# ---- block 1 ----
==> block_1/io_fan.png <==
The bar under the picture is 50 um long.
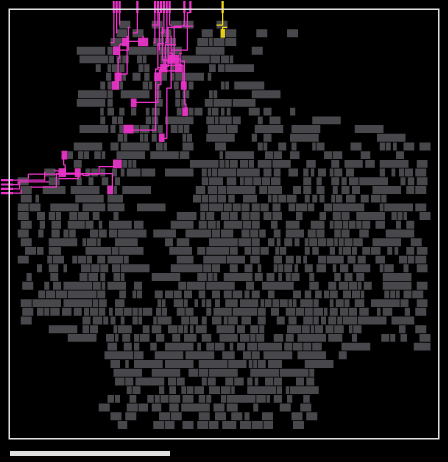

### config.mk
export PLATFORM = sky130hd
export DESIGN_NAME = mac_accumulator
export DESIGN_NICKNAME = d
export VERILOG_FILES = /design/src/rtl/mac_accumulator.sv
export SDC_FILE = /design/constraint.sdc
export NUM_CORES = 1
export LEC_CHECK = 0
export CORE_MARGIN = 2
export CORE_UTILIZATION = 28
export DETAILED_ROUTE_END_ITERATION = 8
export GPL_ROUTABILITY_DRIVEN = 0
export REMOVE_ABC_BUFFERS = 1
export SYNTH_ARGS = -nofsm -noshare
export SYNTH_HDL_FRONTEND = slang
export SYNTH_SLANG_ARGS = --single-unit
### constraint.sdc
create_clock -name clk -period 2.6 [get_ports clk]
set_input_delay 0.65 -clock clk [delete_from_list [all_inputs] [get_ports clk]]
set_output_delay 0.65 -clock clk [all_outputs]
set_load 0.05 [all_outputs]
### src/rtl/mac_accumulator.sv
// mac_accumulator
// Signed multiply-accumulate back end. Takes a stream of INT8xINT8 products
// from an upstream multiplier, adds them to a preloaded bias with saturation,
// and holds the result until downstream accepts it.
//
//   state | meaning
//   ------+-----------------------------------------------------------------
//   IDLE  | waiting for start; accumulator keeps the last result
//   ACCUM | summing products, one per prod_valid, until cnt reaches its end
//   HOLD  | result presented on acc_out with acc_valid, waiting for acc_ready
//
module mac_accumulator #(
  parameter int ACC_W = 32,
  parameter int LEN_W = 16
) (
  input  logic                    clk,
  input  logic                    rst,
  input  logic                    start,
  input  logic [LEN_W-1:0]        len,
  input  logic signed [ACC_W-1:0] bias,
  input  logic                    prod_valid,
  input  logic signed [15:0]      product,
  output logic                    busy,
  output logic                    acc_valid,
  output logic signed [ACC_W-1:0] acc_out,
  input  logic                    acc_ready,
  output logic                    ovf
);

  typedef enum logic [1:0] {
    IDLE  = 2'd0,
    ACCUM = 2'd1,
    HOLD  = 2'd2
  } state_t;

  localparam logic signed [ACC_W-1:0] ACC_MAX = {1'b0, {(ACC_W-1){1'b1}}};
  localparam logic signed [ACC_W-1:0] ACC_MIN = {1'b1, {(ACC_W-1){1'b0}}};
  localparam logic [LEN_W-1:0]        CNT_ONE = {{(LEN_W-1){1'b0}}, 1'b1};
  localparam logic [LEN_W-1:0]        CNT_ZERO = '0;

  state_t                    state_q;
  logic signed [ACC_W-1:0]   acc_q;
  logic [LEN_W-1:0]          cnt_q;
  logic                      ovf_q;
  logic                      busy_q;
  logic                      valid_q;

  logic signed [ACC_W:0]     sum_w;
  logic                      sat_hi;
  logic                      sat_lo;
  logic signed [ACC_W-1:0]   acc_d;
  logic                      ovf_d;
  logic                      last_prod;

  // Saturating adder: one guard bit catches overflow in either direction,
  // which shows up as the top two bits of the wide sum disagreeing.
  always_comb begin
    sum_w  = {acc_q[ACC_W-1], acc_q}
           + {{(ACC_W+1-16){product[15]}}, product};
    sat_hi = ~sum_w[ACC_W] &  sum_w[ACC_W-1];
    sat_lo =  sum_w[ACC_W] & ~sum_w[ACC_W-1];
    if (sat_hi) begin
      acc_d = ACC_MAX;
    end else if (sat_lo) begin
      acc_d = ACC_MIN;
    end else begin
      acc_d = sum_w[ACC_W-1:0];
    end
    ovf_d     = ovf_q | sat_hi | sat_lo;
    last_prod = (cnt_q == CNT_ONE);
  end

  // Sequencer with registered status outputs; reset drops any partial result.
  always_ff @(posedge clk or posedge rst) begin
    if (rst) begin
      state_q <= IDLE;
      acc_q   <= '0;
      cnt_q   <= '0;
      ovf_q   <= 1'b0;
      busy_q  <= 1'b0;
      valid_q <= 1'b0;
    end else begin
      case (state_q)
        IDLE: begin
          if (start) begin
            acc_q  <= bias;
            cnt_q  <= len;
            ovf_q  <= 1'b0;
            busy_q <= 1'b1;
            if (len == CNT_ZERO) begin
              // Empty dot product: the bias itself is the result.
              state_q <= HOLD;
              valid_q <= 1'b1;
            end else begin
              state_q <= ACCUM;
              valid_q <= 1'b0;
            end
          end
        end

        ACCUM: begin
          if (prod_valid) begin
            acc_q <= acc_d;
            ovf_q <= ovf_d;
            cnt_q <= cnt_q - CNT_ONE;
            if (last_prod) begin
              state_q <= HOLD;
              valid_q <= 1'b1;
            end
          end
        end

        HOLD: begin
          // Start arriving alongside the handshake is dropped on purpose;
          // a new job only begins from a settled IDLE.
          if (acc_ready) begin
            state_q <= IDLE;
            busy_q  <= 1'b0;
            valid_q <= 1'b0;
          end
        end

        default: begin
          state_q <= IDLE;
          busy_q  <= 1'b0;
          valid_q <= 1'b0;
        end
      endcase
    end
  end

  // Outputs come straight from flops.
  always_comb begin
    busy      = busy_q;
    acc_valid = valid_q;
    acc_out   = acc_q;
    ovf       = ovf_q;
  end

endmodule

# ---- block 2 ----
**src/rtl/alu_pkg.sv**
```systemverilog
// Shared ALU definitions: opcode encodings and the state type of the
// iterative shift-and-add multiplier that borrows the ALU.
package alu_pkg;

  localparam logic [3:0] ALU_OP_AND  = 4'b0000;
  localparam logic [3:0] ALU_OP_OR   = 4'b0001;
  localparam logic [3:0] ALU_OP_ADD  = 4'b0010;
  localparam logic [3:0] ALU_OP_XOR  = 4'b0011;
  localparam logic [3:0] ALU_OP_SLL  = 4'b0100;
  localparam logic [3:0] ALU_OP_SRL  = 4'b0101;
  localparam logic [3:0] ALU_OP_SUB  = 4'b0110;
  localparam logic [3:0] ALU_OP_SLLI = 4'b0111;
  localparam logic [3:0] ALU_OP_SRA  = 4'b1000;
  localparam logic [3:0] ALU_OP_SLT  = 4'b1001;
  localparam logic [3:0] ALU_OP_SLTU = 4'b1010;
  localparam logic [3:0] ALU_OP_SRLI = 4'b1011;
  localparam logic [3:0] ALU_OP_SRAI = 4'b1100;
  localparam logic [3:0] ALU_OP_BEQ  = 4'b1101;
  localparam logic [3:0] ALU_OP_BLT  = 4'b1110;
  localparam logic [3:0] ALU_OP_BGE  = 4'b1111;

  // Iteration counter width; must hold the value DATA_WIDTH itself.
  localparam int MUL_COUNT_WIDTH = 6;

  typedef enum logic [2:0] {
    IDLE  = 3'd0,
    ITER  = 3'd1,
    ADD   = 3'd2,
    SHIFT = 3'd3,
    DONE  = 3'd4
  } mul_state_t;

endpackage

```
**src/rtl/alu_mul_seq_if.sv**
```systemverilog
// Bundle between the multiplier and its parent: operand/result handshake
// plus the borrowed-ALU request/grant port.
interface alu_mul_seq_if #(
  parameter int DATA_WIDTH    = 32,
  parameter int OPCODE_LENGTH = 4
) ();

  // Handshakes: a transfer happens on a rising edge where both sides are
  // high. Start/Ready accepts operands; ResultValid/ResultReady hands back
  // the product, and Result/ResultValid stay stable until taken. AluReq
  // asks for the ALU; the ALU step completes only on an edge with AluGrant.
  logic                     Start;
  logic                     Ready;
  logic [DATA_WIDTH-1:0]    OpA;
  logic [DATA_WIDTH-1:0]    OpB;
  logic [DATA_WIDTH-1:0]    Result;
  logic                     ResultValid;
  logic                     ResultReady;
  logic                     AluReq;
  logic                     AluGrant;
  logic [DATA_WIDTH-1:0]    AluSrcA;
  logic [DATA_WIDTH-1:0]    AluSrcB;
  logic [OPCODE_LENGTH-1:0] AluOperation;
  logic [DATA_WIDTH-1:0]    AluResult;

  modport slave (
    input  Start, OpA, OpB, ResultReady, AluGrant, AluResult,
    output Ready, Result, ResultValid, AluReq, AluSrcA, AluSrcB, AluOperation
  );

  modport master (
    output Start, OpA, OpB, ResultReady, AluGrant, AluResult,
    input  Ready, Result, ResultValid, AluReq, AluSrcA, AluSrcB, AluOperation
  );

endinterface

```
**src/rtl/alu_mul_seq.sv**
```systemverilog
// Iterative MUL (low word) via shift-and-add on the shared ALU.
// Optional macro ALU_MUL_EARLY_TERM_EN stops once the multiplier runs out of set bits.
module alu_mul_seq
  import alu_pkg::*;
#(
  parameter int DATA_WIDTH    = 32,
  parameter int OPCODE_LENGTH = 4
) (
  input  logic       clk,
  input  logic       rst_n,
  alu_mul_seq_if.slave bus,
  output mul_state_t dbg_state
);

  localparam int CW = MUL_COUNT_WIDTH;
  localparam logic [CW-1:0] LAST_COUNT = CW'(DATA_WIDTH);
  localparam logic [OPCODE_LENGTH-1:0] OP_ADD  = OPCODE_LENGTH'(ALU_OP_ADD);
  localparam logic [OPCODE_LENGTH-1:0] OP_SLLI = OPCODE_LENGTH'(ALU_OP_SLLI);
  localparam logic [DATA_WIDTH-1:0] ONE = DATA_WIDTH'(1);

  mul_state_t state;

  logic [DATA_WIDTH-1:0]    acc;
  logic [DATA_WIDTH-1:0]    mcand;
  logic [DATA_WIDTH-1:0]    mplier;
  logic [CW-1:0]            count;

  logic                     ready;
  logic                     result_valid;
  logic [DATA_WIDTH-1:0]    result;
  logic                     alu_req;
  logic [DATA_WIDTH-1:0]    alu_src_a;
  logic [DATA_WIDTH-1:0]    alu_src_b;
  logic [OPCODE_LENGTH-1:0] alu_op;

  logic                     iter_done;

`ifdef ALU_MUL_EARLY_TERM_EN
  assign iter_done = (count == LAST_COUNT) || (mplier == '0);
`else
  assign iter_done = (count == LAST_COUNT);
`endif

  // Outputs are registered: each transition loads the values the
  // destination state presents, so they are stable for the whole state.
  always_ff @(posedge clk) begin
    if (!rst_n) begin
      state        <= IDLE;
      acc          <= '0;
      mcand        <= '0;
      mplier       <= '0;
      count        <= '0;
      ready        <= 1'b1;
      result_valid <= 1'b0;
      result       <= '0;
      alu_req      <= 1'b0;
      alu_src_a    <= '0;
      alu_src_b    <= '0;
      alu_op       <= '0;
    end else begin
      case (state)
        IDLE: begin
          if (bus.Start) begin
            acc    <= '0;
            mcand  <= bus.OpA;
            mplier <= bus.OpB;
            count  <= '0;
            ready  <= 1'b0;
            state  <= ITER;
          end
        end

        ITER: begin
          if (iter_done) begin
            result       <= acc;
            result_valid <= 1'b1;
            state        <= DONE;
          end else if (mplier[0]) begin
            alu_req   <= 1'b1;
            alu_op    <= OP_ADD;
            alu_src_a <= acc;
            alu_src_b <= mcand;
            state     <= ADD;
          end else begin
            alu_req   <= 1'b1;
            alu_op    <= OP_SLLI;
            alu_src_a <= mcand;
            alu_src_b <= ONE;
            state     <= SHIFT;
          end
        end

        ADD: begin
          // Without a grant nothing moves, so the ALU inputs stay valid.
          if (bus.AluGrant) begin
            acc       <= bus.AluResult;
            alu_op    <= OP_SLLI;
            alu_src_a <= mcand;
            alu_src_b <= ONE;
            state     <= SHIFT;
          end
        end

        SHIFT: begin
          if (bus.AluGrant) begin
            mcand     <= bus.AluResult;
            mplier    <= mplier >> 1;
            count     <= count + CW'(1);
            alu_req   <= 1'b0;
            alu_op    <= '0;
            alu_src_a <= '0;
            alu_src_b <= '0;
            state     <= ITER;
          end
        end

        DONE: begin
          if (bus.ResultReady) begin
            result_valid <= 1'b0;
            ready        <= 1'b1;
            state        <= IDLE;
          end
        end

        default: begin
          state        <= IDLE;
          ready        <= 1'b1;
          result_valid <= 1'b0;
          alu_req      <= 1'b0;
          alu_op       <= '0;
          alu_src_a    <= '0;
          alu_src_b    <= '0;
        end
      endcase
    end
  end

  assign bus.Ready        = ready;
  assign bus.ResultValid  = result_valid;
  assign bus.Result       = result;
  assign bus.AluReq       = alu_req;
  assign bus.AluSrcA      = alu_src_a;
  assign bus.AluSrcB      = alu_src_b;
  assign bus.AluOperation = alu_op;
  assign dbg_state        = state;

endmodule

```
**src/flat_wrapper.sv**
```systemverilog
// flat-port wrapper written by rule: the top's interface ports become plain ports
module alu_mul_seq_flat import alu_pkg::*;
#(
  parameter int DATA_WIDTH    = 32,
  parameter int OPCODE_LENGTH = 4
)
  (clk, rst_n, dbg_state, bus_Start, bus_OpA, bus_OpB, bus_ResultReady, bus_AluGrant, bus_AluResult, bus_Ready, bus_Result, bus_ResultValid, bus_AluReq, bus_AluSrcA, bus_AluSrcB, bus_AluOperation);
  alu_mul_seq_if #(.DATA_WIDTH(DATA_WIDTH), .OPCODE_LENGTH(OPCODE_LENGTH)) bus_i ();
  input  logic clk;
  input  logic rst_n;
  output mul_state_t dbg_state;
  input wire logic [$bits(bus_i.Start)-1:0] bus_Start;
  input wire logic [$bits(bus_i.OpA)-1:0] bus_OpA;
  input wire logic [$bits(bus_i.OpB)-1:0] bus_OpB;
  input wire logic [$bits(bus_i.ResultReady)-1:0] bus_ResultReady;
  input wire logic [$bits(bus_i.AluGrant)-1:0] bus_AluGrant;
  input wire logic [$bits(bus_i.AluResult)-1:0] bus_AluResult;
  output wire logic [$bits(bus_i.Ready)-1:0] bus_Ready;
  output wire logic [$bits(bus_i.Result)-1:0] bus_Result;
  output wire logic [$bits(bus_i.ResultValid)-1:0] bus_ResultValid;
  output wire logic [$bits(bus_i.AluReq)-1:0] bus_AluReq;
  output wire logic [$bits(bus_i.AluSrcA)-1:0] bus_AluSrcA;
  output wire logic [$bits(bus_i.AluSrcB)-1:0] bus_AluSrcB;
  output wire logic [$bits(bus_i.AluOperation)-1:0] bus_AluOperation;
  assign bus_i.Start = bus_Start;
  assign bus_i.OpA = bus_OpA;
  assign bus_i.OpB = bus_OpB;
  assign bus_i.ResultReady = bus_ResultReady;
  assign bus_i.AluGrant = bus_AluGrant;
  assign bus_i.AluResult = bus_AluResult;
  assign bus_Ready = bus_i.Ready;
  assign bus_Result = bus_i.Result;
  assign bus_ResultValid = bus_i.ResultValid;
  assign bus_AluReq = bus_i.AluReq;
  assign bus_AluSrcA = bus_i.AluSrcA;
  assign bus_AluSrcB = bus_i.AluSrcB;
  assign bus_AluOperation = bus_i.AluOperation;
  alu_mul_seq #(.DATA_WIDTH(DATA_WIDTH), .OPCODE_LENGTH(OPCODE_LENGTH)) u_core (.clk(clk), .rst_n(rst_n), .bus(bus_i), .dbg_state(dbg_state));
endmodule
```
**config.mk**
```make
export PLATFORM = sky130hd
export DESIGN_NAME = alu_mul_seq_flat
export DESIGN_NICKNAME = d
export VERILOG_FILES = /design/src/rtl/alu_pkg.sv /design/src/rtl/alu_mul_seq_if.sv /design/src/rtl/alu_mul_seq.sv /design/src/flat_wrapper.sv
export SDC_FILE = /design/constraint.sdc
export NUM_CORES = 1
export LEC_CHECK = 0
export CORE_MARGIN = 2
export CORE_UTILIZATION = 40
export CTS_CLUSTER_DIAMETER = 40
export DETAILED_ROUTE_END_ITERATION = 10
export HOLD_SLACK_MARGIN = 0.08
export PLACE_DENSITY_LB_ADDON = 0.05
export SETUP_SLACK_MARGIN = 0.5
export SYNTH_ARGS = -nofsm -noshare
export SYNTH_HDL_FRONTEND = slang
export SYNTH_SLANG_ARGS = --single-unit
```
**constraint.sdc**
```tcl
create_clock -name clk -period 3.6 [get_ports clk]
set_clock_uncertainty 0.2 [all_clocks]
set_input_delay 0.9 -clock clk [delete_from_list [all_inputs] [get_ports clk]]
set_output_delay 0.9 -clock clk [all_outputs]
set_load 0.01 [all_outputs]
```
==> block_1/power_grid.png <==
The bar under the picture is 50 um long. Pins as bars on the die edge.
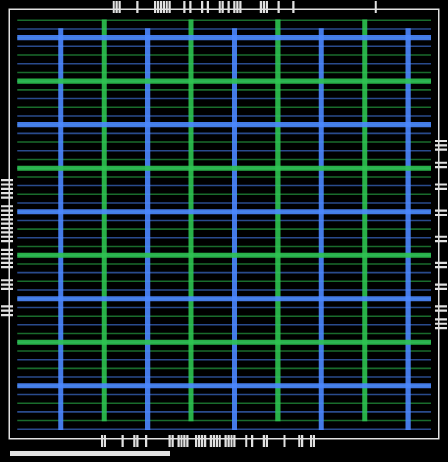
Blue marks VSS. Green marks VDD.
104 signal pins sit on the boundary. 48 met1 rails follow the rows. 9 straps on met5. The core has 47 rows. 9 straps on met4.
Horiz. Die Dim: 133.8 um
IR Drop Worst-Case VDD: 0.5938 mV

About block_1/io_fan.png:
Yellow marks `acc_ready`, bits 1, direction input, edge top, end cells 1, buffers 1, wire 9.50 um. Magenta marks `len`, bits 16, direction input, edge 12 top, 4 left, end cells 20, buffers 16, wire 484 um.

==> results.txt, block 1 <==
Flow results are below.

- The run finished, with violations left.
- The final reports fail on setup timing.
- The maximum fanout encountered on the critical timing path is 7, for reference.
- The number of antenna diodes in the final layout is 0.
- Sorting the synthesized cells by how often they occur yields sky130_fd_sc_hd__a21oi_1 (78), sky130_fd_sc_hd__nand2_1 (70), sky130_fd_sc_hd__o21ai_0 (57).
- The total number of yosys warnings is 0, for reference.
- The critical path starts at product[15].
- The count of final setup violators is 33, for reference.
- In the final routing, the length of wire on met1 measures 7.499 mm.
- From synthesis to final layout, the design area changed by 73.01%.
- Synthesis produced a netlist whose cell count is 600.
- The final layout report lists a filler cell count of 1587.
- The post-layout worst setup margin is -0.3573 ns, for reference.
- The power report attributes to the sequential group a share of 0.141.
- The detailed router reported a total wirelength of 16.58 mm.
- The iteration count recorded for the first detailed-route pass is 4.
- The highest-delay cell along the critical path is sky130_fd_sc_hd__a211o_4, for reference.
- According to the Yosys statistics, the synthesized design has a chip area of 0.004715 mm^2.
- The post-CTS setup buffer count is 18, for reference.
- In this run the remaining antenna-violating nets after routing total 0.
- In the synthesized netlist, the dominant kind of combinational cell is AND-OR/OR-AND gates.
- The compound-cell area share of the yosys netlist is 0.3185, for reference.
- The mux cell area share after synthesis is 0.005308, for reference.
- The yosys cell count is around 600, for reference.
- Counting flops with a built-in enable in the synthesized netlist gives 0.
- For this run the aggregate overflow at the end of global routing stands at 0.
- Setup repair after global routing could not meet its margin everywhere.
- The depth of the worst register-to-register path is 15, for reference.
==> block 1: area by class of cell <==
type	instances	area, um^2	share of cell area
Multi-Input combinational cell	493	3790	0.4646
Timing Repair Buffer	286	2574	0.3155
Clock inverter	3	22.52	0.002761
Sequential cell	52	1303	0.1597
Tap cell	220	275.3	0.03375
Clock buffer	5	125.1	0.01534
Inverter	18	67.56	0.008283
==> block 1: sequential cells by signal, indices dropped and copies added, names as in the netlist <==
signal,flops
acc_out,32
state_q,2
cnt_q,16
busy,1
ovf,1
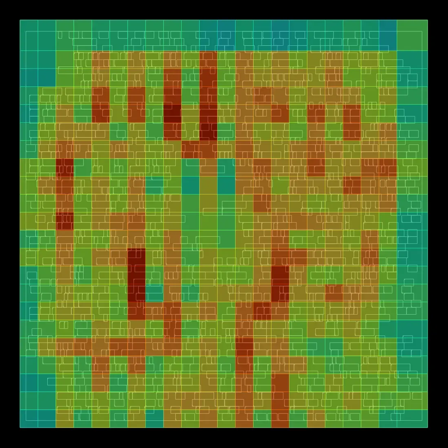
(block_2/congestion.png)
met3 usage: 0.04569
overall routing resource usage: 0.2292
global-route met1 utilization: 0.3129
average wire per cell in the routed design: 18.55 um

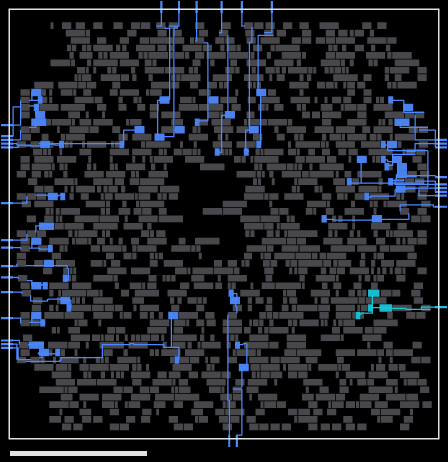
(block_2/io_fan.png)
The bar under the picture is 50 um long.
Cyan marks `rst_n`, bits 1, direction input, edge right, end cells 5, buffers 1, wire 40.2 um. Blue marks `bus_AluResult`, bits 32, direction input, edge 15 left, 9 right, 6 top, 2 bottom, end cells 64, buffers 32, wire 1100 um.
count of buffers from port buffering: 205
number of ports placed on the die boundary: 207

==> results.txt, block 2 <==
Flow results are below.

- The run finished with clean final reports.
- In this run the core area contains between 50 and 60 standard-cell rows.
- The number of hold-slack violations in the final timing report is 0, for reference.
- The path with the worst hold slack has its endpoint at u_core.bus.ResultValid$_SDFFE_PN0P_.
- TritonCTS built the clock tree.
- In this run the static leakage power is ~4.5 nW.
- The part of the total power dissipated in combinational logic is 0.142, for reference.
- The final timing report lists a max-slew violation count of 0.
- The relative area of clock buffers and inverters in the final design is 0.09076, for reference.
- Walking the worst path, the cells encountered are clkdlybuf4s50_1.
- The worst hold path passes through 2 cells.
- Looking at area per cell type in the netlist, the leader is sky130_fd_sc_hd__dfxtp_1.
- Of the total standard cell area in the layout, the multi-input combinational portion is 0.3678.
- The first detailed-routing pass took 6 iterations.
- The biggest slice of the total power is consumed by clock.
- The floorplan core density is 0.4094, for reference.
- The sequential power reported by the tool is 2.52 mW.
- The number of fill cells in the layout is 2088, for reference.
- The tap cell count is 313, for reference.
- The slew at the pin closest to its max-slew limit is just over 1 ns, for reference.
- The placed instances occupy a cell area of 0.01158 mm^2.
- The worst-case headroom to the max-slew limit is 0.3244, for reference.
- Logic depth along the worst register-to-register path is recorded as 5.
- The routability congestion estimate is around 0.77, for reference.
- The final total negative setup slack is 0 ns, for reference.
- The detailed router reported a total wirelength of 28.51 mm.
- The final-layout worst hold slack is ~0.25 ns, for reference.
- The count of clock-net buffers in the final layout is between 40 and 50, for reference.
- Registers take 0.004129 mm^2.
- The post-layout net count is approximately 1300, for reference.
- The total stage count of the critical path is 1, for reference.
- Setup repair after global routing left no endpoint under its margin.
- Per the synth stats, the flop cell with the highest instance count is sky130_fd_sc_hd__dfxtp_1.
- Per the post-synthesis report, the number of cells in the design is 1046.
- The worst endpoint data arrival time is around 1.8 ns, for reference.
- The overflow left after global routing is 0, for reference.
- The largest stage delay on the critical path is between 0.6 and 0.7 ns, for reference.
- The dominant cell by count in the synthesized netlist is sky130_fd_sc_hd__dfxtp_1, for reference.
- The HPWL reported at the end of detailed placement is 18.17 mm, for reference.
- The post-synth register bit count is just over 200.
- Based on the critical path, the design can be clocked at up to 0.3441 GHz.
- STA classifies the critical path endpoint as an output port.
-- block 2: through the flow --
step	power, mW	instances	utilization
finish	6.683	1537	0.5592
global route	6.941	1537	0.5592
CTS	6.747	1537	0.5592
detailed placement	3.514	1476	0.5084
global placement	3.502	1476	0.5084
floorplan	3.149	1046	-
-- block 2: routing by layer --
metal | track usage | wire length [um] | vias to the layer above
li1 | - | - | 4065
met1 | 0.3129 | 13020 | 4031
met2 | 0.3730 | 13290 | 254
met3 | 0.04569 | 1760 | 32
met4 | 0.05548 | 435 | 0
met5 | 0 | 0 | -

==> screenshots <==
Cell area per tile.
panel A
The bar under the picture is 50 um long. 16 x 16 tiles, from black (low) to pale yellow (high), 0 to 100% covered.
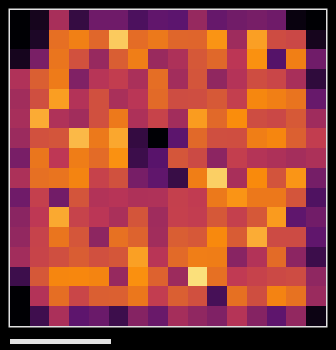
panel B
The bar under the picture is 50 um long. 13 x 13 tiles, from black (low) to pale yellow (high), 0 to 100% covered.
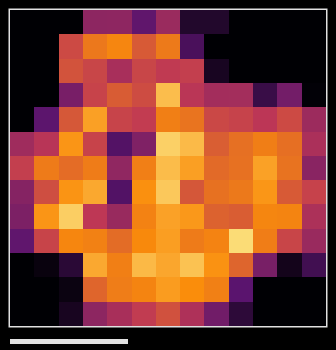
panel B: block 1
panel A: block 2


# ---- block 3 ----
==> block_3/congestion.png <==
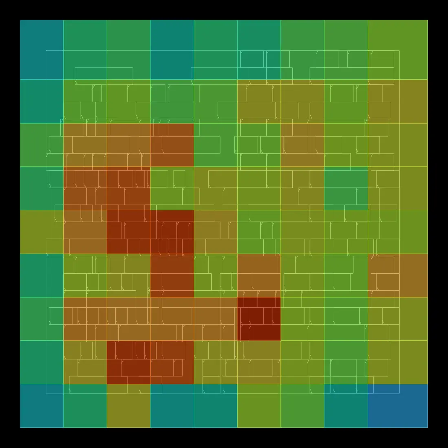

===== src/rtl/result_drain.sv =====
`default_nettype none
// ============================================================================
//  Module   : result_drain
//  Purpose  : Streams a contiguous block of output-SRAM words to a
//             ready/valid sink, one word per read, with back-pressure.
//  Revision : 1.0 - initial release
// ============================================================================
module result_drain #(
  parameter int Addr_Width     = 5,
  parameter int Ram_Depth      = 1 << Addr_Width,
  parameter int Para_Deg       = 1,
  parameter int Data_Width_Out = 16
) (
  input  logic                               clk,
  input  logic                               reset_n,
  input  logic                               start,
  input  logic [Addr_Width-1:0]              base_addr,
  input  logic [Addr_Width:0]                num_words,
  output logic                               rd_en,
  output logic [Addr_Width-1:0]              rd_addr,
  input  logic [Para_Deg*Data_Width_Out-1:0] rd_data,
  output logic [Para_Deg*Data_Width_Out-1:0] out_data,
  output logic                               out_valid,
  input  logic                               out_ready,
  output logic                               out_last,
  output logic                               busy,
  output logic                               done
);

  localparam int                    DW        = Para_Deg * Data_Width_Out;
  // Largest word count a single drain may request; larger requests clamp here.
  localparam logic [Addr_Width:0]   DEPTH_CNT = (Addr_Width + 1)'(Ram_Depth);
  // Highest valid SRAM address; the address counter wraps to zero after it.
  localparam logic [Addr_Width-1:0] LAST_ADDR = Addr_Width'(Ram_Depth - 1);
  localparam logic [Addr_Width-1:0] ADDR_ONE  = Addr_Width'(1);
  localparam logic [Addr_Width:0]   CNT_ONE   = (Addr_Width + 1)'(1);

  typedef enum logic [2:0] {
    IDLE    = 3'd0,
    FETCH   = 3'd1,
    CAPTURE = 3'd2,
    SEND    = 3'd3,
    FINISH  = 3'd4
  } state_t;

  state_t                state;
  state_t                state_nxt;
  logic [Addr_Width-1:0] addr;
  logic [Addr_Width:0]   remaining;
  logic [Addr_Width:0]   num_clamped;
  logic                  accept;
  logic                  handshake;
  logic                  last_word;

  assign num_clamped = (num_words > DEPTH_CNT) ? DEPTH_CNT : num_words;
  // A new drain is only taken in IDLE, so start while busy has no effect.
  assign accept      = (state == IDLE) && start && (num_words != '0);
  assign handshake   = (state == SEND) && out_ready;
  assign last_word   = (remaining == CNT_ONE);
  assign rd_addr     = addr;

  // State register; reset aborts any drain immediately.
  always_ff @(posedge clk or negedge reset_n) begin
    if (!reset_n) begin
      state <= IDLE;
    end else begin
      state <= state_nxt;
    end
  end

  // Next-state and state-decoded outputs.
  always_comb begin
    state_nxt = state;
    rd_en     = 1'b0;
    out_valid = 1'b0;
    out_last  = 1'b0;
    busy      = 1'b1;
    done      = 1'b0;
    case (state)
      IDLE: begin
        busy = 1'b0;
        if (start) begin
          state_nxt = (num_words == '0) ? FINISH : FETCH;
        end
      end
      FETCH: begin
        rd_en     = 1'b1;
        state_nxt = CAPTURE;
      end
      CAPTURE: begin
        state_nxt = SEND;
      end
      SEND: begin
        out_valid = 1'b1;
        out_last  = last_word;
        if (out_ready) begin
          state_nxt = last_word ? FINISH : FETCH;
        end
      end
      FINISH: begin
        done      = 1'b1;
        state_nxt = IDLE;
      end
      default: begin
        busy      = 1'b0;
        state_nxt = IDLE;
      end
    endcase
  end

  // Address and word counters: loaded on accept, stepped on each non-final handshake.
  always_ff @(posedge clk or negedge reset_n) begin
    if (!reset_n) begin
      addr      <= '0;
      remaining <= '0;
    end else if (accept) begin
      addr      <= base_addr;
      remaining <= num_clamped;
    end else if (handshake && !last_word) begin
      remaining <= remaining - CNT_ONE;
      addr      <= (addr == LAST_ADDR) ? '0 : (addr + ADDR_ONE);
    end
  end

  // Output word register: SRAM data lands one cycle after FETCH and is held through SEND.
  always_ff @(posedge clk or negedge reset_n) begin
    if (!reset_n) begin
      out_data <= '0;
    end else if (state == CAPTURE) begin
      out_data <= rd_data[DW-1:0];
    end
  end

endmodule
`default_nettype wire


===== config.mk =====
export PLATFORM = sky130hd
export DESIGN_NAME = result_drain
export DESIGN_NICKNAME = d
export VERILOG_FILES = /design/src/rtl/result_drain.sv
export SDC_FILE = /design/constraint.sdc
export NUM_CORES = 1
export LEC_CHECK = 0
export CAP_MARGIN = 20
export CORE_MARGIN = 4
export CORE_UTILIZATION = 49
export CTS_BUF_LIST = sky130_fd_sc_hd__clkbuf_8
export CTS_CLUSTER_DIAMETER = 150
export DETAILED_ROUTE_END_ITERATION = 8
export PLACE_DENSITY = 0.92
export SKIP_LAST_GASP = 1
export SYNTH_ARGS = -nofsm -noshare
export SYNTH_HDL_FRONTEND = slang
export SYNTH_SLANG_ARGS = --single-unit

===== constraint.sdc =====
create_clock -name clk -period 3 [get_ports clk]
set_input_delay 0.3 -clock clk [delete_from_list [all_inputs] [get_ports clk]]
set_output_delay 0.3 -clock clk [all_outputs]
set_load 0.1 [all_outputs]

# ---- block 4 ----
`src/rtl/vga_timing_gen_if.sv`:
```
// ---------------------------------------------------------------------------
// vga_timing_gen_if
//
// Bundles the raster timing generator's configuration inputs and its timing
// outputs so they travel between blocks as one port.
//
// Configuration (driven by the APB configuration block):
//   enable_i       run the raster; low holds the generator idle
//   hsync_end_i    [10:0] last horizontal count (line length - 1)
//   hpulse_end_i   [7:0]  last count of the hsync pulse
//   hdata_begin_i  [7:0]  first active column count
//   hdata_end_i    [9:0]  first column count after active video
//   vsync_end_i    [8:0]  last line count (frame lines - 1)
//   vpulse_end_i   [2:0]  last line count of the vsync pulse
//   vdata_begin_i  [4:0]  first active line count
//   vdata_end_i    [8:0]  first line count after active video
//
// Timing outputs (consumed by pixel fetch / output stages):
//   hsync_o, vsync_o    active-low syncs
//   de_o                active-video data enable
//   x_o [9:0], y_o [8:0] active pixel coordinates (0 outside active video)
//   frame_start_o       one-cycle pulse at raster position (0,0)
//   cfg_err_o           sticky inconsistent-configuration flag
//
// Modports:
//   master  the timing generator itself
//   slave   the surrounding logic that configures it and uses its outputs
// ---------------------------------------------------------------------------
interface vga_timing_gen_if;

  logic        enable_i;
  logic [10:0] hsync_end_i;
  logic [7:0]  hpulse_end_i;
  logic [7:0]  hdata_begin_i;
  logic [9:0]  hdata_end_i;
  logic [8:0]  vsync_end_i;
  logic [2:0]  vpulse_end_i;
  logic [4:0]  vdata_begin_i;
  logic [8:0]  vdata_end_i;

  logic        hsync_o;
  logic        vsync_o;
  logic        de_o;
  logic [9:0]  x_o;
  logic [8:0]  y_o;
  logic        frame_start_o;
  logic        cfg_err_o;

  modport master (
    input  enable_i,
    input  hsync_end_i,
    input  hpulse_end_i,
    input  hdata_begin_i,
    input  hdata_end_i,
    input  vsync_end_i,
    input  vpulse_end_i,
    input  vdata_begin_i,
    input  vdata_end_i,
    output hsync_o,
    output vsync_o,
    output de_o,
    output x_o,
    output y_o,
    output frame_start_o,
    output cfg_err_o
  );

  modport slave (
    output enable_i,
    output hsync_end_i,
    output hpulse_end_i,
    output hdata_begin_i,
    output hdata_end_i,
    output vsync_end_i,
    output vpulse_end_i,
    output vdata_begin_i,
    output vdata_end_i,
    input  hsync_o,
    input  vsync_o,
    input  de_o,
    input  x_o,
    input  y_o,
    input  frame_start_o,
    input  cfg_err_o
  );

endinterface

```
`src/rtl/vga_timing_gen.sv`:
```
// ---------------------------------------------------------------------------
// vga_timing_gen
//
// Raster timing generator for the VGA pipeline. A horizontal counter runs
// 0..hsync_end and a vertical counter advances once per line, 0..vsync_end.
// Sync pulses, data enable, active coordinates and a frame-start strobe are
// decoded from the counters and registered, so every output lags the counter
// state by exactly one clock.
//
// All eight timing fields are copied into shadow registers that only update
// while the raster is disabled or on the last pixel of a frame, so a
// reconfiguration from the bus can never tear a frame in progress.
//
// Ports:
//   clk     pixel clock
//   resetn  asynchronous active-low reset
//   bus     vga_timing_gen_if.master: configuration in, timing out
// ---------------------------------------------------------------------------
module vga_timing_gen (
  input  logic             clk,
  input  logic             resetn,
  vga_timing_gen_if.master bus
);

  typedef struct packed {
    logic [10:0] hsync_end;
    logic [7:0]  hpulse_end;
    logic [7:0]  hdata_begin;
    logic [9:0]  hdata_end;
    logic [8:0]  vsync_end;
    logic [2:0]  vpulse_end;
    logic [4:0]  vdata_begin;
    logic [8:0]  vdata_end;
  } timing_cfg_t;

  timing_cfg_t cfg_in;
  timing_cfg_t shadow;

  logic [10:0] hcnt;
  logic [8:0]  vcnt;

  logic        line_end;
  logic        frame_end;
  logic        shadow_load;
  logic        cfg_bad;

  logic [11:0] h_limit;
  logic [9:0]  v_limit;

  logic [10:0] hpulse_end_x;
  logic [10:0] hdata_begin_x;
  logic [10:0] hdata_end_x;
  logic [8:0]  vpulse_end_x;
  logic [8:0]  vdata_begin_x;
  logic [8:0]  vdata_end_x;

  logic        h_active;
  logic        v_active;
  logic        hs_n;
  logic        vs_n;
  logic        de;
  logic        fs;
  logic [9:0]  x;
  logic [8:0]  y;

  logic        hsync_q;
  logic        vsync_q;
  logic        de_q;
  logic [9:0]  x_q;
  logic [8:0]  y_q;
  logic        fs_q;
  logic        cfg_err_q;

  // Gather the live configuration fields into one word so the shadow copy
  // is a single register load.
  always_comb begin
    cfg_in             = '0;
    cfg_in.hsync_end   = bus.hsync_end_i;
    cfg_in.hpulse_end  = bus.hpulse_end_i;
    cfg_in.hdata_begin = bus.hdata_begin_i;
    cfg_in.hdata_end   = bus.hdata_end_i;
    cfg_in.vsync_end   = bus.vsync_end_i;
    cfg_in.vpulse_end  = bus.vpulse_end_i;
    cfg_in.vdata_begin = bus.vdata_begin_i;
    cfg_in.vdata_end   = bus.vdata_end_i;
  end

  // End-of-line and end-of-frame are judged against the shadow copy, the
  // geometry of the frame currently on screen. Shadows follow the inputs
  // freely while idle, and only at the frame wrap while running.
  always_comb begin
    line_end    = (hcnt == shadow.hsync_end);
    frame_end   = line_end && (vcnt == shadow.vsync_end);
    shadow_load = !bus.enable_i || frame_end;
  end

  // Consistency check of the configuration about to be latched. Limits are
  // computed one bit wider so hsync_end+1 / vsync_end+1 cannot overflow.
  always_comb begin
    h_limit = {1'b0, cfg_in.hsync_end} + 12'd1;
    v_limit = {1'b0, cfg_in.vsync_end} + 10'd1;
    cfg_bad = (cfg_in.hpulse_end >= cfg_in.hdata_begin)
           || ({2'b00, cfg_in.hdata_begin} > cfg_in.hdata_end)
           || ({2'b00, cfg_in.hdata_end} > h_limit)
           || ({2'b00, cfg_in.vpulse_end} >= cfg_in.vdata_begin)
           || ({4'b0000, cfg_in.vdata_begin} > cfg_in.vdata_end)
           || ({1'b0, cfg_in.vdata_end} > v_limit);
  end

  // Shadow timing registers.
  always_ff @(posedge clk or negedge resetn) begin
    if (!resetn) begin
      shadow <= '0;
    end else if (shadow_load) begin
      shadow <= cfg_in;
    end
  end

  // Raster counters. Because the shadows only change on the wrap edge, when
  // both counters also return to 0, hcnt can never overshoot hsync_end.
  // A zero-length line or frame simply wraps every cycle.
  always_ff @(posedge clk or negedge resetn) begin
    if (!resetn) begin
      hcnt <= '0;
      vcnt <= '0;
    end else if (!bus.enable_i) begin
      hcnt <= '0;
      vcnt <= '0;
    end else if (line_end) begin
      hcnt <= '0;
      if (vcnt == shadow.vsync_end) begin
        vcnt <= '0;
      end else begin
        vcnt <= vcnt + 9'd1;
      end
    end else begin
      hcnt <= hcnt + 11'd1;
    end
  end

  // Decode of the current raster position against the shadow geometry.
  // Coordinates are a plain modular subtraction; erroneous configurations
  // are rasterised as decoded, without clamping.
  always_comb begin
    hpulse_end_x  = {3'b000, shadow.hpulse_end};
    hdata_begin_x = {3'b000, shadow.hdata_begin};
    hdata_end_x   = {1'b0, shadow.hdata_end};
    vpulse_end_x  = {6'b000000, shadow.vpulse_end};
    vdata_begin_x = {4'b0000, shadow.vdata_begin};
    vdata_end_x   = shadow.vdata_end;

    hs_n     = !(hcnt <= hpulse_end_x);
    vs_n     = !(vcnt <= vpulse_end_x);
    h_active = (hcnt >= hdata_begin_x) && (hcnt < hdata_end_x);
    v_active = (vcnt >= vdata_begin_x) && (vcnt < vdata_end_x);
    de       = bus.enable_i && h_active && v_active;
    fs       = bus.enable_i && (hcnt == 11'd0) && (vcnt == 9'd0);
    x        = hcnt[9:0] - hdata_begin_x[9:0];
    y        = vcnt - vdata_begin_x;
  end

  // Output registers. Disabling forces the idle pattern on the same edge
  // that clears the counters, so nothing from a partial frame leaks out.
  always_ff @(posedge clk or negedge resetn) begin
    if (!resetn) begin
      hsync_q <= 1'b1;
      vsync_q <= 1'b1;
      de_q    <= 1'b0;
      x_q     <= '0;
      y_q     <= '0;
      fs_q    <= 1'b0;
    end else if (!bus.enable_i) begin
      hsync_q <= 1'b1;
      vsync_q <= 1'b1;
      de_q    <= 1'b0;
      x_q     <= '0;
      y_q     <= '0;
      fs_q    <= 1'b0;
    end else begin
      hsync_q <= hs_n;
      vsync_q <= vs_n;
      de_q    <= de;
      x_q     <= de ? x : 10'd0;
      y_q     <= de ? y : 9'd0;
      fs_q    <= fs;
    end
  end

  // Sticky configuration error: only configurations latched at a running
  // frame wrap are judged, and only reset clears the flag.
  always_ff @(posedge clk or negedge resetn) begin
    if (!resetn) begin
      cfg_err_q <= 1'b0;
    end else if (bus.enable_i && frame_end && cfg_bad) begin
      cfg_err_q <= 1'b1;
    end
  end

  assign bus.hsync_o       = hsync_q;
  assign bus.vsync_o       = vsync_q;
  assign bus.de_o          = de_q;
  assign bus.x_o           = x_q;
  assign bus.y_o           = y_q;
  assign bus.frame_start_o = fs_q;
  assign bus.cfg_err_o     = cfg_err_q;

endmodule

```
`src/flat_wrapper.sv`:
```
// flat-port wrapper written by rule: the top's interface ports become plain ports
module vga_timing_gen_flat 
  (clk, resetn, bus_enable_i, bus_hsync_end_i, bus_hpulse_end_i, bus_hdata_begin_i, bus_hdata_end_i, bus_vsync_end_i, bus_vpulse_end_i, bus_vdata_begin_i, bus_vdata_end_i, bus_hsync_o, bus_vsync_o, bus_de_o, bus_x_o, bus_y_o, bus_frame_start_o, bus_cfg_err_o);
  vga_timing_gen_if bus_i ();
  input  logic clk;
  input  logic resetn;
  input wire logic [$bits(bus_i.enable_i)-1:0] bus_enable_i;
  input wire logic [$bits(bus_i.hsync_end_i)-1:0] bus_hsync_end_i;
  input wire logic [$bits(bus_i.hpulse_end_i)-1:0] bus_hpulse_end_i;
  input wire logic [$bits(bus_i.hdata_begin_i)-1:0] bus_hdata_begin_i;
  input wire logic [$bits(bus_i.hdata_end_i)-1:0] bus_hdata_end_i;
  input wire logic [$bits(bus_i.vsync_end_i)-1:0] bus_vsync_end_i;
  input wire logic [$bits(bus_i.vpulse_end_i)-1:0] bus_vpulse_end_i;
  input wire logic [$bits(bus_i.vdata_begin_i)-1:0] bus_vdata_begin_i;
  input wire logic [$bits(bus_i.vdata_end_i)-1:0] bus_vdata_end_i;
  output wire logic [$bits(bus_i.hsync_o)-1:0] bus_hsync_o;
  output wire logic [$bits(bus_i.vsync_o)-1:0] bus_vsync_o;
  output wire logic [$bits(bus_i.de_o)-1:0] bus_de_o;
  output wire logic [$bits(bus_i.x_o)-1:0] bus_x_o;
  output wire logic [$bits(bus_i.y_o)-1:0] bus_y_o;
  output wire logic [$bits(bus_i.frame_start_o)-1:0] bus_frame_start_o;
  output wire logic [$bits(bus_i.cfg_err_o)-1:0] bus_cfg_err_o;
  assign bus_i.enable_i = bus_enable_i;
  assign bus_i.hsync_end_i = bus_hsync_end_i;
  assign bus_i.hpulse_end_i = bus_hpulse_end_i;
  assign bus_i.hdata_begin_i = bus_hdata_begin_i;
  assign bus_i.hdata_end_i = bus_hdata_end_i;
  assign bus_i.vsync_end_i = bus_vsync_end_i;
  assign bus_i.vpulse_end_i = bus_vpulse_end_i;
  assign bus_i.vdata_begin_i = bus_vdata_begin_i;
  assign bus_i.vdata_end_i = bus_vdata_end_i;
  assign bus_hsync_o = bus_i.hsync_o;
  assign bus_vsync_o = bus_i.vsync_o;
  assign bus_de_o = bus_i.de_o;
  assign bus_x_o = bus_i.x_o;
  assign bus_y_o = bus_i.y_o;
  assign bus_frame_start_o = bus_i.frame_start_o;
  assign bus_cfg_err_o = bus_i.cfg_err_o;
  vga_timing_gen u_core (.clk(clk), .resetn(resetn), .bus(bus_i));
endmodule
```
`config.mk`:
```
export PLATFORM = sky130hd
export DESIGN_NAME = vga_timing_gen_flat
export DESIGN_NICKNAME = d
export VERILOG_FILES = /design/src/rtl/vga_timing_gen_if.sv /design/src/rtl/vga_timing_gen.sv /design/src/flat_wrapper.sv
export SDC_FILE = /design/constraint.sdc
export NUM_CORES = 1
export LEC_CHECK = 0
export ABC_CLOCK_PERIOD_IN_PS = 3000
export CAP_MARGIN = 20
export CORE_MARGIN = 5
export CORE_UTILIZATION = 53
export DETAILED_ROUTE_END_ITERATION = 10
export PLACE_DENSITY_LB_ADDON = 0.25
export SKIP_CTS_REPAIR_TIMING = 1
export SYNTH_ARGS = -nofsm -noshare
export SYNTH_HDL_FRONTEND = slang
export SYNTH_SLANG_ARGS = --single-unit
```
`constraint.sdc`:
```
create_clock -name clk -period 3 [get_ports clk]
set_input_delay 0.6 -clock clk [delete_from_list [all_inputs] [get_ports clk]]
set_output_delay 0.6 -clock clk [all_outputs]
set_load 0.01 [all_outputs]
```
==> block_3/io_fan.png <==
The bar under the picture is 20 um long.
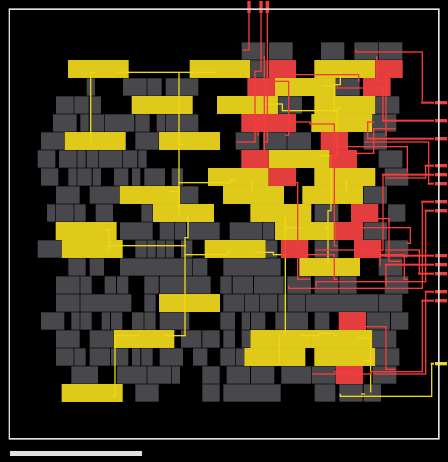
Yellow marks `reset_n`, bits 1, direction input, edge right, end cells 30, buffers 2, wire 235 um. Red marks `rd_data`, bits 16, direction input, edge 13 right, 3 top, end cells 16, buffers 16, wire 484 um.
count of buffers from port buffering: 56
number of ports placed on the die boundary: 57

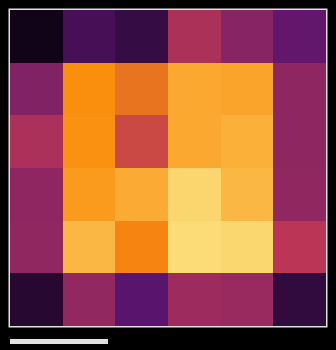
(block_3/cell_density.png)
The bar under the picture is 20 um long. 6 x 6 tiles, from black (low) to pale yellow (high), 0 to 100% covered.
The emptiest ninth of the die: top left. 36% of the tiles are over 75% full. The densest ninth of the die: middle.

About block_3/congestion.png:
overall routing resource usage: 0.2079
met3 usage: 0.04679

==> results.txt, block 3 <==
Flow results are below.

- The flow ran to the end, and the final reports show no timing, DRC or antenna violations.
- Dividing the detail-routed via count by the number of cells gives 5.541.
- For the final routed database, the setup TNS stands at 0 ns.
- Per the layout area report, the sequential fraction of cell area is 0.3293.
- By count the netlist is led by sky130_fd_sc_hd__dfrtp_1 (30), sky130_fd_sc_hd__mux2_2 (16), sky130_fd_sc_hd__nor2_1 (8).
- Counting pins that exceed their max-slew limit in the final report gives 0.
- Clock-pin slew was measured on the worst setup and hold paths at 0.07 ns.
- The relative area of clock buffers and inverters in the final design is 0.06257, for reference.
- Subtracting the final worst setup slack from the clock period gives 2.072 ns.
- In the final layout, the share of cells above drive strength 1 is 0.2424.
- The area taken by sequential standard cells is reported as roughly 750 um^2.
- The synthesis report lists the most area-consuming cells as sky130_fd_sc_hd__dfrtp_1 (48%), sky130_fd_sc_hd__mux2_2 (11%), sky130_fd_sc_hd__ha_1 (3.2%).
- Per the OpenROAD floorplan log, the width of the die is 64.68 um.
- The most common logic cell in the routed design is sky130_fd_sc_hd__clkdlybuf4s50_1, for reference.
- The most critical setup path has its endpoint at out_data[8].
- The type recorded for the worst min-delay path is input pin to asynchronous set/reset pin.
- Of the available clock period, the critical path in the final layout requires 0.6905.
- The number of hold buffers added after CTS was 0.
- The summed standard-cell area reported by yosys is 0.001574 mm^2, for reference.
- On the final layout, the worst hold slack is 0.4099 ns.
- The worst-case headroom to the max-slew limit is 0.3403, for reference.
- The die covers 0.004183 mm^2.
- In the global route stage, met2 resource usage came out at 0.3853.
## block 3: per-layer routing
layer	part of all wire	vias to the layer above	wire length (um)
met5	0	-	0
met4	0.014	0	57
met3	0.066	6	267
met2	0.51	56	2052
met1	0.41	650	1683
li1	-	629	-
## block 3: stage by stage
step	setup slack, ns	instances	cell area (um^2)
after floorplan	0.3414	138	1582
after global placement	0.8299	234	2137
after detailed placement	0.7490	234	2137
after CTS	0.9106	242	2280
after global routing	0.8865	242	2280
final	0.9285	242	2280
## block 3: flip-flops by register name, indices dropped and copies added (netlist names)
register	flops
rd_addr	5
out_data	16
state	3
remaining	6
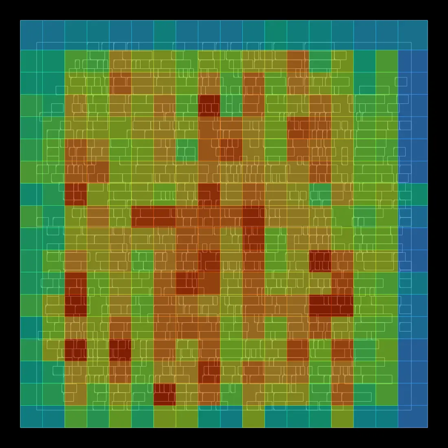
(block_4/congestion.png)
met3 usage: 0.02522
average wire per cell in the routed design: 16.75 um
met2 Usage GRT: 0.3611
gr busiest metal: met2

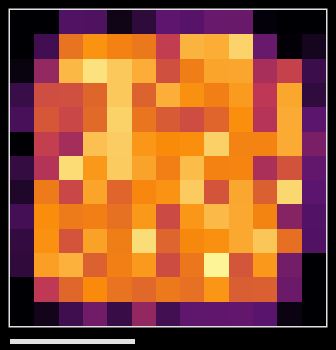
(block_4/cell_density.png)
The bar under the picture is 50 um long. 13 x 13 tiles, from black (low) to pale yellow (high), 0 to 100% covered.
30% of the tiles are over 75% full. The mean over all tiles is 54%. The fullest tile reaches 98%.
share of the core filled with cells in the final layout: 0.6620
initial standard-cell utilization of the core: 0.5410
floorplan core area: 0.01330 mm^2

==> results.txt, block 4 <==
Flow results are below.

- The run finished with clean final reports.
- The clock latency on the worst-skew pair is 0.36 ns, for reference.
- The highest clock rate is between 0.3 and 0.4 GHz, for reference.
- The synthesized instance count is 700, for reference.
- The initial detailed-routing violation count is around 180, for reference.
- The script logs the ratio of routed vias to standard cells as 5.511.
- Setup repair after global routing left no endpoint under its margin.
- For the final routed database, the setup TNS stands at 0 ns.
- The count of antenna diodes in the layout is 0, for reference.
- Averaged over all synthesized cells, the footprint is 10.28 um^2.
- The cell total after placement is 977, for reference.
- The register bit count reported by yosys is approximately 110, for reference.
- The number of warning messages in the logs is 28, for reference.
- The period utilization is 0.9663, for reference.
- TritonCTS created 9 clock buffers.
- The overflow left after global routing is 0, for reference.
- The registers reported with the highest flop counts are u_core.shadow x28, u_core.hcnt x11.
- Per the finish-stage timing summary, setup violations number 0.
- The critical path runs through a total of 10 cells.
- The largest single stage delay on the critical path is 0.70 ns.
- The wire length recorded after detailed routing is 16.64 mm.
- The path type of the worst min-delay path is input pin to asynchronous set/reset pin, for reference.
- Registers represent a cell area share of 0.3045.
- The relative area of clock buffers and inverters in the final design is 0.03725, for reference.
- The launch point of the critical path was reported as bus_vdata_end_i[4].
- Multi-input logic gates represent a cell area share of 0.4635.
- The final-layout worst hold slack is roughly 0.26 ns, for reference.
- The destination of the critical timing path is u_core.bus.cfg_err_o$_DFFE_PN0P_, for reference.
- The critical path capture point type is a flip-flop, for reference.
- Yosys reports the multiplexer fraction of the synthesized area as 0.1188.
- The clock root buffer master is sky130_fd_sc_hd__clkbuf_16, for reference.
- The dominant cell by count in the synthesized netlist is sky130_fd_sc_hd__dfrtp_1, for reference.
- The proportion of synthesized flip-flops having asynchronous set or reset is 1.000, for reference.
- Buffers placed on the I/O ports in this run total 89.
- The number of placed I/O pins is 90, for reference.
block 4: layer usage:
metal	share of wire	vias to the layer above	track usage
met5	0	-	0
met2	0.49	135	0.3611
li1	-	2687	-
met4	0.018	0	0.07256
met1	0.45	2628	0.2871
met3	0.040	22	0.02522

# ---- block 5 ----
==> src/rtl/cb4_nearest_search.sv <==
// Sequential nearest-neighbour search over the 16-entry LSP codebook-4 ROM.
// Walks ROM addresses 0..ENTRIES-1 once per request and reports the entry closest to x.
module cb4_nearest_search #(
  parameter int N       = 32,
  parameter int ENTRIES = 16,
  parameter int AW      = 4
) (
  input  logic          clk,
  input  logic          rst,
  input  logic          start,
  input  logic [N-1:0]  x_in,
  output logic [AW-1:0] rom_addr,
  input  logic [N-1:0]  rom_data,
  output logic          busy,
  output logic          done,
  output logic [AW-1:0] best_idx,
  output logic [N-1:0]  best_val
);

  typedef enum logic [1:0] {IDLE, SEARCH, DONE} state_t;

  state_t          state, state_nx;
  logic [N-1:0]    x;
  logic [AW-1:0]   cnt;
  logic [N:0]      min_err;
  logic signed [N:0] diff;
  logic [N:0]      err;
  logic            last;

  // One extra bit keeps the full-range subtract from wrapping; |diff| then fits in N+1 unsigned.
  assign diff = $signed({x[N-1], x}) - $signed({rom_data[N-1], rom_data});
  assign err  = diff[N] ? $unsigned(-diff) : $unsigned(diff);
  assign last = (cnt == AW'(ENTRIES-1));

  // cnt doubles as the ROM address, so it naturally holds the last entry between searches.
  assign rom_addr = cnt;

  always_ff @(posedge clk or posedge rst) begin
    if (rst) state <= IDLE;
    else     state <= state_nx;
  end

  always_comb begin
    state_nx = state;
    case (state)
      IDLE:    if (start) state_nx = SEARCH;
      SEARCH:  if (last)  state_nx = DONE;
      DONE:    state_nx = IDLE;
      default: state_nx = IDLE;
    endcase
  end

  always_comb begin
    busy = (state == SEARCH) || (state == DONE);
    done = (state == DONE);
  end

  always_ff @(posedge clk or posedge rst) begin
    if (rst) begin
      x        <= '0;
      cnt      <= '0;
      min_err  <= '0;
      best_idx <= '0;
      best_val <= '0;
    end else begin
      case (state)
        IDLE: if (start) begin
          x       <= x_in;
          cnt     <= '0;
          min_err <= '1;
        end
        SEARCH: begin
          // Strict compare: ties keep the earlier (lower) index.
          if (err < min_err) begin
            min_err  <= err;
            best_idx <= cnt;
            best_val <= rom_data;
          end
          if (!last) cnt <= cnt + 1'b1;
        end
        default: ;
      endcase
    end
  end

endmodule

==> config.mk <==
export PLATFORM = sky130hd
export DESIGN_NAME = cb4_nearest_search
export DESIGN_NICKNAME = d
export VERILOG_FILES = /design/src/rtl/cb4_nearest_search.sv
export SDC_FILE = /design/constraint.sdc
export NUM_CORES = 1
export LEC_CHECK = 0
export ABC_CLOCK_PERIOD_IN_PS = 8100
export CAP_MARGIN = 5
export CORE_UTILIZATION = 50
export DETAILED_ROUTE_END_ITERATION = 8
export PLACE_DENSITY = 0.7
export SETUP_SLACK_MARGIN = 0.3
export SLEW_MARGIN = 20
export SYNTH_ARGS = -nofsm -noshare
export SYNTH_HDL_FRONTEND = slang
export SYNTH_SLANG_ARGS = --single-unit
==> constraint.sdc <==
create_clock -name clk -period 8.1 [get_ports clk]
set_clock_uncertainty 0.1 [all_clocks]
set_input_delay 0.81 -clock clk [delete_from_list [all_inputs] [get_ports clk]]
set_output_delay 0.81 -clock clk [all_outputs]
set_load 0.01 [all_outputs]
# ---- block 6 ----
$ cat src/rtl/sample_stream_controller.sv
// sample_stream_controller: Pi serial deserialiser feeding a circular sample
// buffer that is drained one word per I2S ready request. Refill requests to the
// Pi are scheduled through rpi_interrupt using hysteretic watermarks.
`timescale 1ns/1ps
module sample_stream_controller #(
    parameter int DEPTH       = 64,
    parameter int LOW_WATER   = 16,
    parameter int HIGH_WATER  = 48,
    parameter int START_LEVEL = 32
) (
    input  logic                         clk,
    input  logic                         rst_n,
    input  logic                         enable,
    input  logic                         rpi_clk,
    input  logic                         serial,
    input  logic                         ready,
    output logic                         rpi_interrupt,
    output logic [15:0]                  data,
    output logic [$clog2(DEPTH):0]       level,
    output logic                         underrun,
    output logic                         overflow,
    output logic [$clog2(DEPTH)+3:0]     debug
);
    localparam int AW = $clog2(DEPTH);
    localparam int CW = AW + 1;
    localparam logic [CW-1:0] FULL_C  = CW'(DEPTH);
    localparam logic [CW-1:0] LOW_C   = CW'(LOW_WATER);
    localparam logic [CW-1:0] HIGH_C  = CW'(HIGH_WATER);
    localparam logic [CW-1:0] START_C = CW'(START_LEVEL);

    typedef enum logic [1:0] {PRIME = 2'd0, RUN = 2'd1} state_e;

    state_e          state_q, state_d;
    logic [AW-1:0]   rd_ptr_q, rd_ptr_d, wr_ptr_q, wr_ptr_d;
    logic [CW-1:0]   count_q, count_d;
    logic [3:0]      bit_cnt_q, bit_cnt_d;
    logic [15:0]     shift_q, shift_d;
    logic            wr_pend_q, wr_pend_d;
    logic [15:0]     data_q, data_d;
    logic            unr_q, unr_d, ovf_q, ovf_d, irq_q, irq_d;
    logic [2:0]      rpi_q;     // [1:0] synchroniser, [2] edge history
    logic [2:0]      ser_q;     // serial delayed to line up with edge_q
    logic            edge_q;
    logic            ready_q;
    logic            req, do_wr, do_rd;
    logic [15:0]     mem_q [DEPTH];

    assign req = ready & ~ready_q;

    // Input conditioning: rpi_clk synchroniser + edge pulse, serial delay line, ready history
    always_ff @(posedge clk or negedge rst_n) begin
        if (!rst_n) begin
            rpi_q   <= '0;
            ser_q   <= '0;
            edge_q  <= 1'b0;
            ready_q <= 1'b0;
        end else begin
            rpi_q   <= {rpi_q[1:0], rpi_clk};
            ser_q   <= {ser_q[1:0], serial};
            edge_q  <= rpi_q[1] & ~rpi_q[2];
            ready_q <= ready;
        end
    end

    // Next-state: deserialiser, buffer bookkeeping, read sequencing and watermarks
    always_comb begin
        state_d   = state_q;
        rd_ptr_d  = rd_ptr_q;
        wr_ptr_d  = wr_ptr_q;
        count_d   = count_q;
        bit_cnt_d = bit_cnt_q;
        shift_d   = shift_q;
        wr_pend_d = 1'b0;
        data_d    = data_q;
        unr_d     = unr_q;
        ovf_d     = ovf_q;
        irq_d     = irq_q;
        do_wr     = 1'b0;
        do_rd     = 1'b0;
        if (!enable) begin
            state_d   = PRIME;
            rd_ptr_d  = '0;
            wr_ptr_d  = '0;
            count_d   = '0;
            bit_cnt_d = '0;
            shift_d   = '0;
            data_d    = '0;
            unr_d     = 1'b0;
            ovf_d     = 1'b0;
            irq_d     = 1'b0;
        end else begin
            if (edge_q) begin
                shift_d[bit_cnt_q] = ser_q[2];
                bit_cnt_d          = bit_cnt_q + 4'd1;
                wr_pend_d          = (bit_cnt_q == 4'd15);
            end
            if (wr_pend_q) begin
                if (count_q == FULL_C) begin
                    ovf_d = 1'b1;
                end else begin
                    do_wr    = 1'b1;
                    wr_ptr_d = wr_ptr_q + 1'b1;
                end
            end
            case (state_q)
                PRIME: begin
                    data_d = '0;
                    if (count_q >= START_C) state_d = RUN;
                end
                RUN: begin
                    if (req) begin
                        // occupancy is judged before this cycle's write lands
                        if (count_q != '0) begin
                            do_rd    = 1'b1;
                            data_d   = mem_q[rd_ptr_q];
                            rd_ptr_d = rd_ptr_q + 1'b1;
                        end else begin
                            data_d  = '0;
                            unr_d   = 1'b1;
                            state_d = PRIME;
                        end
                    end
                end
                default: state_d = PRIME;
            endcase
            count_d = count_q + {{(CW-1){1'b0}}, do_wr} - {{(CW-1){1'b0}}, do_rd};
            if (state_q == PRIME && count_q < START_C) irq_d = 1'b1;
            else if (count_q <= LOW_C)                 irq_d = 1'b1;
            else if (count_q >= HIGH_C)                irq_d = 1'b0;
        end
    end

    // Controller state registers
    always_ff @(posedge clk or negedge rst_n) begin
        if (!rst_n) begin
            state_q   <= PRIME;
            rd_ptr_q  <= '0;
            wr_ptr_q  <= '0;
            count_q   <= '0;
            bit_cnt_q <= '0;
            shift_q   <= '0;
            wr_pend_q <= 1'b0;
            data_q    <= '0;
            unr_q     <= 1'b0;
            ovf_q     <= 1'b0;
            irq_q     <= 1'b0;
        end else begin
            state_q   <= state_d;
            rd_ptr_q  <= rd_ptr_d;
            wr_ptr_q  <= wr_ptr_d;
            count_q   <= count_d;
            bit_cnt_q <= bit_cnt_d;
            shift_q   <= shift_d;
            wr_pend_q <= wr_pend_d;
            data_q    <= data_d;
            unr_q     <= unr_d;
            ovf_q     <= ovf_d;
            irq_q     <= irq_d;
        end
    end

    // Sample RAM write port; contents need no reset
    always_ff @(posedge clk) begin
        if (do_wr) mem_q[wr_ptr_q] <= shift_q;
    end

    assign rpi_interrupt = irq_q;
    assign data          = data_q;
    assign level         = count_q;
    assign underrun      = unr_q;
    assign overflow      = ovf_q;
    assign debug         = {state_q, count_q, bit_cnt_q[3]};
endmodule

$ cat config.mk
export PLATFORM = sky130hd
export DESIGN_NAME = sample_stream_controller
export DESIGN_NICKNAME = d
export VERILOG_FILES = /design/src/rtl/sample_stream_controller.sv
export SDC_FILE = /design/constraint.sdc
export NUM_CORES = 1
export LEC_CHECK = 0
export CAP_MARGIN = 20
export CORE_MARGIN = 1
export CORE_UTILIZATION = 60
export DETAILED_ROUTE_END_ITERATION = 8
export GPL_TIMING_DRIVEN = 0
export PLACE_DENSITY = 0.76
export RECOVER_POWER = 25
export SLEW_MARGIN = 40
export SYNTH_ARGS = -nofsm -noshare
export SYNTH_HDL_FRONTEND = slang
export SYNTH_SLANG_ARGS = --single-unit
export TNS_END_PERCENT = 1
$ cat constraint.sdc
create_clock -name clk -period 6.18 [get_ports clk]
set_input_delay 0.618 -clock clk [delete_from_list [all_inputs] [get_ports clk]]
set_output_delay 0.618 -clock clk [all_outputs]
set_load 0.1 [all_outputs]
# ---- block 7 ----
==> config.mk <==
export PLATFORM = sky130hd
export DESIGN_NAME = spi_adc_rx
export DESIGN_NICKNAME = d
export VERILOG_FILES = /design/src/rtl/spi_adc_rx.sv
export SDC_FILE = /design/constraint.sdc
export NUM_CORES = 1
export LEC_CHECK = 0
export CORE_MARGIN = 2
export CORE_UTILIZATION = 45
export DETAILED_ROUTE_END_ITERATION = 12
export PLACE_DENSITY = 0.71
export SKIP_CTS_REPAIR_TIMING = 1
export SYNTH_ARGS = -nofsm -noshare
export SYNTH_HDL_FRONTEND = slang
export SYNTH_SLANG_ARGS = --single-unit
==> constraint.sdc <==
create_clock -name clk -period 1.8 [get_ports clk]
set_input_delay 0.18 -clock clk [delete_from_list [all_inputs] [get_ports clk]]
set_output_delay 0.18 -clock clk [all_outputs]
set_load 0.03 [all_outputs]
==> src/rtl/spi_adc_rx.sv <==
// SPI master for CH parallel serial ADCs that share SCLK/CS. It reads FRAME-bit frames MSB-first and keeps the last DATA_W bits of each.
// Define SPI_ADC_OVERRUN_EN to add a sticky overrun flag (ports ovr_clr/overrun) for read edges dropped in single mode.
module spi_adc_rx #(
  parameter int DATA_W    = 12,
  parameter int LEAD_BITS = 4,
  parameter int CH        = 1,
  parameter int DIV       = 4,
  parameter int QUIET     = 2
) (
  input  logic                 clk,
  input  logic                 rst,
  input  logic                 single,
  input  logic                 read,
  output logic                 SPI_SCLK,
  output logic                 CS,
  input  logic [CH-1:0]        MISO,
  output logic [CH*DATA_W-1:0] audio,
  output logic                 new_data,
  output logic                 busy
`ifdef SPI_ADC_OVERRUN_EN
  ,
  input  logic                 ovr_clr,
  output logic                 overrun
`endif
);

  localparam int FRAME     = LEAD_BITS + DATA_W;
  localparam int QUIET_CYC = 2 * DIV * QUIET;
  localparam int CNT_W     = $clog2(QUIET_CYC + 2 * DIV + 1);
  localparam int BIT_W     = $clog2(FRAME + 1);

  localparam logic [CNT_W-1:0] HALF_LAST   = CNT_W'(DIV - 1);
  localparam logic [CNT_W-1:0] PERIOD_LAST = CNT_W'(2 * DIV - 1);
  localparam logic [CNT_W-1:0] QUIET_LAST  = CNT_W'(QUIET_CYC - 1);
  localparam logic [BIT_W-1:0] BIT_LAST    = BIT_W'(FRAME - 1);

  localparam logic [2:0] IDLE  = 3'd0;
  localparam logic [2:0] START = 3'd1;
  localparam logic [2:0] SHIFT = 3'd2;
  localparam logic [2:0] DONE  = 3'd3;
  localparam logic [2:0] QUIET_ST = 3'd4;

  logic [2:0]             state_q, state_d;
  logic [CNT_W-1:0]       cnt_q, cnt_d;
  logic [BIT_W-1:0]       bit_q, bit_d;
  logic [CH*DATA_W-1:0]   shift_q, shift_d;
  logic [CH*DATA_W-1:0]   audio_q, audio_d;
  logic                   new_data_q, new_data_d;
  logic                   sclk_q, sclk_d;
  logic                   cs_q, cs_d;
  logic                   read_prev_q, read_prev_d;
  logic                   read_edge, req;

  always_comb begin
    // NOTE: every signal gets a default before the case, so no path leaves one unassigned and no latch is inferred.
    state_d     = state_q;
    cnt_d       = cnt_q;
    bit_d       = bit_q;
    shift_d     = shift_q;
    audio_d     = audio_q;
    new_data_d  = 1'b0;
    read_prev_d = read;
    read_edge   = read & ~read_prev_q;
    req         = single ? read_edge : read;

    case (state_q)
      IDLE: begin
        if (req) begin
          state_d = START;
          cnt_d   = '0;
        end
      end
      START: begin
        if (cnt_q == HALF_LAST) begin
          state_d = SHIFT;
          cnt_d   = '0;
          bit_d   = '0;
        end else begin
          cnt_d = cnt_q + CNT_W'(1);
        end
      end
      SHIFT: begin
        // SCLK rises on the edge that ends the low half, so MISO is sampled on that same edge.
        if (cnt_q == HALF_LAST) begin
          for (int c = 0; c < CH; c++) begin
            shift_d[c*DATA_W +: DATA_W] = {shift_q[c*DATA_W +: DATA_W-1], MISO[c]};
          end
        end
        if (cnt_q == PERIOD_LAST) begin
          cnt_d = '0;
          if (bit_q == BIT_LAST) begin
            state_d    = DONE;
            audio_d    = shift_q;
            new_data_d = 1'b1;
          end else begin
            bit_d = bit_q + BIT_W'(1);
          end
        end else begin
          cnt_d = cnt_q + CNT_W'(1);
        end
      end
      DONE: begin
        state_d = QUIET_ST;
        cnt_d   = '0;
      end
      QUIET_ST: begin
        if (cnt_q == QUIET_LAST) state_d = IDLE;
        else                     cnt_d   = cnt_q + CNT_W'(1);
      end
      default: state_d = IDLE;
    endcase

    // SCLK and CS are registered from next-state values so the pins stay glitch-free.
    cs_d   = !(state_d == START || state_d == SHIFT || state_d == DONE);
    sclk_d = !(state_d == SHIFT && cnt_d <= HALF_LAST);
  end

  // NOTE: sequential state uses non-blocking assignments only, so every flop samples pre-edge values.
  always_ff @(posedge clk) begin
    if (rst) begin
      state_q     <= IDLE;
      cnt_q       <= '0;
      bit_q       <= '0;
      shift_q     <= '0;
      audio_q     <= '0;
      new_data_q  <= 1'b0;
      sclk_q      <= 1'b1;
      cs_q        <= 1'b1;
      read_prev_q <= 1'b0;
    end else begin
      state_q     <= state_d;
      cnt_q       <= cnt_d;
      bit_q       <= bit_d;
      shift_q     <= shift_d;
      audio_q     <= audio_d;
      new_data_q  <= new_data_d;
      sclk_q      <= sclk_d;
      cs_q        <= cs_d;
      read_prev_q <= read_prev_d;
    end
  end

`ifdef SPI_ADC_OVERRUN_EN
  logic overrun_q, overrun_d;

  // A dropped edge sets the flag even when ovr_clr is asserted in the same cycle.
  always_comb begin
    overrun_d = overrun_q;
    if (ovr_clr) overrun_d = 1'b0;
    if (single && read_edge && state_q != IDLE) overrun_d = 1'b1;
  end

  always_ff @(posedge clk) begin
    if (rst) overrun_q <= 1'b0;
    else     overrun_q <= overrun_d;
  end

  assign overrun = overrun_q;
`endif

  assign SPI_SCLK = sclk_q;
  assign CS       = cs_q;
  assign audio    = audio_q;
  assign new_data = new_data_q;
  assign busy     = (state_q != IDLE);

endmodule

# ---- block 8 ----
--- src/rtl/store_queue_pkg.sv ---
// Shared types and helpers for the store queue and its forwarding matcher.
package store_queue_pkg;

  localparam int SQ_DATA_WIDTH = 11;
  localparam int SQ_ADDR_WIDTH = 11;

  // One queued store request at the default widths.
  typedef struct packed {
    logic [SQ_ADDR_WIDTH-1:0] addr;
    logic [SQ_DATA_WIDTH-1:0] data;
  } sq_entry_t;

  // Age of a slot relative to the head: 0 is the oldest entry, larger is younger.
  function automatic int unsigned sq_age(input int unsigned slot,
                                         input int unsigned head,
                                         input int unsigned depth);
    return (slot + depth - head) % depth;
  endfunction

endpackage

--- src/rtl/sq_fwd_match.sv ---
// Combinational store-to-load forwarding: picks the youngest valid entry whose
// address matches the load address.
module sq_fwd_match
  import store_queue_pkg::*;
#(
  parameter int ADDR_WIDTH = SQ_ADDR_WIDTH,
  parameter int DATA_WIDTH = SQ_DATA_WIDTH,
  parameter int DEPTH      = 4
) (
  input  logic [ADDR_WIDTH-1:0]      addrs [DEPTH],
  input  logic [DATA_WIDTH-1:0]      datas [DEPTH],
  input  logic [DEPTH-1:0]           valid,
  input  logic [$clog2(DEPTH)-1:0]   rd_ptr,
  input  logic [ADDR_WIDTH-1:0]      ld_addr,
  output logic                       hit,
  output logic [DATA_WIDTH-1:0]      data
);

  int unsigned best_age;

  // Scan every slot and keep the matching entry with the greatest age from the head.
  always_comb begin
    // NOTE: every output of a combinational block gets a default first so no path leaves it unassigned (no latch).
    hit      = 1'b0;
    data     = '0;
    best_age = 0;
    for (int i = 0; i < DEPTH; i++) begin
      if (valid[i] && (addrs[i] == ld_addr) &&
          (!hit || (sq_age(i, 32'(rd_ptr), DEPTH) > best_age))) begin
        hit      = 1'b1;
        data     = datas[i];
        best_age = sq_age(i, 32'(rd_ptr), DEPTH);
      end
    end
  end

endmodule

--- src/rtl/store_queue.sv ---
// FIFO of pending stores between the accumulator and data memory, with
// forwarding of the newest pending data to loads that hit a queued address.
module store_queue
  import store_queue_pkg::*;
#(
  parameter int DATA_WIDTH = SQ_DATA_WIDTH,
  parameter int ADDR_WIDTH = SQ_ADDR_WIDTH,
  parameter int DEPTH      = 4
) (
  input  logic                     clk,
  input  logic                     rst,
  input  logic                     st_valid,
  output logic                     st_ready,
  input  logic [ADDR_WIDTH-1:0]    st_addr,
  input  logic [DATA_WIDTH-1:0]    st_data,
  output logic                     mem_wr_en,
  output logic [ADDR_WIDTH-1:0]    mem_wr_addr,
  output logic [DATA_WIDTH-1:0]    mem_wr_data,
  input  logic                     mem_wr_ack,
  input  logic [ADDR_WIDTH-1:0]    ld_addr,
  output logic                     ld_fwd_hit,
  output logic [DATA_WIDTH-1:0]    ld_fwd_data,
  output logic [$clog2(DEPTH):0]   count,
  output logic                     empty
);

  localparam int            PW    = $clog2(DEPTH);
  localparam logic [PW:0]   FULL  = (PW + 1)'(DEPTH);
  localparam logic [PW:0]   CNT1  = (PW + 1)'(1);
  localparam logic [PW-1:0] PTR1  = PW'(1);

  logic [PW-1:0]         wr_ptr;
  logic [PW-1:0]         rd_ptr;
  logic [ADDR_WIDTH-1:0] addr_mem [DEPTH];
  logic [DATA_WIDTH-1:0] data_mem [DEPTH];
  logic [DEPTH-1:0]      valid;
  logic                  push;
  logic                  pop;

  // Full/empty come from count alone, so ready never depends on the memory ack.
  assign st_ready    = (count != FULL);
  assign mem_wr_en   = (count != '0);
  assign empty       = (count == '0);
  assign push        = st_valid & st_ready;
  assign pop         = mem_wr_en & mem_wr_ack;
  assign mem_wr_addr = mem_wr_en ? addr_mem[rd_ptr] : '0;
  assign mem_wr_data = mem_wr_en ? data_mem[rd_ptr] : '0;

  // Pointer and occupancy update; reset drops every pending store.
  always_ff @(posedge clk) begin
    // NOTE: sequential state uses non-blocking assignments so all registers update from pre-edge values.
    if (rst) begin
      wr_ptr <= '0;
      rd_ptr <= '0;
      count  <= '0;
    end else begin
      if (push) wr_ptr <= wr_ptr + PTR1;
      if (pop)  rd_ptr <= rd_ptr + PTR1;
      unique case ({push, pop})
        2'b10:   count <= count + CNT1;
        2'b01:   count <= count - CNT1;
        default: count <= count;
      endcase
    end
  end

  // Entry storage written on every accepted store.
  always_ff @(posedge clk) begin
    // NOTE: storage is not reset; stale slots are masked by count, which keeps this a plain RAM.
    if (push) begin
      addr_mem[wr_ptr] <= st_addr;
      data_mem[wr_ptr] <= st_data;
    end
  end

  // A slot is live when its distance from the head is below the occupancy.
  always_comb begin
    valid = '0;
    for (int i = 0; i < DEPTH; i++) begin
      valid[i] = (sq_age(i, 32'(rd_ptr), DEPTH) < 32'(count));
    end
  end

  sq_fwd_match #(
    .ADDR_WIDTH (ADDR_WIDTH),
    .DATA_WIDTH (DATA_WIDTH),
    .DEPTH      (DEPTH)
  ) u_fwd (
    .addrs   (addr_mem),
    .datas   (data_mem),
    .valid   (valid),
    .rd_ptr  (rd_ptr),
    .ld_addr (ld_addr),
    .hit     (ld_fwd_hit),
    .data    (ld_fwd_data)
  );

endmodule

--- config.mk ---
export PLATFORM = sky130hd
export DESIGN_NAME = store_queue
export DESIGN_NICKNAME = d
export VERILOG_FILES = /design/src/rtl/store_queue_pkg.sv /design/src/rtl/sq_fwd_match.sv /design/src/rtl/store_queue.sv
export SDC_FILE = /design/constraint.sdc
export NUM_CORES = 1
export LEC_CHECK = 0
export CORE_MARGIN = 2
export CORE_UTILIZATION = 52
export CTS_BUF_LIST = sky130_fd_sc_hd__clkbuf_4 sky130_fd_sc_hd__clkbuf_8 sky130_fd_sc_hd__clkbuf_16
export CTS_CLUSTER_SIZE = 12
export DETAILED_ROUTE_END_ITERATION = 10
export HOLD_SLACK_MARGIN = 0.12
export PLACE_DENSITY = 0.88
export SLEW_MARGIN = 10
export SYNTH_ARGS = -nofsm -noshare
export SYNTH_HDL_FRONTEND = slang
export SYNTH_SLANG_ARGS = --single-unit
--- constraint.sdc ---
create_clock -name clk -period 10 [get_ports clk]
set_input_delay 2 -clock clk [delete_from_list [all_inputs] [get_ports clk]]
set_output_delay 2 -clock clk [all_outputs]
set_load 0.03 [all_outputs]
# ---- block 9 ----
### src/rtl/bf_program_uploader.sv
// Streams a ROM program image to the processor as 8N1 UART frames while holding loading high, then waits for done.
// First start bit appears SETUP_CYCLES+3 cycles after start; 10*BIT_PERIOD+2 cycles per byte; start is ignored while busy.
module bf_program_uploader #(
  parameter int CODE_SIZE_LOG = 9,
  parameter int BIT_PERIOD    = 12,
  parameter int SETUP_CYCLES  = 16
) (
  input  logic                     clk,
  input  logic                     reset,
  input  logic                     start,
  input  logic [CODE_SIZE_LOG:0]   prog_len,
  output logic [CODE_SIZE_LOG-1:0] rom_addr,
  input  logic [7:0]               rom_data,
  output logic                     loading,
  output logic                     tx,
  input  logic                     done,
  output logic                     busy,
  output logic                     finished
);

  localparam int BW = (BIT_PERIOD > 1) ? $clog2(BIT_PERIOD) : 1;
  localparam int SW = $clog2(SETUP_CYCLES + 1);
  localparam int IW = CODE_SIZE_LOG + 1;

  typedef enum logic [2:0] {IDLE, SETUP, FETCH, LATCH, SEND, RUN} state_t;

  state_t          state, state_nxt;
  logic [IW-1:0]   len_q;
  logic [IW-1:0]   idx;
  logic [IW-1:0]   idx_inc;
  logic [SW-1:0]   setup_cnt;
  logic [BW-1:0]   baud_cnt;
  logic [3:0]      bit_cnt;
  logic [7:0]      shreg;
  logic [1:0]      run_cnt;
  logic            setup_end;
  logic            bit_end;
  logic            frame_end;
  logic            last_byte;
  logic            done_ok;

  assign idx_inc   = idx + IW'(1);
  assign setup_end = (setup_cnt == SW'(SETUP_CYCLES - 1));
  assign bit_end   = (baud_cnt == BW'(BIT_PERIOD - 1));
  assign frame_end = bit_end && (bit_cnt == 4'd9);
  assign last_byte = (idx_inc == len_q);
  assign done_ok   = (run_cnt == 2'd2) && done;
  assign rom_addr  = idx[CODE_SIZE_LOG-1:0];

  always_ff @(posedge clk or negedge reset) begin
    if (!reset) state <= IDLE;
    else        state <= state_nxt;
  end

  always_comb begin
    state_nxt = state;
    case (state)
      IDLE:    if (start) state_nxt = SETUP;
      SETUP:   if (setup_end) state_nxt = (len_q != '0) ? FETCH : RUN;
      FETCH:   state_nxt = LATCH;
      LATCH:   state_nxt = SEND;
      SEND:    if (frame_end) state_nxt = last_byte ? RUN : FETCH;
      RUN:     if (done_ok) state_nxt = IDLE;
      default: state_nxt = IDLE;
    endcase
  end

  // tx is registered from the SEND counters, so the line trails the FSM by one cycle;
  // loading is therefore released on the first RUN edge, which is when the stop bit ends on the wire.
  always_ff @(posedge clk or negedge reset) begin
    if (!reset) begin
      len_q     <= '0;
      idx       <= '0;
      setup_cnt <= '0;
      baud_cnt  <= '0;
      bit_cnt   <= '0;
      shreg     <= '0;
      run_cnt   <= '0;
      tx        <= 1'b1;
      loading   <= 1'b0;
      busy      <= 1'b0;
      finished  <= 1'b0;
    end else begin
      finished <= 1'b0;
      case (state)
        IDLE: begin
          tx <= 1'b1;
          if (start) begin
            len_q     <= prog_len;
            idx       <= '0;
            setup_cnt <= '0;
            run_cnt   <= '0;
            busy      <= 1'b1;
            loading   <= 1'b1;
          end
        end
        SETUP: begin
          tx        <= 1'b1;
          setup_cnt <= setup_cnt + SW'(1);
          if (setup_end && (len_q == '0)) loading <= 1'b0;
        end
        FETCH: tx <= 1'b1;
        LATCH: begin
          tx       <= 1'b1;
          shreg    <= rom_data;
          baud_cnt <= '0;
          bit_cnt  <= '0;
        end
        SEND: begin
          if (bit_cnt == 4'd0)      tx <= 1'b0;
          else if (bit_cnt == 4'd9) tx <= 1'b1;
          else                      tx <= shreg[0];
          if (bit_end) begin
            baud_cnt <= '0;
            bit_cnt  <= bit_cnt + 4'd1;
            if (bit_cnt != 4'd0) shreg <= {1'b0, shreg[7:1]};
            if (frame_end) begin
              bit_cnt <= '0;
              // The final index is held so rom_addr never wraps back to 0 after a full-size image.
              if (!last_byte) idx <= idx_inc;
            end
          end else begin
            baud_cnt <= baud_cnt + BW'(1);
          end
        end
        RUN: begin
          tx      <= 1'b1;
          loading <= 1'b0;
          // The stale-done guard counts only cycles where loading is already low.
          if (!loading && (run_cnt != 2'd2)) run_cnt <= run_cnt + 2'd1;
          if (done_ok) begin
            finished <= 1'b1;
            busy     <= 1'b0;
          end
        end
        default: tx <= 1'b1;
      endcase
    end
  end

endmodule

### config.mk
export PLATFORM = sky130hd
export DESIGN_NAME = bf_program_uploader
export DESIGN_NICKNAME = d
export VERILOG_FILES = /design/src/rtl/bf_program_uploader.sv
export SDC_FILE = /design/constraint.sdc
export NUM_CORES = 1
export LEC_CHECK = 0
export ABC_AREA = 1
export CORE_ASPECT_RATIO = 1.1
export CORE_UTILIZATION = 56
export CTS_CLUSTER_DIAMETER = 40
export DETAILED_ROUTE_END_ITERATION = 7
export PLACE_DENSITY = 0.8
export SLEW_MARGIN = 20
export SYNTH_ARGS = -nofsm -noshare
export SYNTH_HDL_FRONTEND = slang
export SYNTH_SLANG_ARGS = --single-unit
### constraint.sdc
create_clock -name clk -period 2.24 [get_ports clk]
set_input_delay 0.336 -clock clk [delete_from_list [all_inputs] [get_ports clk]]
set_output_delay 0.336 -clock clk [all_outputs]
set_load 0.05 [all_outputs]

==> layout pictures side by side <==
Wires at chosen ports, followed through buffers.
image #1
The bar under the picture is 100 um long.
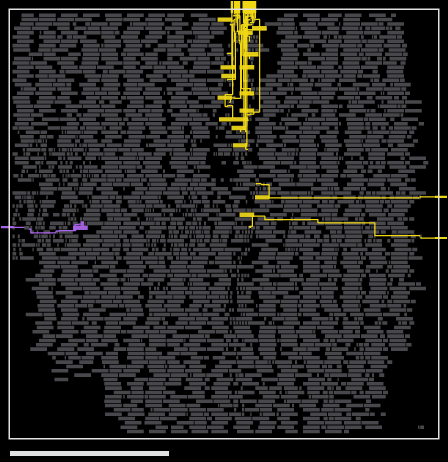
image #2
The bar under the picture is 50 um long.
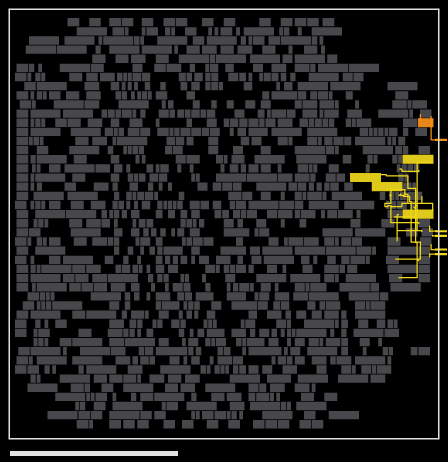
image #3
The bar under the picture is 20 um long.
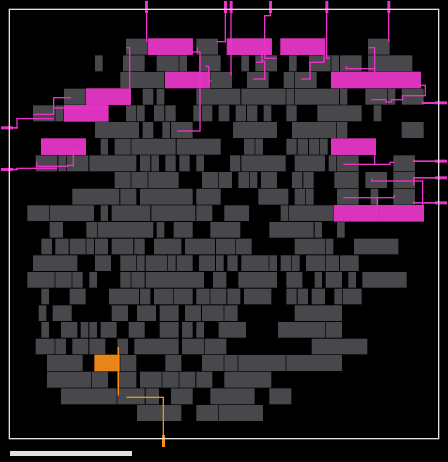
image #4
The bar under the picture is 20 um long.
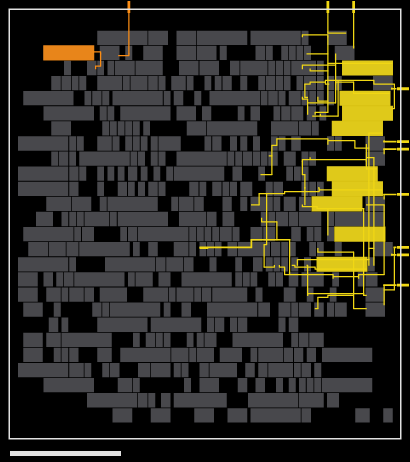
image #5
The bar under the picture is 20 um long.
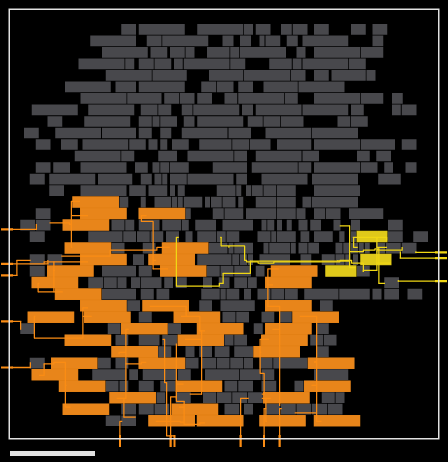
- block 7 = image #3
- block 6 = image #1
- block 8 = image #5
- block 9 = image #4
- block 5 = image #2
The one with the fewest cells is image #3.
The one with the largest die is image #1.

==> block_7/power_grid.png <==
The bar under the picture is 20 um long. Pins as bars on the die edge.
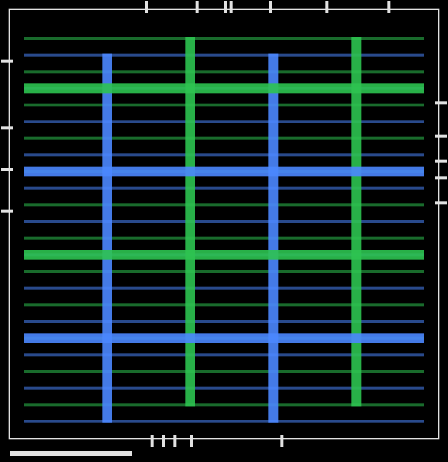
Green marks VDD. Blue marks VSS.
21 signal pins sit on the boundary. The core has 23 rows. 4 straps on met5.

==> results.txt, block 7 <==
Flow results are below.

- The floorplan has 23 rows.
- The overall die size recorded for this design is 0.004889 mm^2.
- The cell class ranked first by area is logic gates, for reference.
- The summed standard-cell area reported by yosys is 0.001956 mm^2, for reference.
- Across all layers, the routed design uses around 1600 vias.
- The minimum setup slack after placement is -0.05790 ns, for reference.
- The clock latency on the worst-skew pair is 0.28 ns, for reference.
- Before any placement, the netlist area is recorded as 0.001956 mm^2.
- The synthesis report gives the async set-or-reset register share as 0.
- The fraction of final cell area spent on non-clock buffers in this run is 0.1584.
- The final critical-path required period is 1.749 ns, for reference.
- The die is 69.92 um wide.
- In the routed layout, each cell is associated on average with a via count of 5.424.
- The path type of the worst min-delay path is flip-flop to flip-flop, for reference.
- The largest stage delay on the critical path is 0.52 ns, for reference.
- The destination of the critical timing path is SPI_SCLK$_SDFF_PP1_, for reference.
- The post-layout worst setup margin is 0.05120 ns, for reference.
- The run finished with clean final reports.
- The sequential-to-total area share from yosys stat is 0.4197, for reference.
- Setup total negative slack on the finished layout was measured at 0 ns.
- The number of warning messages in the logs is 28, for reference.
- The routed length per placed instance is between 10 and 15 um, for reference.
- Detailed placement ended at an HPWL of 2.609 mm.
- The via count of the first global-routing pass is 1453.
- The sequential cell area is roughly 830 um^2, for reference.
- The worst register-to-register path depth is 9.
- The maximum buffer depth of the clock tree is 2, for reference.
- The fraction of area in multi-input gates is 0.4411, for reference.
- The highest-delay cell along the critical path is sky130_fd_sc_hd__or4b_4, for reference.
- The cell repeated most along the worst path is sky130_fd_sc_hd__ha_4, for reference.
- The detailed placer reported the number of placed instances as 288.
- In the synthesized netlist, the cells that appear most often are sky130_fd_sc_hd__dfxtp_1 (41), sky130_fd_sc_hd__nor2_1 (26), sky130_fd_sc_hd__a21oi_1 (17), sky130_fd_sc_hd__nand2_1 (17), sky130_fd_sc_hd__nand3_1 (16).
- Per the run report, area growth between synthesis and finish was 27.64%.
- The critical register-to-register path endpoint is SPI_SCLK$_SDFF_PP1_, for reference.
- The first-pass GRT wire length is 6.534 mm, for reference.
[block 7: logic make-up (layout without fill, tap and decap cells)]
| kind of cell | count (synthesis) | in the layout | share of synthesized area |
|---|---|---|---|
| flip-flops | 41 | 41 | 0.4197 |
| AND/OR/NAND/NOR | 86 | 86 | 0.2476 |
| adder cells (fa/ha/maj) | 5 | 5 | 0.03199 |
| buffers and inverters | 20 | 56 | 0.06909 |
| XOR/XNOR | 5 | 5 | 0.02240 |
| AND-OR/OR-AND | 40 | 40 | 0.1376 |
| multiplexers | 14 | 14 | 0.07165 |
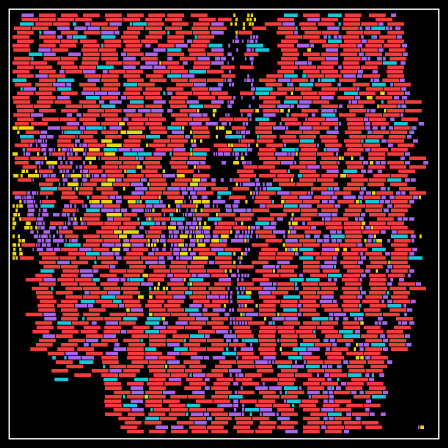
(block_6/placement_by_type.png)
Red marks sequential cells, cells 1092. Cyan marks clock drivers and dummy loads, cells 199. Purple marks combinational and other logic, cells 908. Yellow marks remaining buffers and delay cells, cells 232.
share of the core filled with cells in the final layout: 0.6948
cell area after layout: 0.04874 mm^2
floorplan core area: 0.07015 mm^2
standard-cell rows: 97

==> results.txt, block 6 <==
Flow results are below.

- The final reports fail on capacitance limit, slew limit.
- The proportion of synthesized flip-flops having asynchronous set or reset is 0.06227, for reference.
- The fraction of final layout cells with drive strength greater than 1 is 0.2398, for reference.
- The flow ran to the end, but the final reports show violations.
- The share of synthesized area in the top cell type comes to 0.7216.
- As logged by OpenROAD, the buffers inserted on ports number 40.
- The number of maximum-capacitance constraint violations is 4, for reference.
- The dominant cell by count in the synthesized netlist is sky130_fd_sc_hd__edfxtp_1, for reference.
- The number of setup buffers added after CTS is 0.
- The worst register-to-register path has a setup slack of approximately 2.4 ns.
- sky130_fd_sc_hd__edfxtp_1 takes more of the synthesized area than any other cell.
- The critical path runs through a total of 15 cells.
- The HPWL reported at the end of detailed placement is 69.15 mm, for reference.
- The via count of the first global-routing pass was ~22000.
- The count of pins over their slew limit is 157, for reference.
- The start point of the critical path is level[5]$_DFF_PN0_, for reference.
- The register containing the most flip-flops in the final layout is mem_q, for reference.
- The cell total after placement is between 3000 and 4000, for reference.
==> block 6: logic make-up (layout without fill, tap and decap cells) <==
family | after synthesis | after routing | share of synthesized area
DFF | 1092 | 1092 | 0.7615
muxes | 396 | 396 | 0.1497
AOI/OAI and AO/OA | 227 | 227 | 0.03456
and+or+nand+nor | 226 | 226 | 0.02419
buffers and inverters | 160 | 449 | 0.01964
adders and majority gates | 22 | 22 | 0.006636
xor gates and xnor gates | 18 | 18 | 0.003699
other | 1 | 1 | 0.00008800
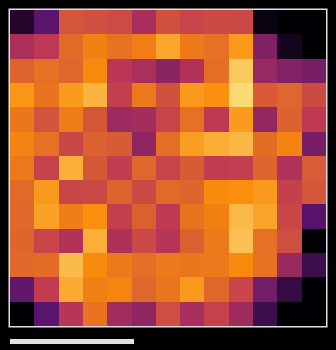
(block_5/cell_density.png)
The bar under the picture is 50 um long. 13 x 13 tiles, from black (low) to pale yellow (high), 0 to 100% covered.
4.7% of the tiles are nearly empty. The mean over all tiles is 56%. The fullest tile reaches 92%.

==> results.txt, block 5 <==
Flow results are below.

- Per the final report, the share of cell area in non-clock buffers is 0.1214.
- The flow ran to the end, and the final reports show no timing, DRC or antenna violations.
- The detailed router put a total of ~8.6 mm of wire on met1.
- The count of buffers added on input and output ports is approximately 110.
- STA puts the critical path data arrival time at 7.08 ns.
- The final critical-path required period is 6.949 ns, for reference.
- The depth of the worst register-to-register path is 23, for reference.
- The gate-level netlist out of Yosys references 76 unique cell types.
- The CTS log lists the clock sinks for this run as 107.
- Ranked by total cell area, the synthesized netlist is headed by sky130_fd_sc_hd__dfrtp_1 (34%), sky130_fd_sc_hd__ha_1 (11%), sky130_fd_sc_hd__mux2_2 (5.6%).
- In this run the remaining antenna-violating nets after routing total 0.
- The standard-cell row count is 45, for reference.
- The highest clock rate is 0.1439 GHz, for reference.
- For reference, the top cells by count after synthesis are sky130_fd_sc_hd__dfrtp_1 (107), sky130_fd_sc_hd__nand2_1 (88), sky130_fd_sc_hd__inv_1 (80).
- Detailed routing placed a total of between 7 and 8 mm of wire on met2.
- The post-synth count of flops with an enable pin is 0.
- The relative area of clock buffers and inverters in the final design is 0.02983, for reference.
- Looking at hold timing, the worst path starts from best_val[31]$_DFFE_PP0P_.
- The met3 wire length is around 570 um, for reference.
- Per the layout area report, the combinational gate area comes to 0.004731 mm^2.
- The maximum number of pins on one net before global-route repair is 62, for reference.
- The clock tree from TritonCTS is done, for reference.
- The overall fraction of global-route tracks in use is 0.2190, for reference.
block 5: flip-flops by register name (all words and copies together) (netlist names):
signal    count
x            32
state         2
best_val     32
best_idx      4
rom_addr      4
min_err      33
block 5: cells by family (layout without fill, tap and decap cells):
logic type,count (synthesis),after routing,share of synthesized area
flip-flops,107,107,0.3406
XOR/XNOR,46,46,0.05125
buffers and inverters,118,212,0.05825
AND/OR/NAND/NOR,232,232,0.1523
adder cells (fa/ha/maj),71,71,0.1140
AND-OR/OR-AND,259,259,0.2265
multiplexers,40,40,0.05714
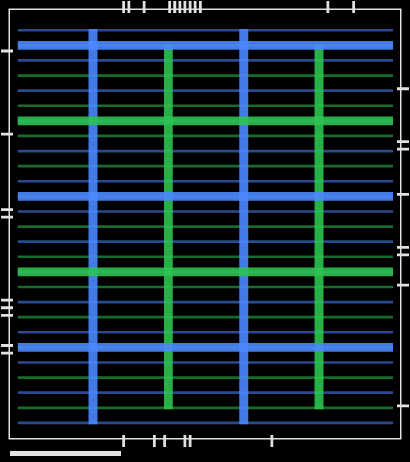
(block_9/power_grid.png)
The bar under the picture is 20 um long. Pins as bars on the die edge.
Green marks VDD. Blue marks VSS.
35 signal pins sit on the boundary. 5 straps on met5. 27 met1 rails follow the rows.
Horiz. Die Dim: 70.26 um
floorplan core area: 0.004782 mm^2
Die H: 77.09 um

==> results.txt, block 9 <==
Flow results are below.

- The flow ran to the end, and the final reports show no timing, DRC or antenna violations.
- The post-layout net count is about 440, for reference.
- The summed standard-cell area reported by yosys is roughly 0.0029 mm^2, for reference.
- The worst setup path is captured at a flip-flop.
- The top cell types in the final layout, fill and taps aside, are sky130_fd_sc_hd__nand2_1 (97), sky130_fd_sc_hd__dfrtp_1 (49), sky130_fd_sc_hd__inv_1 (47), sky130_fd_sc_hd__nor2_1 (38), sky130_fd_sc_hd__clkdlybuf4s50_1 (33).
- The cell type that accounts for the most area after synthesis is sky130_fd_sc_hd__dfrtp_1.
- After global routing, the most crowded layer is met2.
- The number of maximum-capacitance constraint violations is 0, for reference.
- The routed length on met2 is 2.787 mm, for reference.
- The total overflow left after global routing is 0.
- The met3 wire length is ~140 um, for reference.
- The met3 capacity usage during global routing is 0.04074, for reference.
- The final total negative setup slack is 0 ns, for reference.
- The highest-delay cell along the critical path is sky130_fd_sc_hd__nor3_2, for reference.
- The compound-cell area share of the yosys netlist is 0.1016, for reference.
- The met1 usage in global routing is 0.2906, for reference.
- The count of H-tree levels built during CTS is 2, for reference.
- The finished layout holds about 470 standard cells, fillers aside.
- For this block, the via count after detailed routing is approximately 2400.
- The count of pins over their slew limit is 0, for reference.
- The fraction of synthesized cell area in xor and xnor cells is 0.009154, for reference.
- After detailed placement, the design holds a cell count of 457.
-- block 9: layout make-up --
| cell class | instances | area (um^2) |
|---|---|---|
| Tap cell | 56 | 70.07 |
| Multi-Input combinational cell | 259 | 1326 |
| Fill cell | 395 | 1470 |
| Clock buffer | 7 | 86.33 |
| Timing Repair Buffer | 39 | 372.9 |
| Clock inverter | 1 | 5.005 |
| Sequential cell | 50 | 1252 |
| Inverter | 53 | 198.9 |
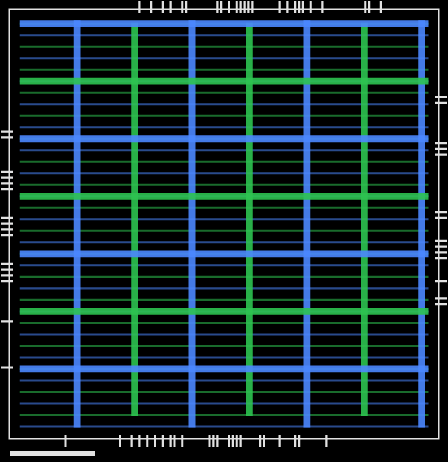
(block_8/power_grid.png)
The bar under the picture is 20 um long. Pins as bars on the die edge.
Blue marks VSS. Green marks VDD.
The core has 35 rows. 36 met1 rails follow the rows. 77 signal pins sit on the boundary. 7 straps on met4. 7 straps on met5.
Die H: 101.1 um
floorplan core area: 0.009196 mm^2
Horiz. Die Dim: 101.1 um

==> results.txt, block 8 <==
Flow results are below.

- The final critical-path required period is 9.524 ns, for reference.
- The cell area that synthesis handed to floorplanning was 0.004907 mm^2.
- The type of the worst setup path is input pin to output port, for reference.
- The quantity of hold-fixing buffers added after cts is 0, for reference.
- Ranking logic cells in the layout by count gives the top entries sky130_fd_sc_hd__edfxtp_1 (88), sky130_fd_sc_hd__clkdlybuf4s50_1 (69), sky130_fd_sc_hd__xor2_1 (43), sky130_fd_sc_hd__and2_1 (24), sky130_fd_sc_hd__mux4_2 (22).
- Leaving out the clock tree, the finished layout contains a buffer count of 84.
- The top cell type's share of synthesized area is 0.5385, for reference.
- The cell resize tally after clock tree synthesis is 0, for reference.
- The period utilization is 0.9524, for reference.
- The synthesis log from Yosys contains 0 warnings.
- By instance count after routing, the leading logic cell type is sky130_fd_sc_hd__edfxtp_1.
- Looking at the clock tree report, the root buffer type is sky130_fd_sc_hd__clkbuf_8.
- During tapcell insertion the tool placed ~110 well taps.
- The critical path capture point type is an output port, for reference.
- The worst-case headroom to the max-slew limit is 0.3167, for reference.
- The synthesized instance count is 323, for reference.
- The area growth from synthesis to layout is 22.03%, for reference.
- The destination of the critical timing path is ld_fwd_data[10], for reference.
- The yosys cell count is 323, for reference.
- The launch point of the worst reg-to-reg path is count[2]$_SDFFE_PP0P_, for reference.
- The flow ran to the end, and the final reports show no timing, DRC or antenna violations.
- The register bit count reported by yosys is 95, for reference.
- The pin closest to its max-slew limit shows a slew of 1.023 ns.
- Max-slew check failures listed in the final report amount to 0.
- The fraction of final cell area spent on non-clock buffers in this run is 0.1341.
- The routability congestion estimate is 0.8172, for reference.
- The final total negative setup slack is 0 ns, for reference.
- Across all hold checks on the routed design, the worst slack comes to around 0.51 ns.
- Note that the worst hold path type here is flip-flop to flip-flop.
- The depth of the worst register-to-register path is 8, for reference.
- The mux cell area share after synthesis is 0.1614, for reference.
-- block 8: layer usage --
| metal | vias to the layer above | track usage | share of wire |
|---|---|---|---|
| li1 | 1388 | - | - |
| met1 | 1500 | 0.2863 | 0.41 |
| met5 | - | 0 | 0 |
| met4 | 0 | 0.07069 | 0.0097 |
| met2 | 98 | 0.3698 | 0.52 |
| met3 | 7 | 0.03313 | 0.066 |

# ---- block 10 ----
==> block_10/placement_by_type.png <==
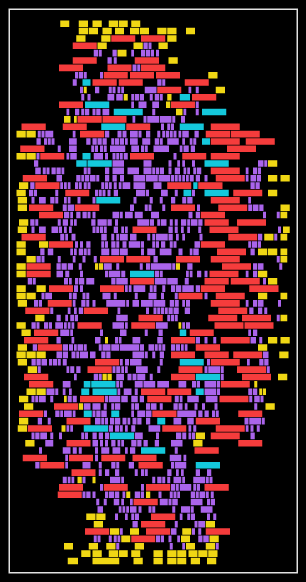

### config.mk
export PLATFORM = sky130hd
export DESIGN_NAME = axi4_master_burst_splitter
export DESIGN_NICKNAME = d
export VERILOG_FILES = /design/src/rtl/axi_lib_pkg.sv /design/src/rtl/sync_fifo_len.sv /design/src/rtl/axi4_master_burst_splitter.sv
export SDC_FILE = /design/constraint.sdc
export NUM_CORES = 1
export LEC_CHECK = 0
export ABC_AREA = 1
export CORE_ASPECT_RATIO = 2
export CORE_MARGIN = 2
export CORE_UTILIZATION = 40
export CTS_CLUSTER_DIAMETER = 60
export DETAILED_ROUTE_END_ITERATION = 8
export GPL_TIMING_DRIVEN = 0
export PLACE_DENSITY = 0.67
export SLEW_MARGIN = 25
export SYNTH_ARGS = -nofsm -noshare
export SYNTH_HDL_FRONTEND = slang
export SYNTH_SLANG_ARGS = --single-unit
### constraint.sdc
create_clock -name clk -period 5.5 [get_ports clk]
set_clock_uncertainty 0.05 [all_clocks]
set_input_delay 1.1 -clock clk [delete_from_list [all_inputs] [get_ports clk]]
set_output_delay 1.1 -clock clk [all_outputs]
set_load 0.005 [all_outputs]
### src/rtl/axi_lib_pkg.sv
// rtl/axi_lib_pkg.sv - shared AXI constants, response ranking and splitter state type
package axi_lib_pkg;

    localparam logic [1:0] AXI_RESP_OKAY   = 2'b00;
    localparam logic [1:0] AXI_RESP_EXOKAY = 2'b01;
    localparam logic [1:0] AXI_RESP_SLVERR = 2'b10;
    localparam logic [1:0] AXI_RESP_DECERR = 2'b11;
    localparam logic [1:0] AXI_BURST_INCR  = 2'b01;

    typedef enum logic [1:0] {
        S_IDLE,
        S_ISSUE,
        S_DRAIN
    } axi_splitter_state_t;

    // EXOKAY folds to OKAY, so the numeric maximum of the folded codes is the worst.
    function automatic logic [1:0] axi_resp_worst(input logic [1:0] a, input logic [1:0] b);
        logic [1:0] ra;
        logic [1:0] rb;
        ra = (a == AXI_RESP_EXOKAY) ? AXI_RESP_OKAY : a;
        rb = (b == AXI_RESP_EXOKAY) ? AXI_RESP_OKAY : b;
        return (ra > rb) ? ra : rb;
    endfunction

endpackage

### src/rtl/sync_fifo_len.sv
// rtl/sync_fifo_len.sv - small synchronous FIFO carrying per-burst beat counts
module sync_fifo_len #(
    parameter int WIDTH = 9,
    parameter int DEPTH = 4
) (
    input  logic             clk,
    input  logic             rst_n,
    input  logic             s_tvalid,
    input  logic [WIDTH-1:0] s_tdata,
    output logic             m_tvalid,
    output logic [WIDTH-1:0] m_tdata,
    input  logic             m_tready,
    output logic             full
);

    localparam int PW = (DEPTH > 1) ? $clog2(DEPTH) : 1;
    localparam int CW = $clog2(DEPTH + 1);

    logic [WIDTH-1:0] mem [DEPTH];
    logic [PW-1:0]    wr_ptr;
    logic [PW-1:0]    rd_ptr;
    logic [CW-1:0]    count;
    logic             push;
    logic             pop;

    function automatic logic [PW-1:0] ptr_next(input logic [PW-1:0] p);
        return (p == PW'(DEPTH - 1)) ? '0 : p + 1'b1;
    endfunction

    assign full     = (count == CW'(DEPTH));
    assign m_tvalid = (count != '0);
    assign m_tdata  = mem[rd_ptr];
    assign pop      = m_tvalid && m_tready;
    // A full queue still takes a push when the head leaves in the same cycle.
    assign push     = s_tvalid && (!full || m_tready);

    always_ff @(posedge clk) begin
        if (push) begin
            mem[wr_ptr] <= s_tdata;
        end
    end

    always_ff @(posedge clk or negedge rst_n) begin
        if (!rst_n) begin
            wr_ptr <= '0;
            rd_ptr <= '0;
            count  <= '0;
        end else begin
            if (push) wr_ptr <= ptr_next(wr_ptr);
            if (pop)  rd_ptr <= ptr_next(rd_ptr);
            if (push && !pop)      count <= count + 1'b1;
            else if (!push && pop) count <= count - 1'b1;
        end
    end

endmodule

### src/rtl/axi4_master_burst_splitter.sv
// rtl/axi4_master_burst_splitter.sv - splits one user command into 4 KiB-safe INCR bursts
module axi4_master_burst_splitter
    import axi_lib_pkg::*;
#(
    parameter int AXI_ADDR_WIDTH               = 32,
    parameter int AXI_DATA_WIDTH               = 32,
    parameter int AXI_ID_WIDTH                 = 1,
    parameter int MAX_BURST_LEN                = 16,
    parameter int MAX_OUTSTANDING              = 4,
    parameter int MAX_TOTAL_TRANSACTION_LENGTH = 4096
) (
    input  logic                                             clk,
    input  logic                                             rst_n,
    input  logic                                             i_cmd_valid,
    output logic                                             o_cmd_ready,
    input  logic                                             i_cmd_direction,
    input  logic [AXI_ADDR_WIDTH-1:0]                        i_cmd_addr,
    input  logic [$clog2(MAX_TOTAL_TRANSACTION_LENGTH+1)-1:0] i_cmd_num_words,
    input  logic [AXI_ID_WIDTH-1:0]                          i_cmd_id,
    output logic [AXI_ADDR_WIDTH-1:0]                        o_ax_addr,
    output logic [7:0]                                       o_ax_len,
    output logic [AXI_ID_WIDTH-1:0]                          o_ax_id,
    output logic [2:0]                                       o_ax_size,
    output logic [1:0]                                       o_ax_burst,
    output logic                                             o_awvalid,
    input  logic                                             i_awready,
    output logic                                             o_arvalid,
    input  logic                                             i_arready,
    input  logic                                             i_bvalid,
    input  logic [1:0]                                       i_bresp,
    output logic                                             o_bready,
    input  logic                                             i_rlast_hs,
    input  logic [1:0]                                       i_rresp_last,
    output logic [8:0]                                       o_wburst_len,
    output logic                                             o_wburst_valid,
    input  logic                                             i_wburst_ready,
    output logic                                             o_busy,
    output logic                                             o_done,
    output logic [1:0]                                       o_resp,
    output logic                                             o_protocol_err,
    input  logic                                             i_clear_messages
);

    localparam int SIZE = $clog2(AXI_DATA_WIDTH / 8);
    localparam int NW   = $clog2(MAX_TOTAL_TRANSACTION_LENGTH + 1);
    localparam int OW   = $clog2(MAX_OUTSTANDING + 1);
    localparam int CW   = (NW > 13) ? NW : 13;

    axi_splitter_state_t       state_q, state_d;
    logic [AXI_ADDR_WIDTH-1:0] addr_q;
    logic [NW-1:0]             remaining_q;
    logic                      dir_q;
    logic [AXI_ID_WIDTH-1:0]   id_q;
    logic                      ax_valid_q;
    logic [8:0]                len_q;
    logic [OW-1:0]             cnt_q, cnt_d;
    logic                      done_q;
    logic [1:0]                resp_d;
    logic                      perr_d;
    logic                      q_full;
    logic                      cmd_accept, ax_hs, comp_ok, stray, slot_free, issue_ok, last_burst;
    logic [12:0]               beats_to_4k;
    logic [CW-1:0]             len_c;
    logic [1:0]                comp_resp;

    assign o_cmd_ready = (state_q == S_IDLE) && rst_n;
    assign cmd_accept  = i_cmd_valid && o_cmd_ready;
    assign o_awvalid   = ax_valid_q && !dir_q;
    assign o_arvalid   = ax_valid_q && dir_q;
    assign ax_hs       = (o_awvalid && i_awready) || (o_arvalid && i_arready);
    assign o_bready    = (cnt_q != '0) && !dir_q;
    assign comp_ok     = (cnt_q != '0) && (dir_q ? i_rlast_hs : i_bvalid);
    assign stray       = (cnt_q == '0) && (i_bvalid || i_rlast_hs);
    assign comp_resp   = dir_q ? i_rresp_last : i_bresp;
    // A completion in this cycle frees a slot, so the next burst can be registered now.
    assign slot_free   = (cnt_q < OW'(MAX_OUTSTANDING)) || comp_ok;
    assign issue_ok    = (state_q == S_ISSUE) && !ax_valid_q && slot_free && (dir_q || !q_full);
    assign last_burst  = (remaining_q == NW'(len_q));
    assign beats_to_4k = (13'h1000 - {1'b0, addr_q[11:0]}) >> SIZE;
    assign o_ax_id     = id_q;
    assign o_ax_size   = 3'(SIZE);
    assign o_ax_burst  = AXI_BURST_INCR;
    assign o_busy      = (state_q != S_IDLE);
    assign o_done      = done_q;

    always_comb begin
        len_c = CW'(remaining_q);
        if (len_c > CW'(MAX_BURST_LEN)) len_c = CW'(MAX_BURST_LEN);
        if (len_c > CW'(beats_to_4k))   len_c = CW'(beats_to_4k);
    end

    always_comb begin
        cnt_d = cnt_q;
        if (ax_hs && !comp_ok)      cnt_d = cnt_q + 1'b1;
        else if (!ax_hs && comp_ok) cnt_d = cnt_q - 1'b1;
    end

    // Clearing first lets a response arriving in the same cycle survive the clear.
    always_comb begin
        resp_d = i_clear_messages ? AXI_RESP_OKAY : o_resp;
        perr_d = !i_clear_messages && o_protocol_err;
        if (comp_ok) resp_d = axi_resp_worst(resp_d, comp_resp);
        if (stray)   perr_d = 1'b1;
    end

    always_comb begin
        state_d = state_q;
        case (state_q)
            S_IDLE:  if (cmd_accept && i_cmd_num_words != '0) state_d = S_ISSUE;
            S_ISSUE: if (ax_hs && last_burst) state_d = S_DRAIN;
            S_DRAIN: if (cnt_d == '0) state_d = S_IDLE;
            default: state_d = S_IDLE;
        endcase
    end

    always_ff @(posedge clk or negedge rst_n) begin
        if (!rst_n) state_q <= S_IDLE;
        else        state_q <= state_d;
    end

    always_ff @(posedge clk or negedge rst_n) begin
        if (!rst_n) begin
            addr_q         <= '0;
            remaining_q    <= '0;
            dir_q          <= 1'b0;
            id_q           <= '0;
            ax_valid_q     <= 1'b0;
            len_q          <= '0;
            o_ax_addr      <= '0;
            o_ax_len       <= '0;
            cnt_q          <= '0;
            done_q         <= 1'b0;
            o_resp         <= AXI_RESP_OKAY;
            o_protocol_err <= 1'b0;
        end else begin
            cnt_q          <= cnt_d;
            o_resp         <= resp_d;
            o_protocol_err <= perr_d;
            done_q         <= (cmd_accept && i_cmd_num_words == '0) ||
                              (state_q == S_DRAIN && cnt_d == '0);
            if (cmd_accept) begin
                addr_q      <= i_cmd_addr & ~AXI_ADDR_WIDTH'((1 << SIZE) - 1);
                remaining_q <= i_cmd_num_words;
                dir_q       <= i_cmd_direction;
                id_q        <= i_cmd_id;
            end
            if (issue_ok) begin
                ax_valid_q <= 1'b1;
                o_ax_addr  <= addr_q;
                o_ax_len   <= 8'(len_c - 1'b1);
                len_q      <= len_c[8:0];
            end
            if (ax_hs) begin
                ax_valid_q  <= 1'b0;
                addr_q      <= addr_q + (AXI_ADDR_WIDTH'(len_q) << SIZE);
                remaining_q <= remaining_q - NW'(len_q);
            end
        end
    end

    sync_fifo_len #(
        .WIDTH (9),
        .DEPTH (MAX_OUTSTANDING)
    ) u_wlen_fifo (
        .clk      (clk),
        .rst_n    (rst_n),
        .s_tvalid (ax_hs && !dir_q),
        .s_tdata  (len_q),
        .m_tvalid (o_wburst_valid),
        .m_tdata  (o_wburst_len),
        .m_tready (i_wburst_ready),
        .full     (q_full)
    );

endmodule

# ---- block 11 ----
$ cat config.mk
export PLATFORM = sky130hd
export DESIGN_NAME = tri_port_tx_flat
export DESIGN_NICKNAME = d
export VERILOG_FILES = /design/src/rtl/tri_port_tx_pkg.sv /design/src/rtl/tri_port_tx_if.sv /design/src/rtl/tri_port_tx_lane.sv /design/src/rtl/tri_port_tx.sv /design/src/flat_wrapper.sv
export SDC_FILE = /design/constraint.sdc
export NUM_CORES = 1
export LEC_CHECK = 0
export CORE_ASPECT_RATIO = 1.5
export CORE_MARGIN = 2
export CORE_UTILIZATION = 31
export DETAILED_ROUTE_END_ITERATION = 8
export GPL_ROUTABILITY_DRIVEN = 0
export MAX_ROUTING_LAYER = met4
export PLACE_DENSITY = 0.45
export SYNTH_ARGS = -nofsm -noshare
export SYNTH_HDL_FRONTEND = slang
export SYNTH_SLANG_ARGS = --single-unit
$ cat constraint.sdc
create_clock -name clk -period 4.85 [get_ports clk]
set_input_delay 0.485 -clock clk [delete_from_list [all_inputs] [get_ports clk]]
set_output_delay 0.485 -clock clk [all_outputs]
set_load 0.05 [all_outputs]
$ cat src/rtl/tri_port_tx_pkg.sv
`default_nettype none
// ============================================================================
//  Module   : tri_port_tx_pkg
//  Brief    : Shared types and constants for the three-port transmit driver.
//  Revision : 1.0
// ============================================================================
package tri_port_tx_pkg;
    localparam int NUM_PORTS = 3;
    localparam int DATA_W    = 8;

    typedef logic [1:0] port_id_t;
    localparam port_id_t PORT_ILLEGAL = 2'd0;

    typedef enum logic [1:0] {
        ST_IDLE = 2'd0,
        ST_SEND = 2'd1,
        ST_GAP  = 2'd2
    } lane_state_t;
endpackage
`default_nettype wire

$ cat src/rtl/tri_port_tx_if.sv
`default_nettype none
// ============================================================================
//  Module   : tri_port_tx_if
//  Brief    : Upstream tagged-byte write channel (valid/ready).
//  Revision : 1.0
// ============================================================================
interface tri_port_tx_if;
    import tri_port_tx_pkg::*;

    logic                wr_valid;
    logic                wr_ready;
    port_id_t            wr_port;
    logic [DATA_W-1:0]   wr_data;

    modport master (output wr_valid, wr_port, wr_data, input wr_ready);
    modport slave  (input wr_valid, wr_port, wr_data, output wr_ready);
endinterface
`default_nettype wire

$ cat src/rtl/tri_port_tx_lane.sv
`default_nettype none
// ============================================================================
//  Module   : tx_port_lane
//  Brief    : One output lane: byte FIFO, beat/gap FSM and output register.
//  Revision : 1.0
// ============================================================================
module tx_port_lane
    import tri_port_tx_pkg::*;
#(
    parameter int DEPTH = 4,
    parameter int GAP   = 0,
    parameter int GAP_W = 4
) (
    input  wire logic              clk,
    input  wire logic              rst_n,
    input  wire logic              push,
    input  wire logic [DATA_W-1:0] push_data,
    input  wire logic              tx_en,
    output logic                   full,
    output logic                   empty,
    output logic [DATA_W-1:0]      out_data,
    output logic                   out_valid
);
    localparam int               AW    = $clog2(DEPTH);
    localparam logic [GAP_W-1:0] C_GAP = GAP_W'(GAP);

    logic [DATA_W-1:0] r_mem [DEPTH];
    logic [AW:0]       r_wr_ptr;
    logic [AW:0]       r_rd_ptr;
    lane_state_t       r_state;
    logic [GAP_W-1:0]  r_gap_cnt;
    logic [DATA_W-1:0] r_data;
    logic              r_valid;
    logic              w_can_pop;
    logic              w_pop;

    assign empty     = (r_wr_ptr == r_rd_ptr);
    assign full      = (r_wr_ptr[AW] != r_rd_ptr[AW]) &&
                       (r_wr_ptr[AW-1:0] == r_rd_ptr[AW-1:0]);
    assign w_can_pop = tx_en && !empty;
    assign out_data  = r_data;
    assign out_valid = r_valid;

    // The last gap cycle doubles as the idle decision so exactly GAP
    // empty cycles separate beats.
    always_comb begin
        w_pop = 1'b0;
        case (r_state)
            ST_IDLE: w_pop = w_can_pop;
            ST_SEND: w_pop = (GAP == 0) && w_can_pop;
            ST_GAP:  w_pop = (r_gap_cnt == GAP_W'(1)) && w_can_pop;
            default: w_pop = 1'b0;
        endcase
    end

    always_ff @(posedge clk) begin
        if (push && !full) begin
            r_mem[r_wr_ptr[AW-1:0]] <= push_data;
        end
    end

    always_ff @(posedge clk or negedge rst_n) begin
        if (!rst_n) begin
            r_wr_ptr  <= '0;
            r_rd_ptr  <= '0;
            r_state   <= ST_IDLE;
            r_gap_cnt <= '0;
            r_data    <= '0;
            r_valid   <= 1'b0;
        end else begin
            if (push && !full) begin
                r_wr_ptr <= r_wr_ptr + (AW+1)'(1);
            end
            if (w_pop) begin
                r_rd_ptr <= r_rd_ptr + (AW+1)'(1);
                r_data   <= r_mem[r_rd_ptr[AW-1:0]];
            end
            r_valid <= w_pop;
            case (r_state)
                ST_IDLE: begin
                    if (w_pop) r_state <= ST_SEND;
                end
                ST_SEND: begin
                    if (w_pop) begin
                        r_state <= ST_SEND;
                    end else if (GAP > 0) begin
                        r_state   <= ST_GAP;
                        r_gap_cnt <= C_GAP;
                    end else begin
                        r_state <= ST_IDLE;
                    end
                end
                ST_GAP: begin
                    r_gap_cnt <= r_gap_cnt - GAP_W'(1);
                    if (w_pop) begin
                        r_state <= ST_SEND;
                    end else if (r_gap_cnt == GAP_W'(1)) begin
                        r_state <= ST_IDLE;
                    end
                end
                default: r_state <= ST_IDLE;
            endcase
        end
    end
endmodule
`default_nettype wire

$ cat src/rtl/tri_port_tx.sv
`default_nettype none
// ============================================================================
//  Module   : tri_port_tx
//  Brief    : Three-port 8-bit transmit driver fed by one tagged write channel.
//  Revision : 1.0
// ============================================================================
module tri_port_tx
    import tri_port_tx_pkg::*;
#(
    parameter int DEPTH = 4,
    parameter int GAP   = 0,
    parameter int GAP_W = 4
) (
    input  wire logic                 clk,
    input  wire logic                 rst_n,
    tri_port_tx_if.slave              wr,
    input  wire logic [NUM_PORTS-1:0] tx_en,
    input  wire logic                 clr_err,
    output logic [DATA_W-1:0]         port1_data,
    output logic                      port1_valid,
    output logic [DATA_W-1:0]         port2_data,
    output logic                      port2_valid,
    output logic [DATA_W-1:0]         port3_data,
    output logic                      port3_valid,
    output logic [NUM_PORTS-1:0]      fifo_full,
    output logic [NUM_PORTS-1:0]      fifo_empty,
    output logic                      drop_err
);
    logic                 w_ready;
    logic                 w_accept;
    logic                 w_illegal;
    logic [NUM_PORTS-1:0] w_push;
    logic [DATA_W-1:0]    w_lane_data [NUM_PORTS];
    logic [NUM_PORTS-1:0] w_lane_valid;
    logic                 r_drop_err;

    // Illegal destinations are always accepted so the source never stalls on them.
    always_comb begin
        w_ready = 1'b1;
        for (int i = 0; i < NUM_PORTS; i++) begin
            if (wr.wr_port == port_id_t'(i + 1)) w_ready = !fifo_full[i];
        end
    end

    assign wr.wr_ready = w_ready;
    assign w_accept    = wr.wr_valid && w_ready;
    assign w_illegal   = w_accept && (wr.wr_port == PORT_ILLEGAL);

    for (genvar i = 0; i < NUM_PORTS; i++) begin : g_lane
        assign w_push[i] = w_accept && (wr.wr_port == port_id_t'(i + 1));

        tx_port_lane #(
            .DEPTH (DEPTH),
            .GAP   (GAP),
            .GAP_W (GAP_W)
        ) u_lane (
            .clk       (clk),
            .rst_n     (rst_n),
            .push      (w_push[i]),
            .push_data (wr.wr_data),
            .tx_en     (tx_en[i]),
            .full      (fifo_full[i]),
            .empty     (fifo_empty[i]),
            .out_data  (w_lane_data[i]),
            .out_valid (w_lane_valid[i])
        );
    end

    always_ff @(posedge clk or negedge rst_n) begin
        if (!rst_n) begin
            r_drop_err <= 1'b0;
        end else if (w_illegal) begin
            r_drop_err <= 1'b1;
        end else if (clr_err) begin
            r_drop_err <= 1'b0;
        end
    end

    assign drop_err    = r_drop_err;
    assign port1_data  = w_lane_data[0];
    assign port1_valid = w_lane_valid[0];
    assign port2_data  = w_lane_data[1];
    assign port2_valid = w_lane_valid[1];
    assign port3_data  = w_lane_data[2];
    assign port3_valid = w_lane_valid[2];
endmodule
`default_nettype wire

$ cat src/flat_wrapper.sv
// flat-port wrapper written by rule: the top's interface ports become plain ports
module tri_port_tx_flat import tri_port_tx_pkg::*;
#(
    parameter int DEPTH = 4,
    parameter int GAP   = 0,
    parameter int GAP_W = 4
)
  (clk, rst_n, tx_en, clr_err, port1_data, port1_valid, port2_data, port2_valid, port3_data, port3_valid, fifo_full, fifo_empty, drop_err, wr_wr_valid, wr_wr_port, wr_wr_data, wr_wr_ready);
  tri_port_tx_if wr_i ();
  input  wire logic clk;
  input  wire logic rst_n;
  input  wire logic [NUM_PORTS-1:0] tx_en;
  input  wire logic clr_err;
  output logic [DATA_W-1:0] port1_data;
  output logic port1_valid;
  output logic [DATA_W-1:0] port2_data;
  output logic port2_valid;
  output logic [DATA_W-1:0] port3_data;
  output logic port3_valid;
  output logic [NUM_PORTS-1:0] fifo_full;
  output logic [NUM_PORTS-1:0] fifo_empty;
  output logic drop_err;
  input wire logic [$bits(wr_i.wr_valid)-1:0] wr_wr_valid;
  input wire logic [$bits(wr_i.wr_port)-1:0] wr_wr_port;
  input wire logic [$bits(wr_i.wr_data)-1:0] wr_wr_data;
  output wire logic [$bits(wr_i.wr_ready)-1:0] wr_wr_ready;
  assign wr_i.wr_valid = wr_wr_valid;
  assign wr_i.wr_port = wr_wr_port;
  assign wr_i.wr_data = wr_wr_data;
  assign wr_wr_ready = wr_i.wr_ready;
  tri_port_tx #(.DEPTH(DEPTH), .GAP(GAP), .GAP_W(GAP_W)) u_core (.clk(clk), .rst_n(rst_n), .wr(wr_i), .tx_en(tx_en), .clr_err(clr_err), .port1_data(port1_data), .port1_valid(port1_valid), .port2_data(port2_data), .port2_valid(port2_valid), .port3_data(port3_data), .port3_valid(port3_valid), .fifo_full(fifo_full), .fifo_empty(fifo_empty), .drop_err(drop_err));
endmodule
# ---- block 12 ----
### src/rtl/pulse_period_meter.sv
// pulse_period_meter
// Measures the interval, in clk cycles, between consecutive rising edges of
// a clk-synchronous tick stream and reports when that interval is stable.
//
// Ports
//   clk          in   sole clock, all state updates on its rising edge
//   rst          in   synchronous active-high reset
//   en           in   measurement enable; low parks the block in IDLE
//   pulse_in     in   tick stream synchronous to clk
//   period       out  last measured interval (W bits), holds between strobes
//   period_valid out  one-cycle strobe, period was updated this cycle
//   locked       out  high while the last two measured periods are equal
//   timeout      out  sticky, no edge arrived within MAX_PERIOD cycles
module pulse_period_meter #(
  parameter int MAX_PERIOD = 25000000,
  localparam int W = $clog2(MAX_PERIOD + 1)
) (
  input  logic         clk,
  input  logic         rst,
  input  logic         en,
  input  logic         pulse_in,
  output logic [W-1:0] period,
  output logic         period_valid,
  output logic         locked,
  output logic         timeout
);

  typedef enum logic {
    IDLE = 1'b0,
    MEAS = 1'b1
  } state_t;

  localparam logic [W-1:0] CNT_MAX = W'(MAX_PERIOD);
  localparam logic [W-1:0] CNT_ONE = W'(1);

  state_t       state_reg;
  logic [W-1:0] cnt_reg;
  logic         prev_reg;
  logic [W-1:0] period_reg;
  logic         valid_reg;
  logic         locked_reg;
  logic         timeout_reg;
  logic [W-1:0] last_period_reg;
  // Set while the next reported period is the first since leaving IDLE;
  // that period has nothing valid to be compared against.
  logic         first_reg;

  logic         rise;

  // A pulse held high for several cycles yields a single rise.
  assign rise = pulse_in & ~prev_reg;

  always_ff @(posedge clk) begin
    if (rst) begin
      state_reg       <= IDLE;
      cnt_reg         <= '0;
      prev_reg        <= 1'b0;
      period_reg      <= '0;
      valid_reg       <= 1'b0;
      locked_reg      <= 1'b0;
      timeout_reg     <= 1'b0;
      last_period_reg <= '0;
      first_reg       <= 1'b0;
    end else begin
      // prev tracks pulse_in regardless of en, so raising en while the
      // pulse is already high does not fabricate an edge.
      prev_reg  <= pulse_in;
      valid_reg <= 1'b0;
      if (!en) begin
        state_reg  <= IDLE;
        cnt_reg    <= '0;
        locked_reg <= 1'b0;
      end else begin
        case (state_reg)
          IDLE: begin
            cnt_reg <= '0;
            if (rise) begin
              // Arming edge: no period yet, counting starts here.
              state_reg <= MEAS;
              cnt_reg   <= CNT_ONE;
              first_reg <= 1'b1;
            end
          end
          MEAS: begin
            if (rise) begin
              // An edge landing exactly at cnt == MAX_PERIOD still counts
              // as a valid measurement, so this branch comes first.
              period_reg      <= cnt_reg;
              valid_reg       <= 1'b1;
              timeout_reg     <= 1'b0;
              last_period_reg <= cnt_reg;
              locked_reg      <= first_reg ? 1'b0 : (cnt_reg == last_period_reg);
              first_reg       <= 1'b0;
              cnt_reg         <= CNT_ONE;
            end else if (cnt_reg < CNT_MAX) begin
              cnt_reg <= cnt_reg + CNT_ONE;
            end else begin
              // Interval exceeded: drop back to IDLE instead of wrapping.
              state_reg   <= IDLE;
              cnt_reg     <= '0;
              timeout_reg <= 1'b1;
              locked_reg  <= 1'b0;
            end
          end
          default: begin
            state_reg <= IDLE;
            cnt_reg   <= '0;
          end
        endcase
      end
    end
  end

  assign period       = period_reg;
  assign period_valid = valid_reg;
  assign locked       = locked_reg;
  assign timeout      = timeout_reg;

endmodule
### config.mk
export PLATFORM = sky130hd
export DESIGN_NAME = pulse_period_meter
export DESIGN_NICKNAME = d
export VERILOG_FILES = /design/src/rtl/pulse_period_meter.sv
export SDC_FILE = /design/constraint.sdc
export NUM_CORES = 1
export LEC_CHECK = 0
export ABC_CLOCK_PERIOD_IN_PS = 2600
export CAP_MARGIN = 20
export CELL_PAD_IN_SITES_DETAIL_PLACEMENT = 2
export CELL_PAD_IN_SITES_GLOBAL_PLACEMENT = 2
export CORE_AREA = 3 3 107 109
export DETAILED_ROUTE_END_ITERATION = 8
export DIE_AREA = 0 0 110 112
export PLACE_DENSITY = 0.63
export SLEW_MARGIN = 0
export SYNTH_ARGS = -nofsm -noshare
export SYNTH_HDL_FRONTEND = slang
export SYNTH_SLANG_ARGS = --single-unit
### constraint.sdc
create_clock -name clk -period 2.6 [get_ports clk]
set_input_delay 0.65 -clock clk [delete_from_list [all_inputs] [get_ports clk]]
set_output_delay 0.65 -clock clk [all_outputs]
set_load 0.05 [all_outputs]

==> screenshots <==
Wires at chosen ports, followed through buffers.
The bar under the picture is 20 um long.
picture 1
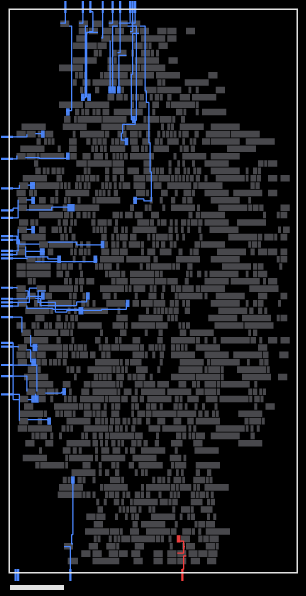
picture 2
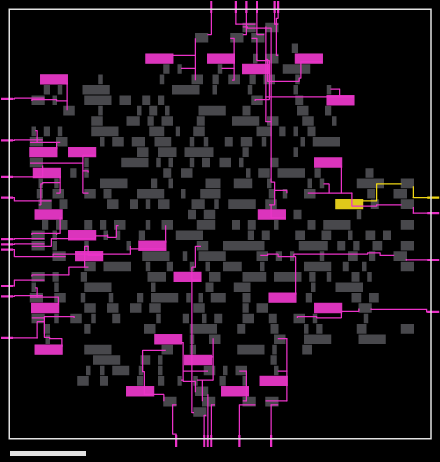
picture 3
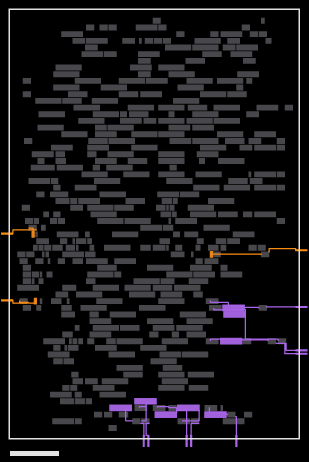
block 10: picture 1
block 12: picture 2
block 11: picture 3
- most cells: picture 1

Key to picture 3:
Purple marks `port1_data`, bits 8, direction output, edge 5 bottom, 3 right, end cells 8, buffers 8, wire 226 um. Orange marks `fifo_empty`, bits 3, direction output, edge 2 left, 1 right, end cells 3, buffers 3, wire 65.1 um.

==> block_11/congestion.png <==
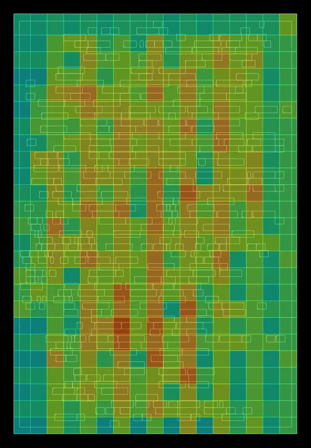
met2 Usage GRT: 0.2110
overall routing resource usage: 0.1227
gr busiest metal: met2

==> results.txt, block 11 <==
Flow results are below.

- In the synthesized netlist the async set-or-reset flop fraction comes to 0.3239.
- The clock net sink count is 142, for reference.
- The pre-antenna-repair detailed-routing pass consisted of 4 iterations.
- The register bit count reported by yosys is 142, for reference.
- In the post-synthesis netlist, the cell with the most instances is sky130_fd_sc_hd__edfxtp_1.
- The power attributed to the clock group is between 1 and 1.5 mW, for reference.
- The leakage power of the design is 2.683 nW, for reference.
- The startpoint kind of the worst setup timing path is a flip-flop, for reference.
- After detailed placement, the design holds a cell count of just over 600.
- For reference, the top logic cell family by area is multiplexers.
- The cell area that synthesis handed to floorplanning was 0.006001 mm^2.
- The group that draws the most power in this run is combinational logic.
- The length of routed wiring on met1 is 4.882 mm, for reference.
- Setup repair after global routing left no endpoint under its margin.
- The fraction of synthesized cell area in xor and xnor cells is 0.05129, for reference.
- The critical path capture point type is an output port, for reference.
- The placement stage leaves a total instance area of ~0.0067 mm^2.
- The met1 usage in global routing is 0.1413, for reference.
- The run finished with clean final reports.
- The core region area is 0.01908 mm^2, for reference.
- The clock transition time at the flip-flop clock pins of the worst setup and hold paths is 0.07 ns, for reference.
- The number of setup buffers added after CTS is 0.
- The number of hold-slack violations in the final timing report is 0, for reference.
- The maximum buffer depth of the clock tree is 2, for reference.
- The post-layout net count is 399, for reference.
- The count of H-tree levels built during CTS is 4, for reference.
==> block 11: cell type report <==
| cell class | count | area (um^2) |
|---|---|---|
| Tap cell | 256 | 320.3 |
| Sequential cell | 142 | 4034 |
| Inverter | 13 | 48.80 |
| Clock buffer | 18 | 439.2 |
| Timing Repair Buffer | 56 | 543.0 |
| Fill cell | 1829 | 11770 |
| Multi-Input combinational cell | 137 | 1785 |
| Clock inverter | 14 | 142.6 |
==> block 11: worst reg2reg max path, delay by kind of cell (launching register included) <==
family,cells,cell delay [ns]
compound gates,1,0.47
simple gates,1,0.47
flops,1,0.83
xor+xnor,1,0.30
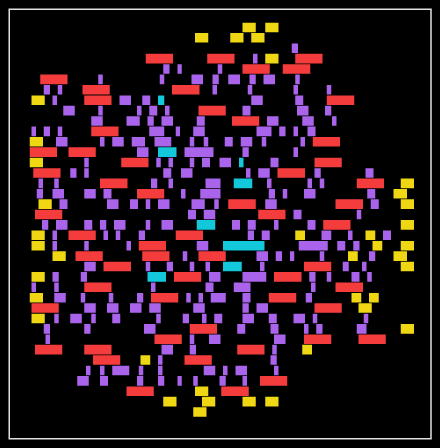
(block_12/placement_by_type.png)
Cyan marks clock drivers and dummy loads, cells 8. Yellow marks remaining buffers and delay cells, cells 39. Red marks sequential cells, cells 56. Purple marks combinational and other logic, cells 229.

==> results.txt, block 12 <==
Flow results are below.

- The run finished with clean final reports.
- Summing all multi-input logic gate instances after layout gives about 0.0014 mm^2.
- In the final layout, the fill cell count is 1248.
- The power density over the cells is 470.6 mW/mm^2, for reference.
- The leakage power of the design is 0.9578 nW, for reference.
- The largest single stage delay on the critical path is 0.84 ns.
- Registers take 0.001121 mm^2.
- Buffers inserted during clock tree synthesis total 5.
- The maximum buffer depth of the clock tree is 2, for reference.
- Looking at the critical path, the highest net fanout was 3.
- Data on the critical path is required at its endpoint by 1.95 ns.
- The initial detailed-routing violation count is 98, for reference.
- The total number of yosys warnings is 0, for reference.
- The depth of the worst register-to-register path is 6, for reference.
- The die covers 0.01232 mm^2.
- The worst endpoint data arrival time is ~1.6 ns, for reference.
- In the finished design, the share of the clock period the worst path needs comes to 0.8523.
- The startpoint kind of the worst setup timing path is a flip-flop, for reference.
- By area, the combinational part of the netlist is dominated by simple AND/OR/NAND/NOR gates.
- The count of pins over their slew limit is 0, for reference.
- The path type of the worst min-delay path is flip-flop to flip-flop, for reference.
- The total of plain and repair buffers excluding clock buffers is 39, for reference.
- The die is ~110 um tall.
- Sequential cells placed in the final layout were counted as between 50 and 60.
- Setup slack on the worst reg-to-reg path comes out at 0.63 ns.
- In this run, the synthesized area fraction spent on adder and majority cells is recorded as 0.004766.
- Hold analysis shows the worst path with a depth of 1.
- The number of placed I/O pins is 32, for reference.
- According to the tapcell log, the count of inserted taps is 140.
- The area growth from synthesis to layout is 20.40%, for reference.
- The share of the final layout cell area in sequential cells is 0.3547, for reference.
- Entering global routing, the biggest net connects 29 pins.
- The minimum setup slack after placement is 0.3468 ns, for reference.
- Setup repair after global routing left no endpoint under its margin.
- The finished design was reported to have a net count of 336.
- The top cell type's share of synthesized area is 0.4271, for reference.
- The most critical setup path has its startpoint at last_period_reg[17]$_SDFFE_PP0P_.
- The multi-input gate count is 224, for reference.
- The most common logic cell in the routed design is sky130_fd_sc_hd__nand2_1, for reference.
- The floorplan has 38 rows.
- Of all the cell area in the finished design, non-clock buffers hold 0.1172.
- The number of maximum-capacitance violations recorded for the run is 0.
- The via count of the first global-routing pass is 2266, for reference.
- For reference, the mux area share after synthesis is 0.
## block 12: kinds of logic after synthesis
group	Yosys count
DFF	56
xor gates and xnor gates	47
buffers and inverters	26
adders and majority gates	1
AOI/OAI and AO/OA	34
and+or+nand+nor	142
## block 12: layer usage
metal	track usage	vias to the layer above	share of wire
met5	0	-	0
met3	0.02435	7	0.022
li1	-	1058	-
met1	0.1823	1076	0.50
met2	0.2047	25	0.46
met4	0.02494	0	0.0084
## block 12: report_power, final
part / internal (mW) / switching [mW] / total [mW]
registers: 0.861 / 0.00417 / 0.865
logic: 0.0146 / 0.0298 / 0.0444
clock network: 0.287 / 0.291 / 0.578
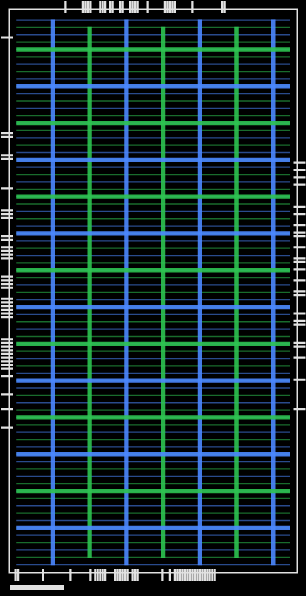
(block_10/power_grid.png)
The bar under the picture is 20 um long. Pins as bars on the die edge.
Green marks VDD. Blue marks VSS.
125 signal pins sit on the boundary. The core has 74 rows. 14 straps on met5.
Horiz. Die Dim: 105.9 um
Die H: 207.7 um
floorplan core area: 0.02037 mm^2
IR Drop Worst-Case VDD: 0.2576 mV

## Picture notes: block_10/placement_by_type.png
Red marks sequential cells, cells 145. Yellow marks remaining buffers and delay cells, cells 147. Cyan marks clock drivers and dummy loads, cells 32. Purple marks combinational and other logic, cells 827.

==> results.txt, block 10 <==
Flow results are below.

- The commonest cells after synthesis are sky130_fd_sc_hd__nand2_1 (224), sky130_fd_sc_hd__inv_1 (117), sky130_fd_sc_hd__dfrtp_1 (109).
- After synthesis the netlist holds a flip-flop and latch count of 145.
- Per the cell usage report, the commonest logic cells after layout are sky130_fd_sc_hd__nand2_1 (224), sky130_fd_sc_hd__inv_1 (117), sky130_fd_sc_hd__clkdlybuf4s50_1 (114), sky130_fd_sc_hd__dfrtp_1 (109), sky130_fd_sc_hd__o21ai_0 (90).
- The number of antenna violations at the first check in global routing came to 0.
- The period utilization is 0.6617, for reference.
- Leaving out buffers and inverters, the combinational logic in the layout accounts for 0.003897 mm^2.
- The dominant register cell is sky130_fd_sc_hd__dfrtp_1, for reference.
- After the first detailed-routing iteration, the DRC count stood at slightly below 400.
- The synthesized design contains 36 enable-type register cells.
- The power density over the cells is 596.8 mW/mm^2, for reference.
- The total number of vias is 7336, for reference.
- After detailed routing, no signal wire sits above met4.
- The post-layout net count is 1244, for reference.
- The met3 wire length is 758 um, for reference.
- The tree built by TritonCTS fans out to 145 sinks.
- For the pin with the worst max-slew slack, the measured transition is between 0.8 and 0.9 ns.
- The initial utilization of the core area, before any placement, comes to 0.4074.
- The register-to-register setup slack is 1.86 ns, for reference.
- The timing report notes that buffer and inverter cells on the critical path total 1.
- Tracing the worst setup path back leads to its startpoint at addr_q[3]$_DFFE_PN0P_.
- The launch point of the worst hold path is o_ax_len[7]$_DFFE_PN0P_, for reference.
- The synthesized instance count is ~990, for reference.
- The number of buffers inserted during clock tree synthesis is 17, for reference.
- Per the placement log, port buffering inserted 115 buffers.
- Ranked by total cell area, the synthesized netlist is headed by sky130_fd_sc_hd__dfrtp_1 (33%), sky130_fd_sc_hd__edfxtp_1 (13%), sky130_fd_sc_hd__nand2_1 (10%).
- The flow ran to the end, and the final reports show no timing, DRC or antenna violations.
- The worst-case headroom to the max-slew limit is 0.4288, for reference.
-- block 10: per-stage QoR --
stage	TNS (ns)	setup WS [ns]	total power, mW	util
final	0	1.860	6.224	0.5120
after global routing	0	1.616	6.743	0.5120
after CTS	0	1.828	6.243	0.5120
after detailed placement	0	1.852	5.069	0.4837
after global placement	-213.24	-1.983	4.991	0.4823
after floorplan	0	2.550	3.868	-
-- block 10: power by group --
group	internal (mW)	switching [mW]	total, mW	leakage [nW]
Sequential	1.54	0.363	1.91	1.68
Clock	0.636	0.517	1.15	0.279
Combinational	1.29	1.88	3.16	2.77

# ---- block 13 ----
**config.mk**
```make
export PLATFORM = sky130hd
export DESIGN_NAME = ifns_encoder_7_iter
export DESIGN_NICKNAME = d
export VERILOG_FILES = /design/src/rtl/ifns_pkg.sv /design/src/rtl/ifns_fns_step.sv /design/src/rtl/ifns_encoder_7_iter.sv
export SDC_FILE = /design/constraint.sdc
export NUM_CORES = 1
export LEC_CHECK = 0
export CAP_MARGIN = 20
export CORE_UTILIZATION = 40
export DETAILED_ROUTE_END_ITERATION = 8
export SETUP_SLACK_MARGIN = 0.1
export SLEW_MARGIN = 20
export SYNTH_ARGS = -nofsm -noshare
export SYNTH_HDL_FRONTEND = slang
export SYNTH_SLANG_ARGS = --single-unit
```
**constraint.sdc**
```tcl
create_clock -name clock -period 2.5 [get_ports clock]
set_input_delay 0.75 -clock clock [delete_from_list [all_inputs] [get_ports clock]]
set_output_delay 0.75 -clock clock [all_outputs]
set_load 0.01 [all_outputs]
```
**src/rtl/ifns_pkg.sv**
```systemverilog
// Shared constants, weight table and state type for the 7-bit Fibonacci
// numeral system (IFNS) encoder.
package ifns_pkg;

  localparam int DATA_W = 5;
  localparam int CODE_W = 7;

  // Weight of code bit dk, indexed [7:1]; W[7] is the most significant.
  localparam logic [CODE_W:1][DATA_W-1:0] IFNS7_W = {
    5'd13, 5'd8, 5'd5, 5'd3, 5'd2, 5'd1, 5'd1
  };

  typedef enum logic [1:0] {
    IDLE = 2'd0,
    CONV = 2'd1,
    OUT  = 2'd2
  } ifns_state_e;

  // Weight lookup that returns 0 for the unused index 0.
  function automatic logic [DATA_W-1:0] ifns7_weight(input logic [2:0] k);
    logic [DATA_W-1:0] w;
    w = '0;
    for (int i = 1; i <= CODE_W; i++) begin
      if (k == 3'(i)) begin
        w = IFNS7_W[i];
      end
    end
    return w;
  endfunction

endpackage

```
**src/rtl/ifns_fns_step.sv**
```systemverilog
// One greedy Fibonacci step: take the weight out of the remainder when it
// fits and report whether the corresponding code bit is set.
module ifns_fns_step
  import ifns_pkg::*;
(
  input  logic [DATA_W-1:0] rem_i,
  input  logic [DATA_W-1:0] weight_i,
  output logic              bit_o,
  output logic [DATA_W-1:0] rem_o
);

  logic fits;

  assign fits  = (rem_i >= weight_i);
  assign bit_o = fits;
  assign rem_o = fits ? (rem_i - weight_i) : rem_i;

endmodule

```
**src/rtl/ifns_encoder_7_iter.sv**
```systemverilog
// Iterative IFNS encoder: converts a 5-bit word into the 7-bit codeword
// d7..d1 one weight per cycle, with valid/ready handshakes on both sides.
module ifns_encoder_7_iter #(
  parameter int DATA_W = 5,
  parameter int CODE_W = 7
) (
  input  logic              clock,
  input  logic              rst_n,
  input  logic [DATA_W-1:0] datain,
  input  logic              din_valid,
  output logic              din_ready,
  output logic [CODE_W:1]   codeout,
  output logic              code_valid,
  input  logic              code_ready,
  output logic              busy
);

  import ifns_pkg::*;

  if (DATA_W != ifns_pkg::DATA_W) begin : g_bad_data_w
    $error("ifns_encoder_7_iter: DATA_W must be %0d", ifns_pkg::DATA_W);
  end
  if (CODE_W != ifns_pkg::CODE_W) begin : g_bad_code_w
    $error("ifns_encoder_7_iter: CODE_W must be %0d", ifns_pkg::CODE_W);
  end

  localparam logic [2:0] K_TOP = 3'(CODE_W);

  ifns_state_e       state_q, state_d;
  logic [DATA_W-1:0] rem_q, rem_d;
  logic [2:0]        k_q, k_d;
  logic [CODE_W:1]   work_q, work_d;
  logic [CODE_W:1]   codeout_q, codeout_d;

  logic [DATA_W-1:0] step_weight;
  logic [DATA_W-1:0] step_rem;
  logic              step_bit;
  logic [CODE_W:1]   work_step;

  assign step_weight = ifns7_weight(k_q);

  ifns_fns_step u_step (
    .rem_i    (rem_q),
    .weight_i (step_weight),
    .bit_o    (step_bit),
    .rem_o    (step_rem)
  );

  // Partial codeword with the bit decided this cycle merged in at position k.
  for (genvar gi = 1; gi <= CODE_W; gi++) begin : g_work
    assign work_step[gi] = (k_q == 3'(gi)) ? step_bit : work_q[gi];
  end

  always_comb begin
    state_d   = state_q;
    rem_d     = rem_q;
    k_d       = k_q;
    work_d    = work_q;
    codeout_d = codeout_q;
    case (state_q)
      IDLE: begin
        if (din_valid) begin
          rem_d   = datain;
          work_d  = '0;
          k_d     = K_TOP;
          state_d = CONV;
        end
      end
      CONV: begin
        rem_d  = step_rem;
        work_d = work_step;
        k_d    = k_q - 3'd1;
        if (k_q == 3'd1) begin
          codeout_d = work_step;
          state_d   = OUT;
        end
      end
      OUT: begin
        if (code_ready) begin
          state_d = IDLE;
        end
      end
      default: begin
        state_d = IDLE;
      end
    endcase
  end

  always_ff @(posedge clock or negedge rst_n) begin
    if (!rst_n) begin
      state_q   <= IDLE;
      rem_q     <= '0;
      k_q       <= '0;
      work_q    <= '0;
      codeout_q <= '0;
    end else begin
      state_q   <= state_d;
      rem_q     <= rem_d;
      k_q       <= k_d;
      work_q    <= work_d;
      codeout_q <= codeout_d;
    end
  end

  // Handshake flags decode straight from the state so reset clears them at once.
  assign din_ready  = (state_q == IDLE);
  assign code_valid = (state_q == OUT);
  assign busy       = (state_q != IDLE);
  assign codeout    = codeout_q;

endmodule

```
# ---- block 14 ----
[config.mk]
export PLATFORM = sky130hd
export DESIGN_NAME = uart_tx
export DESIGN_NICKNAME = d
export VERILOG_FILES = /design/src/rtl/uart_tx.sv
export SDC_FILE = /design/constraint.sdc
export NUM_CORES = 1
export LEC_CHECK = 0
export ABC_AREA = 1
export CORE_MARGIN = 5
export CORE_UTILIZATION = 30
export CTS_CLUSTER_DIAMETER = 60
export CTS_CLUSTER_SIZE = 16
export DETAILED_ROUTE_END_ITERATION = 8
export PLACE_DENSITY_LB_ADDON = 0.2
export SLEW_MARGIN = 20
export SYNTH_ARGS = -nofsm -noshare
export SYNTH_HDL_FRONTEND = slang
export SYNTH_SLANG_ARGS = --single-unit
[constraint.sdc]
create_clock -name sclk -period 2.45 [get_ports sclk]
set_input_delay 0.245 -clock sclk [delete_from_list [all_inputs] [get_ports sclk]]
set_output_delay 0.245 -clock sclk [all_outputs]
set_load 0.01 [all_outputs]
[src/rtl/uart_tx.sv]
// FIFO-buffered 8N1 UART transmitter with a registered serial output.
// Define UART_TX_PARITY_EN to add an even-parity bit (8E1 frame).
module uart_tx #(
    parameter int BAUD_CNT_END = 5207,
    parameter int FIFO_AW      = 3
) (
    input  logic       sclk,
    input  logic       s_rst_n,
    input  logic [7:0] pi_data,
    input  logic       pi_flag,
    output logic       fifo_full,
    output logic       tx_ovf,
    output logic       tx_busy,
    output logic       rs232_tx
);

    localparam int CW    = (BAUD_CNT_END > 0) ? $clog2(BAUD_CNT_END + 1) : 1;
    localparam int DEPTH = 1 << FIFO_AW;
    localparam logic [CW-1:0] CNT_END = CW'(BAUD_CNT_END);

`ifdef UART_TX_PARITY_EN
    typedef enum logic [2:0] {IDLE, START, DATA, PARITY, STOP} state_t;
`else
    typedef enum logic [1:0] {IDLE, START, DATA, STOP} state_t;
`endif

    state_t             state_q;
    logic [CW-1:0]      cnt_q;
    logic [2:0]         bit_q;
    logic [7:0]         shift_q;
    logic               tx_q;
    logic               ovf_q;
    logic [FIFO_AW:0]   wr_ptr_q, wr_ptr_d;
    logic [FIFO_AW:0]   rd_ptr_q, rd_ptr_d;
    logic [7:0]         mem [DEPTH];
`ifdef UART_TX_PARITY_EN
    logic               parity_q;
`endif

    logic       fifo_empty;
    logic       full;
    logic       push;
    logic       pop;
    logic       bit_end;
    logic [7:0] rd_data;

    // Extra pointer MSB tells full (MSBs differ) from empty (MSBs equal).
    always_comb begin
        fifo_empty = (wr_ptr_q == rd_ptr_q);
        full       = (wr_ptr_q[FIFO_AW] != rd_ptr_q[FIFO_AW]) &&
                     (wr_ptr_q[FIFO_AW-1:0] == rd_ptr_q[FIFO_AW-1:0]);
        bit_end    = (cnt_q == CNT_END);
        push       = pi_flag && !full;
        pop        = !fifo_empty &&
                     ((state_q == IDLE) || ((state_q == STOP) && bit_end));
        rd_data    = mem[rd_ptr_q[FIFO_AW-1:0]];
        wr_ptr_d   = push ? wr_ptr_q + 1'b1 : wr_ptr_q;
        rd_ptr_d   = pop  ? rd_ptr_q + 1'b1 : rd_ptr_q;
    end

    always_ff @(posedge sclk or negedge s_rst_n) begin
        if (!s_rst_n) begin
            wr_ptr_q <= '0;
            rd_ptr_q <= '0;
            ovf_q    <= 1'b0;
        end else begin
            wr_ptr_q <= wr_ptr_d;
            rd_ptr_q <= rd_ptr_d;
            ovf_q    <= pi_flag && full;
        end
    end

    always_ff @(posedge sclk) begin
        if (push) begin
            mem[wr_ptr_q[FIFO_AW-1:0]] <= pi_data;
        end
    end

    // The line register follows the state one cycle later, so every bit keeps its full width.
    always_ff @(posedge sclk or negedge s_rst_n) begin
        if (!s_rst_n) begin
            state_q  <= IDLE;
            cnt_q    <= '0;
            bit_q    <= '0;
            shift_q  <= '0;
            tx_q     <= 1'b1;
`ifdef UART_TX_PARITY_EN
            parity_q <= 1'b0;
`endif
        end else begin
            cnt_q <= ((state_q == IDLE) || bit_end) ? '0 : cnt_q + 1'b1;
            case (state_q)
                IDLE: begin
                    tx_q <= 1'b1;
                    if (pop) begin
                        state_q  <= START;
                        shift_q  <= rd_data;
`ifdef UART_TX_PARITY_EN
                        parity_q <= ^rd_data;
`endif
                    end
                end
                START: begin
                    tx_q <= 1'b0;
                    if (bit_end) begin
                        state_q <= DATA;
                        bit_q   <= '0;
                    end
                end
                DATA: begin
                    tx_q <= shift_q[0];
                    if (bit_end) begin
                        shift_q <= {1'b0, shift_q[7:1]};
                        if (bit_q == 3'd7) begin
`ifdef UART_TX_PARITY_EN
                            state_q <= PARITY;
`else
                            state_q <= STOP;
`endif
                        end else begin
                            bit_q <= bit_q + 3'd1;
                        end
                    end
                end
`ifdef UART_TX_PARITY_EN
                PARITY: begin
                    tx_q <= parity_q;
                    if (bit_end) begin
                        state_q <= STOP;
                    end
                end
`endif
                STOP: begin
                    tx_q <= 1'b1;
                    if (bit_end) begin
                        if (pop) begin
                            state_q  <= START;
                            shift_q  <= rd_data;
`ifdef UART_TX_PARITY_EN
                            parity_q <= ^rd_data;
`endif
                        end else begin
                            state_q <= IDLE;
                        end
                    end
                end
                default: state_q <= IDLE;
            endcase
        end
    end

    assign fifo_full = full;
    assign tx_ovf    = ovf_q;
    assign tx_busy   = (state_q != IDLE);
    assign rs232_tx  = tx_q;

endmodule

==> block_13/placement_by_type.png <==
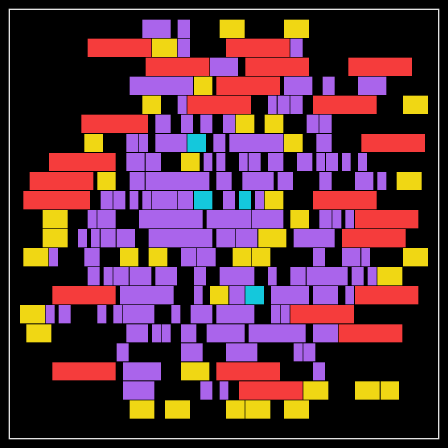
Red marks sequential cells, cells 23. Cyan marks clock drivers and dummy loads, cells 4. Yellow marks remaining buffers and delay cells, cells 37. Purple marks combinational and other logic, cells 121.
share of the core filled with cells in the final layout: 0.5741
floorplan core area: 0.003337 mm^2

==> results.txt, block 13 <==
Flow results are below.

- The type of the worst setup path is flip-flop to flip-flop, for reference.
- Summing all non-filler instances in the final layout gives an area of 0.001916 mm^2.
- On met1, the global router reports a usage of 0.2454.
- The start point of the critical path is k_q[1]$_DFFE_PN0P_, for reference.
- The overall fraction of global-route tracks in use is 0.1885, for reference.
- The depth of the worst register-to-register path is 9, for reference.
- The number of antenna violations at the first check in global routing is 0, for reference.
- The count of port buffers added during placement is 18, for reference.
- The sequential-to-total area share from yosys stat is 0.4111, for reference.
- In this run the tools logged warnings totalling 33.
- In the synthesized netlist the dominant register cell turns out to be sky130_fd_sc_hd__dfrtp_1.
- After layout, the setup clock skew is reported as approximately 0.0056 ns.
- Per the repair_timing log after CTS, setup buffers inserted total 8.
- In the synthesis report, Yosys lists the chip area as between 0.001 and 0.0015 mm^2.
- Of the total standard cell area in the layout, the multi-input combinational portion is 0.4605.
- The highest-delay cell along the critical path is sky130_fd_sc_hd__dfrtp_2, for reference.
- TritonCTS built the clock tree.
- The signal on the critical path passes through inv_4 -> ha_4 -> nor4_4 -> nor2_1 -> ha_1 -> nor2b_4 -> o31a_4 -> o31ai_4 -> mux2_4.
- After detailed routing, the number of remaining DRC violations is 0.
- The number of fill cells in the layout is 321, for reference.
- Logged for this run, the post-placement worst setup slack is -0.09635 ns.
- The script reports the combined buffer and inverter count of the critical path as 1.
- The area growth from synthesis to layout is 36.82%, for reference.
- For this run, the top clock speed supported by timing is around 0.40 GHz.
- The share of the final layout cell area in sequential cells is 0.3024, for reference.
- The flow ran to the end, and the final reports show no timing, DRC or antenna violations.
[block 13: synthesized netlist by cell type, drive strengths merged, types with 2 or more instances]
library cell / count
nand2: 13
clkbuf: 3
nor2b: 5
o2bb2ai: 2
o31ai: 4
mux2: 6
buf: 3
nor2: 17
inv: 9
ha: 9
a21oi: 8
o21ai: 21
dfrtp: 23
a22oi: 2
nor3: 2
nand2b: 5
or2: 2
mux2i: 2
[block 13: routing by layer]
metal  wire length, um  vias to the layer above  share of wire
met2              1557                       14           0.49
met3                82                        5          0.026
li1                  -                      592              -
met5                 0                        -              0
met4                43                        0          0.014
met1              1490                      571           0.47
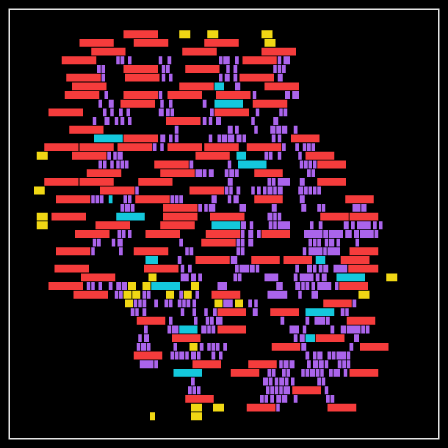
(block_14/placement_by_type.png)
Purple marks combinational and other logic, cells 384. Cyan marks clock drivers and dummy loads, cells 16. Yellow marks remaining buffers and delay cells, cells 26. Red marks sequential cells, cells 100.
floorplan core area: 0.01515 mm^2
share of the core filled with cells in the final layout: 0.3509
register share of the cell area: 0.5313
standard-cell rows: 45

==> results.txt, block 14 <==
Flow results are below.

- The final reports fail on hold timing.
- The total number of yosys warnings is 0, for reference.
- The clock reaches the later pin of the worst-skew pair after 0.35 ns.
- The overall die size recorded for this design is 0.01797 mm^2.
- Measured against the total synthesized area, the mux share comes to 0.
- The DRC violation total left in the routed layout is recorded as 0.
- The maximum fanout encountered on the critical timing path is 6, for reference.
- The path type of the worst min-delay path is input pin to asynchronous set/reset pin, for reference.
- The floorplan step set the die height to 134.1 um.
- The cell resize tally after clock tree synthesis is 0, for reference.
- For reference, the final report shows the hold violation count at 11.
- The synthesized netlist net count is 516, for reference.
- The fraction of area in multi-input gates is 0.2891, for reference.
- The fraction of synthesized cell area in xor and xnor cells is 0.009483, for reference.
- The run finished, with violations left.
- The most critical hold endpoint after final layout shows a slack of -0.006473 ns.
==> block 14: stage by stage <==
| stage | util | hold slack (ns) | instances | cell area, um^2 | setup slack, ns |
|---|---|---|---|---|---|
| final | 0.3509 | -0.006473 | 714 | 5315 | 0.3012 |
| after CTS | 0.3509 | 0.02519 | 714 | 5315 | 0.2566 |
| after detailed placement | 0.3317 | 0.4066 | 698 | 5024 | 0.4578 |
| after floorplan | - | -0.05059 | 495 | 4618 | 0.5744 |
| after global placement | 0.3317 | 0.3939 | 698 | 5024 | 0.5245 |
| after global routing | 0.3509 | 0.07405 | 714 | 5315 | 0.1488 |

==> notes/layouts.md <==
Pictures saved along the way, in no particular order.

Floorplan with the power grid.
Plate I
The bar under the picture is 50 um long. Pins as bars on the die edge.
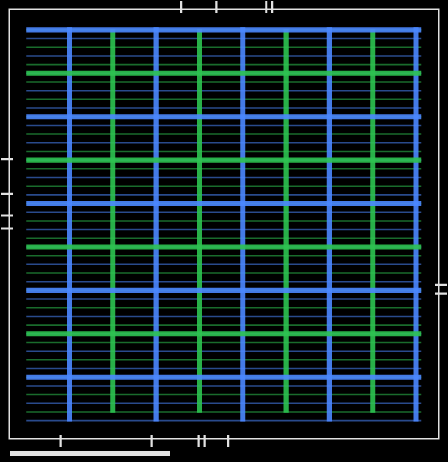
Plate II
The bar under the picture is 20 um long. Pins as bars on the die edge.
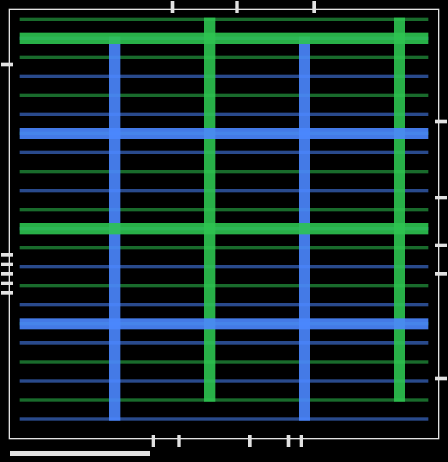
| picture | from |
|---|---|
| Plate I | block 14 |
| Plate II | block 13 |
- largest die: Plate I

Key to Plate I:
Blue marks VSS. Green marks VDD.
9 straps on met5. 15 signal pins sit on the boundary. 46 met1 rails follow the rows. The core has 45 rows. 9 straps on met4.


# ---- block 15 ----
==> block_15/cell_density.png <==
The bar under the picture is 20 um long. 11 x 12 tiles, from black (low) to pale yellow (high), 0 to 100% covered.
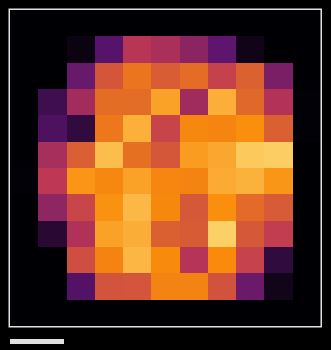

[config.mk]
export PLATFORM = sky130hd
export DESIGN_NAME = mmio_timer
export DESIGN_NICKNAME = d
export VERILOG_FILES = /design/src/rtl/mmio_timer.sv
export SDC_FILE = /design/constraint.sdc
export NUM_CORES = 1
export LEC_CHECK = 0
export ABC_CLOCK_PERIOD_IN_PS = 5200
export CAP_MARGIN = 10
export CORE_AREA = 10 10 104 106
export DETAILED_ROUTE_END_ITERATION = 6
export DIE_AREA = 0 0 114 116
export PLACE_DENSITY = 0.78
export SYNTH_ARGS = -nofsm -noshare
export SYNTH_HDL_FRONTEND = slang
export SYNTH_SLANG_ARGS = --single-unit
export TNS_END_PERCENT = 30
[constraint.sdc]
create_clock -name clk -period 5.2 [get_ports clk]
set_input_delay 1.3 -clock clk [delete_from_list [all_inputs] [get_ports clk]]
set_output_delay 1.3 -clock clk [all_outputs]
set_load 0.02 [all_outputs]
[src/rtl/mmio_timer.sv]
// Memory-mapped down-counter timer with CTRL/PRESET/COUNT registers.
// The counter reloads from PRESET and raises an interrupt flag on expiry, once or periodically.
module mmio_timer (
    input  logic        clk,
    input  logic        reset,
    input  logic [31:0] A,
    input  logic [31:0] WD,
    input  logic        WE,
    input  logic        RE,
    output logic [31:0] RD,
    output logic        IRQ
);

    typedef enum logic [1:0] {
        IDLE = 2'd0,
        LOAD = 2'd1,
        CNT  = 2'd2,
        INT  = 2'd3
    } state_t;

    localparam logic [1:0] ADDR_CTRL   = 2'd0;
    localparam logic [1:0] ADDR_PRESET = 2'd1;
    localparam logic [1:0] ADDR_COUNT  = 2'd2;

    state_t      state_reg, state_next;
    logic [3:0]  ctrl_reg, ctrl_next;
    logic [31:0] preset_reg, preset_next;
    logic [31:0] count_reg, count_next;
    logic        irq_flag_reg, irq_flag_next;
    logic        irq_set;
    logic [1:0]  wr_sel;

    logic        enable;
    logic        mode_reload;
    logic        addr_unused;

    assign enable      = ctrl_reg[0];
    assign mode_reload = (ctrl_reg[2:1] == 2'd1);
    assign addr_unused = ^{A[31:4], A[1:0]};

    // Store strobes for the two writable registers (CTRL, PRESET).
    genvar gi;
    generate
        for (gi = 0; gi < 2; gi++) begin : g_wr_sel
            assign wr_sel[gi] = WE && (A[3:2] == 2'(gi));
        end
    endgenerate

    always_ff @(posedge clk or negedge reset) begin
        if (!reset) begin
            state_reg    <= IDLE;
            ctrl_reg     <= 4'd0;
            preset_reg   <= 32'd0;
            count_reg    <= 32'd0;
            irq_flag_reg <= 1'b0;
        end else begin
            state_reg    <= state_next;
            ctrl_reg     <= ctrl_next;
            preset_reg   <= preset_next;
            count_reg    <= count_next;
            irq_flag_reg <= irq_flag_next;
        end
    end

    always_comb begin
        state_next = state_reg;
        case (state_reg)
            IDLE: if (enable) state_next = LOAD;
            LOAD: state_next = CNT;
            CNT: begin
                if (!enable)
                    state_next = IDLE;
                else if (count_reg <= 32'd1)
                    state_next = INT;
            end
            INT: state_next = mode_reload ? LOAD : IDLE;
            default: state_next = IDLE;
        endcase
    end

    always_comb begin
        ctrl_next     = ctrl_reg;
        preset_next   = wr_sel[1] ? WD : preset_reg;
        count_next    = count_reg;
        irq_flag_next = irq_flag_reg;
        irq_set       = 1'b0;
        case (state_reg)
            LOAD: count_next = preset_reg;
            CNT: begin
                if (enable) begin
                    if (count_reg > 32'd1) begin
                        count_next = count_reg - 32'd1;
                    end else begin
                        count_next = 32'd0;
                        irq_set    = 1'b1;
                    end
                end
            end
            INT: begin
                if (mode_reload)
                    irq_flag_next = 1'b0;
                else
                    ctrl_next[0] = 1'b0;
            end
            default: ;
        endcase
        // A CTRL store overrides the one-shot Enable clear; an expiry on the same edge keeps the flag.
        if (wr_sel[0]) begin
            ctrl_next     = WD[3:0];
            irq_flag_next = 1'b0;
        end
        if (irq_set)
            irq_flag_next = 1'b1;
    end

    always_comb begin
        RD = 32'd0;
        if (RE) begin
            case (A[3:2])
                ADDR_CTRL:   RD = {28'd0, ctrl_reg};
                ADDR_PRESET: RD = preset_reg;
                ADDR_COUNT:  RD = count_reg;
                default:     RD = 32'd0;
            endcase
        end
    end

    assign IRQ = irq_flag_reg & ctrl_reg[3];

endmodule

# ---- block 16 ----
$ cat src/rtl/load_store_unit_if.sv
// Word-bus interface between the load/store unit and data memory.
//   bus_valid/bus_ready : request handshake (master -> slave)
//   bus_we/addr/wdata/wstrb : request payload, stable while bus_valid
//   bus_rvalid/bus_rdata : read response (slave -> master)
interface load_store_unit_if;
  logic        bus_valid;
  logic        bus_ready;
  logic        bus_we;
  logic [31:0] bus_addr;
  logic [31:0] bus_wdata;
  logic [3:0]  bus_wstrb;
  logic        bus_rvalid;
  logic [31:0] bus_rdata;

  modport master (
    output bus_valid, bus_we, bus_addr, bus_wdata, bus_wstrb,
    input  bus_ready, bus_rvalid, bus_rdata
  );

  modport slave (
    input  bus_valid, bus_we, bus_addr, bus_wdata, bus_wstrb,
    output bus_ready, bus_rvalid, bus_rdata
  );
endinterface

$ cat src/rtl/load_store_unit.sv
// RV32I load/store unit: turns the single-cycle core's data-memory request
// into a valid/ready word-bus transaction, places store lanes, extracts and
// extends load data, and stalls the core until the access completes.
// Ports:
//   clk, reset_n          : clock, async active-low reset
//   req_read, req_write   : core load/store request (held while stall=1)
//   addr, wdata, funct3   : byte address, low-aligned store data, size/sign
//   stall                 : core holds PC/instruction while 1
//   rdata                 : extended load result, valid in DONE only
//   misalign_err, bus_err : one-cycle pulses (dropped request / timeout)
//   bus                   : word-bus master modport
module load_store_unit #(
  parameter int TIMEOUT_CYCLES = 64
) (
  input  logic        clk,
  input  logic        reset_n,
  input  logic        req_read,
  input  logic        req_write,
  input  logic [31:0] addr,
  input  logic [31:0] wdata,
  input  logic [2:0]  funct3,
  output logic        stall,
  output logic [31:0] rdata,
  output logic        misalign_err,
  output logic        bus_err,
  load_store_unit_if.master bus
);
  localparam int CW = $clog2(TIMEOUT_CYCLES + 1);

  typedef enum logic [1:0] {S_IDLE, S_REQ, S_WAIT, S_DONE} state_t;

  state_t      r_state, w_next;
  logic [CW-1:0] r_cnt;
  logic [CW-1:0] w_cnt_inc;
  logic        w_timeout;
  logic        r_we;
  logic [31:0] r_addr, r_wdata, r_rdata;
  logic [3:0]  r_wstrb;
  logic [2:0]  r_f3;
  logic [1:0]  r_lo;
  logic        r_bus_err;

  logic        w_one_req, w_any_req, w_f3_legal, w_aligned, w_accept, w_drop;
  logic [31:0] w_st_wdata, w_ld;
  logic [3:0]  w_st_wstrb;
  logic [7:0]  w_byte;
  logic [15:0] w_half;

  // ---------------- request decode (IDLE only) ----------------
  assign w_one_req = req_read ^ req_write;
  assign w_any_req = req_read | req_write;

  always_comb begin
    w_f3_legal = 1'b0;
    if (req_write) w_f3_legal = (funct3 == 3'b000) || (funct3 == 3'b001) || (funct3 == 3'b010);
    else           w_f3_legal = (funct3 == 3'b000) || (funct3 == 3'b001) || (funct3 == 3'b010) ||
                                (funct3 == 3'b100) || (funct3 == 3'b101);
  end

  always_comb begin
    w_aligned = 1'b0;
    case (funct3[1:0])
      2'b00:   w_aligned = 1'b1;
      2'b01:   w_aligned = ~addr[0];
      2'b10:   w_aligned = (addr[1:0] == 2'b00);
      default: w_aligned = 1'b0;
    endcase
  end

  assign w_accept = (r_state == S_IDLE) && w_one_req && w_f3_legal && w_aligned;
  assign w_drop   = (r_state == S_IDLE) && w_any_req && !w_accept;

  // ---------------- store lane placement ----------------
  always_comb begin
    w_st_wdata = wdata;
    w_st_wstrb = 4'b1111;
    case (funct3[1:0])
      2'b00: begin
        w_st_wdata = {4{wdata[7:0]}};
        w_st_wstrb = 4'b0001 << addr[1:0];
      end
      2'b01: begin
        w_st_wdata = {2{wdata[15:0]}};
        w_st_wstrb = addr[1] ? 4'b1100 : 4'b0011;
      end
      default: ;
    endcase
  end

  // ---------------- load extraction ----------------
  always_comb begin
    w_byte = bus.bus_rdata[7:0];
    case (r_lo)
      2'd1:    w_byte = bus.bus_rdata[15:8];
      2'd2:    w_byte = bus.bus_rdata[23:16];
      2'd3:    w_byte = bus.bus_rdata[31:24];
      default: ;
    endcase
    w_half = r_lo[1] ? bus.bus_rdata[31:16] : bus.bus_rdata[15:0];
    case (r_f3)
      3'b000:  w_ld = {{24{w_byte[7]}}, w_byte};
      3'b001:  w_ld = {{16{w_half[15]}}, w_half};
      3'b100:  w_ld = {24'h0, w_byte};
      3'b101:  w_ld = {16'h0, w_half};
      default: w_ld = bus.bus_rdata;
    endcase
  end

  // Timeout fires in the cycle whose count would reach TIMEOUT_CYCLES,
  // so exactly TIMEOUT_CYCLES cycles are spent in REQ/WAIT_RESP.
  assign w_cnt_inc = r_cnt + CW'(1);
  assign w_timeout = (w_cnt_inc == CW'(TIMEOUT_CYCLES));

  // ---------------- FSM next state ----------------
  always_comb begin
    w_next = r_state;
    case (r_state)
      S_IDLE: if (w_accept) w_next = S_REQ;
      S_REQ: begin
        if (bus.bus_ready)  w_next = r_we ? S_DONE : S_WAIT;
        else if (w_timeout) w_next = S_DONE;
      end
      S_WAIT: begin
        if (bus.bus_rvalid) w_next = S_DONE;
        else if (w_timeout) w_next = S_DONE;
      end
      S_DONE:  w_next = S_IDLE;
      default: w_next = S_IDLE;
    endcase
  end

  // ---------------- state and datapath registers ----------------
  always_ff @(posedge clk or negedge reset_n) begin
    if (!reset_n) begin
      r_state   <= S_IDLE;
      r_cnt     <= '0;
      r_we      <= 1'b0;
      r_addr    <= '0;
      r_wdata   <= '0;
      r_wstrb   <= '0;
      r_f3      <= '0;
      r_lo      <= '0;
      r_rdata   <= '0;
      r_bus_err <= 1'b0;
    end else begin
      r_state   <= w_next;
      r_bus_err <= 1'b0;
      case (r_state)
        S_IDLE: if (w_accept) begin
          r_we    <= req_write;
          r_addr  <= {addr[31:2], 2'b00};
          r_wdata <= req_write ? w_st_wdata : 32'h0;
          r_wstrb <= req_write ? w_st_wstrb : 4'b0000;
          r_f3    <= funct3;
          r_lo    <= addr[1:0];
          r_cnt   <= '0;
          r_rdata <= '0;
        end
        S_REQ: begin
          if (bus.bus_ready) r_cnt <= '0;
          else if (w_timeout) begin
            r_bus_err <= 1'b1;
            r_rdata   <= '0;
          end else r_cnt <= w_cnt_inc;
        end
        S_WAIT: begin
          if (bus.bus_rvalid) r_rdata <= w_ld;
          else if (w_timeout) begin
            r_bus_err <= 1'b1;
            r_rdata   <= '0;
          end else r_cnt <= w_cnt_inc;
        end
        // rdata is only meaningful for the single DONE cycle
        S_DONE:  r_rdata <= '0;
        default: ;
      endcase
    end
  end

  // ---------------- outputs ----------------
  assign bus.bus_valid = (r_state == S_REQ);
  assign bus.bus_we    = r_we;
  assign bus.bus_addr  = r_addr;
  assign bus.bus_wdata = r_wdata;
  assign bus.bus_wstrb = r_wstrb;
  assign stall         = (r_state == S_REQ) || (r_state == S_WAIT) || w_accept;
  assign rdata         = r_rdata;
  assign misalign_err  = w_drop;
  assign bus_err       = r_bus_err;
endmodule
$ cat src/flat_wrapper.sv
// flat-port wrapper written by rule: the top's interface ports become plain ports
module load_store_unit_flat 
#(
  parameter int TIMEOUT_CYCLES = 64
)
  (clk, reset_n, req_read, req_write, addr, wdata, funct3, stall, rdata, misalign_err, bus_err, bus_bus_valid, bus_bus_we, bus_bus_addr, bus_bus_wdata, bus_bus_wstrb, bus_bus_ready, bus_bus_rvalid, bus_bus_rdata);
  load_store_unit_if bus_i ();
  input  logic clk;
  input  logic reset_n;
  input  logic req_read;
  input  logic req_write;
  input  logic [31:0] addr;
  input  logic [31:0] wdata;
  input  logic [2:0] funct3;
  output logic stall;
  output logic [31:0] rdata;
  output logic misalign_err;
  output logic bus_err;
  output wire logic [$bits(bus_i.bus_valid)-1:0] bus_bus_valid;
  output wire logic [$bits(bus_i.bus_we)-1:0] bus_bus_we;
  output wire logic [$bits(bus_i.bus_addr)-1:0] bus_bus_addr;
  output wire logic [$bits(bus_i.bus_wdata)-1:0] bus_bus_wdata;
  output wire logic [$bits(bus_i.bus_wstrb)-1:0] bus_bus_wstrb;
  input wire logic [$bits(bus_i.bus_ready)-1:0] bus_bus_ready;
  input wire logic [$bits(bus_i.bus_rvalid)-1:0] bus_bus_rvalid;
  input wire logic [$bits(bus_i.bus_rdata)-1:0] bus_bus_rdata;
  assign bus_bus_valid = bus_i.bus_valid;
  assign bus_bus_we = bus_i.bus_we;
  assign bus_bus_addr = bus_i.bus_addr;
  assign bus_bus_wdata = bus_i.bus_wdata;
  assign bus_bus_wstrb = bus_i.bus_wstrb;
  assign bus_i.bus_ready = bus_bus_ready;
  assign bus_i.bus_rvalid = bus_bus_rvalid;
  assign bus_i.bus_rdata = bus_bus_rdata;
  load_store_unit #(.TIMEOUT_CYCLES(TIMEOUT_CYCLES)) u_core (.clk(clk), .reset_n(reset_n), .req_read(req_read), .req_write(req_write), .addr(addr), .wdata(wdata), .funct3(funct3), .stall(stall), .rdata(rdata), .misalign_err(misalign_err), .bus_err(bus_err), .bus(bus_i));
endmodule
$ cat config.mk
export PLATFORM = sky130hd
export DESIGN_NAME = load_store_unit_flat
export DESIGN_NICKNAME = d
export VERILOG_FILES = /design/src/rtl/load_store_unit_if.sv /design/src/rtl/load_store_unit.sv /design/src/flat_wrapper.sv
export SDC_FILE = /design/constraint.sdc
export NUM_CORES = 1
export LEC_CHECK = 0
export CAP_MARGIN = 30
export CORE_UTILIZATION = 48
export CTS_CLUSTER_DIAMETER = 200
export CTS_CLUSTER_SIZE = 20
export DETAILED_ROUTE_END_ITERATION = 8
export PLACE_DENSITY = 0.87
export SYNTH_ARGS = -nofsm -noshare
export SYNTH_HDL_FRONTEND = slang
export SYNTH_SLANG_ARGS = --single-unit
$ cat constraint.sdc
create_clock -name clk -period 5 [get_ports clk]
set_clock_uncertainty 0.2 [all_clocks]
set_input_delay 0.75 -clock clk [delete_from_list [all_inputs] [get_ports clk]]
set_output_delay 0.75 -clock clk [all_outputs]
set_load 0.005 [all_outputs]

## Gallery

Wires at chosen ports, followed through buffers.
The bar under the picture is 20 um long.
shot_01.png
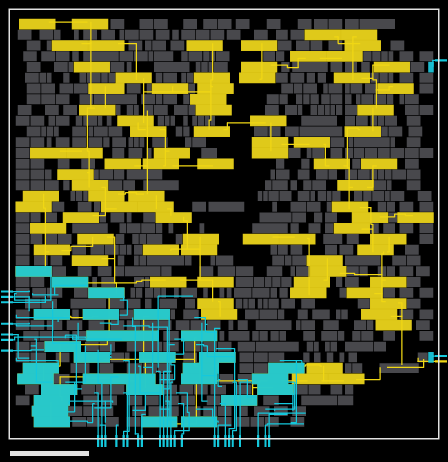
shot_02.png
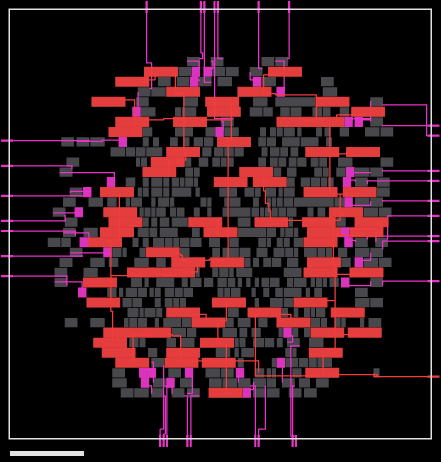
For block 15, see shot_02.png.
For block 16, see shot_01.png.
Of these, most cells: shot_01.png

Key to shot_01.png:
Yellow marks `reset_n`, bits 1, direction input, edge right, end cells 114, buffers 3, wire 799 um. Cyan marks `bus_bus_addr`, bits 32, direction output, edge 23 bottom, 7 left, 2 right, end cells 32, buffers 30, wire 905 um.

==> block_16/placement_by_type.png <==
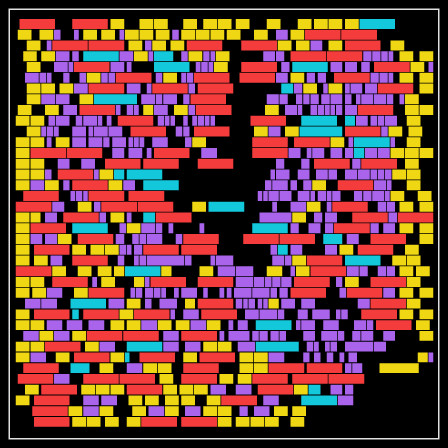
Yellow marks remaining buffers and delay cells, cells 216. Red marks sequential cells, cells 114. Cyan marks clock drivers and dummy loads, cells 32. Purple marks combinational and other logic, cells 349.
register share of the cell area: 0.3456
share of the core filled with cells in the final layout: 0.7548
cell area after layout: 0.008254 mm^2

==> results.txt, block 16 <==
Flow results are below.

- The flow ran to the end, and the final reports show no timing, DRC or antenna violations.
- The startpoint identified for the worst register-to-register timing path is u_core.r_state[0]$_DFFE_PN0P_.
- For the combinational group, total power comes out at about 1.9 mW.
- Per the timing report, the most critical flop-to-flop path finishes at u_core.r_cnt[1]$_DFFE_PN0P_.
- The non-clock buffer share of cell area is 0.2618, for reference.
- The power density over the cells is 569.1 mW/mm^2, for reference.
- The number of buffers inserted during clock tree synthesis is 17, for reference.
- The total number of vias is 4876, for reference.
- The power consumed by sequential cells is 1.56 mW, for reference.
- The post-CTS setup buffer count is 0, for reference.
- The critical path ends at misalign_err.
- Setup repair after global routing left no endpoint under its margin.
- The dominant register cell is sky130_fd_sc_hd__dfrtp_1, for reference.
- STA reports a reg2reg setup slack of 2.12 ns.
- Setup violations remaining at the end of the flow were counted as 0.
- For this run, the detailed router's first-pass iteration total came to 5.
- The share of total power dissipated in combinational logic is 0.396.
- The switching share of power is 0.3264, for reference.
- The commonest cells after synthesis are sky130_fd_sc_hd__dfrtp_1 (114), sky130_fd_sc_hd__nand2_1 (53), sky130_fd_sc_hd__o21ai_0 (51).
- The first global-routing pass estimated around 26 mm of wire.
- The number of antenna violations at the first check in global routing is 0.
- After detailed routing, the number of remaining DRC violations is 0.
- The area growth from synthesis to layout is 52.25%, for reference.
- Setup slack on the worst path after placement came out at 0.9492 ns.
- The cell total after placement is 818, for reference.
- The critical path capture point type is an output port, for reference.
- The core region area is 0.01094 mm^2, for reference.
- The initial detailed-routing violation count is ~330, for reference.
- The HPWL reported at the end of detailed placement is 11.16 mm, for reference.
- The count of port buffers added during placement is 207, for reference.
- In this run the worst setup path begins at funct3[0].
block 16: routing by layer:
layer	up-vias	wire, um	track usage
met5	-	0	0
met4	0	379	0.1110
met3	38	1321	0.08017
met2	249	8067	0.4895
met1	2395	6558	0.3518
li1	2194	-	-
block 16: logic make-up (layout without fill, tap and decap cells):
family                     count (synthesis)  after routing  share of synthesized area
xor gates and xnor gates                   1              1                   0.001616
other                                      1              2                  0.0006917
DFF                                      114            114                     0.5262
adders and majority gates                  8              8                    0.01846
AOI/OAI and AO/OA                        150            150                     0.1913
muxes                                     61             61                     0.1230
buffers and inverters                     39            255                    0.03069
and+or+nand+nor                          120            120                     0.1080
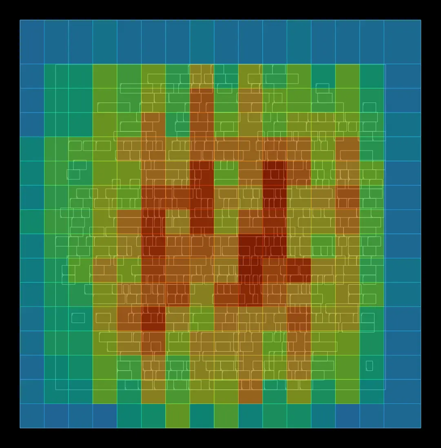
(block_15/congestion.png)
average wire per cell in the routed design: 18.97 um
gr busiest metal: met2
met3 usage: 0.03979

## Picture notes: block_15/cell_density.png
The densest ninth of the die: middle. 16% of the tiles are over 75% full. The mean over all tiles is 38%.

==> results.txt, block 15 <==
Flow results are below.

- The area growth from synthesis to layout is 23.67%.
- The endpoint of the worst hold path is reported as count_reg[4]$_DFFE_PN0P_.
- Post-CTS repair changed the size of 0 cells.
- The routed length on met2 is 5.519 mm, for reference.
- The capture point of the critical path was reported as RD[3].
- The tally of nets with antenna violations remaining after routing is 0, for reference.
- The cell total after placement is between 500 and 600, for reference.
- In this run, the synthesized area fraction spent on and/or/nand/nor cells is recorded as 0.2179.
- The final critical-path required period is roughly 4.5 ns, for reference.
- Among logic cells in the layout, the one with the most instances is sky130_fd_sc_hd__dfrtp_1.
- The met3 wire length is 920 um, for reference.
- The clock power share is 0.213, for reference.
- The register-to-register setup slack is 2.11 ns, for reference.
- In this run, CTS created clock tree buffers numbering 9.
- Per the Yosys statistics, synthesis produced 426 cells.
- The count of pins over their slew limit is 0, for reference.
- The flow ran to the end, and the final reports show no timing, DRC or antenna violations.
- The power in combinational cells is ~0.84 mW, for reference.
- The total stage count of the critical path is 7, for reference.
- After detailed routing, no signal wire sits above met4.
- The dominant non-sequential cell family after synthesis is simple AND/OR/NAND/NOR gates, for reference.
- Looking at the clock tree report, the maximum root-to-sink buffer count equals 2.
- The top cell type's share of synthesized area is 0.4303, for reference.
- The critical path capture point type is an output port, for reference.
- The final report lists a non-filler cell total of ~600.
- The post-layout net count is 555, for reference.
- The final-layout worst hold slack is 0.5187 ns, for reference.
- The power consumed by sequential cells is 0.987 mW, for reference.
- The global routing report lists combined usage of all routing layers as 0.1747.
## block 15: layout make-up
cell class / instances / area, um^2
well taps: 108 / 135.1
repair buffers: 79 / 763.2
clock buffers: 9 / 123.9
multi-input cells: 318 / 2187
clock inverters: 7 / 97.59
inverters: 6 / 22.52
flip-flops and latches: 71 / 1777
fillers: 753 / 3572
## block 15: routing by layer
| metal | vias to the layer above | global-route usage |
|---|---|---|
| li1 | 1723 | - |
| met1 | 1807 | 0.2208 |
| met2 | 160 | 0.2836 |
| met3 | 19 | 0.03979 |
| met4 | 0 | 0.06934 |
| met5 | - | 0 |

# ---- block 17 ----
==> block_17/cell_density.png <==
The bar under the picture is 50 um long. 15 x 8 tiles, from black (low) to pale yellow (high), 0 to 100% covered.
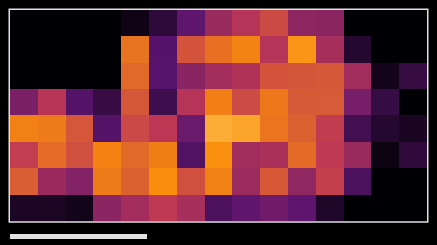

$ cat src/rtl/hazard_ctrl.sv
// Hazard controller for the 5-stage MIPS pipeline.
// Handles operand forwarding selects, load/branch/HI-LO interlocks and the
// fetch/decode flush. It also contains the multiply busy sequencer and a
// counter of stalled cycles.
module hazard_ctrl #(
  parameter int unsigned MULT_LAT = 4,
  parameter int unsigned CNT_W    = 32
) (
  input  logic             clk,
  input  logic             rst,
  input  logic [4:0]       rsD,
  input  logic [4:0]       rtD,
  input  logic             branchD,
  input  logic             jumpD,
  input  logic             pc_srcD,
  input  logic             mfhiloD,
  input  logic [4:0]       rsE,
  input  logic [4:0]       rtE,
  input  logic [4:0]       writeregE,
  input  logic             we_regE,
  input  logic             dm2regE,
  input  logic             mult_startE,
  input  logic [4:0]       writeregM,
  input  logic             we_regM,
  input  logic             dm2regM,
  input  logic [4:0]       writeregW,
  input  logic             we_regW,
  input  logic             cnt_clr,
  output logic [1:0]       fwdAE,
  output logic [1:0]       fwdBE,
  output logic             fwdAD,
  output logic             fwdBD,
  output logic             stallF,
  output logic             stallD,
  output logic             flushD,
  output logic             flushE,
  output logic             mult_busy,
  output logic             mult_done,
  output logic [CNT_W-1:0] stall_cnt
);

  typedef enum logic [0:0] {
    IDLE = 1'b0,
    BUSY = 1'b1
  } mult_state_e;

  localparam logic [3:0]       LAT_M1  = 4'(MULT_LAT - 1);
  localparam logic [CNT_W-1:0] CNT_MAX = {CNT_W{1'b1}};
  localparam logic [CNT_W-1:0] CNT_ONE = {{(CNT_W-1){1'b0}}, 1'b1};

  // A pipeline stage produces register r; $0 is hard-wired and never produced.
  function automatic logic match_f(input logic we, input logic [4:0] wr,
                                   input logic [4:0] r);
    return we && (wr != 5'd0) && (wr == r);
  endfunction

  mult_state_e            state_r, state_s;
  logic [3:0]             cnt_r, cnt_s;
  logic [CNT_W-1:0]       stall_cnt_r;
  logic                   lwstall_s, brstall_s, mdstall_s, stall_s;

  // Multiply sequencer next state: a new multiply always restarts the count.
  always_comb begin
    state_s = state_r;
    cnt_s   = cnt_r;
    case (state_r)
      IDLE: begin
        if (mult_startE) begin
          state_s = BUSY;
          cnt_s   = LAT_M1;
        end else begin
          state_s = IDLE;
          cnt_s   = 4'd0;
        end
      end
      BUSY: begin
        if (mult_startE) begin
          state_s = BUSY;
          cnt_s   = LAT_M1;
        end else if (cnt_r > 4'd1) begin
          state_s = BUSY;
          cnt_s   = cnt_r - 4'd1;
        end else begin
          state_s = IDLE;
          cnt_s   = 4'd0;
        end
      end
      default: begin
        state_s = IDLE;
        cnt_s   = 4'd0;
      end
    endcase
  end

  // Multiply sequencer state register.
  always_ff @(posedge clk or posedge rst) begin
    if (rst) begin
      state_r <= IDLE;
      cnt_r   <= 4'd0;
    end else begin
      state_r <= state_s;
      cnt_r   <= cnt_s;
    end
  end

  // Busy/done decode from the registered sequencer state; a restart in the
  // final cycle cancels the completion pulse.
  always_comb begin
    mult_busy = (state_r == BUSY);
    if ((state_r == BUSY) && (cnt_r == 4'd1) && !mult_startE) begin
      mult_done = 1'b1;
    end else begin
      mult_done = 1'b0;
    end
  end

  // Interlock detection and forwarding selects, all forced idle during reset.
  always_comb begin
    lwstall_s = 1'b0;
    brstall_s = 1'b0;
    mdstall_s = 1'b0;
    stall_s   = 1'b0;
    fwdAE     = 2'b00;
    fwdBE     = 2'b00;
    fwdAD     = 1'b0;
    fwdBD     = 1'b0;
    flushD    = 1'b0;
    if (rst) begin
      stall_s = 1'b0;
    end else begin
      lwstall_s = dm2regE && (match_f(we_regE, writeregE, rsD) ||
                              match_f(we_regE, writeregE, rtD));
      brstall_s = branchD && (match_f(we_regE, writeregE, rsD) ||
                              match_f(we_regE, writeregE, rtD) ||
                              (dm2regM && (match_f(we_regM, writeregM, rsD) ||
                                           match_f(we_regM, writeregM, rtD))));
      mdstall_s = mfhiloD && (mult_busy || mult_startE);
      stall_s   = lwstall_s || brstall_s || mdstall_s;

      if (match_f(we_regM, writeregM, rsE)) begin
        fwdAE = 2'b10;
      end else if (match_f(we_regW, writeregW, rsE)) begin
        fwdAE = 2'b01;
      end else begin
        fwdAE = 2'b00;
      end

      if (match_f(we_regM, writeregM, rtE)) begin
        fwdBE = 2'b10;
      end else if (match_f(we_regW, writeregW, rtE)) begin
        fwdBE = 2'b01;
      end else begin
        fwdBE = 2'b00;
      end

      fwdAD  = match_f(we_regM, writeregM, rsD);
      fwdBD  = match_f(we_regM, writeregM, rtD);
      // A stalled branch has not resolved yet, so it must not flush.
      flushD = (pc_srcD || jumpD) && !stall_s;
    end
    stallF = stall_s;
    stallD = stall_s;
    flushE = stall_s;
  end

  // Saturating count of stalled cycles; clear wins over increment.
  always_ff @(posedge clk or posedge rst) begin
    if (rst) begin
      stall_cnt_r <= {CNT_W{1'b0}};
    end else if (cnt_clr) begin
      stall_cnt_r <= {CNT_W{1'b0}};
    end else if (stall_s && (stall_cnt_r != CNT_MAX)) begin
      stall_cnt_r <= stall_cnt_r + CNT_ONE;
    end else begin
      stall_cnt_r <= stall_cnt_r;
    end
  end

  assign stall_cnt = stall_cnt_r;

endmodule
$ cat config.mk
export PLATFORM = sky130hd
export DESIGN_NAME = hazard_ctrl
export DESIGN_NICKNAME = d
export VERILOG_FILES = /design/src/rtl/hazard_ctrl.sv
export SDC_FILE = /design/constraint.sdc
export NUM_CORES = 1
export LEC_CHECK = 0
export CORE_ASPECT_RATIO = 0.5
export CORE_UTILIZATION = 25
export CTS_CLUSTER_DIAMETER = 120
export DETAILED_ROUTE_END_ITERATION = 8
export SYNTH_ARGS = -nofsm -noshare
export SYNTH_HDL_FRONTEND = slang
export SYNTH_SLANG_ARGS = --single-unit
$ cat constraint.sdc
create_clock -name clk -period 2.6 [get_ports clk]
set_input_delay 0.52 -clock clk [delete_from_list [all_inputs] [get_ports clk]]
set_output_delay 0.52 -clock clk [all_outputs]
set_load 0.02 [all_outputs]
# ---- block 18 ----
<file path="src/rtl/muxpga_cfg_sequencer_if.sv">
// Host and fabric-pin signal bundle for the muxpga configuration sequencer.
// master: host/fabric side driving stimulus; slave: the sequencer itself.
interface muxpga_cfg_sequencer_if #(
    parameter int unsigned CNT_W = 8
);
    // Host side
    logic             load_start;
    logic             cfg_valid;
    logic             cfg_ready;
    logic [3:0]       cfg_nibble;
    logic             run_start;
    logic [CNT_W-1:0] run_cycles;
    logic [3:0]       run_data;
    logic             busy;
    logic             loaded;
    logic             cfg_err;
    logic             done;
    logic [7:0]       result;
    // Fabric pins
    logic             fab_reset;
    logic [1:0]       fab_cmd;
    logic [3:0]       fab_nibble;
    logic [7:0]       fab_out;

    modport master (
        output load_start, cfg_valid, cfg_nibble, run_start, run_cycles, run_data, fab_out,
        input  cfg_ready, busy, loaded, cfg_err, done, result, fab_reset, fab_cmd, fab_nibble
    );

    modport slave (
        input  load_start, cfg_valid, cfg_nibble, run_start, run_cycles, run_data, fab_out,
        output cfg_ready, busy, loaded, cfg_err, done, result, fab_reset, fab_cmd, fab_nibble
    );
endinterface

</file>
<file path="src/rtl/muxpga_cfg_sequencer.sv">
// Host-side controller for the muxpga fabric: shifts in a configuration, verifies it by
// reading back the first nibble, then runs N enabled evaluation cycles and captures fab_out.
// Every output, including all fabric pins, is a register.
module muxpga_cfg_sequencer #(
    parameter int unsigned NIBBLES  = 24,
    parameter int unsigned CNT_W    = 8,
    parameter logic [1:0]  HOLD_CMD = 2'd2
) (
    input logic                  clk,
    input logic                  reset,
    muxpga_cfg_sequencer_if.slave bus
);
    localparam int unsigned CW = $clog2(NIBBLES + 1);

    typedef enum logic [2:0] {StIdle, StLoad, StVerify, StLoaded, StRun} state_e;

    state_e           state_q;
    logic [CW-1:0]    count_q;
    logic [3:0]       first_q;
    logic             verify_q;  // second VERIFY cycle
    logic [CNT_W-1:0] run_cnt_q; // enabled cycles still to issue, including current

    // Single sequencer FSM; fabric pins show decisions one cycle after they are made.
    always_ff @(posedge clk) begin
        if (reset) begin
            state_q        <= StIdle;
            count_q        <= '0;
            first_q        <= '0;
            verify_q       <= 1'b0;
            run_cnt_q      <= '0;
            bus.cfg_ready  <= 1'b0;
            bus.busy       <= 1'b0;
            bus.loaded     <= 1'b0;
            bus.cfg_err    <= 1'b0;
            bus.done       <= 1'b0;
            bus.result     <= '0;
            bus.fab_reset  <= 1'b1;
            bus.fab_cmd    <= HOLD_CMD;
            bus.fab_nibble <= '0;
        end else begin
            bus.fab_reset <= 1'b0;
            bus.done      <= 1'b0;
            case (state_q)
                StIdle, StLoaded: begin
                    bus.fab_cmd <= HOLD_CMD;
                    // Load has priority over run when both start pulses coincide.
                    if (bus.load_start) begin
                        state_q       <= StLoad;
                        count_q       <= '0;
                        bus.loaded    <= 1'b0;
                        bus.cfg_err   <= 1'b0;
                        bus.fab_reset <= 1'b1;
                        bus.cfg_ready <= 1'b1;
                        bus.busy      <= 1'b1;
                    end else if (bus.run_start && state_q == StLoaded) begin
                        if (bus.run_cycles == '0) begin
                            bus.done <= 1'b1;
                        end else begin
                            state_q        <= StRun;
                            run_cnt_q      <= bus.run_cycles;
                            bus.busy       <= 1'b1;
                            bus.fab_cmd    <= 2'd1;
                            bus.fab_nibble <= bus.run_data;
                        end
                    end
                end
                StLoad: begin
                    if (bus.cfg_valid && bus.cfg_ready) begin
                        bus.fab_cmd    <= 2'd0;
                        bus.fab_nibble <= bus.cfg_nibble;
                        count_q        <= count_q + CW'(1);
                        if (count_q == '0) begin
                            first_q <= bus.cfg_nibble;
                        end
                        if (count_q == CW'(NIBBLES - 1)) begin
                            bus.cfg_ready <= 1'b0;
                            verify_q      <= 1'b0;
                            state_q       <= StVerify;
                        end
                    end else begin
                        bus.fab_cmd <= HOLD_CMD;
                    end
                end
                StVerify: begin
                    bus.fab_cmd <= HOLD_CMD;
                    verify_q    <= 1'b1;
                    // Last shift lands at the end of the first VERIFY cycle, so read back in the 2nd.
                    if (verify_q) begin
                        if (bus.fab_out[7:4] != first_q) begin
                            bus.cfg_err <= 1'b1;
                        end
                        bus.loaded <= 1'b1;
                        bus.busy   <= 1'b0;
                        state_q    <= StLoaded;
                    end
                end
                StRun: begin
                    bus.result <= bus.fab_out;
                    if (run_cnt_q == CNT_W'(1)) begin
                        bus.fab_cmd <= HOLD_CMD;
                        bus.done    <= 1'b1;
                        bus.busy    <= 1'b0;
                        state_q     <= StLoaded;
                    end else begin
                        run_cnt_q      <= run_cnt_q - CNT_W'(1);
                        bus.fab_nibble <= bus.run_data;
                    end
                end
                default: state_q <= StIdle;
            endcase
        end
    end
endmodule

</file>
<file path="src/flat_wrapper.sv">
// flat-port wrapper written by rule: the top's interface ports become plain ports
module muxpga_cfg_sequencer_flat 
#(
    parameter int unsigned NIBBLES  = 24,
    parameter int unsigned CNT_W    = 8,
    parameter logic [1:0]  HOLD_CMD = 2'd2
)
  (clk, reset, bus_load_start, bus_cfg_valid, bus_cfg_nibble, bus_run_start, bus_run_cycles, bus_run_data, bus_fab_out, bus_cfg_ready, bus_busy, bus_loaded, bus_cfg_err, bus_done, bus_result, bus_fab_reset, bus_fab_cmd, bus_fab_nibble);
  muxpga_cfg_sequencer_if #(.CNT_W(CNT_W)) bus_i ();
  input logic clk;
  input logic reset;
  input wire logic [$bits(bus_i.load_start)-1:0] bus_load_start;
  input wire logic [$bits(bus_i.cfg_valid)-1:0] bus_cfg_valid;
  input wire logic [$bits(bus_i.cfg_nibble)-1:0] bus_cfg_nibble;
  input wire logic [$bits(bus_i.run_start)-1:0] bus_run_start;
  input wire logic [$bits(bus_i.run_cycles)-1:0] bus_run_cycles;
  input wire logic [$bits(bus_i.run_data)-1:0] bus_run_data;
  input wire logic [$bits(bus_i.fab_out)-1:0] bus_fab_out;
  output wire logic [$bits(bus_i.cfg_ready)-1:0] bus_cfg_ready;
  output wire logic [$bits(bus_i.busy)-1:0] bus_busy;
  output wire logic [$bits(bus_i.loaded)-1:0] bus_loaded;
  output wire logic [$bits(bus_i.cfg_err)-1:0] bus_cfg_err;
  output wire logic [$bits(bus_i.done)-1:0] bus_done;
  output wire logic [$bits(bus_i.result)-1:0] bus_result;
  output wire logic [$bits(bus_i.fab_reset)-1:0] bus_fab_reset;
  output wire logic [$bits(bus_i.fab_cmd)-1:0] bus_fab_cmd;
  output wire logic [$bits(bus_i.fab_nibble)-1:0] bus_fab_nibble;
  assign bus_i.load_start = bus_load_start;
  assign bus_i.cfg_valid = bus_cfg_valid;
  assign bus_i.cfg_nibble = bus_cfg_nibble;
  assign bus_i.run_start = bus_run_start;
  assign bus_i.run_cycles = bus_run_cycles;
  assign bus_i.run_data = bus_run_data;
  assign bus_i.fab_out = bus_fab_out;
  assign bus_cfg_ready = bus_i.cfg_ready;
  assign bus_busy = bus_i.busy;
  assign bus_loaded = bus_i.loaded;
  assign bus_cfg_err = bus_i.cfg_err;
  assign bus_done = bus_i.done;
  assign bus_result = bus_i.result;
  assign bus_fab_reset = bus_i.fab_reset;
  assign bus_fab_cmd = bus_i.fab_cmd;
  assign bus_fab_nibble = bus_i.fab_nibble;
  muxpga_cfg_sequencer #(.NIBBLES(NIBBLES), .CNT_W(CNT_W), .HOLD_CMD(HOLD_CMD)) u_core (.clk(clk), .reset(reset), .bus(bus_i));
endmodule
</file>
<file path="config.mk">
export PLATFORM = sky130hd
export DESIGN_NAME = muxpga_cfg_sequencer_flat
export DESIGN_NICKNAME = d
export VERILOG_FILES = /design/src/rtl/muxpga_cfg_sequencer_if.sv /design/src/rtl/muxpga_cfg_sequencer.sv /design/src/flat_wrapper.sv
export SDC_FILE = /design/constraint.sdc
export NUM_CORES = 1
export LEC_CHECK = 0
export CAP_MARGIN = 25
export CELL_PAD_IN_SITES_DETAIL_PLACEMENT = 1
export CELL_PAD_IN_SITES_GLOBAL_PLACEMENT = 2
export CORE_MARGIN = 2
export CORE_UTILIZATION = 26
export DETAILED_ROUTE_END_ITERATION = 16
export GPL_ROUTABILITY_DRIVEN = 0
export MAX_ROUTING_LAYER = met4
export PLACE_DENSITY_LB_ADDON = 0.2
export SYNTH_ARGS = -nofsm -noshare
export SYNTH_HDL_FRONTEND = slang
export SYNTH_SLANG_ARGS = --single-unit
</file>
<file path="constraint.sdc">
create_clock -name clk -period 2.05 [get_ports clk]
set_clock_uncertainty 0.2 [all_clocks]
set_input_delay 0.205 -clock clk [delete_from_list [all_inputs] [get_ports clk]]
set_output_delay 0.205 -clock clk [all_outputs]
set_load 0.005 [all_outputs]
</file>
==> block_18/placement_by_type.png <==
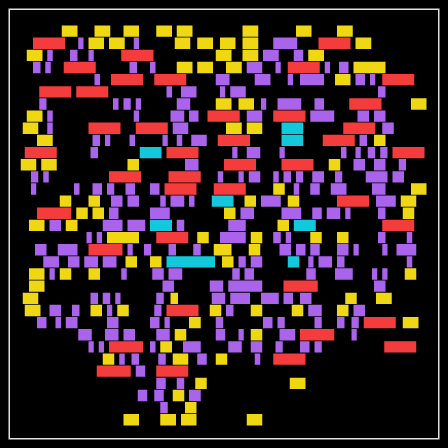
Yellow marks remaining buffers and delay cells, cells 93. Red marks sequential cells, cells 41. Purple marks combinational and other logic, cells 209. Cyan marks clock drivers and dummy loads, cells 8.

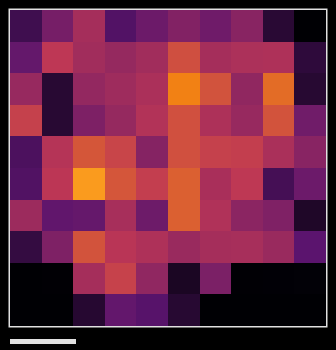
(block_18/cell_density.png)
The bar under the picture is 20 um long. 10 x 10 tiles, from black (low) to pale yellow (high), 0 to 100% covered.
The densest ninth of the die: middle. The emptiest ninth of the die: bottom right. The fullest tile reaches 78%. 12% of the tiles are nearly empty.
share of the core filled with cells in the final layout: 0.4006
initial standard-cell utilization of the core: 0.2669
floorplan core area: 0.008217 mm^2

==> results.txt, block 18 <==
Flow results are below.

- In this run the critical register-to-register path is captured at u_core.bus.fab_nibble[3]$_SDFFE_PP0P_.
- The via count of the first global-routing pass is 2353.
- The post-layout net count is 383, for reference.
- The switching share of power is 0.2420, for reference.
- The final reports fail on setup timing.
- The largest total area in the synthesized netlist belongs to sky130_fd_sc_hd__dfxtp_1.
- The number of antenna violations at the first check in global routing is 0, for reference.
- Of the total power, the clock network draws 0.397.
- The wire-length estimate of the detail-placed layout is 5.371 mm.
- The maximum buffer depth of the clock tree is 2, for reference.
- The power attributed to the clock group is between 0.7 and 0.8 mW, for reference.
- The longest incremental delay of any stage on the critical path is reported as 0.41 ns.
- The cell-mix breakdown from Yosys lists the XOR/XNOR area share as 0.02396.
- The group drawing the most power is sequential cells, for reference.
- Dividing total power by cell area gives a power density of 543.6 mW/mm^2.
- The commonest cells after synthesis are sky130_fd_sc_hd__dfxtp_1 (41), sky130_fd_sc_hd__nand2_1 (27), sky130_fd_sc_hd__a21oi_1 (25).
- The final power report lists total power as 1.790 mW.
- Broken down by cell family, the worst path's largest delay share belongs to simple AND/OR/NAND/NOR gates.
- The final-layout worst hold slack is approximately 0.25 ns, for reference.
- The launch point of the worst min-delay path is recorded as bus_fab_out[3].
- The number of distinct library cell variants in the gate-level netlist after synthesis is about 51, for reference.
- The smallest clock period supported by the final layout is computed as 2.080 ns.
- The flow ran to the end, but the final reports show violations.
- The total number of vias is 2270, for reference.
- The fraction of final layout cells with drive strength greater than 1 is 0.2279, for reference.
- Derived from the worst setup path, the maximum achievable clock frequency is between 0.4 and 0.5 GHz.
- The maximum number of pins on one net before global-route repair is 41, for reference.
- The number of nets handed over by synthesis was roughly 300.
- The count of port buffers added during placement is 48, for reference.
- Per the synthesis report, the simple-gate share of the synthesized area is 0.2533.
- The minimum setup slack after placement is -0.1963 ns, for reference.
- The top cell type's share of synthesized area is 0.3742, for reference.
- The required time reported for the critical path endpoint is 2.04 ns, for reference.
- Per the post-route antenna check, the number of violating nets is 0.
- The compound-cell area share of the yosys netlist is 0.2116, for reference.
- Looking at the setup timing report, the critical path kind is flip-flop to flip-flop.
- The post-layout worst setup margin is -0.02965 ns, for reference.
- The start point of the critical path is u_core.run_cnt_q[1]$_SDFFE_PP0P_, for reference.
- TritonCTS built the clock tree.
- Setup violations remaining at the end of the flow were counted as 4.
## block 18: per-layer routing
layer | global-route usage | share of wire
met1 | 0.2163 | 0.48
met2 | 0.2908 | 0.50
met3 | 0.03602 | 0.024
met4 | 0.02857 | 0.0025
met5 | - | 0
## block 18: what timing repair did
action                     in CTS  in global routing
buffers inserted                1                  1
setup endpoints to repair       7                 24
gates resized                   4                  8
cloned                          1                  0
## block 18: layout make-up
type	instances	share of cell area
multi-input combinational	197	0.4017
timing repair buffer	93	0.2566
sequential	41	0.2516
clock buffer	6	0.02509
inverter	12	0.01368
tap	105	0.03991
clock inverter	2	0.01140
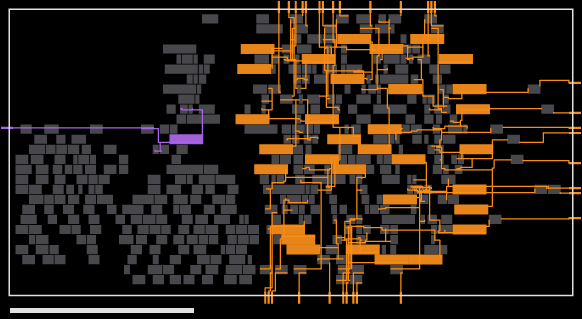
(block_17/io_fan.png)
The bar under the picture is 50 um long.
Orange marks `stall_cnt`, bits 32, direction output, edge 14 top, 10 bottom, 8 right, end cells 32, buffers 33, wire 1510 um. Purple marks `mult_busy`, bits 1, direction output, edge left, end cells 1, buffers 1, wire 77.2 um.

About block_17/cell_density.png:
The densest ninth of the die: middle. 4.2% of the tiles are over 75% full. The mean over all tiles is 36%. The emptiest ninth of the die: top left.

==> results.txt, block 17 <==
Flow results are below.

- Yosys reports a chip area of 0.002829 mm^2.
- The final timing report lists a max-slew violation count of 0.
- The layout report lists the non-clock buffer share of cell area as 0.2817.
- The final standard cell count with taps included and fillers excluded is 587, for reference.
- The worst-case headroom to the max-slew limit is 0.6620, for reference.
- The final critical-path required period is between 2 and 3 ns, for reference.
- The layout has ~1100 filler cells.
- The routed layout reports a DRC error count of 2.
- The area share of fa/ha/maj cells after synthesis is 0.01327, for reference.
- For this run, the share of the core covered by cells in the final layout is 0.3968.
- The clock power share is 0.383, for reference.
- The dominant non-sequential cell family after synthesis is simple AND/OR/NAND/NOR gates, for reference.
- The checks that failed: DRC.
- The iteration count of the initial detailed-routing pass is 6, for reference.
- The clock tree skew after final layout is 0.009482 ns, for reference.
- Counting instances, the worst hold path has a depth of 1.
- The overall die height is 77.22 um, for reference.
- According to the floorplan report, the die width is 152.4 um.
- The total number of sequential cells is 37, for reference.
- The finished design was reported to have a net count of 492.
- The via count of the first global-routing pass was 2705.
- For reference, the clock transition at the flip-flops on the worst setup and hold paths is 0.06 ns.
- The minimum setup slack after placement is -0.7424 ns, for reference.
- After synthesis, the share of cell area in mux cells is 0.03582.
- The register bit count reported by yosys is 37, for reference.
- The endpoint identified for the worst register-to-register timing path is stall_cnt[23]$_DFFE_PP0P_.
- The flow ran to the end, but the final reports show violations.
- Per the synthesis report, the AND-OR/OR-AND share of the synthesized area is 0.1247.
- The core region area is around 0.011 mm^2, for reference.
- The design draws 1.641 mW.
- The final total negative setup slack is 0 ns, for reference.
- The worst endpoint data arrival time is around 2.7 ns, for reference.
- The power in combinational cells is 0.400 mW, for reference.
- The number of hold-slack violations in the final timing report is 0, for reference.
- The leakage power of the design is 1.770 nW, for reference.
- The synthesized netlist contains 43 unique library cells.
- The maximum vdd drop is between 0.2 and 0.25 mV, for reference.
- The number of maximum-capacitance constraint violations is 0, for reference.
## block 17: routing by layer
metal  up-vias  track usage  wire (um)
li1       1407            -          -
met1      1328       0.1770       3783
met2        65       0.2452       3880
met3        11      0.03053        379
met4         0      0.04646        123
met5         -            0          0
## block 17: what timing repair did
| action | in CTS | in global routing |
|---|---|---|
| endpoints found under the setup margin | 39 | 34 |
| pin swaps | 24 | 18 |
| hold buffers | 0 | 0 |
| buffers inserted | 2 | 0 |
| gates resized | 80 | 21 |
## block 17: registers in the layout, summed over array words and instances (netlist names)
signal and flops:
stall_cnt 32, mult_busy 1, cnt_r 4

## Gallery

Floorplan with the power grid.
(a)
The bar under the picture is 50 um long. Pins as bars on the die edge.
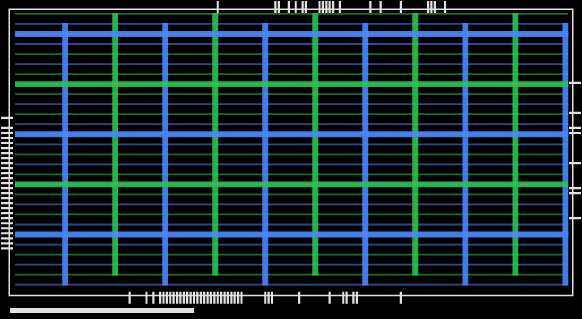
(b)
The bar under the picture is 20 um long. Pins as bars on the die edge.
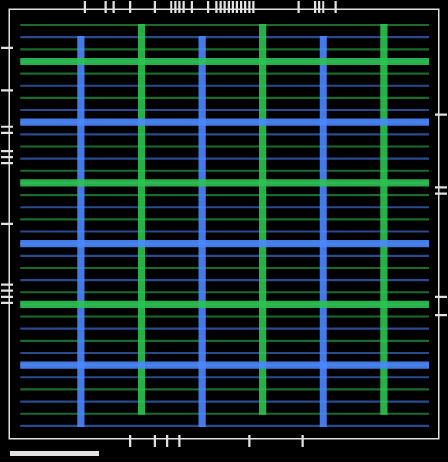
Of these, most pins: (a)
Of these, largest die: (a)
- (b) = block 18
- (a) = block 17

Key to (b):
Green marks VDD. Blue marks VSS.
34 met1 rails follow the rows. The core has 33 rows. 6 straps on met4. 49 signal pins sit on the boundary.


# ---- block 19 ----
==> block_19/placement_by_type.png <==
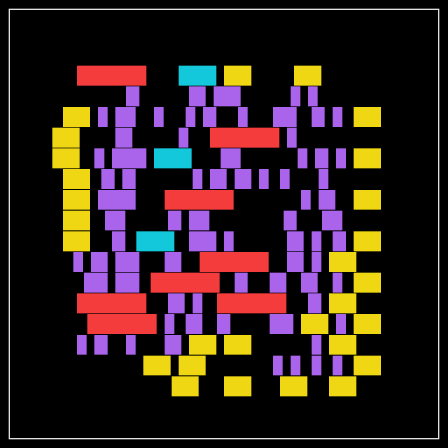

$ cat config.mk
export PLATFORM = sky130hd
export DESIGN_NAME = multicycle_control_unit
export DESIGN_NICKNAME = d
export VERILOG_FILES = /design/src/rtl/mips_ctrl_pkg.sv /design/src/rtl/opcode_class_decoder.sv /design/src/rtl/multicycle_control_unit.sv
export SDC_FILE = /design/constraint.sdc
export NUM_CORES = 1
export LEC_CHECK = 0
export CELL_PAD_IN_SITES_DETAIL_PLACEMENT = 1
export CELL_PAD_IN_SITES_GLOBAL_PLACEMENT = 1
export CORE_MARGIN = 5
export CORE_UTILIZATION = 30
export CTS_BUF_LIST = sky130_fd_sc_hd__clkbuf_8
export CTS_CLUSTER_DIAMETER = 80
export DETAILED_ROUTE_END_ITERATION = 10
export PLACE_DENSITY_LB_ADDON = 0.12
export SLEW_MARGIN = 10
export SYNTH_ARGS = -nofsm -noshare
export SYNTH_HDL_FRONTEND = slang
export SYNTH_SLANG_ARGS = --single-unit
$ cat constraint.sdc
create_clock -name clk -period 5 [get_ports clk]
set_input_delay 1.25 -clock clk [delete_from_list [all_inputs] [get_ports clk]]
set_output_delay 1.25 -clock clk [all_outputs]
set_load 0.02 [all_outputs]
$ cat src/rtl/mips_ctrl_pkg.sv
// Shared encodings for the multi-cycle MIPS controller: FSM states,
// opcode values, opcode classes and the datapath mux/ALUOp codes.
package mips_ctrl_pkg;

  typedef enum logic [3:0] {
    S_IDLE,
    S_FETCH,
    S_DECODE,
    S_EXEC_R,
    S_R_WB,
    S_EXEC_I,
    S_I_WB,
    S_MEM_ADDR,
    S_MEM_READ,
    S_MEM_WB,
    S_MEM_WRITE,
    S_BRANCH,
    S_JUMP
  } state_t;

  // Primary opcodes (IR[31:26])
  localparam logic [5:0] OP_RTYPE = 6'b000000;
  localparam logic [5:0] OP_LW    = 6'b100011;
  localparam logic [5:0] OP_SW    = 6'b101011;
  localparam logic [5:0] OP_ADDI  = 6'b001000;
  localparam logic [5:0] OP_BEQ   = 6'b000100;
  localparam logic [5:0] OP_BNE   = 6'b000101;
  localparam logic [5:0] OP_BGTZ  = 6'b000111;
  localparam logic [5:0] OP_J     = 6'b000010;

  // ALUOp codes, zero-extended to the configured ALUOp width
  localparam logic [2:0] ALU_ADD   = 3'b000;
  localparam logic [2:0] ALU_SUB   = 3'b001;
  localparam logic [2:0] ALU_ADDI  = 3'b010;
  localparam logic [2:0] ALU_RTYPE = 3'b100;

  // ALU B-operand select
  localparam logic [1:0] ASB_B      = 2'b00;
  localparam logic [1:0] ASB_FOUR   = 2'b01;
  localparam logic [1:0] ASB_IMM    = 2'b10;
  localparam logic [1:0] ASB_IMM_SH = 2'b11;

  // PC source select
  localparam logic [1:0] PCS_ALU    = 2'b00;
  localparam logic [1:0] PCS_ALUOUT = 2'b01;
  localparam logic [1:0] PCS_JUMP   = 2'b10;

  // One-hot opcode class; exactly one bit is set for any opcode
  typedef struct packed {
    logic r;
    logic lw;
    logic sw;
    logic addi;
    logic beq;
    logic bne;
    logic bgtz;
    logic j;
    logic illegal;
  } opclass_t;

endpackage

$ cat src/rtl/opcode_class_decoder.sv
// Combinational opcode -> one-hot class decoder. Shared with hazard and
// debug logic. Jumps decode as legal only when JUMP_EN is defined.
module opcode_class_decoder
  import mips_ctrl_pkg::*;
#(
  parameter int OPCODE_W = 6
) (
  input  logic [OPCODE_W-1:0] opcode_i,
  output opclass_t            cls_o
);

  logic [5:0] op6;
  logic       upper_zero;

  // Opcodes wider than six bits are legal only with the extra bits clear
  generate
    if (OPCODE_W > 6) begin : g_wide
      assign upper_zero = ~|opcode_i[OPCODE_W-1:6];
      assign op6        = opcode_i[5:0];
    end else begin : g_narrow
      assign upper_zero = 1'b1;
      assign op6        = 6'(opcode_i);
    end
  endgenerate

  // Classify the six-bit primary opcode
  always_comb begin
    cls_o = '0;
    if (!upper_zero) begin
      cls_o.illegal = 1'b1;
    end else begin
      case (op6)
        OP_RTYPE: cls_o.r    = 1'b1;
        OP_LW:    cls_o.lw   = 1'b1;
        OP_SW:    cls_o.sw   = 1'b1;
        OP_ADDI:  cls_o.addi = 1'b1;
        OP_BEQ:   cls_o.beq  = 1'b1;
        OP_BNE:   cls_o.bne  = 1'b1;
        OP_BGTZ:  cls_o.bgtz = 1'b1;
`ifdef JUMP_EN
        OP_J:     cls_o.j       = 1'b1;
`else
        OP_J:     cls_o.illegal = 1'b1;
`endif
        default:  cls_o.illegal = 1'b1;
      endcase
    end
  end

endmodule

$ cat src/rtl/multicycle_control_unit.sv
// Moore main controller for the multi-cycle MIPS datapath.
// Sequences FETCH/DECODE/EXEC/MEM/WB, stalls on mem_ready.
// Optional feature: define JUMP_EN to add the JUMP state (opcode 000010).
module multicycle_control_unit
  import mips_ctrl_pkg::*;
#(
  parameter int OPCODE_W = 6,
  parameter int ALUOP_W  = 3
) (
  input  logic                clk,
  input  logic                rst_n,
  input  logic [OPCODE_W-1:0] opcode,
  input  logic                mem_ready,
  output logic                pc_write,
  output logic                branch_eq,
  output logic                branch_ne,
  output logic                branch_gtz,
  output logic                iord,
  output logic                mem_read,
  output logic                mem_write,
  output logic                ir_write,
  output logic                mem_to_reg,
  output logic                reg_dst,
  output logic                reg_write,
  output logic                alu_src_a,
  output logic [1:0]          alu_src_b,
  output logic [ALUOP_W-1:0]  alu_op,
  output logic [1:0]          pc_source,
  output logic                illegal_op,
  output logic                instr_done
);

  state_t     state_q, state_d;
  opclass_t   cls;
  logic       is_sw_q;
  logic [2:0] br_q;     // {gtz, ne, eq}
  logic [2:0] aluop3;

  opcode_class_decoder #(.OPCODE_W(OPCODE_W)) u_dec (
    .opcode_i (opcode),
    .cls_o    (cls)
  );

  assign alu_op = ALUOP_W'(aluop3);

  // State register
  always_ff @(posedge clk or negedge rst_n) begin
    if (!rst_n) state_q <= S_IDLE;
    else        state_q <= state_d;
  end

  // Capture the class bits later states need, so opcode is only read in DECODE
  always_ff @(posedge clk or negedge rst_n) begin
    if (!rst_n) begin
      is_sw_q <= 1'b0;
      br_q    <= '0;
    end else if (state_q == S_DECODE) begin
      is_sw_q <= cls.sw;
      br_q    <= {cls.bgtz, cls.bne, cls.beq};
    end
  end

  // Next state and datapath controls
  always_comb begin
    state_d    = state_q;
    pc_write   = 1'b0;
    branch_eq  = 1'b0;
    branch_ne  = 1'b0;
    branch_gtz = 1'b0;
    iord       = 1'b0;
    mem_read   = 1'b0;
    mem_write  = 1'b0;
    ir_write   = 1'b0;
    mem_to_reg = 1'b0;
    reg_dst    = 1'b0;
    reg_write  = 1'b0;
    alu_src_a  = 1'b0;
    alu_src_b  = ASB_B;
    aluop3     = ALU_ADD;
    pc_source  = PCS_ALU;
    illegal_op = 1'b0;
    instr_done = 1'b0;
    case (state_q)
      S_IDLE: state_d = S_FETCH;
      S_FETCH: begin
        // PC+4 and IR load commit only in the cycle memory delivers
        mem_read  = 1'b1;
        alu_src_b = ASB_FOUR;
        ir_write  = mem_ready;
        pc_write  = mem_ready;
        if (mem_ready) state_d = S_DECODE;
      end
      S_DECODE: begin
        // ALU precomputes the branch target while the opcode dispatches
        alu_src_b = ASB_IMM_SH;
        state_d   = S_FETCH;
        if (cls.r)                          state_d = S_EXEC_R;
        else if (cls.lw | cls.sw)           state_d = S_MEM_ADDR;
        else if (cls.addi)                  state_d = S_EXEC_I;
        else if (cls.beq | cls.bne | cls.bgtz) state_d = S_BRANCH;
`ifdef JUMP_EN
        else if (cls.j)                     state_d = S_JUMP;
        illegal_op = cls.illegal;
`else
        // j is never set when jumps are disabled; folding it in keeps the
        // whole class bus consumed
        illegal_op = cls.illegal | cls.j;
`endif
      end
      S_EXEC_R: begin
        alu_src_a = 1'b1;
        alu_src_b = ASB_B;
        aluop3    = ALU_RTYPE;
        state_d   = S_R_WB;
      end
      S_R_WB: begin
        reg_dst    = 1'b1;
        reg_write  = 1'b1;
        instr_done = 1'b1;
        state_d    = S_FETCH;
      end
      S_EXEC_I: begin
        alu_src_a = 1'b1;
        alu_src_b = ASB_IMM;
        aluop3    = ALU_ADDI;
        state_d   = S_I_WB;
      end
      S_I_WB: begin
        reg_write  = 1'b1;
        instr_done = 1'b1;
        state_d    = S_FETCH;
      end
      S_MEM_ADDR: begin
        alu_src_a = 1'b1;
        alu_src_b = ASB_IMM;
        state_d   = is_sw_q ? S_MEM_WRITE : S_MEM_READ;
      end
      S_MEM_READ: begin
        mem_read = 1'b1;
        iord     = 1'b1;
        if (mem_ready) state_d = S_MEM_WB;
      end
      S_MEM_WB: begin
        mem_to_reg = 1'b1;
        reg_write  = 1'b1;
        instr_done = 1'b1;
        state_d    = S_FETCH;
      end
      S_MEM_WRITE: begin
        // Store retires in the cycle memory accepts it
        mem_write  = 1'b1;
        iord       = 1'b1;
        instr_done = mem_ready;
        if (mem_ready) state_d = S_FETCH;
      end
      S_BRANCH: begin
        alu_src_a  = 1'b1;
        alu_src_b  = ASB_B;
        aluop3     = ALU_SUB;
        pc_source  = PCS_ALUOUT;
        branch_eq  = br_q[0];
        branch_ne  = br_q[1];
        branch_gtz = br_q[2];
        instr_done = 1'b1;
        state_d    = S_FETCH;
      end
`ifdef JUMP_EN
      S_JUMP: begin
        pc_write   = 1'b1;
        pc_source  = PCS_JUMP;
        instr_done = 1'b1;
        state_d    = S_FETCH;
      end
`endif
      default: state_d = S_IDLE;
    endcase
  end

endmodule

# ---- block 20 ----
## config.mk

```make
export PLATFORM = sky130hd
export DESIGN_NAME = fetch_sequencer_flat
export DESIGN_NICKNAME = d
export VERILOG_FILES = /design/src/rtl/fetch_sequencer_if.sv /design/src/rtl/fetch_sequencer.sv /design/src/flat_wrapper.sv
export SDC_FILE = /design/constraint.sdc
export NUM_CORES = 1
export LEC_CHECK = 0
export ABC_AREA = 1
export CAP_MARGIN = 40
export CORE_MARGIN = 10
export CORE_UTILIZATION = 40
export CTS_BUF_LIST = sky130_fd_sc_hd__clkbuf_8 sky130_fd_sc_hd__clkbuf_16
export DETAILED_ROUTE_END_ITERATION = 10
export GPL_ROUTABILITY_DRIVEN = 0
export HOLD_SLACK_MARGIN = 0.03
export PLACE_DENSITY = 0.68
export SYNTH_ARGS = -nofsm -noshare
export SYNTH_HDL_FRONTEND = slang
export SYNTH_SLANG_ARGS = --single-unit
```

## constraint.sdc

```tcl
create_clock -name clock -period 2.33 [get_ports clock]
set_input_delay 0.233 -clock clock [delete_from_list [all_inputs] [get_ports clock]]
set_output_delay 0.233 -clock clock [all_outputs]
set_load 0.05 [all_outputs]
```

## src/rtl/fetch_sequencer_if.sv

```systemverilog
// fetch_sequencer_if: bundles the sequencer's control, ROM and processor signals.
//   start, stop      control levels from the host
//   step             single-step advance (only when FETCH_STEP_EN is defined)
//   mem_q            ROM read data
//   proc_done        processor completion
//   mem_addr         ROM address (= PC)
//   instr            latched instruction
//   run              one-cycle issue pulse to the processor
//   busy, halted     status
//   retired          saturating retired-instruction count
// Modports: master = the sequencer, slave = the surrounding system.
interface fetch_sequencer_if #(
  parameter int ADDR_W = 5,
  parameter int DATA_W = 16
);
  logic              start;
  logic              stop;
`ifdef FETCH_STEP_EN
  logic              step;
`endif
  logic [DATA_W-1:0] mem_q;
  logic              proc_done;
  logic [ADDR_W-1:0] mem_addr;
  logic [DATA_W-1:0] instr;
  logic              run;
  logic              busy;
  logic              halted;
  logic [15:0]       retired;

`ifdef FETCH_STEP_EN
  modport master (
    input  start, stop, step, mem_q, proc_done,
    output mem_addr, instr, run, busy, halted, retired
  );
  modport slave (
    output start, stop, step, mem_q, proc_done,
    input  mem_addr, instr, run, busy, halted, retired
  );
`else
  modport master (
    input  start, stop, mem_q, proc_done,
    output mem_addr, instr, run, busy, halted, retired
  );
  modport slave (
    output start, stop, mem_q, proc_done,
    input  mem_addr, instr, run, busy, halted, retired
  );
`endif
endinterface

```

## src/rtl/fetch_sequencer.sv

```systemverilog
// fetch_sequencer: gates instruction fetch by execution. Drives the ROM address,
// captures the fetched word, issues it with a one-cycle run pulse, waits for
// proc_done, then retires it and advances the PC (or halts / returns to idle).
// Ports:
//   clock   single clock, rising edge
//   resetN  asynchronous active-low reset
//   bus     fetch_sequencer_if.master (start/stop/[step]/mem_q/proc_done in;
//           mem_addr/instr/run/busy/halted/retired out)
// Parameters: ADDR_W (PC width, wraps), DATA_W (instruction width),
//   MEM_LAT (ROM read latency, >=1), HALT_OP (opcode in instr[DATA_W-1 -: 3]).
// Optional feature: define FETCH_STEP_EN to add the step input and a PAUSE state
// entered after every non-halt retire without stop; step advances, stop exits.
module fetch_sequencer #(
  parameter int         ADDR_W  = 5,
  parameter int         DATA_W  = 16,
  parameter int         MEM_LAT = 1,
  parameter logic [2:0] HALT_OP = 3'b111
) (
  input logic              clock,
  input logic              resetN,
  fetch_sequencer_if.master bus
);

  localparam int LAT_W = (MEM_LAT > 1) ? $clog2(MEM_LAT) : 1;
  localparam logic [LAT_W-1:0] LAT_LAST = LAT_W'(MEM_LAT - 1);

  typedef enum logic [2:0] {
    S_IDLE,
    S_FETCH,
    S_LATCH,
    S_ISSUE,
    S_EXEC,
`ifdef FETCH_STEP_EN
    S_HALT,
    S_PAUSE
`else
    S_HALT
`endif
  } state_t;

  state_t            state;
  logic [ADDR_W-1:0] pc;
  logic [DATA_W-1:0] instr_r;
  logic [LAT_W-1:0]  lat_cnt;
  logic              run_r;
  logic              busy_r;
  logic              halted_r;
  logic [15:0]       retired_r;
  logic              is_halt;

  function automatic logic [15:0] sat_inc(input logic [15:0] v);
    return (v == 16'hFFFF) ? v : v + 16'd1;
  endfunction

  assign is_halt = (instr_r[DATA_W-1 -: 3] == HALT_OP);

  // Sequencer FSM; every output is a register updated with the state transition.
  always_ff @(posedge clock or negedge resetN) begin
    if (!resetN) begin
      state     <= S_IDLE;
      pc        <= '0;
      instr_r   <= '0;
      lat_cnt   <= '0;
      run_r     <= 1'b0;
      busy_r    <= 1'b0;
      halted_r  <= 1'b0;
      retired_r <= '0;
    end else begin
      run_r <= 1'b0;
      case (state)
        S_IDLE: begin
          if (bus.start) begin
            pc      <= '0;
            lat_cnt <= '0;
            busy_r  <= 1'b1;
            state   <= S_FETCH;
          end
        end
        // Hold the address for MEM_LAT cycles so mem_q is valid in LATCH.
        S_FETCH: begin
          if (lat_cnt == LAT_LAST) begin
            state <= S_LATCH;
          end else begin
            lat_cnt <= lat_cnt + 1'b1;
          end
        end
        // run is raised here so that it is high during the ISSUE cycle.
        S_LATCH: begin
          instr_r <= bus.mem_q;
          run_r   <= 1'b1;
          state   <= S_ISSUE;
        end
        S_ISSUE: begin
          state <= S_EXEC;
        end
        S_EXEC: begin
          if (bus.proc_done) begin
            retired_r <= sat_inc(retired_r);
            if (is_halt) begin
              busy_r   <= 1'b0;
              halted_r <= 1'b1;
              state    <= S_HALT;
            end else if (bus.stop) begin
              busy_r <= 1'b0;
              state  <= S_IDLE;
            end else begin
`ifdef FETCH_STEP_EN
              state <= S_PAUSE;
`else
              pc      <= pc + 1'b1;
              lat_cnt <= '0;
              state   <= S_FETCH;
`endif
            end
          end
        end
`ifdef FETCH_STEP_EN
        // stop wins when both stop and step are high.
        S_PAUSE: begin
          if (bus.stop) begin
            busy_r <= 1'b0;
            state  <= S_IDLE;
          end else if (bus.step) begin
            pc      <= pc + 1'b1;
            lat_cnt <= '0;
            state   <= S_FETCH;
          end
        end
`endif
        // Terminal: only resetN leaves HALT.
        S_HALT: begin
          state <= S_HALT;
        end
        default: begin
          busy_r <= 1'b0;
          state  <= S_IDLE;
        end
      endcase
    end
  end

  assign bus.mem_addr = pc;
  assign bus.instr    = instr_r;
  assign bus.run      = run_r;
  assign bus.busy     = busy_r;
  assign bus.halted   = halted_r;
  assign bus.retired  = retired_r;

endmodule

```

## src/flat_wrapper.sv

```systemverilog
// flat-port wrapper written by rule: the top's interface ports become plain ports
module fetch_sequencer_flat 
#(
  parameter int         ADDR_W  = 5,
  parameter int         DATA_W  = 16,
  parameter int         MEM_LAT = 1,
  parameter logic [2:0] HALT_OP = 3'b111
)
  (clock, resetN, bus_start, bus_stop, bus_mem_q, bus_proc_done, bus_mem_addr, bus_instr, bus_run, bus_busy, bus_halted, bus_retired);
  fetch_sequencer_if #(.ADDR_W(ADDR_W), .DATA_W(DATA_W)) bus_i ();
  input logic clock;
  input logic resetN;
  input wire logic [$bits(bus_i.start)-1:0] bus_start;
  input wire logic [$bits(bus_i.stop)-1:0] bus_stop;
  input wire logic [$bits(bus_i.mem_q)-1:0] bus_mem_q;
  input wire logic [$bits(bus_i.proc_done)-1:0] bus_proc_done;
  output wire logic [$bits(bus_i.mem_addr)-1:0] bus_mem_addr;
  output wire logic [$bits(bus_i.instr)-1:0] bus_instr;
  output wire logic [$bits(bus_i.run)-1:0] bus_run;
  output wire logic [$bits(bus_i.busy)-1:0] bus_busy;
  output wire logic [$bits(bus_i.halted)-1:0] bus_halted;
  output wire logic [$bits(bus_i.retired)-1:0] bus_retired;
  assign bus_i.start = bus_start;
  assign bus_i.stop = bus_stop;
  assign bus_i.mem_q = bus_mem_q;
  assign bus_i.proc_done = bus_proc_done;
  assign bus_mem_addr = bus_i.mem_addr;
  assign bus_instr = bus_i.instr;
  assign bus_run = bus_i.run;
  assign bus_busy = bus_i.busy;
  assign bus_halted = bus_i.halted;
  assign bus_retired = bus_i.retired;
  fetch_sequencer #(.ADDR_W(ADDR_W), .DATA_W(DATA_W), .MEM_LAT(MEM_LAT), .HALT_OP(HALT_OP)) u_core (.clock(clock), .resetN(resetN), .bus(bus_i));
endmodule
```

==> block_20/cell_density.png <==
The bar under the picture is 20 um long. 9 x 9 tiles, from black (low) to pale yellow (high), 0 to 100% covered.
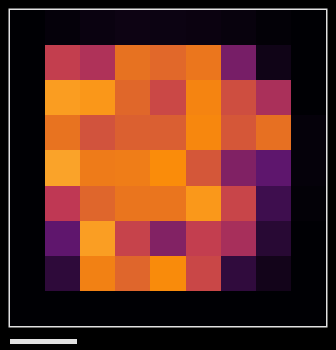
The densest ninth of the die: middle. The fullest tile reaches 80%. The emptiest ninth of the die: bottom right. 6.2% of the tiles are over 75% full. 33% of the tiles are nearly empty.

==> results.txt, block 20 <==
Flow results are below.

- The dominant power group in this design is combinational logic.
- Per the OpenROAD floorplan log, the width of the die is roughly 94 um.
- Sorting the synthesized cells by area gives the leading types as sky130_fd_sc_hd__dfrtp_1 (49%), sky130_fd_sc_hd__nand2_1 (25%), sky130_fd_sc_hd__nor2_1 (3.9%).
- The slew at the pin closest to its max-slew limit is 0.5289 ns, for reference.
- In the post-synthesis netlist, the cell with the most instances is sky130_fd_sc_hd__nand2_1.
- The final hold violation count recorded for this run is 0.
- Detailed routing placed a total of 2.544 mm of wire on met2.
- The number of buffers inserted during clock tree synthesis is 5, for reference.
- In this run the clock root is driven by a sky130_fd_sc_hd__clkbuf_8.
- STA classifies the critical path startpoint as a flip-flop.
- In this run the power spent charging and discharging nets is 1.607 mW.
- In the final routed layout, each cell accounts on average for 12.61 um.
- After detailed routing, the number of vias per cell comes to ~4.6.
- For this run, the number of Yosys warnings is 0.
- The area growth from synthesis to layout is 36.65%, for reference.
- Across all checked pins, the minimum headroom to the slew limit is 0.6463.
- The number of fill cells in the layout is 527, for reference.
- The overall die size recorded for this design is 0.008905 mm^2.
- The register bit count reported by yosys is 43, for reference.
- The run finished with clean final reports.
[block 20: flip-flops by register name, indices dropped and copies added (netlist names)]
register,count
u_core.bus.run,1
u_core.state,3
u_core.bus.retired,16
u_core.bus.instr,16
u_core.bus.busy,1
u_core.bus.halted,1
u_core.bus.mem_addr,5
[block 20: area by class of cell]
class / instances / area share
inverter: 20 / 0.02566
multi-input combinational: 228 / 0.3394
clock inverter: 2 / 0.01159
tap: 72 / 0.02980
clock buffer: 6 / 0.02732
timing repair buffer: 65 / 0.2103
sequential: 43 / 0.3560
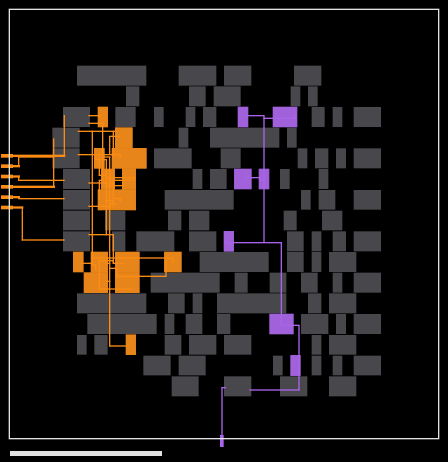
(block_19/io_fan.png)
The bar under the picture is 20 um long.
Orange marks `opcode`, bits 6, direction input, edge left, end cells 14, buffers 6, wire 214 um. Purple marks `mem_ready`, bits 1, direction input, edge bottom, end cells 7, buffers 1, wire 68.7 um.

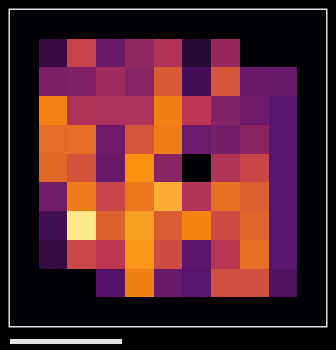
(block_19/cell_density.png)
The bar under the picture is 20 um long. 11 x 11 tiles, from black (low) to pale yellow (high), 0 to 100% covered.
The mean over all tiles is 29%. The emptiest ninth of the die: top right. The fullest tile reaches 95%. 37% of the tiles are nearly empty. 4.1% of the tiles are over 75% full.
share of the core filled with cells in the final layout: 0.4800
initial standard-cell utilization of the core: 0.3200
floorplan core area: 0.002002 mm^2

About block_19/placement_by_type.png:
Cyan marks clock drivers, cells 3. Red marks sequential cells, cells 8. Purple marks combinational and other logic, cells 74. Yellow marks remaining buffers and delay cells, cells 28.

==> results.txt, block 19 <==
Flow results are below.

- The run finished with clean final reports.
- For the worst-skew pair, the clock arrives at the later sink with an insertion delay of between 0.2 and 0.25 ns.
- Among the non-sequential cells, simple AND/OR/NAND/NOR gates take the most area.
- At the end of the flow, the number of nets in the layout was ~120.
- The maximum number of pins on one net before global-route repair is 16, for reference.
- In this run, the synthesized area fraction spent on adder and majority cells is recorded as 0.
- The via count of the first global-routing pass came to 753.
- The minimum setup slack after placement is 0.5085 ns, for reference.
- The path type of the worst min-delay path is flip-flop to flip-flop, for reference.
- The final critical-path required period is 4.501 ns, for reference.
- In this design, the stage delay of the slowest critical-path cell is 0.56 ns.
- The leakage power of the design is 0.3800 nW, for reference.
- The clock net sink count is 8, for reference.
- Counting both buffers and inverters, the worst setup path holds a total of 2.
- The startpoint identified for the worst register-to-register timing path is state_q[2]$_DFFE_PN0P_.
- In the layout the commonest cells are sky130_fd_sc_hd__clkdlybuf4s50_1 (28), sky130_fd_sc_hd__nor2_1 (15), sky130_fd_sc_hd__nand2_1 (13), sky130_fd_sc_hd__dfrtp_1 (8), sky130_fd_sc_hd__nand2b_1 (6).
- CTS reports a maximum clock tree buffer depth of 2.
- The period utilization is 0.9001, for reference.
- The number of antenna violations at the first check in global routing was 0.
- The most used routing layer in global routing is met2, for reference.
- The cell repeated most along the worst path is sky130_fd_sc_hd__clkdlybuf4s50_1, for reference.
- The final standard cell count with taps included and fillers excluded is about 140, for reference.
- TritonCTS built the clock tree.
- The endpoint identified for the worst register-to-register timing path is state_q[3]$_DFFE_PN0P_.
- The fraction of final layout cells with drive strength greater than 1 is 0.04425, for reference.
- TritonCTS created 3 clock buffers.
- STA classifies the critical path endpoint as an output port.
- Buffers added to address setup during post-CTS repair amount to 0.
- The number of distinct library cell variants in the gate-level netlist after synthesis is 28, for reference.
- The kind of cell with the highest combined delay along the critical path is buffers and inverters.
- The register bit count reported by yosys is 8, for reference.
- The clock tree skew after final layout is 0.003799 ns, for reference.
- STA shows the worst reg2reg path with a cell count of 4.
- For this design, the slowest cell found on the critical path is sky130_fd_sc_hd__or4b_4.
- For the completed layout, the total cell area is recorded as around 960 um^2.
==> block 19: layout make-up <==
| cell class | instances | area, um^2 |
|---|---|---|
| fill | 258 | 1041 |
| multi-input combinational | 71 | 394.1 |
| tap | 27 | 33.78 |
| sequential | 8 | 200.2 |
| clock buffer | 3 | 41.29 |
| timing repair buffer | 28 | 280.3 |
| inverter | 3 | 11.26 |
==> block 19: where the power goes <==
part,internal (mW),switching [mW]
clock,0.0522,0.0260
combinational,0.153,0.172
sequential,0.0948,0.0514
==> block 19: flip-flops by register name (all words and copies together) (netlist names) <==
register / cells
br_q: 3
is_sw_q: 1
state_q: 4

==> notes/layouts.md <==
Pictures saved along the way, in no particular order.

Track usage over the die.
shot_01.png
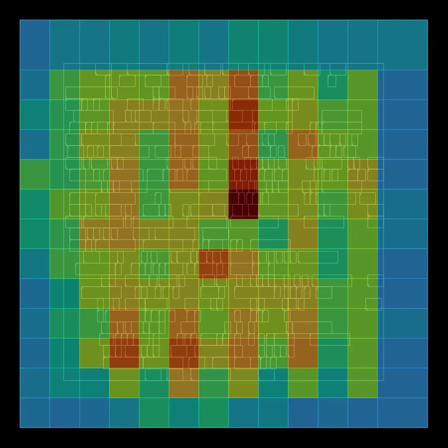
shot_02.png
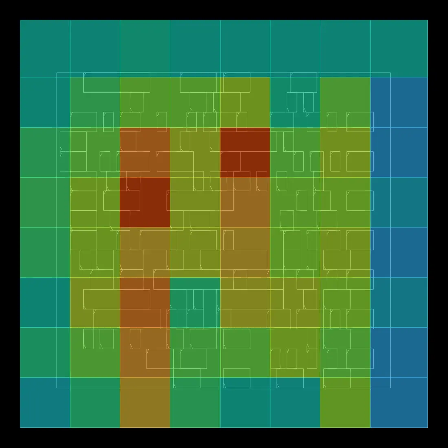
- highest utilization: shot_01.png
| picture | from |
|---|---|
| shot_02.png | block 19 |
| shot_01.png | block 20 |


# ---- block 21 ----
==> block_21/cell_density.png <==
The bar under the picture is 10 um long. 9 x 9 tiles, from black (low) to pale yellow (high), 0 to 100% covered.
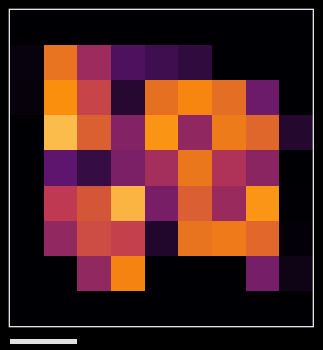

$ cat config.mk
export PLATFORM = sky130hd
export DESIGN_NAME = pc
export DESIGN_NICKNAME = d
export VERILOG_FILES = /design/src/rtl/nrisc_pkg.sv /design/src/rtl/pc.sv
export SDC_FILE = /design/constraint.sdc
export NUM_CORES = 1
export LEC_CHECK = 0
export CAP_MARGIN = 10
export CORE_AREA = 4 4 41 43
export DETAILED_ROUTE_END_ITERATION = 12
export DIE_AREA = 0 0 45 47
export GPL_TIMING_DRIVEN = 0
export PLACE_DENSITY = 0.56
export SYNTH_ARGS = -nofsm -noshare
export SYNTH_HDL_FRONTEND = slang
export SYNTH_SLANG_ARGS = --single-unit
$ cat constraint.sdc
create_clock -name clock -period 1.2 [get_ports clock]
set_input_delay 0.24 -clock clock [delete_from_list [all_inputs] [get_ports clock]]
set_output_delay 0.24 -clock clock [all_outputs]
set_load 0.03 [all_outputs]
$ cat src/rtl/nrisc_pkg.sv
// Shared nRisc datapath constants: address width, reset vector and PC run/halt encoding.
// Used by the program counter, instruction memory and branch unit.
package nrisc_pkg;

    localparam int unsigned ADDR_W     = 8;
    localparam int unsigned RESET_ADDR = 0;

    typedef logic [ADDR_W-1:0] addr_t;

    // The PC has two states, carried directly by its halted flag.
    localparam logic [0:0] PC_RUN  = 1'b0;
    localparam logic [0:0] PC_HALT = 1'b1;

endpackage

$ cat src/rtl/pc.sv
// nRisc program counter: loads the upstream next-address each cycle until Encerra
// freezes it; the halt is sticky and only an asynchronous reset clears it.
module pc
    import nrisc_pkg::*;
#(
    parameter int unsigned        WIDTH      = ADDR_W,
    parameter logic [WIDTH-1:0]   RESET_ADDR = WIDTH'(nrisc_pkg::RESET_ADDR)
) (
    input  logic             clock,
    input  logic [WIDTH-1:0] in,
    output logic [WIDTH-1:0] out,
    input  logic             Encerra,
    input  logic             reset_n,
    output logic             halted
);

    logic [WIDTH-1:0] out_q;
    logic [WIDTH-1:0] out_d;
    logic [0:0]       halted_q;
    logic [0:0]       halted_d;

    // Halt wins over load: the address presented alongside Encerra is discarded.
    always_comb begin
        out_d    = out_q;
        halted_d = halted_q;
        if (halted_q == PC_RUN) begin
            if (Encerra) begin
                halted_d = PC_HALT;
            end else begin
                out_d = in;
            end
        end
    end

    always_ff @(posedge clock or negedge reset_n) begin
        if (!reset_n) begin
            out_q    <= RESET_ADDR;
            halted_q <= PC_RUN;
        end else begin
            out_q    <= out_d;
            halted_q <= halted_d;
        end
    end

    assign out    = out_q;
    assign halted = halted_q[0];

`ifdef PC_ASSERTIONS
    property p_frozen_while_halted;
        @(posedge clock) disable iff (!reset_n)
            halted |=> $stable(out);
    endproperty

    property p_halt_sticky;
        @(posedge clock) disable iff (!reset_n)
            halted |=> halted;
    endproperty

    a_frozen_while_halted : assert property (p_frozen_while_halted);
    a_halt_sticky         : assert property (p_halt_sticky);
`endif

endmodule

# ---- block 22 ----
--- config.mk ---
export PLATFORM = sky130hd
export DESIGN_NAME = pc_gen
export DESIGN_NICKNAME = d
export VERILOG_FILES = /design/src/rtl/pc_pkg.sv /design/src/rtl/ras_stack.sv /design/src/rtl/pc_gen.sv
export SDC_FILE = /design/constraint.sdc
export NUM_CORES = 1
export LEC_CHECK = 0
export CORE_MARGIN = 5
export CORE_UTILIZATION = 40
export CTS_BUF_LIST = sky130_fd_sc_hd__clkbuf_8
export CTS_CLUSTER_DIAMETER = 40
export DETAILED_ROUTE_END_ITERATION = 16
export PLACE_DENSITY = 0.74
export SLEW_MARGIN = 10
export SYNTH_ARGS = -nofsm -noshare
export SYNTH_HDL_FRONTEND = slang
export SYNTH_SLANG_ARGS = --single-unit
--- constraint.sdc ---
create_clock -name clk -period 5 [get_ports clk]
set_clock_uncertainty 0.05 [all_clocks]
set_input_delay 1 -clock clk [delete_from_list [all_inputs] [get_ports clk]]
set_output_delay 1 -clock clk [all_outputs]
set_load 0.05 [all_outputs]
--- src/rtl/pc_pkg.sv ---
// rtl/pc_pkg.sv - shared types, defaults and wrapped-add helper for the PC generator
package pc_pkg;

    localparam int DEF_PC_W = 16;
    localparam int DEF_INC  = 2;
    localparam int MAX_W    = 64;

    typedef enum logic [2:0] {
        SEL_RST,
        SEL_EXC,
        SEL_ERET,
        SEL_RET,
        SEL_BR,
        SEL_HOLD,
        SEL_SEQ
    } pc_sel_e;

    // Sum masked to w bits; callers narrow the result to their own PC width.
    function automatic logic [MAX_W-1:0] pc_add(input logic [MAX_W-1:0] pc,
                                                input logic [MAX_W-1:0] inc,
                                                input int               w);
        logic [MAX_W-1:0] mask;
        mask = (w >= MAX_W) ? '1 : ((MAX_W'(1) << w) - MAX_W'(1));
        return (pc + inc) & mask;
    endfunction

endpackage

--- src/rtl/ras_stack.sv ---
// rtl/ras_stack.sv - circular return-address stack that overwrites its oldest entry when full
module ras_stack #(
    parameter int W     = 16,
    parameter int DEPTH = 4
) (
    input  logic                     clk,
    input  logic                     rst,
    input  logic                     push,
    input  logic                     pop,
    input  logic [W-1:0]             push_data,
    output logic [W-1:0]             top,
    output logic [$clog2(DEPTH):0]   count,
    output logic                     empty
);
    localparam int PTR_W = $clog2(DEPTH);
    localparam int CNT_W = PTR_W + 1;

    logic [W-1:0]     mem_q [DEPTH];
    logic [W-1:0]     mem_d [DEPTH];
    logic [PTR_W-1:0] ptr_q, ptr_d;
    logic [CNT_W-1:0] count_q, count_d;

    // ptr_q always addresses the most recent entry; a push pre-increments it.
    always_comb begin
        mem_d   = mem_q;
        ptr_d   = ptr_q;
        count_d = count_q;
        if (push) begin
            ptr_d        = ptr_q + 1'b1;
            mem_d[ptr_d] = push_data;
            if (count_q != CNT_W'(DEPTH)) begin
                count_d = count_q + 1'b1;
            end
        end else if (pop && (count_q != '0)) begin
            ptr_d   = ptr_q - 1'b1;
            count_d = count_q - 1'b1;
        end
    end

    always_ff @(posedge clk) begin
        if (rst) begin
            ptr_q   <= '0;
            count_q <= '0;
        end else begin
            ptr_q   <= ptr_d;
            count_q <= count_d;
        end
    end

    always_ff @(posedge clk) begin
        mem_q <= mem_d;
    end

    assign top   = mem_q[ptr_q];
    assign count = count_q;
    assign empty = (count_q == '0);

endmodule

--- src/rtl/pc_gen.sv ---
// rtl/pc_gen.sv - program counter with priority next-PC selection, RAS and exception PC
module pc_gen
    import pc_pkg::*;
#(
    parameter int              PC_W      = DEF_PC_W,
    parameter int              INC       = DEF_INC,
    parameter logic [PC_W-1:0] RESET_VEC = '0,
    parameter logic [PC_W-1:0] EXC_VEC   = PC_W'(2),
    parameter int              RAS_DEPTH = 4
) (
    input  logic                         clk,
    input  logic                         rst,
    input  logic                         stall,
    input  logic                         br_taken,
    input  logic [PC_W-1:0]              br_target,
    input  logic                         call,
    input  logic                         ret,
    input  logic                         exc,
    input  logic                         eret,
    output logic [PC_W-1:0]              pc,
    output logic [PC_W-1:0]              pc_plus,
    output logic [PC_W-1:0]              epc,
    output logic [$clog2(RAS_DEPTH):0]   ras_count,
    output logic                         ras_underflow
);
    pc_sel_e         sel;
    logic [PC_W-1:0] pc_q, pc_d;
    logic [PC_W-1:0] epc_q, epc_d;
    logic            underflow_q, underflow_d;
    logic            ras_push, ras_pop, ras_empty;
    logic [PC_W-1:0] ras_top;

    assign pc_plus = PC_W'(pc_add(MAX_W'(pc_q), MAX_W'(INC), PC_W));

    always_comb begin
        if (rst)           sel = SEL_RST;
        else if (exc)      sel = SEL_EXC;
        else if (eret)     sel = SEL_ERET;
        else if (ret)      sel = SEL_RET;
        else if (br_taken) sel = SEL_BR;
        else if (stall)    sel = SEL_HOLD;
        else               sel = SEL_SEQ;
    end

    always_comb begin
        pc_d        = pc_plus;
        epc_d       = epc_q;
        underflow_d = 1'b0;
        ras_push    = 1'b0;
        ras_pop     = 1'b0;
        unique case (sel)
            SEL_RST: begin
                pc_d  = RESET_VEC;
                epc_d = '0;
            end
            SEL_EXC: begin
                pc_d  = EXC_VEC;
                epc_d = pc_q;
            end
            SEL_ERET: pc_d = epc_q;
            SEL_RET: begin
                // An empty stack falls through to the next sequential PC.
                if (ras_empty) begin
                    underflow_d = 1'b1;
                end else begin
                    pc_d    = ras_top;
                    ras_pop = 1'b1;
                end
            end
            SEL_BR: begin
                pc_d     = br_target;
                ras_push = call;
            end
            SEL_HOLD: pc_d = pc_q;
            SEL_SEQ:  pc_d = pc_plus;
            default:  pc_d = pc_plus;
        endcase
    end

    always_ff @(posedge clk) begin
        if (rst) begin
            pc_q        <= RESET_VEC;
            epc_q       <= '0;
            underflow_q <= 1'b0;
        end else begin
            pc_q        <= pc_d;
            epc_q       <= epc_d;
            underflow_q <= underflow_d;
        end
    end

    ras_stack #(
        .W     (PC_W),
        .DEPTH (RAS_DEPTH)
    ) u_ras (
        .clk       (clk),
        .rst       (rst),
        .push      (ras_push),
        .pop       (ras_pop),
        .push_data (pc_plus),
        .top       (ras_top),
        .count     (ras_count),
        .empty     (ras_empty)
    );

    assign pc            = pc_q;
    assign epc           = epc_q;
    assign ras_underflow = underflow_q;

endmodule

# ---- block 23 ----
### src/rtl/sdram_sched_pkg.sv
// Shared encodings and widths for the SDRAM burst scheduler.
package sdram_sched_pkg;

  typedef enum logic [1:0] {
    StIdle  = 2'd0,
    StWrReq = 2'd1,
    StRdReq = 2'd2,
    StGap   = 2'd3
  } state_e;

  typedef enum logic {
    GrantWr = 1'b0,
    GrantRd = 1'b1
  } grant_e;

  localparam int unsigned BurstLenDefault = 512;
  localparam int unsigned RowW            = 13;
  localparam int unsigned BankW           = 2;
  // One bit wider than a row so that a quota of 8192 bursts is representable.
  localparam int unsigned CntW            = RowW + 1;

endpackage

### src/rtl/sdram_frame_ptr.sv
// Per-side frame pointer: burst counter, ping-pong buffer bit and quota compare.
module sdram_frame_ptr
  import sdram_sched_pkg::*;
#(
  parameter int unsigned BURSTS_PER_FRAME = 938,
  parameter logic        RESET_BUF        = 1'b0
) (
  input  logic            clk,
  input  logic            rst,
  input  logic            step_i,
  input  logic            sync_i,
  input  logic            next_buf_i,
  output logic [CntW-1:0] cnt_o,
  output logic            buf_o,
  output logic            at_quota_o
);

  logic [CntW-1:0] cnt_d, cnt_q;
  logic            buf_d, buf_q;

  always_comb begin
    cnt_d = cnt_q;
    buf_d = buf_q;
    if (sync_i) begin
      cnt_d = '0;
      buf_d = next_buf_i;
    end else if (step_i) begin
      cnt_d = cnt_q + 1'b1;
    end
  end

  always_ff @(posedge clk) begin
    if (rst) begin
      cnt_q <= '0;
      buf_q <= RESET_BUF;
    end else begin
      cnt_q <= cnt_d;
      buf_q <= buf_d;
    end
  end

  assign cnt_o      = cnt_q;
  assign buf_o      = buf_q;
  assign at_quota_o = (cnt_q == CntW'(BURSTS_PER_FRAME));

endmodule

### src/rtl/sdram_burst_sched.sv
// Arbitrates full-page write/read bursts to sdram_ctrl and manages the ping-pong
// frame buffers shared by the camera writer and the display reader.
module sdram_burst_sched
  import sdram_sched_pkg::*;
#(
  parameter int unsigned BURST_LEN        = BurstLenDefault,
  parameter int unsigned FIFO_DEPTH       = 1024,
  parameter int unsigned BURSTS_PER_FRAME = 938,
  parameter int unsigned CNT_W            = 11
) (
  input  logic             clk,
  input  logic             rst,
  input  logic [CNT_W-1:0] wr_fifo_used_i,
  input  logic [CNT_W-1:0] rd_fifo_used_i,
  input  logic             wr_vsync_i,
  input  logic             rd_vsync_i,
  input  logic             wr_sdram_ack_i,
  input  logic             rd_sdram_ack_i,
  output logic             wr_sdram_req_o,
  output logic             rd_sdram_req_o,
  output logic [BankW-1:0] wr_bank_o,
  output logic [RowW-1:0]  wr_row_o,
  output logic [BankW-1:0] rd_bank_o,
  output logic [RowW-1:0]  rd_row_o,
  output logic             wr_frame_full_o,
  output logic             sched_busy_o
);

  state_e          state_q;
  grant_e          last_grant_q;
  logic            wr_pend_q, rd_pend_q, done_buf_q, wr_full_q;
  logic            wr_req_q, rd_req_q, busy_q;
  logic [CntW-1:0] wr_cnt, rd_cnt;
  logic            wr_buf, rd_buf, wr_at_quota, rd_at_quota;
  logic            wr_ok, rd_ok, wr_step, rd_step, wr_sync, rd_sync, wr_next_buf;

  // Counters saturate at the quota, so "below quota" is simply "not at quota".
  always_comb begin
    wr_ok       = (32'(wr_fifo_used_i) >= BURST_LEN) && !wr_at_quota;
    rd_ok       = (32'(rd_fifo_used_i) <= FIFO_DEPTH - BURST_LEN) && !rd_at_quota;
    wr_sync     = (state_q == StIdle) && wr_pend_q;
    rd_sync     = (state_q == StIdle) && rd_pend_q;
    wr_step     = (state_q == StWrReq) && wr_sdram_ack_i;
    rd_step     = (state_q == StRdReq) && rd_sdram_ack_i;
    wr_next_buf = wr_at_quota ? ~wr_buf : wr_buf;
  end

  sdram_frame_ptr #(
    .BURSTS_PER_FRAME(BURSTS_PER_FRAME),
    .RESET_BUF       (1'b0)
  ) u_wr_ptr (
    .clk       (clk),
    .rst       (rst),
    .step_i    (wr_step),
    .sync_i    (wr_sync),
    .next_buf_i(wr_next_buf),
    .cnt_o     (wr_cnt),
    .buf_o     (wr_buf),
    .at_quota_o(wr_at_quota)
  );

  sdram_frame_ptr #(
    .BURSTS_PER_FRAME(BURSTS_PER_FRAME),
    .RESET_BUF       (1'b1)
  ) u_rd_ptr (
    .clk       (clk),
    .rst       (rst),
    .step_i    (rd_step),
    .sync_i    (rd_sync),
    .next_buf_i(done_buf_q),
    .cnt_o     (rd_cnt),
    .buf_o     (rd_buf),
    .at_quota_o(rd_at_quota)
  );

  always_ff @(posedge clk) begin
    if (rst) begin
      state_q      <= StIdle;
      last_grant_q <= GrantRd;
      wr_pend_q    <= 1'b0;
      rd_pend_q    <= 1'b0;
      done_buf_q   <= 1'b1;
      wr_full_q    <= 1'b0;
      wr_req_q     <= 1'b0;
      rd_req_q     <= 1'b0;
      busy_q       <= 1'b0;
    end else begin
      // A vsync arriving while its flag is being applied must survive.
      wr_pend_q <= (wr_pend_q & ~wr_sync) | wr_vsync_i;
      rd_pend_q <= (rd_pend_q & ~rd_sync) | rd_vsync_i;
      unique case (state_q)
        StIdle: begin
          if (wr_pend_q || rd_pend_q) begin
            if (wr_pend_q) begin
              wr_full_q <= 1'b0;
              if (wr_at_quota) done_buf_q <= wr_buf;
            end
          end else if (wr_ok && (!rd_ok || last_grant_q == GrantRd)) begin
            state_q  <= StWrReq;
            wr_req_q <= 1'b1;
            busy_q   <= 1'b1;
          end else if (rd_ok) begin
            state_q  <= StRdReq;
            rd_req_q <= 1'b1;
            busy_q   <= 1'b1;
          end
        end
        StWrReq: begin
          if (wr_sdram_ack_i) begin
            state_q      <= StGap;
            wr_req_q     <= 1'b0;
            busy_q       <= 1'b0;
            last_grant_q <= GrantWr;
            if (wr_cnt == CntW'(BURSTS_PER_FRAME - 1)) wr_full_q <= 1'b1;
          end
        end
        StRdReq: begin
          if (rd_sdram_ack_i) begin
            state_q      <= StGap;
            rd_req_q     <= 1'b0;
            busy_q       <= 1'b0;
            last_grant_q <= GrantRd;
          end
        end
        StGap:   state_q <= StIdle;
        default: state_q <= StIdle;
      endcase
    end
  end

  assign wr_sdram_req_o  = wr_req_q;
  assign rd_sdram_req_o  = rd_req_q;
  assign wr_bank_o       = {{(BankW - 1){1'b0}}, wr_buf};
  assign rd_bank_o       = {{(BankW - 1){1'b0}}, rd_buf};
  assign wr_row_o        = wr_cnt[RowW-1:0];
  assign rd_row_o        = rd_cnt[RowW-1:0];
  assign wr_frame_full_o = wr_full_q;
  assign sched_busy_o    = busy_q;

endmodule

### config.mk
export PLATFORM = sky130hd
export DESIGN_NAME = sdram_burst_sched
export DESIGN_NICKNAME = d
export VERILOG_FILES = /design/src/rtl/sdram_sched_pkg.sv /design/src/rtl/sdram_frame_ptr.sv /design/src/rtl/sdram_burst_sched.sv
export SDC_FILE = /design/constraint.sdc
export NUM_CORES = 1
export LEC_CHECK = 0
export ABC_AREA = 0
export ABC_CLOCK_PERIOD_IN_PS = 5100
export CAP_MARGIN = 20
export CORE_MARGIN = 2
export CORE_UTILIZATION = 51
export CTS_CLUSTER_DIAMETER = 200
export DETAILED_ROUTE_END_ITERATION = 6
export PLACE_DENSITY_LB_ADDON = 0.15
export SETUP_SLACK_MARGIN = 0.5
export SLEW_MARGIN = 20
export SYNTH_ARGS = -nofsm -noshare
export SYNTH_HDL_FRONTEND = slang
export SYNTH_HIERARCHICAL = 1
export SYNTH_SLANG_ARGS = --single-unit
### constraint.sdc
create_clock -name clk -period 5.1 [get_ports clk]
set_input_delay 0.51 -clock clk [delete_from_list [all_inputs] [get_ports clk]]
set_output_delay 0.51 -clock clk [all_outputs]
set_load 0.02 [all_outputs]
==> block_21/power_grid.png <==
The bar under the picture is 10 um long. Pins as bars on the die edge.
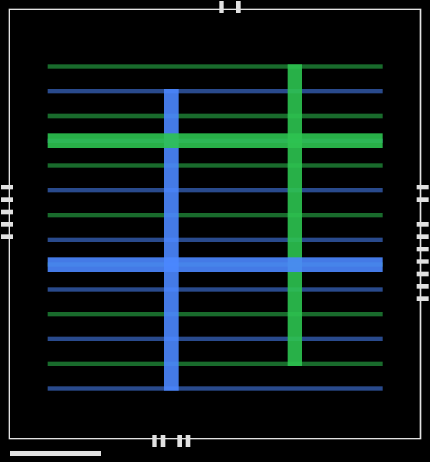
Blue marks VSS. Green marks VDD.
The core has 13 rows. 2 straps on met4. 14 met1 rails follow the rows.
Horiz. Die Dim: 45 um
Die H: 47 um

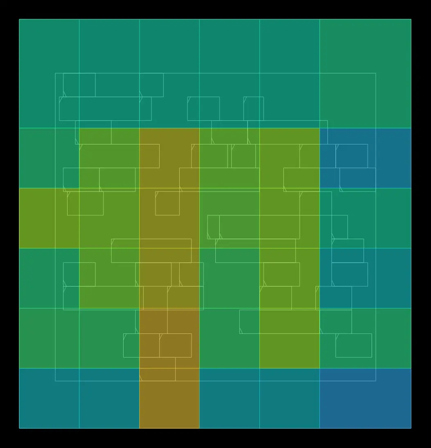
(block_21/congestion.png)
met3 usage: 0.03448
overall routing resource usage: 0.07760
met2 Usage GRT: 0.1186

## Picture notes: block_21/cell_density.png
The densest ninth of the die: middle. 43% of the tiles are nearly empty. The fullest tile reaches 86%. The mean over all tiles is 27%. The emptiest ninth of the die: top right. 6.2% of the tiles are over 75% full.

==> results.txt, block 21 <==
Flow results are below.

- The register share of total power is 0.454, for reference.
- The sequential-to-total area share from yosys stat is 0.6818, for reference.
- After synthesis, the mean cell area works out to 17.39 um^2.
- The clock tree from TritonCTS is done, for reference.
- The cell resize tally after clock tree synthesis is 27, for reference.
- The worst-case IR drop observed on VDD is a little over 0.5 mV.
- The count of pins over their slew limit is 0, for reference.
- The number of maximum-capacitance constraint violations is 0, for reference.
- The count of H-tree levels built during CTS is 1, for reference.
- The worst-case headroom to the max-slew limit is 0.7348, for reference.
- The maximum fanout encountered on the critical timing path is 2, for reference.
- The internal power summed over all cells is 0.5555 mW, for reference.
- For this run, design rule violations remaining after detail routing come to 0.
- OpenSTA, run right after detailed placement, puts the worst setup slack at -0.2580 ns.
- The iteration count of the initial detailed-routing pass is 2, for reference.
- Row generation in the floorplan step produced 13 rows.
- CTS placed an instance of sky130_fd_sc_hd__clkbuf_4 at the clock tree root.
- The destination of the critical timing path is out[3], for reference.
- The chip occupies 0.002115 mm^2.
- The power consumed by sequential cells is about 0.35 mW, for reference.
- The number of antenna violations at the first check in global routing is 0, for reference.
- On met1, the global router reports a usage of 0.08726.
- The highest-delay cell along the critical path is sky130_fd_sc_hd__dfrtp_1, for reference.
- The most area-hungry cell type in the Yosys netlist is sky130_fd_sc_hd__dfrtp_1, for reference.
- The register-to-register setup slack is 0.08 ns, for reference.
- The most used routing layer in global routing is met2, for reference.
- Of the post-synthesis cell area, the dominant cell type holds 0.6818.
- The cell area after layout is 584.3 um^2, for reference.
- Between the synthesized netlist and the finished layout, the area growth was recorded as 76.89%.
- The cell area that synthesis handed to floorplanning was 330.3 um^2.
- The initial detailed-routing violation count is 1, for reference.
- The clock transition time at the flip-flop clock pins of the worst setup and hold paths is 0.06 ns, for reference.
- The part of the total power dissipated in combinational logic is 0.243, for reference.
- The worst endpoint data arrival time is 0.92 ns, for reference.
- For this design, the sink count on the clock tree is 9.
- The synthesis report lists the Yosys warning total as 0.
- The summed standard-cell area reported by yosys is 330.3 um^2, for reference.
- The number of placed I/O pins is 20, for reference.
- The number of flops mapped to enable cells by yosys is 0, for reference.
- In the final run the clock tree shows a worst skew of 0.004128 ns.
- Per the detail_route report, routed wire per instance is ~13 um.
- The run finished with clean final reports.
- Once layout is complete, the cells apart from fillers number 59.
- The launch point of the worst reg-to-reg path is halted$_DFF_PN0_, for reference.
## block 21: registers in the layout, summed over array words and instances (netlist names)
name	cells
out	8
halted	1
## block 21: logic make-up (layout without fill, tap and decap cells)
group	after synthesis	count (layout)	synth area share
simple gates	1	2	0.03409
flops	9	9	0.6818
mux	8	8	0.2727
buf+inv	1	25	0.01135
## block 21: layout make-up
type | instances | area, um^2
Fill cell | 132 | 716.9
Sequential cell | 9 | 225.2
Tap cell | 15 | 18.77
Inverter | 1 | 3.754
Clock buffer | 4 | 26.28
Multi-Input combinational cell | 10 | 107.6
Timing Repair Buffer | 20 | 202.7
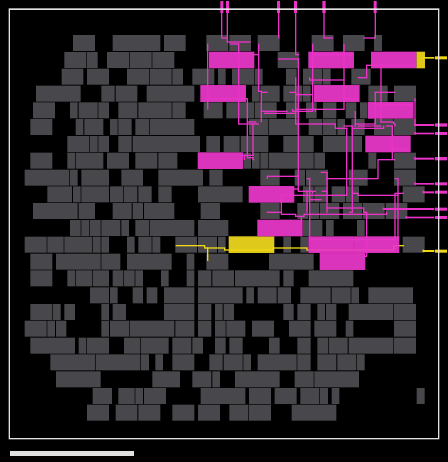
(block_23/io_fan.png)
The bar under the picture is 20 um long.
Yellow marks `wr_bank_o`, bits 2, direction output, edge right, end cells 2, buffers 1, wire 44.4 um. Magenta marks `rd_row_o`, bits 13, direction output, edge 7 right, 6 top, end cells 13, buffers 13, wire 466 um.
number of ports placed on the die boundary: 62
count of buffers from port buffering: 50

==> results.txt, block 23 <==
Flow results are below.

- The flow ran to the end, and the final reports show no timing, DRC or antenna violations.
- The power report attributes to the combinational group a share of 0.320.
- Setup repair after global routing left no endpoint under its margin.
- The critical path endpoint has a required time of 5.28 ns.
- The number of antenna violations at the first check in global routing is 0, for reference.
- Per the cell usage report, the commonest logic cells after layout are sky130_fd_sc_hd__clkdlybuf4s50_1 (50), sky130_fd_sc_hd__dfxtp_1 (40), sky130_fd_sc_hd__nor2_1 (35), sky130_fd_sc_hd__xor2_1 (19), sky130_fd_sc_hd__nand3_1 (13).
- The number of setup buffers added after CTS is 0.
- The tightest hold path in the finished design has a slack of 0.4781 ns.
- For this run, global-route usage on met1 was measured as 0.2543.
- Per the post-CTS timing run, clock transition at the registers of the reported paths is 0.07 ns.
- In this run, power in combinational logic comes to 0.305 mW.
- The number of distinct library cell variants in the gate-level netlist after synthesis is 48, for reference.
- The total design power is 0.9511 mW, for reference.
- The mapped netlist covers 0.002173 mm^2.
- Headroom to the max-slew limit came out at 0.5860.
- Once placement completed, the tool counted placed cells totaling 328.
- The slew at the pin closest to its max-slew limit is 0.6163 ns, for reference.
- Per the log, the first TritonRoute iteration ended with a DRC count of between 100 and 150.
- The clock power share is 0.294, for reference.
- The first-pass GRT wire length is between 8 and 9 mm, for reference.
- The yosys cell count is 245, for reference.
- The fraction of final layout cells with drive strength greater than 1 is 0.08042, for reference.
- Per STA, the endpoint of the critical path is sched_busy_o$_SDFFE_PP0P_.
- The uppermost layer routed is met4, for reference.
- The flow reports an fmax of around 0.40 GHz.
- The register bit count reported by yosys is roughly 40, for reference.
- The cell repeated most along the worst path is sky130_fd_sc_hd__nor3_1, for reference.
- The length of routed wiring on met1 is 2.052 mm, for reference.
block 23: layout make-up:
cell class / instances / area [um^2]
well taps: 50 / 62.56
inverters: 10 / 37.54
clock inverters: 1 / 30.03
flip-flops and latches: 40 / 800.8
clock buffers: 7 / 96.34
repair buffers: 50 / 500.5
multi-input cells: 178 / 1225
fillers: 333 / 1305
block 23: kinds of logic after synthesis:
kind of cell	share of synthesized area
other	0.001725
XOR/XNOR	0.1007
multiplexers	0.02590
buffers and inverters	0.06966
AND/OR/NAND/NOR	0.2942
AND-OR/OR-AND	0.09327
adder cells (fa/ha/maj)	0.04606
flip-flops	0.3685
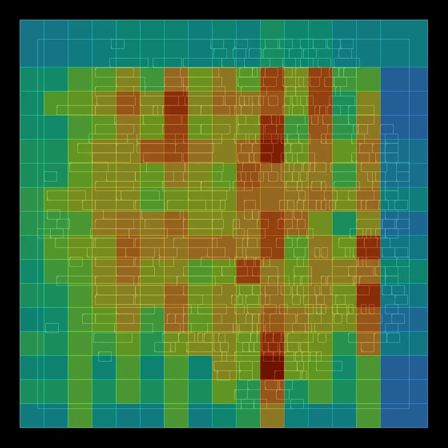
(block_22/congestion.png)
met3 usage: 0.03548
average wire per cell in the routed design: 19.08 um

==> results.txt, block 22 <==
Flow results are below.

- The via count of the first global-routing pass is 3043, for reference.
- The number of hold-slack violations in the final timing report is 0, for reference.
- The clock net sink count is 102, for reference.
- The report lists the power per cell area as 286.9 mW/mm^2.
- The count of pins over their slew limit is 0, for reference.
- The minimum setup slack after placement is 1.157 ns, for reference.
- In this run the critical register-to-register path is captured at pc[11]$_SDFFE_PP0P_.
- Global routing put the most usage on met2.
- The net count of the finished layout is about 460.
- The maximum buffer depth of the clock tree is 2, for reference.
- Subtracting the final worst setup slack from the clock period gives 4.172 ns.
- Row generation in the floorplan step produced 39 rows.
- The highest clock rate is 0.2397 GHz, for reference.
- The flow ran to the end, and the final reports show no timing, DRC or antenna violations.
- The startpoint identified for the worst register-to-register timing path is pc[1]$_SDFFE_PP0P_.
- The worst hold endpoint is epc[8]$_SDFFE_PP0P_, for reference.
- The final antenna diode tally reported by the flow is 0.
- The startpoint identified for the worst hold timing path is epc[8]$_SDFFE_PP0P_.
[block 22: area by class of cell]
cell class	instances	area, um^2	share of cell area
repair buffers	80	788.3	0.1403
clock buffers	9	123.9	0.02205
flip-flops and latches	102	2683	0.4775
multi-input cells	225	1720	0.3062
well taps	143	178.9	0.03185
clock inverters	7	90.09	0.01604
inverters	9	33.78	0.006013
[block 22: where the power goes]
part	internal [mW]	switching, mW
Combinational	0.0641	0.0865
Clock	0.245	0.302
Sequential	0.896	0.0190


==> gallery <==
Wires at chosen ports, followed through buffers.
Plate I
The bar under the picture is 20 um long.
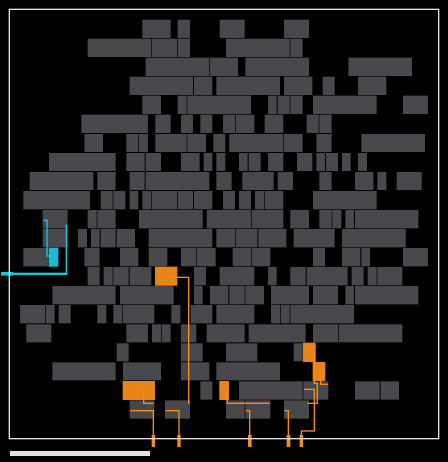
Plate II
The bar under the picture is 20 um long.
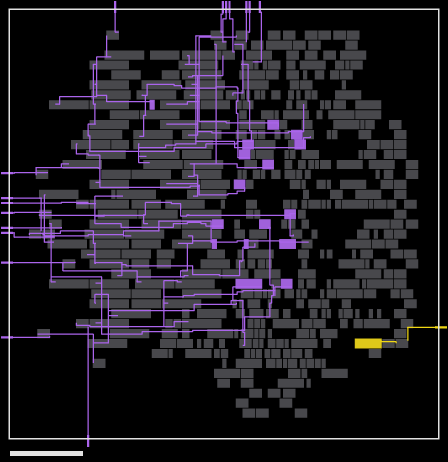
Plate III
The bar under the picture is 20 um long.
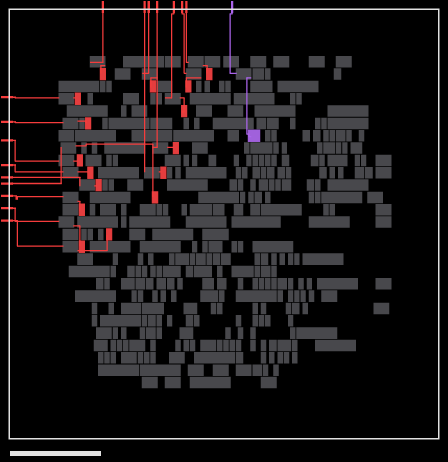
Plate IV
The bar under the picture is 50 um long.
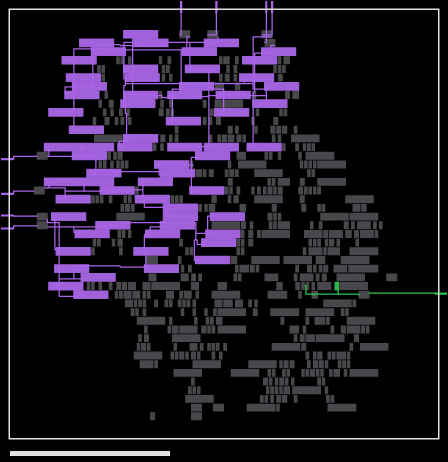
Plate V
The bar under the picture is 10 um long.
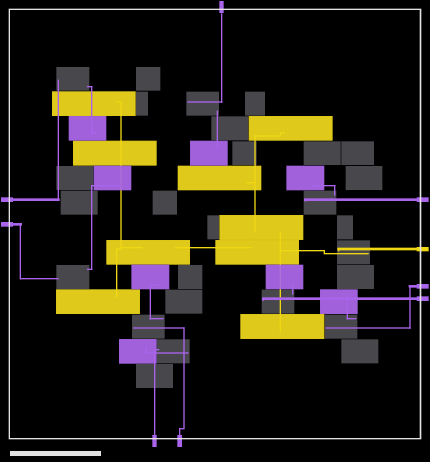
Plate VI
The bar under the picture is 50 um long.
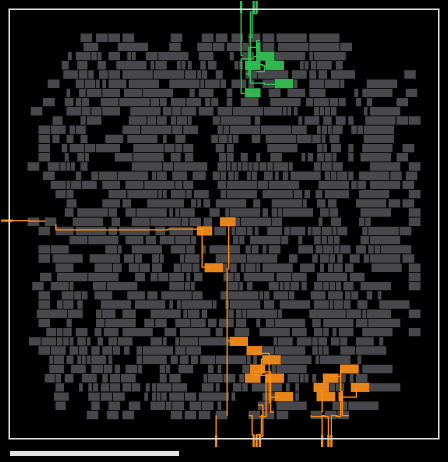
Of these, smallest die: Plate V
Of these, fewest cells: Plate V
- block 22 = Plate II
- block 13 = Plate I
- block 21 = Plate V
- block 20 = Plate III
- block 4 = Plate VI
- block 14 = Plate IV


==> screenshots <==
Cell classes on the final placement.
(a)
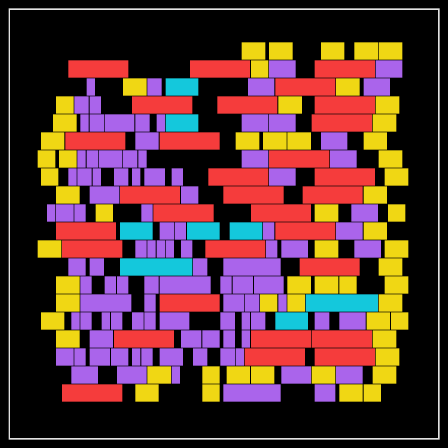
(b)
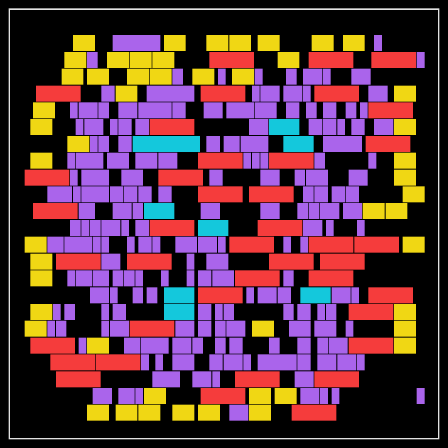
(c)
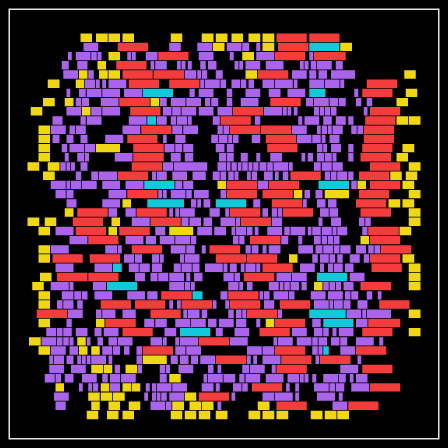
(d)
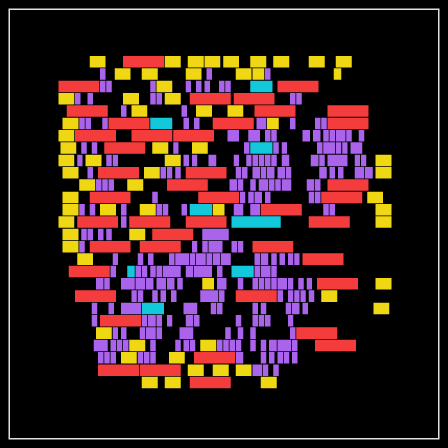
(e)
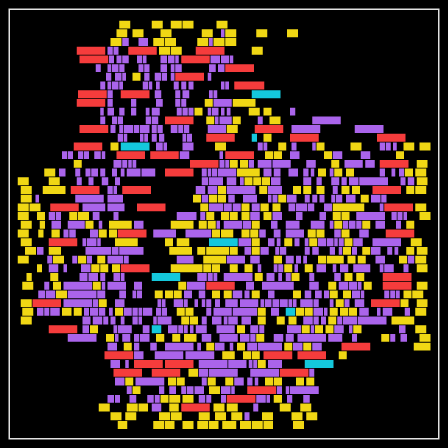
(f)
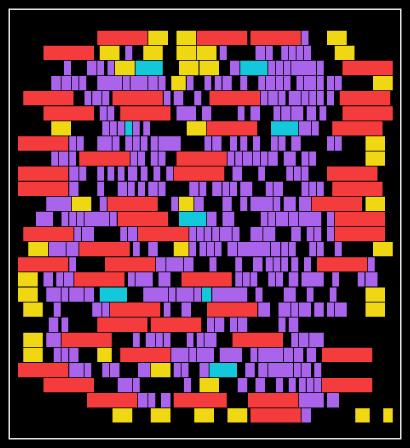
(c) is block 4.
(b) is block 23.
(e) is block 1.
(a) is block 3.
(f) is block 9.
(d) is block 20.
- fewest cells: (a)

Power and IR drop assume default switching activity.
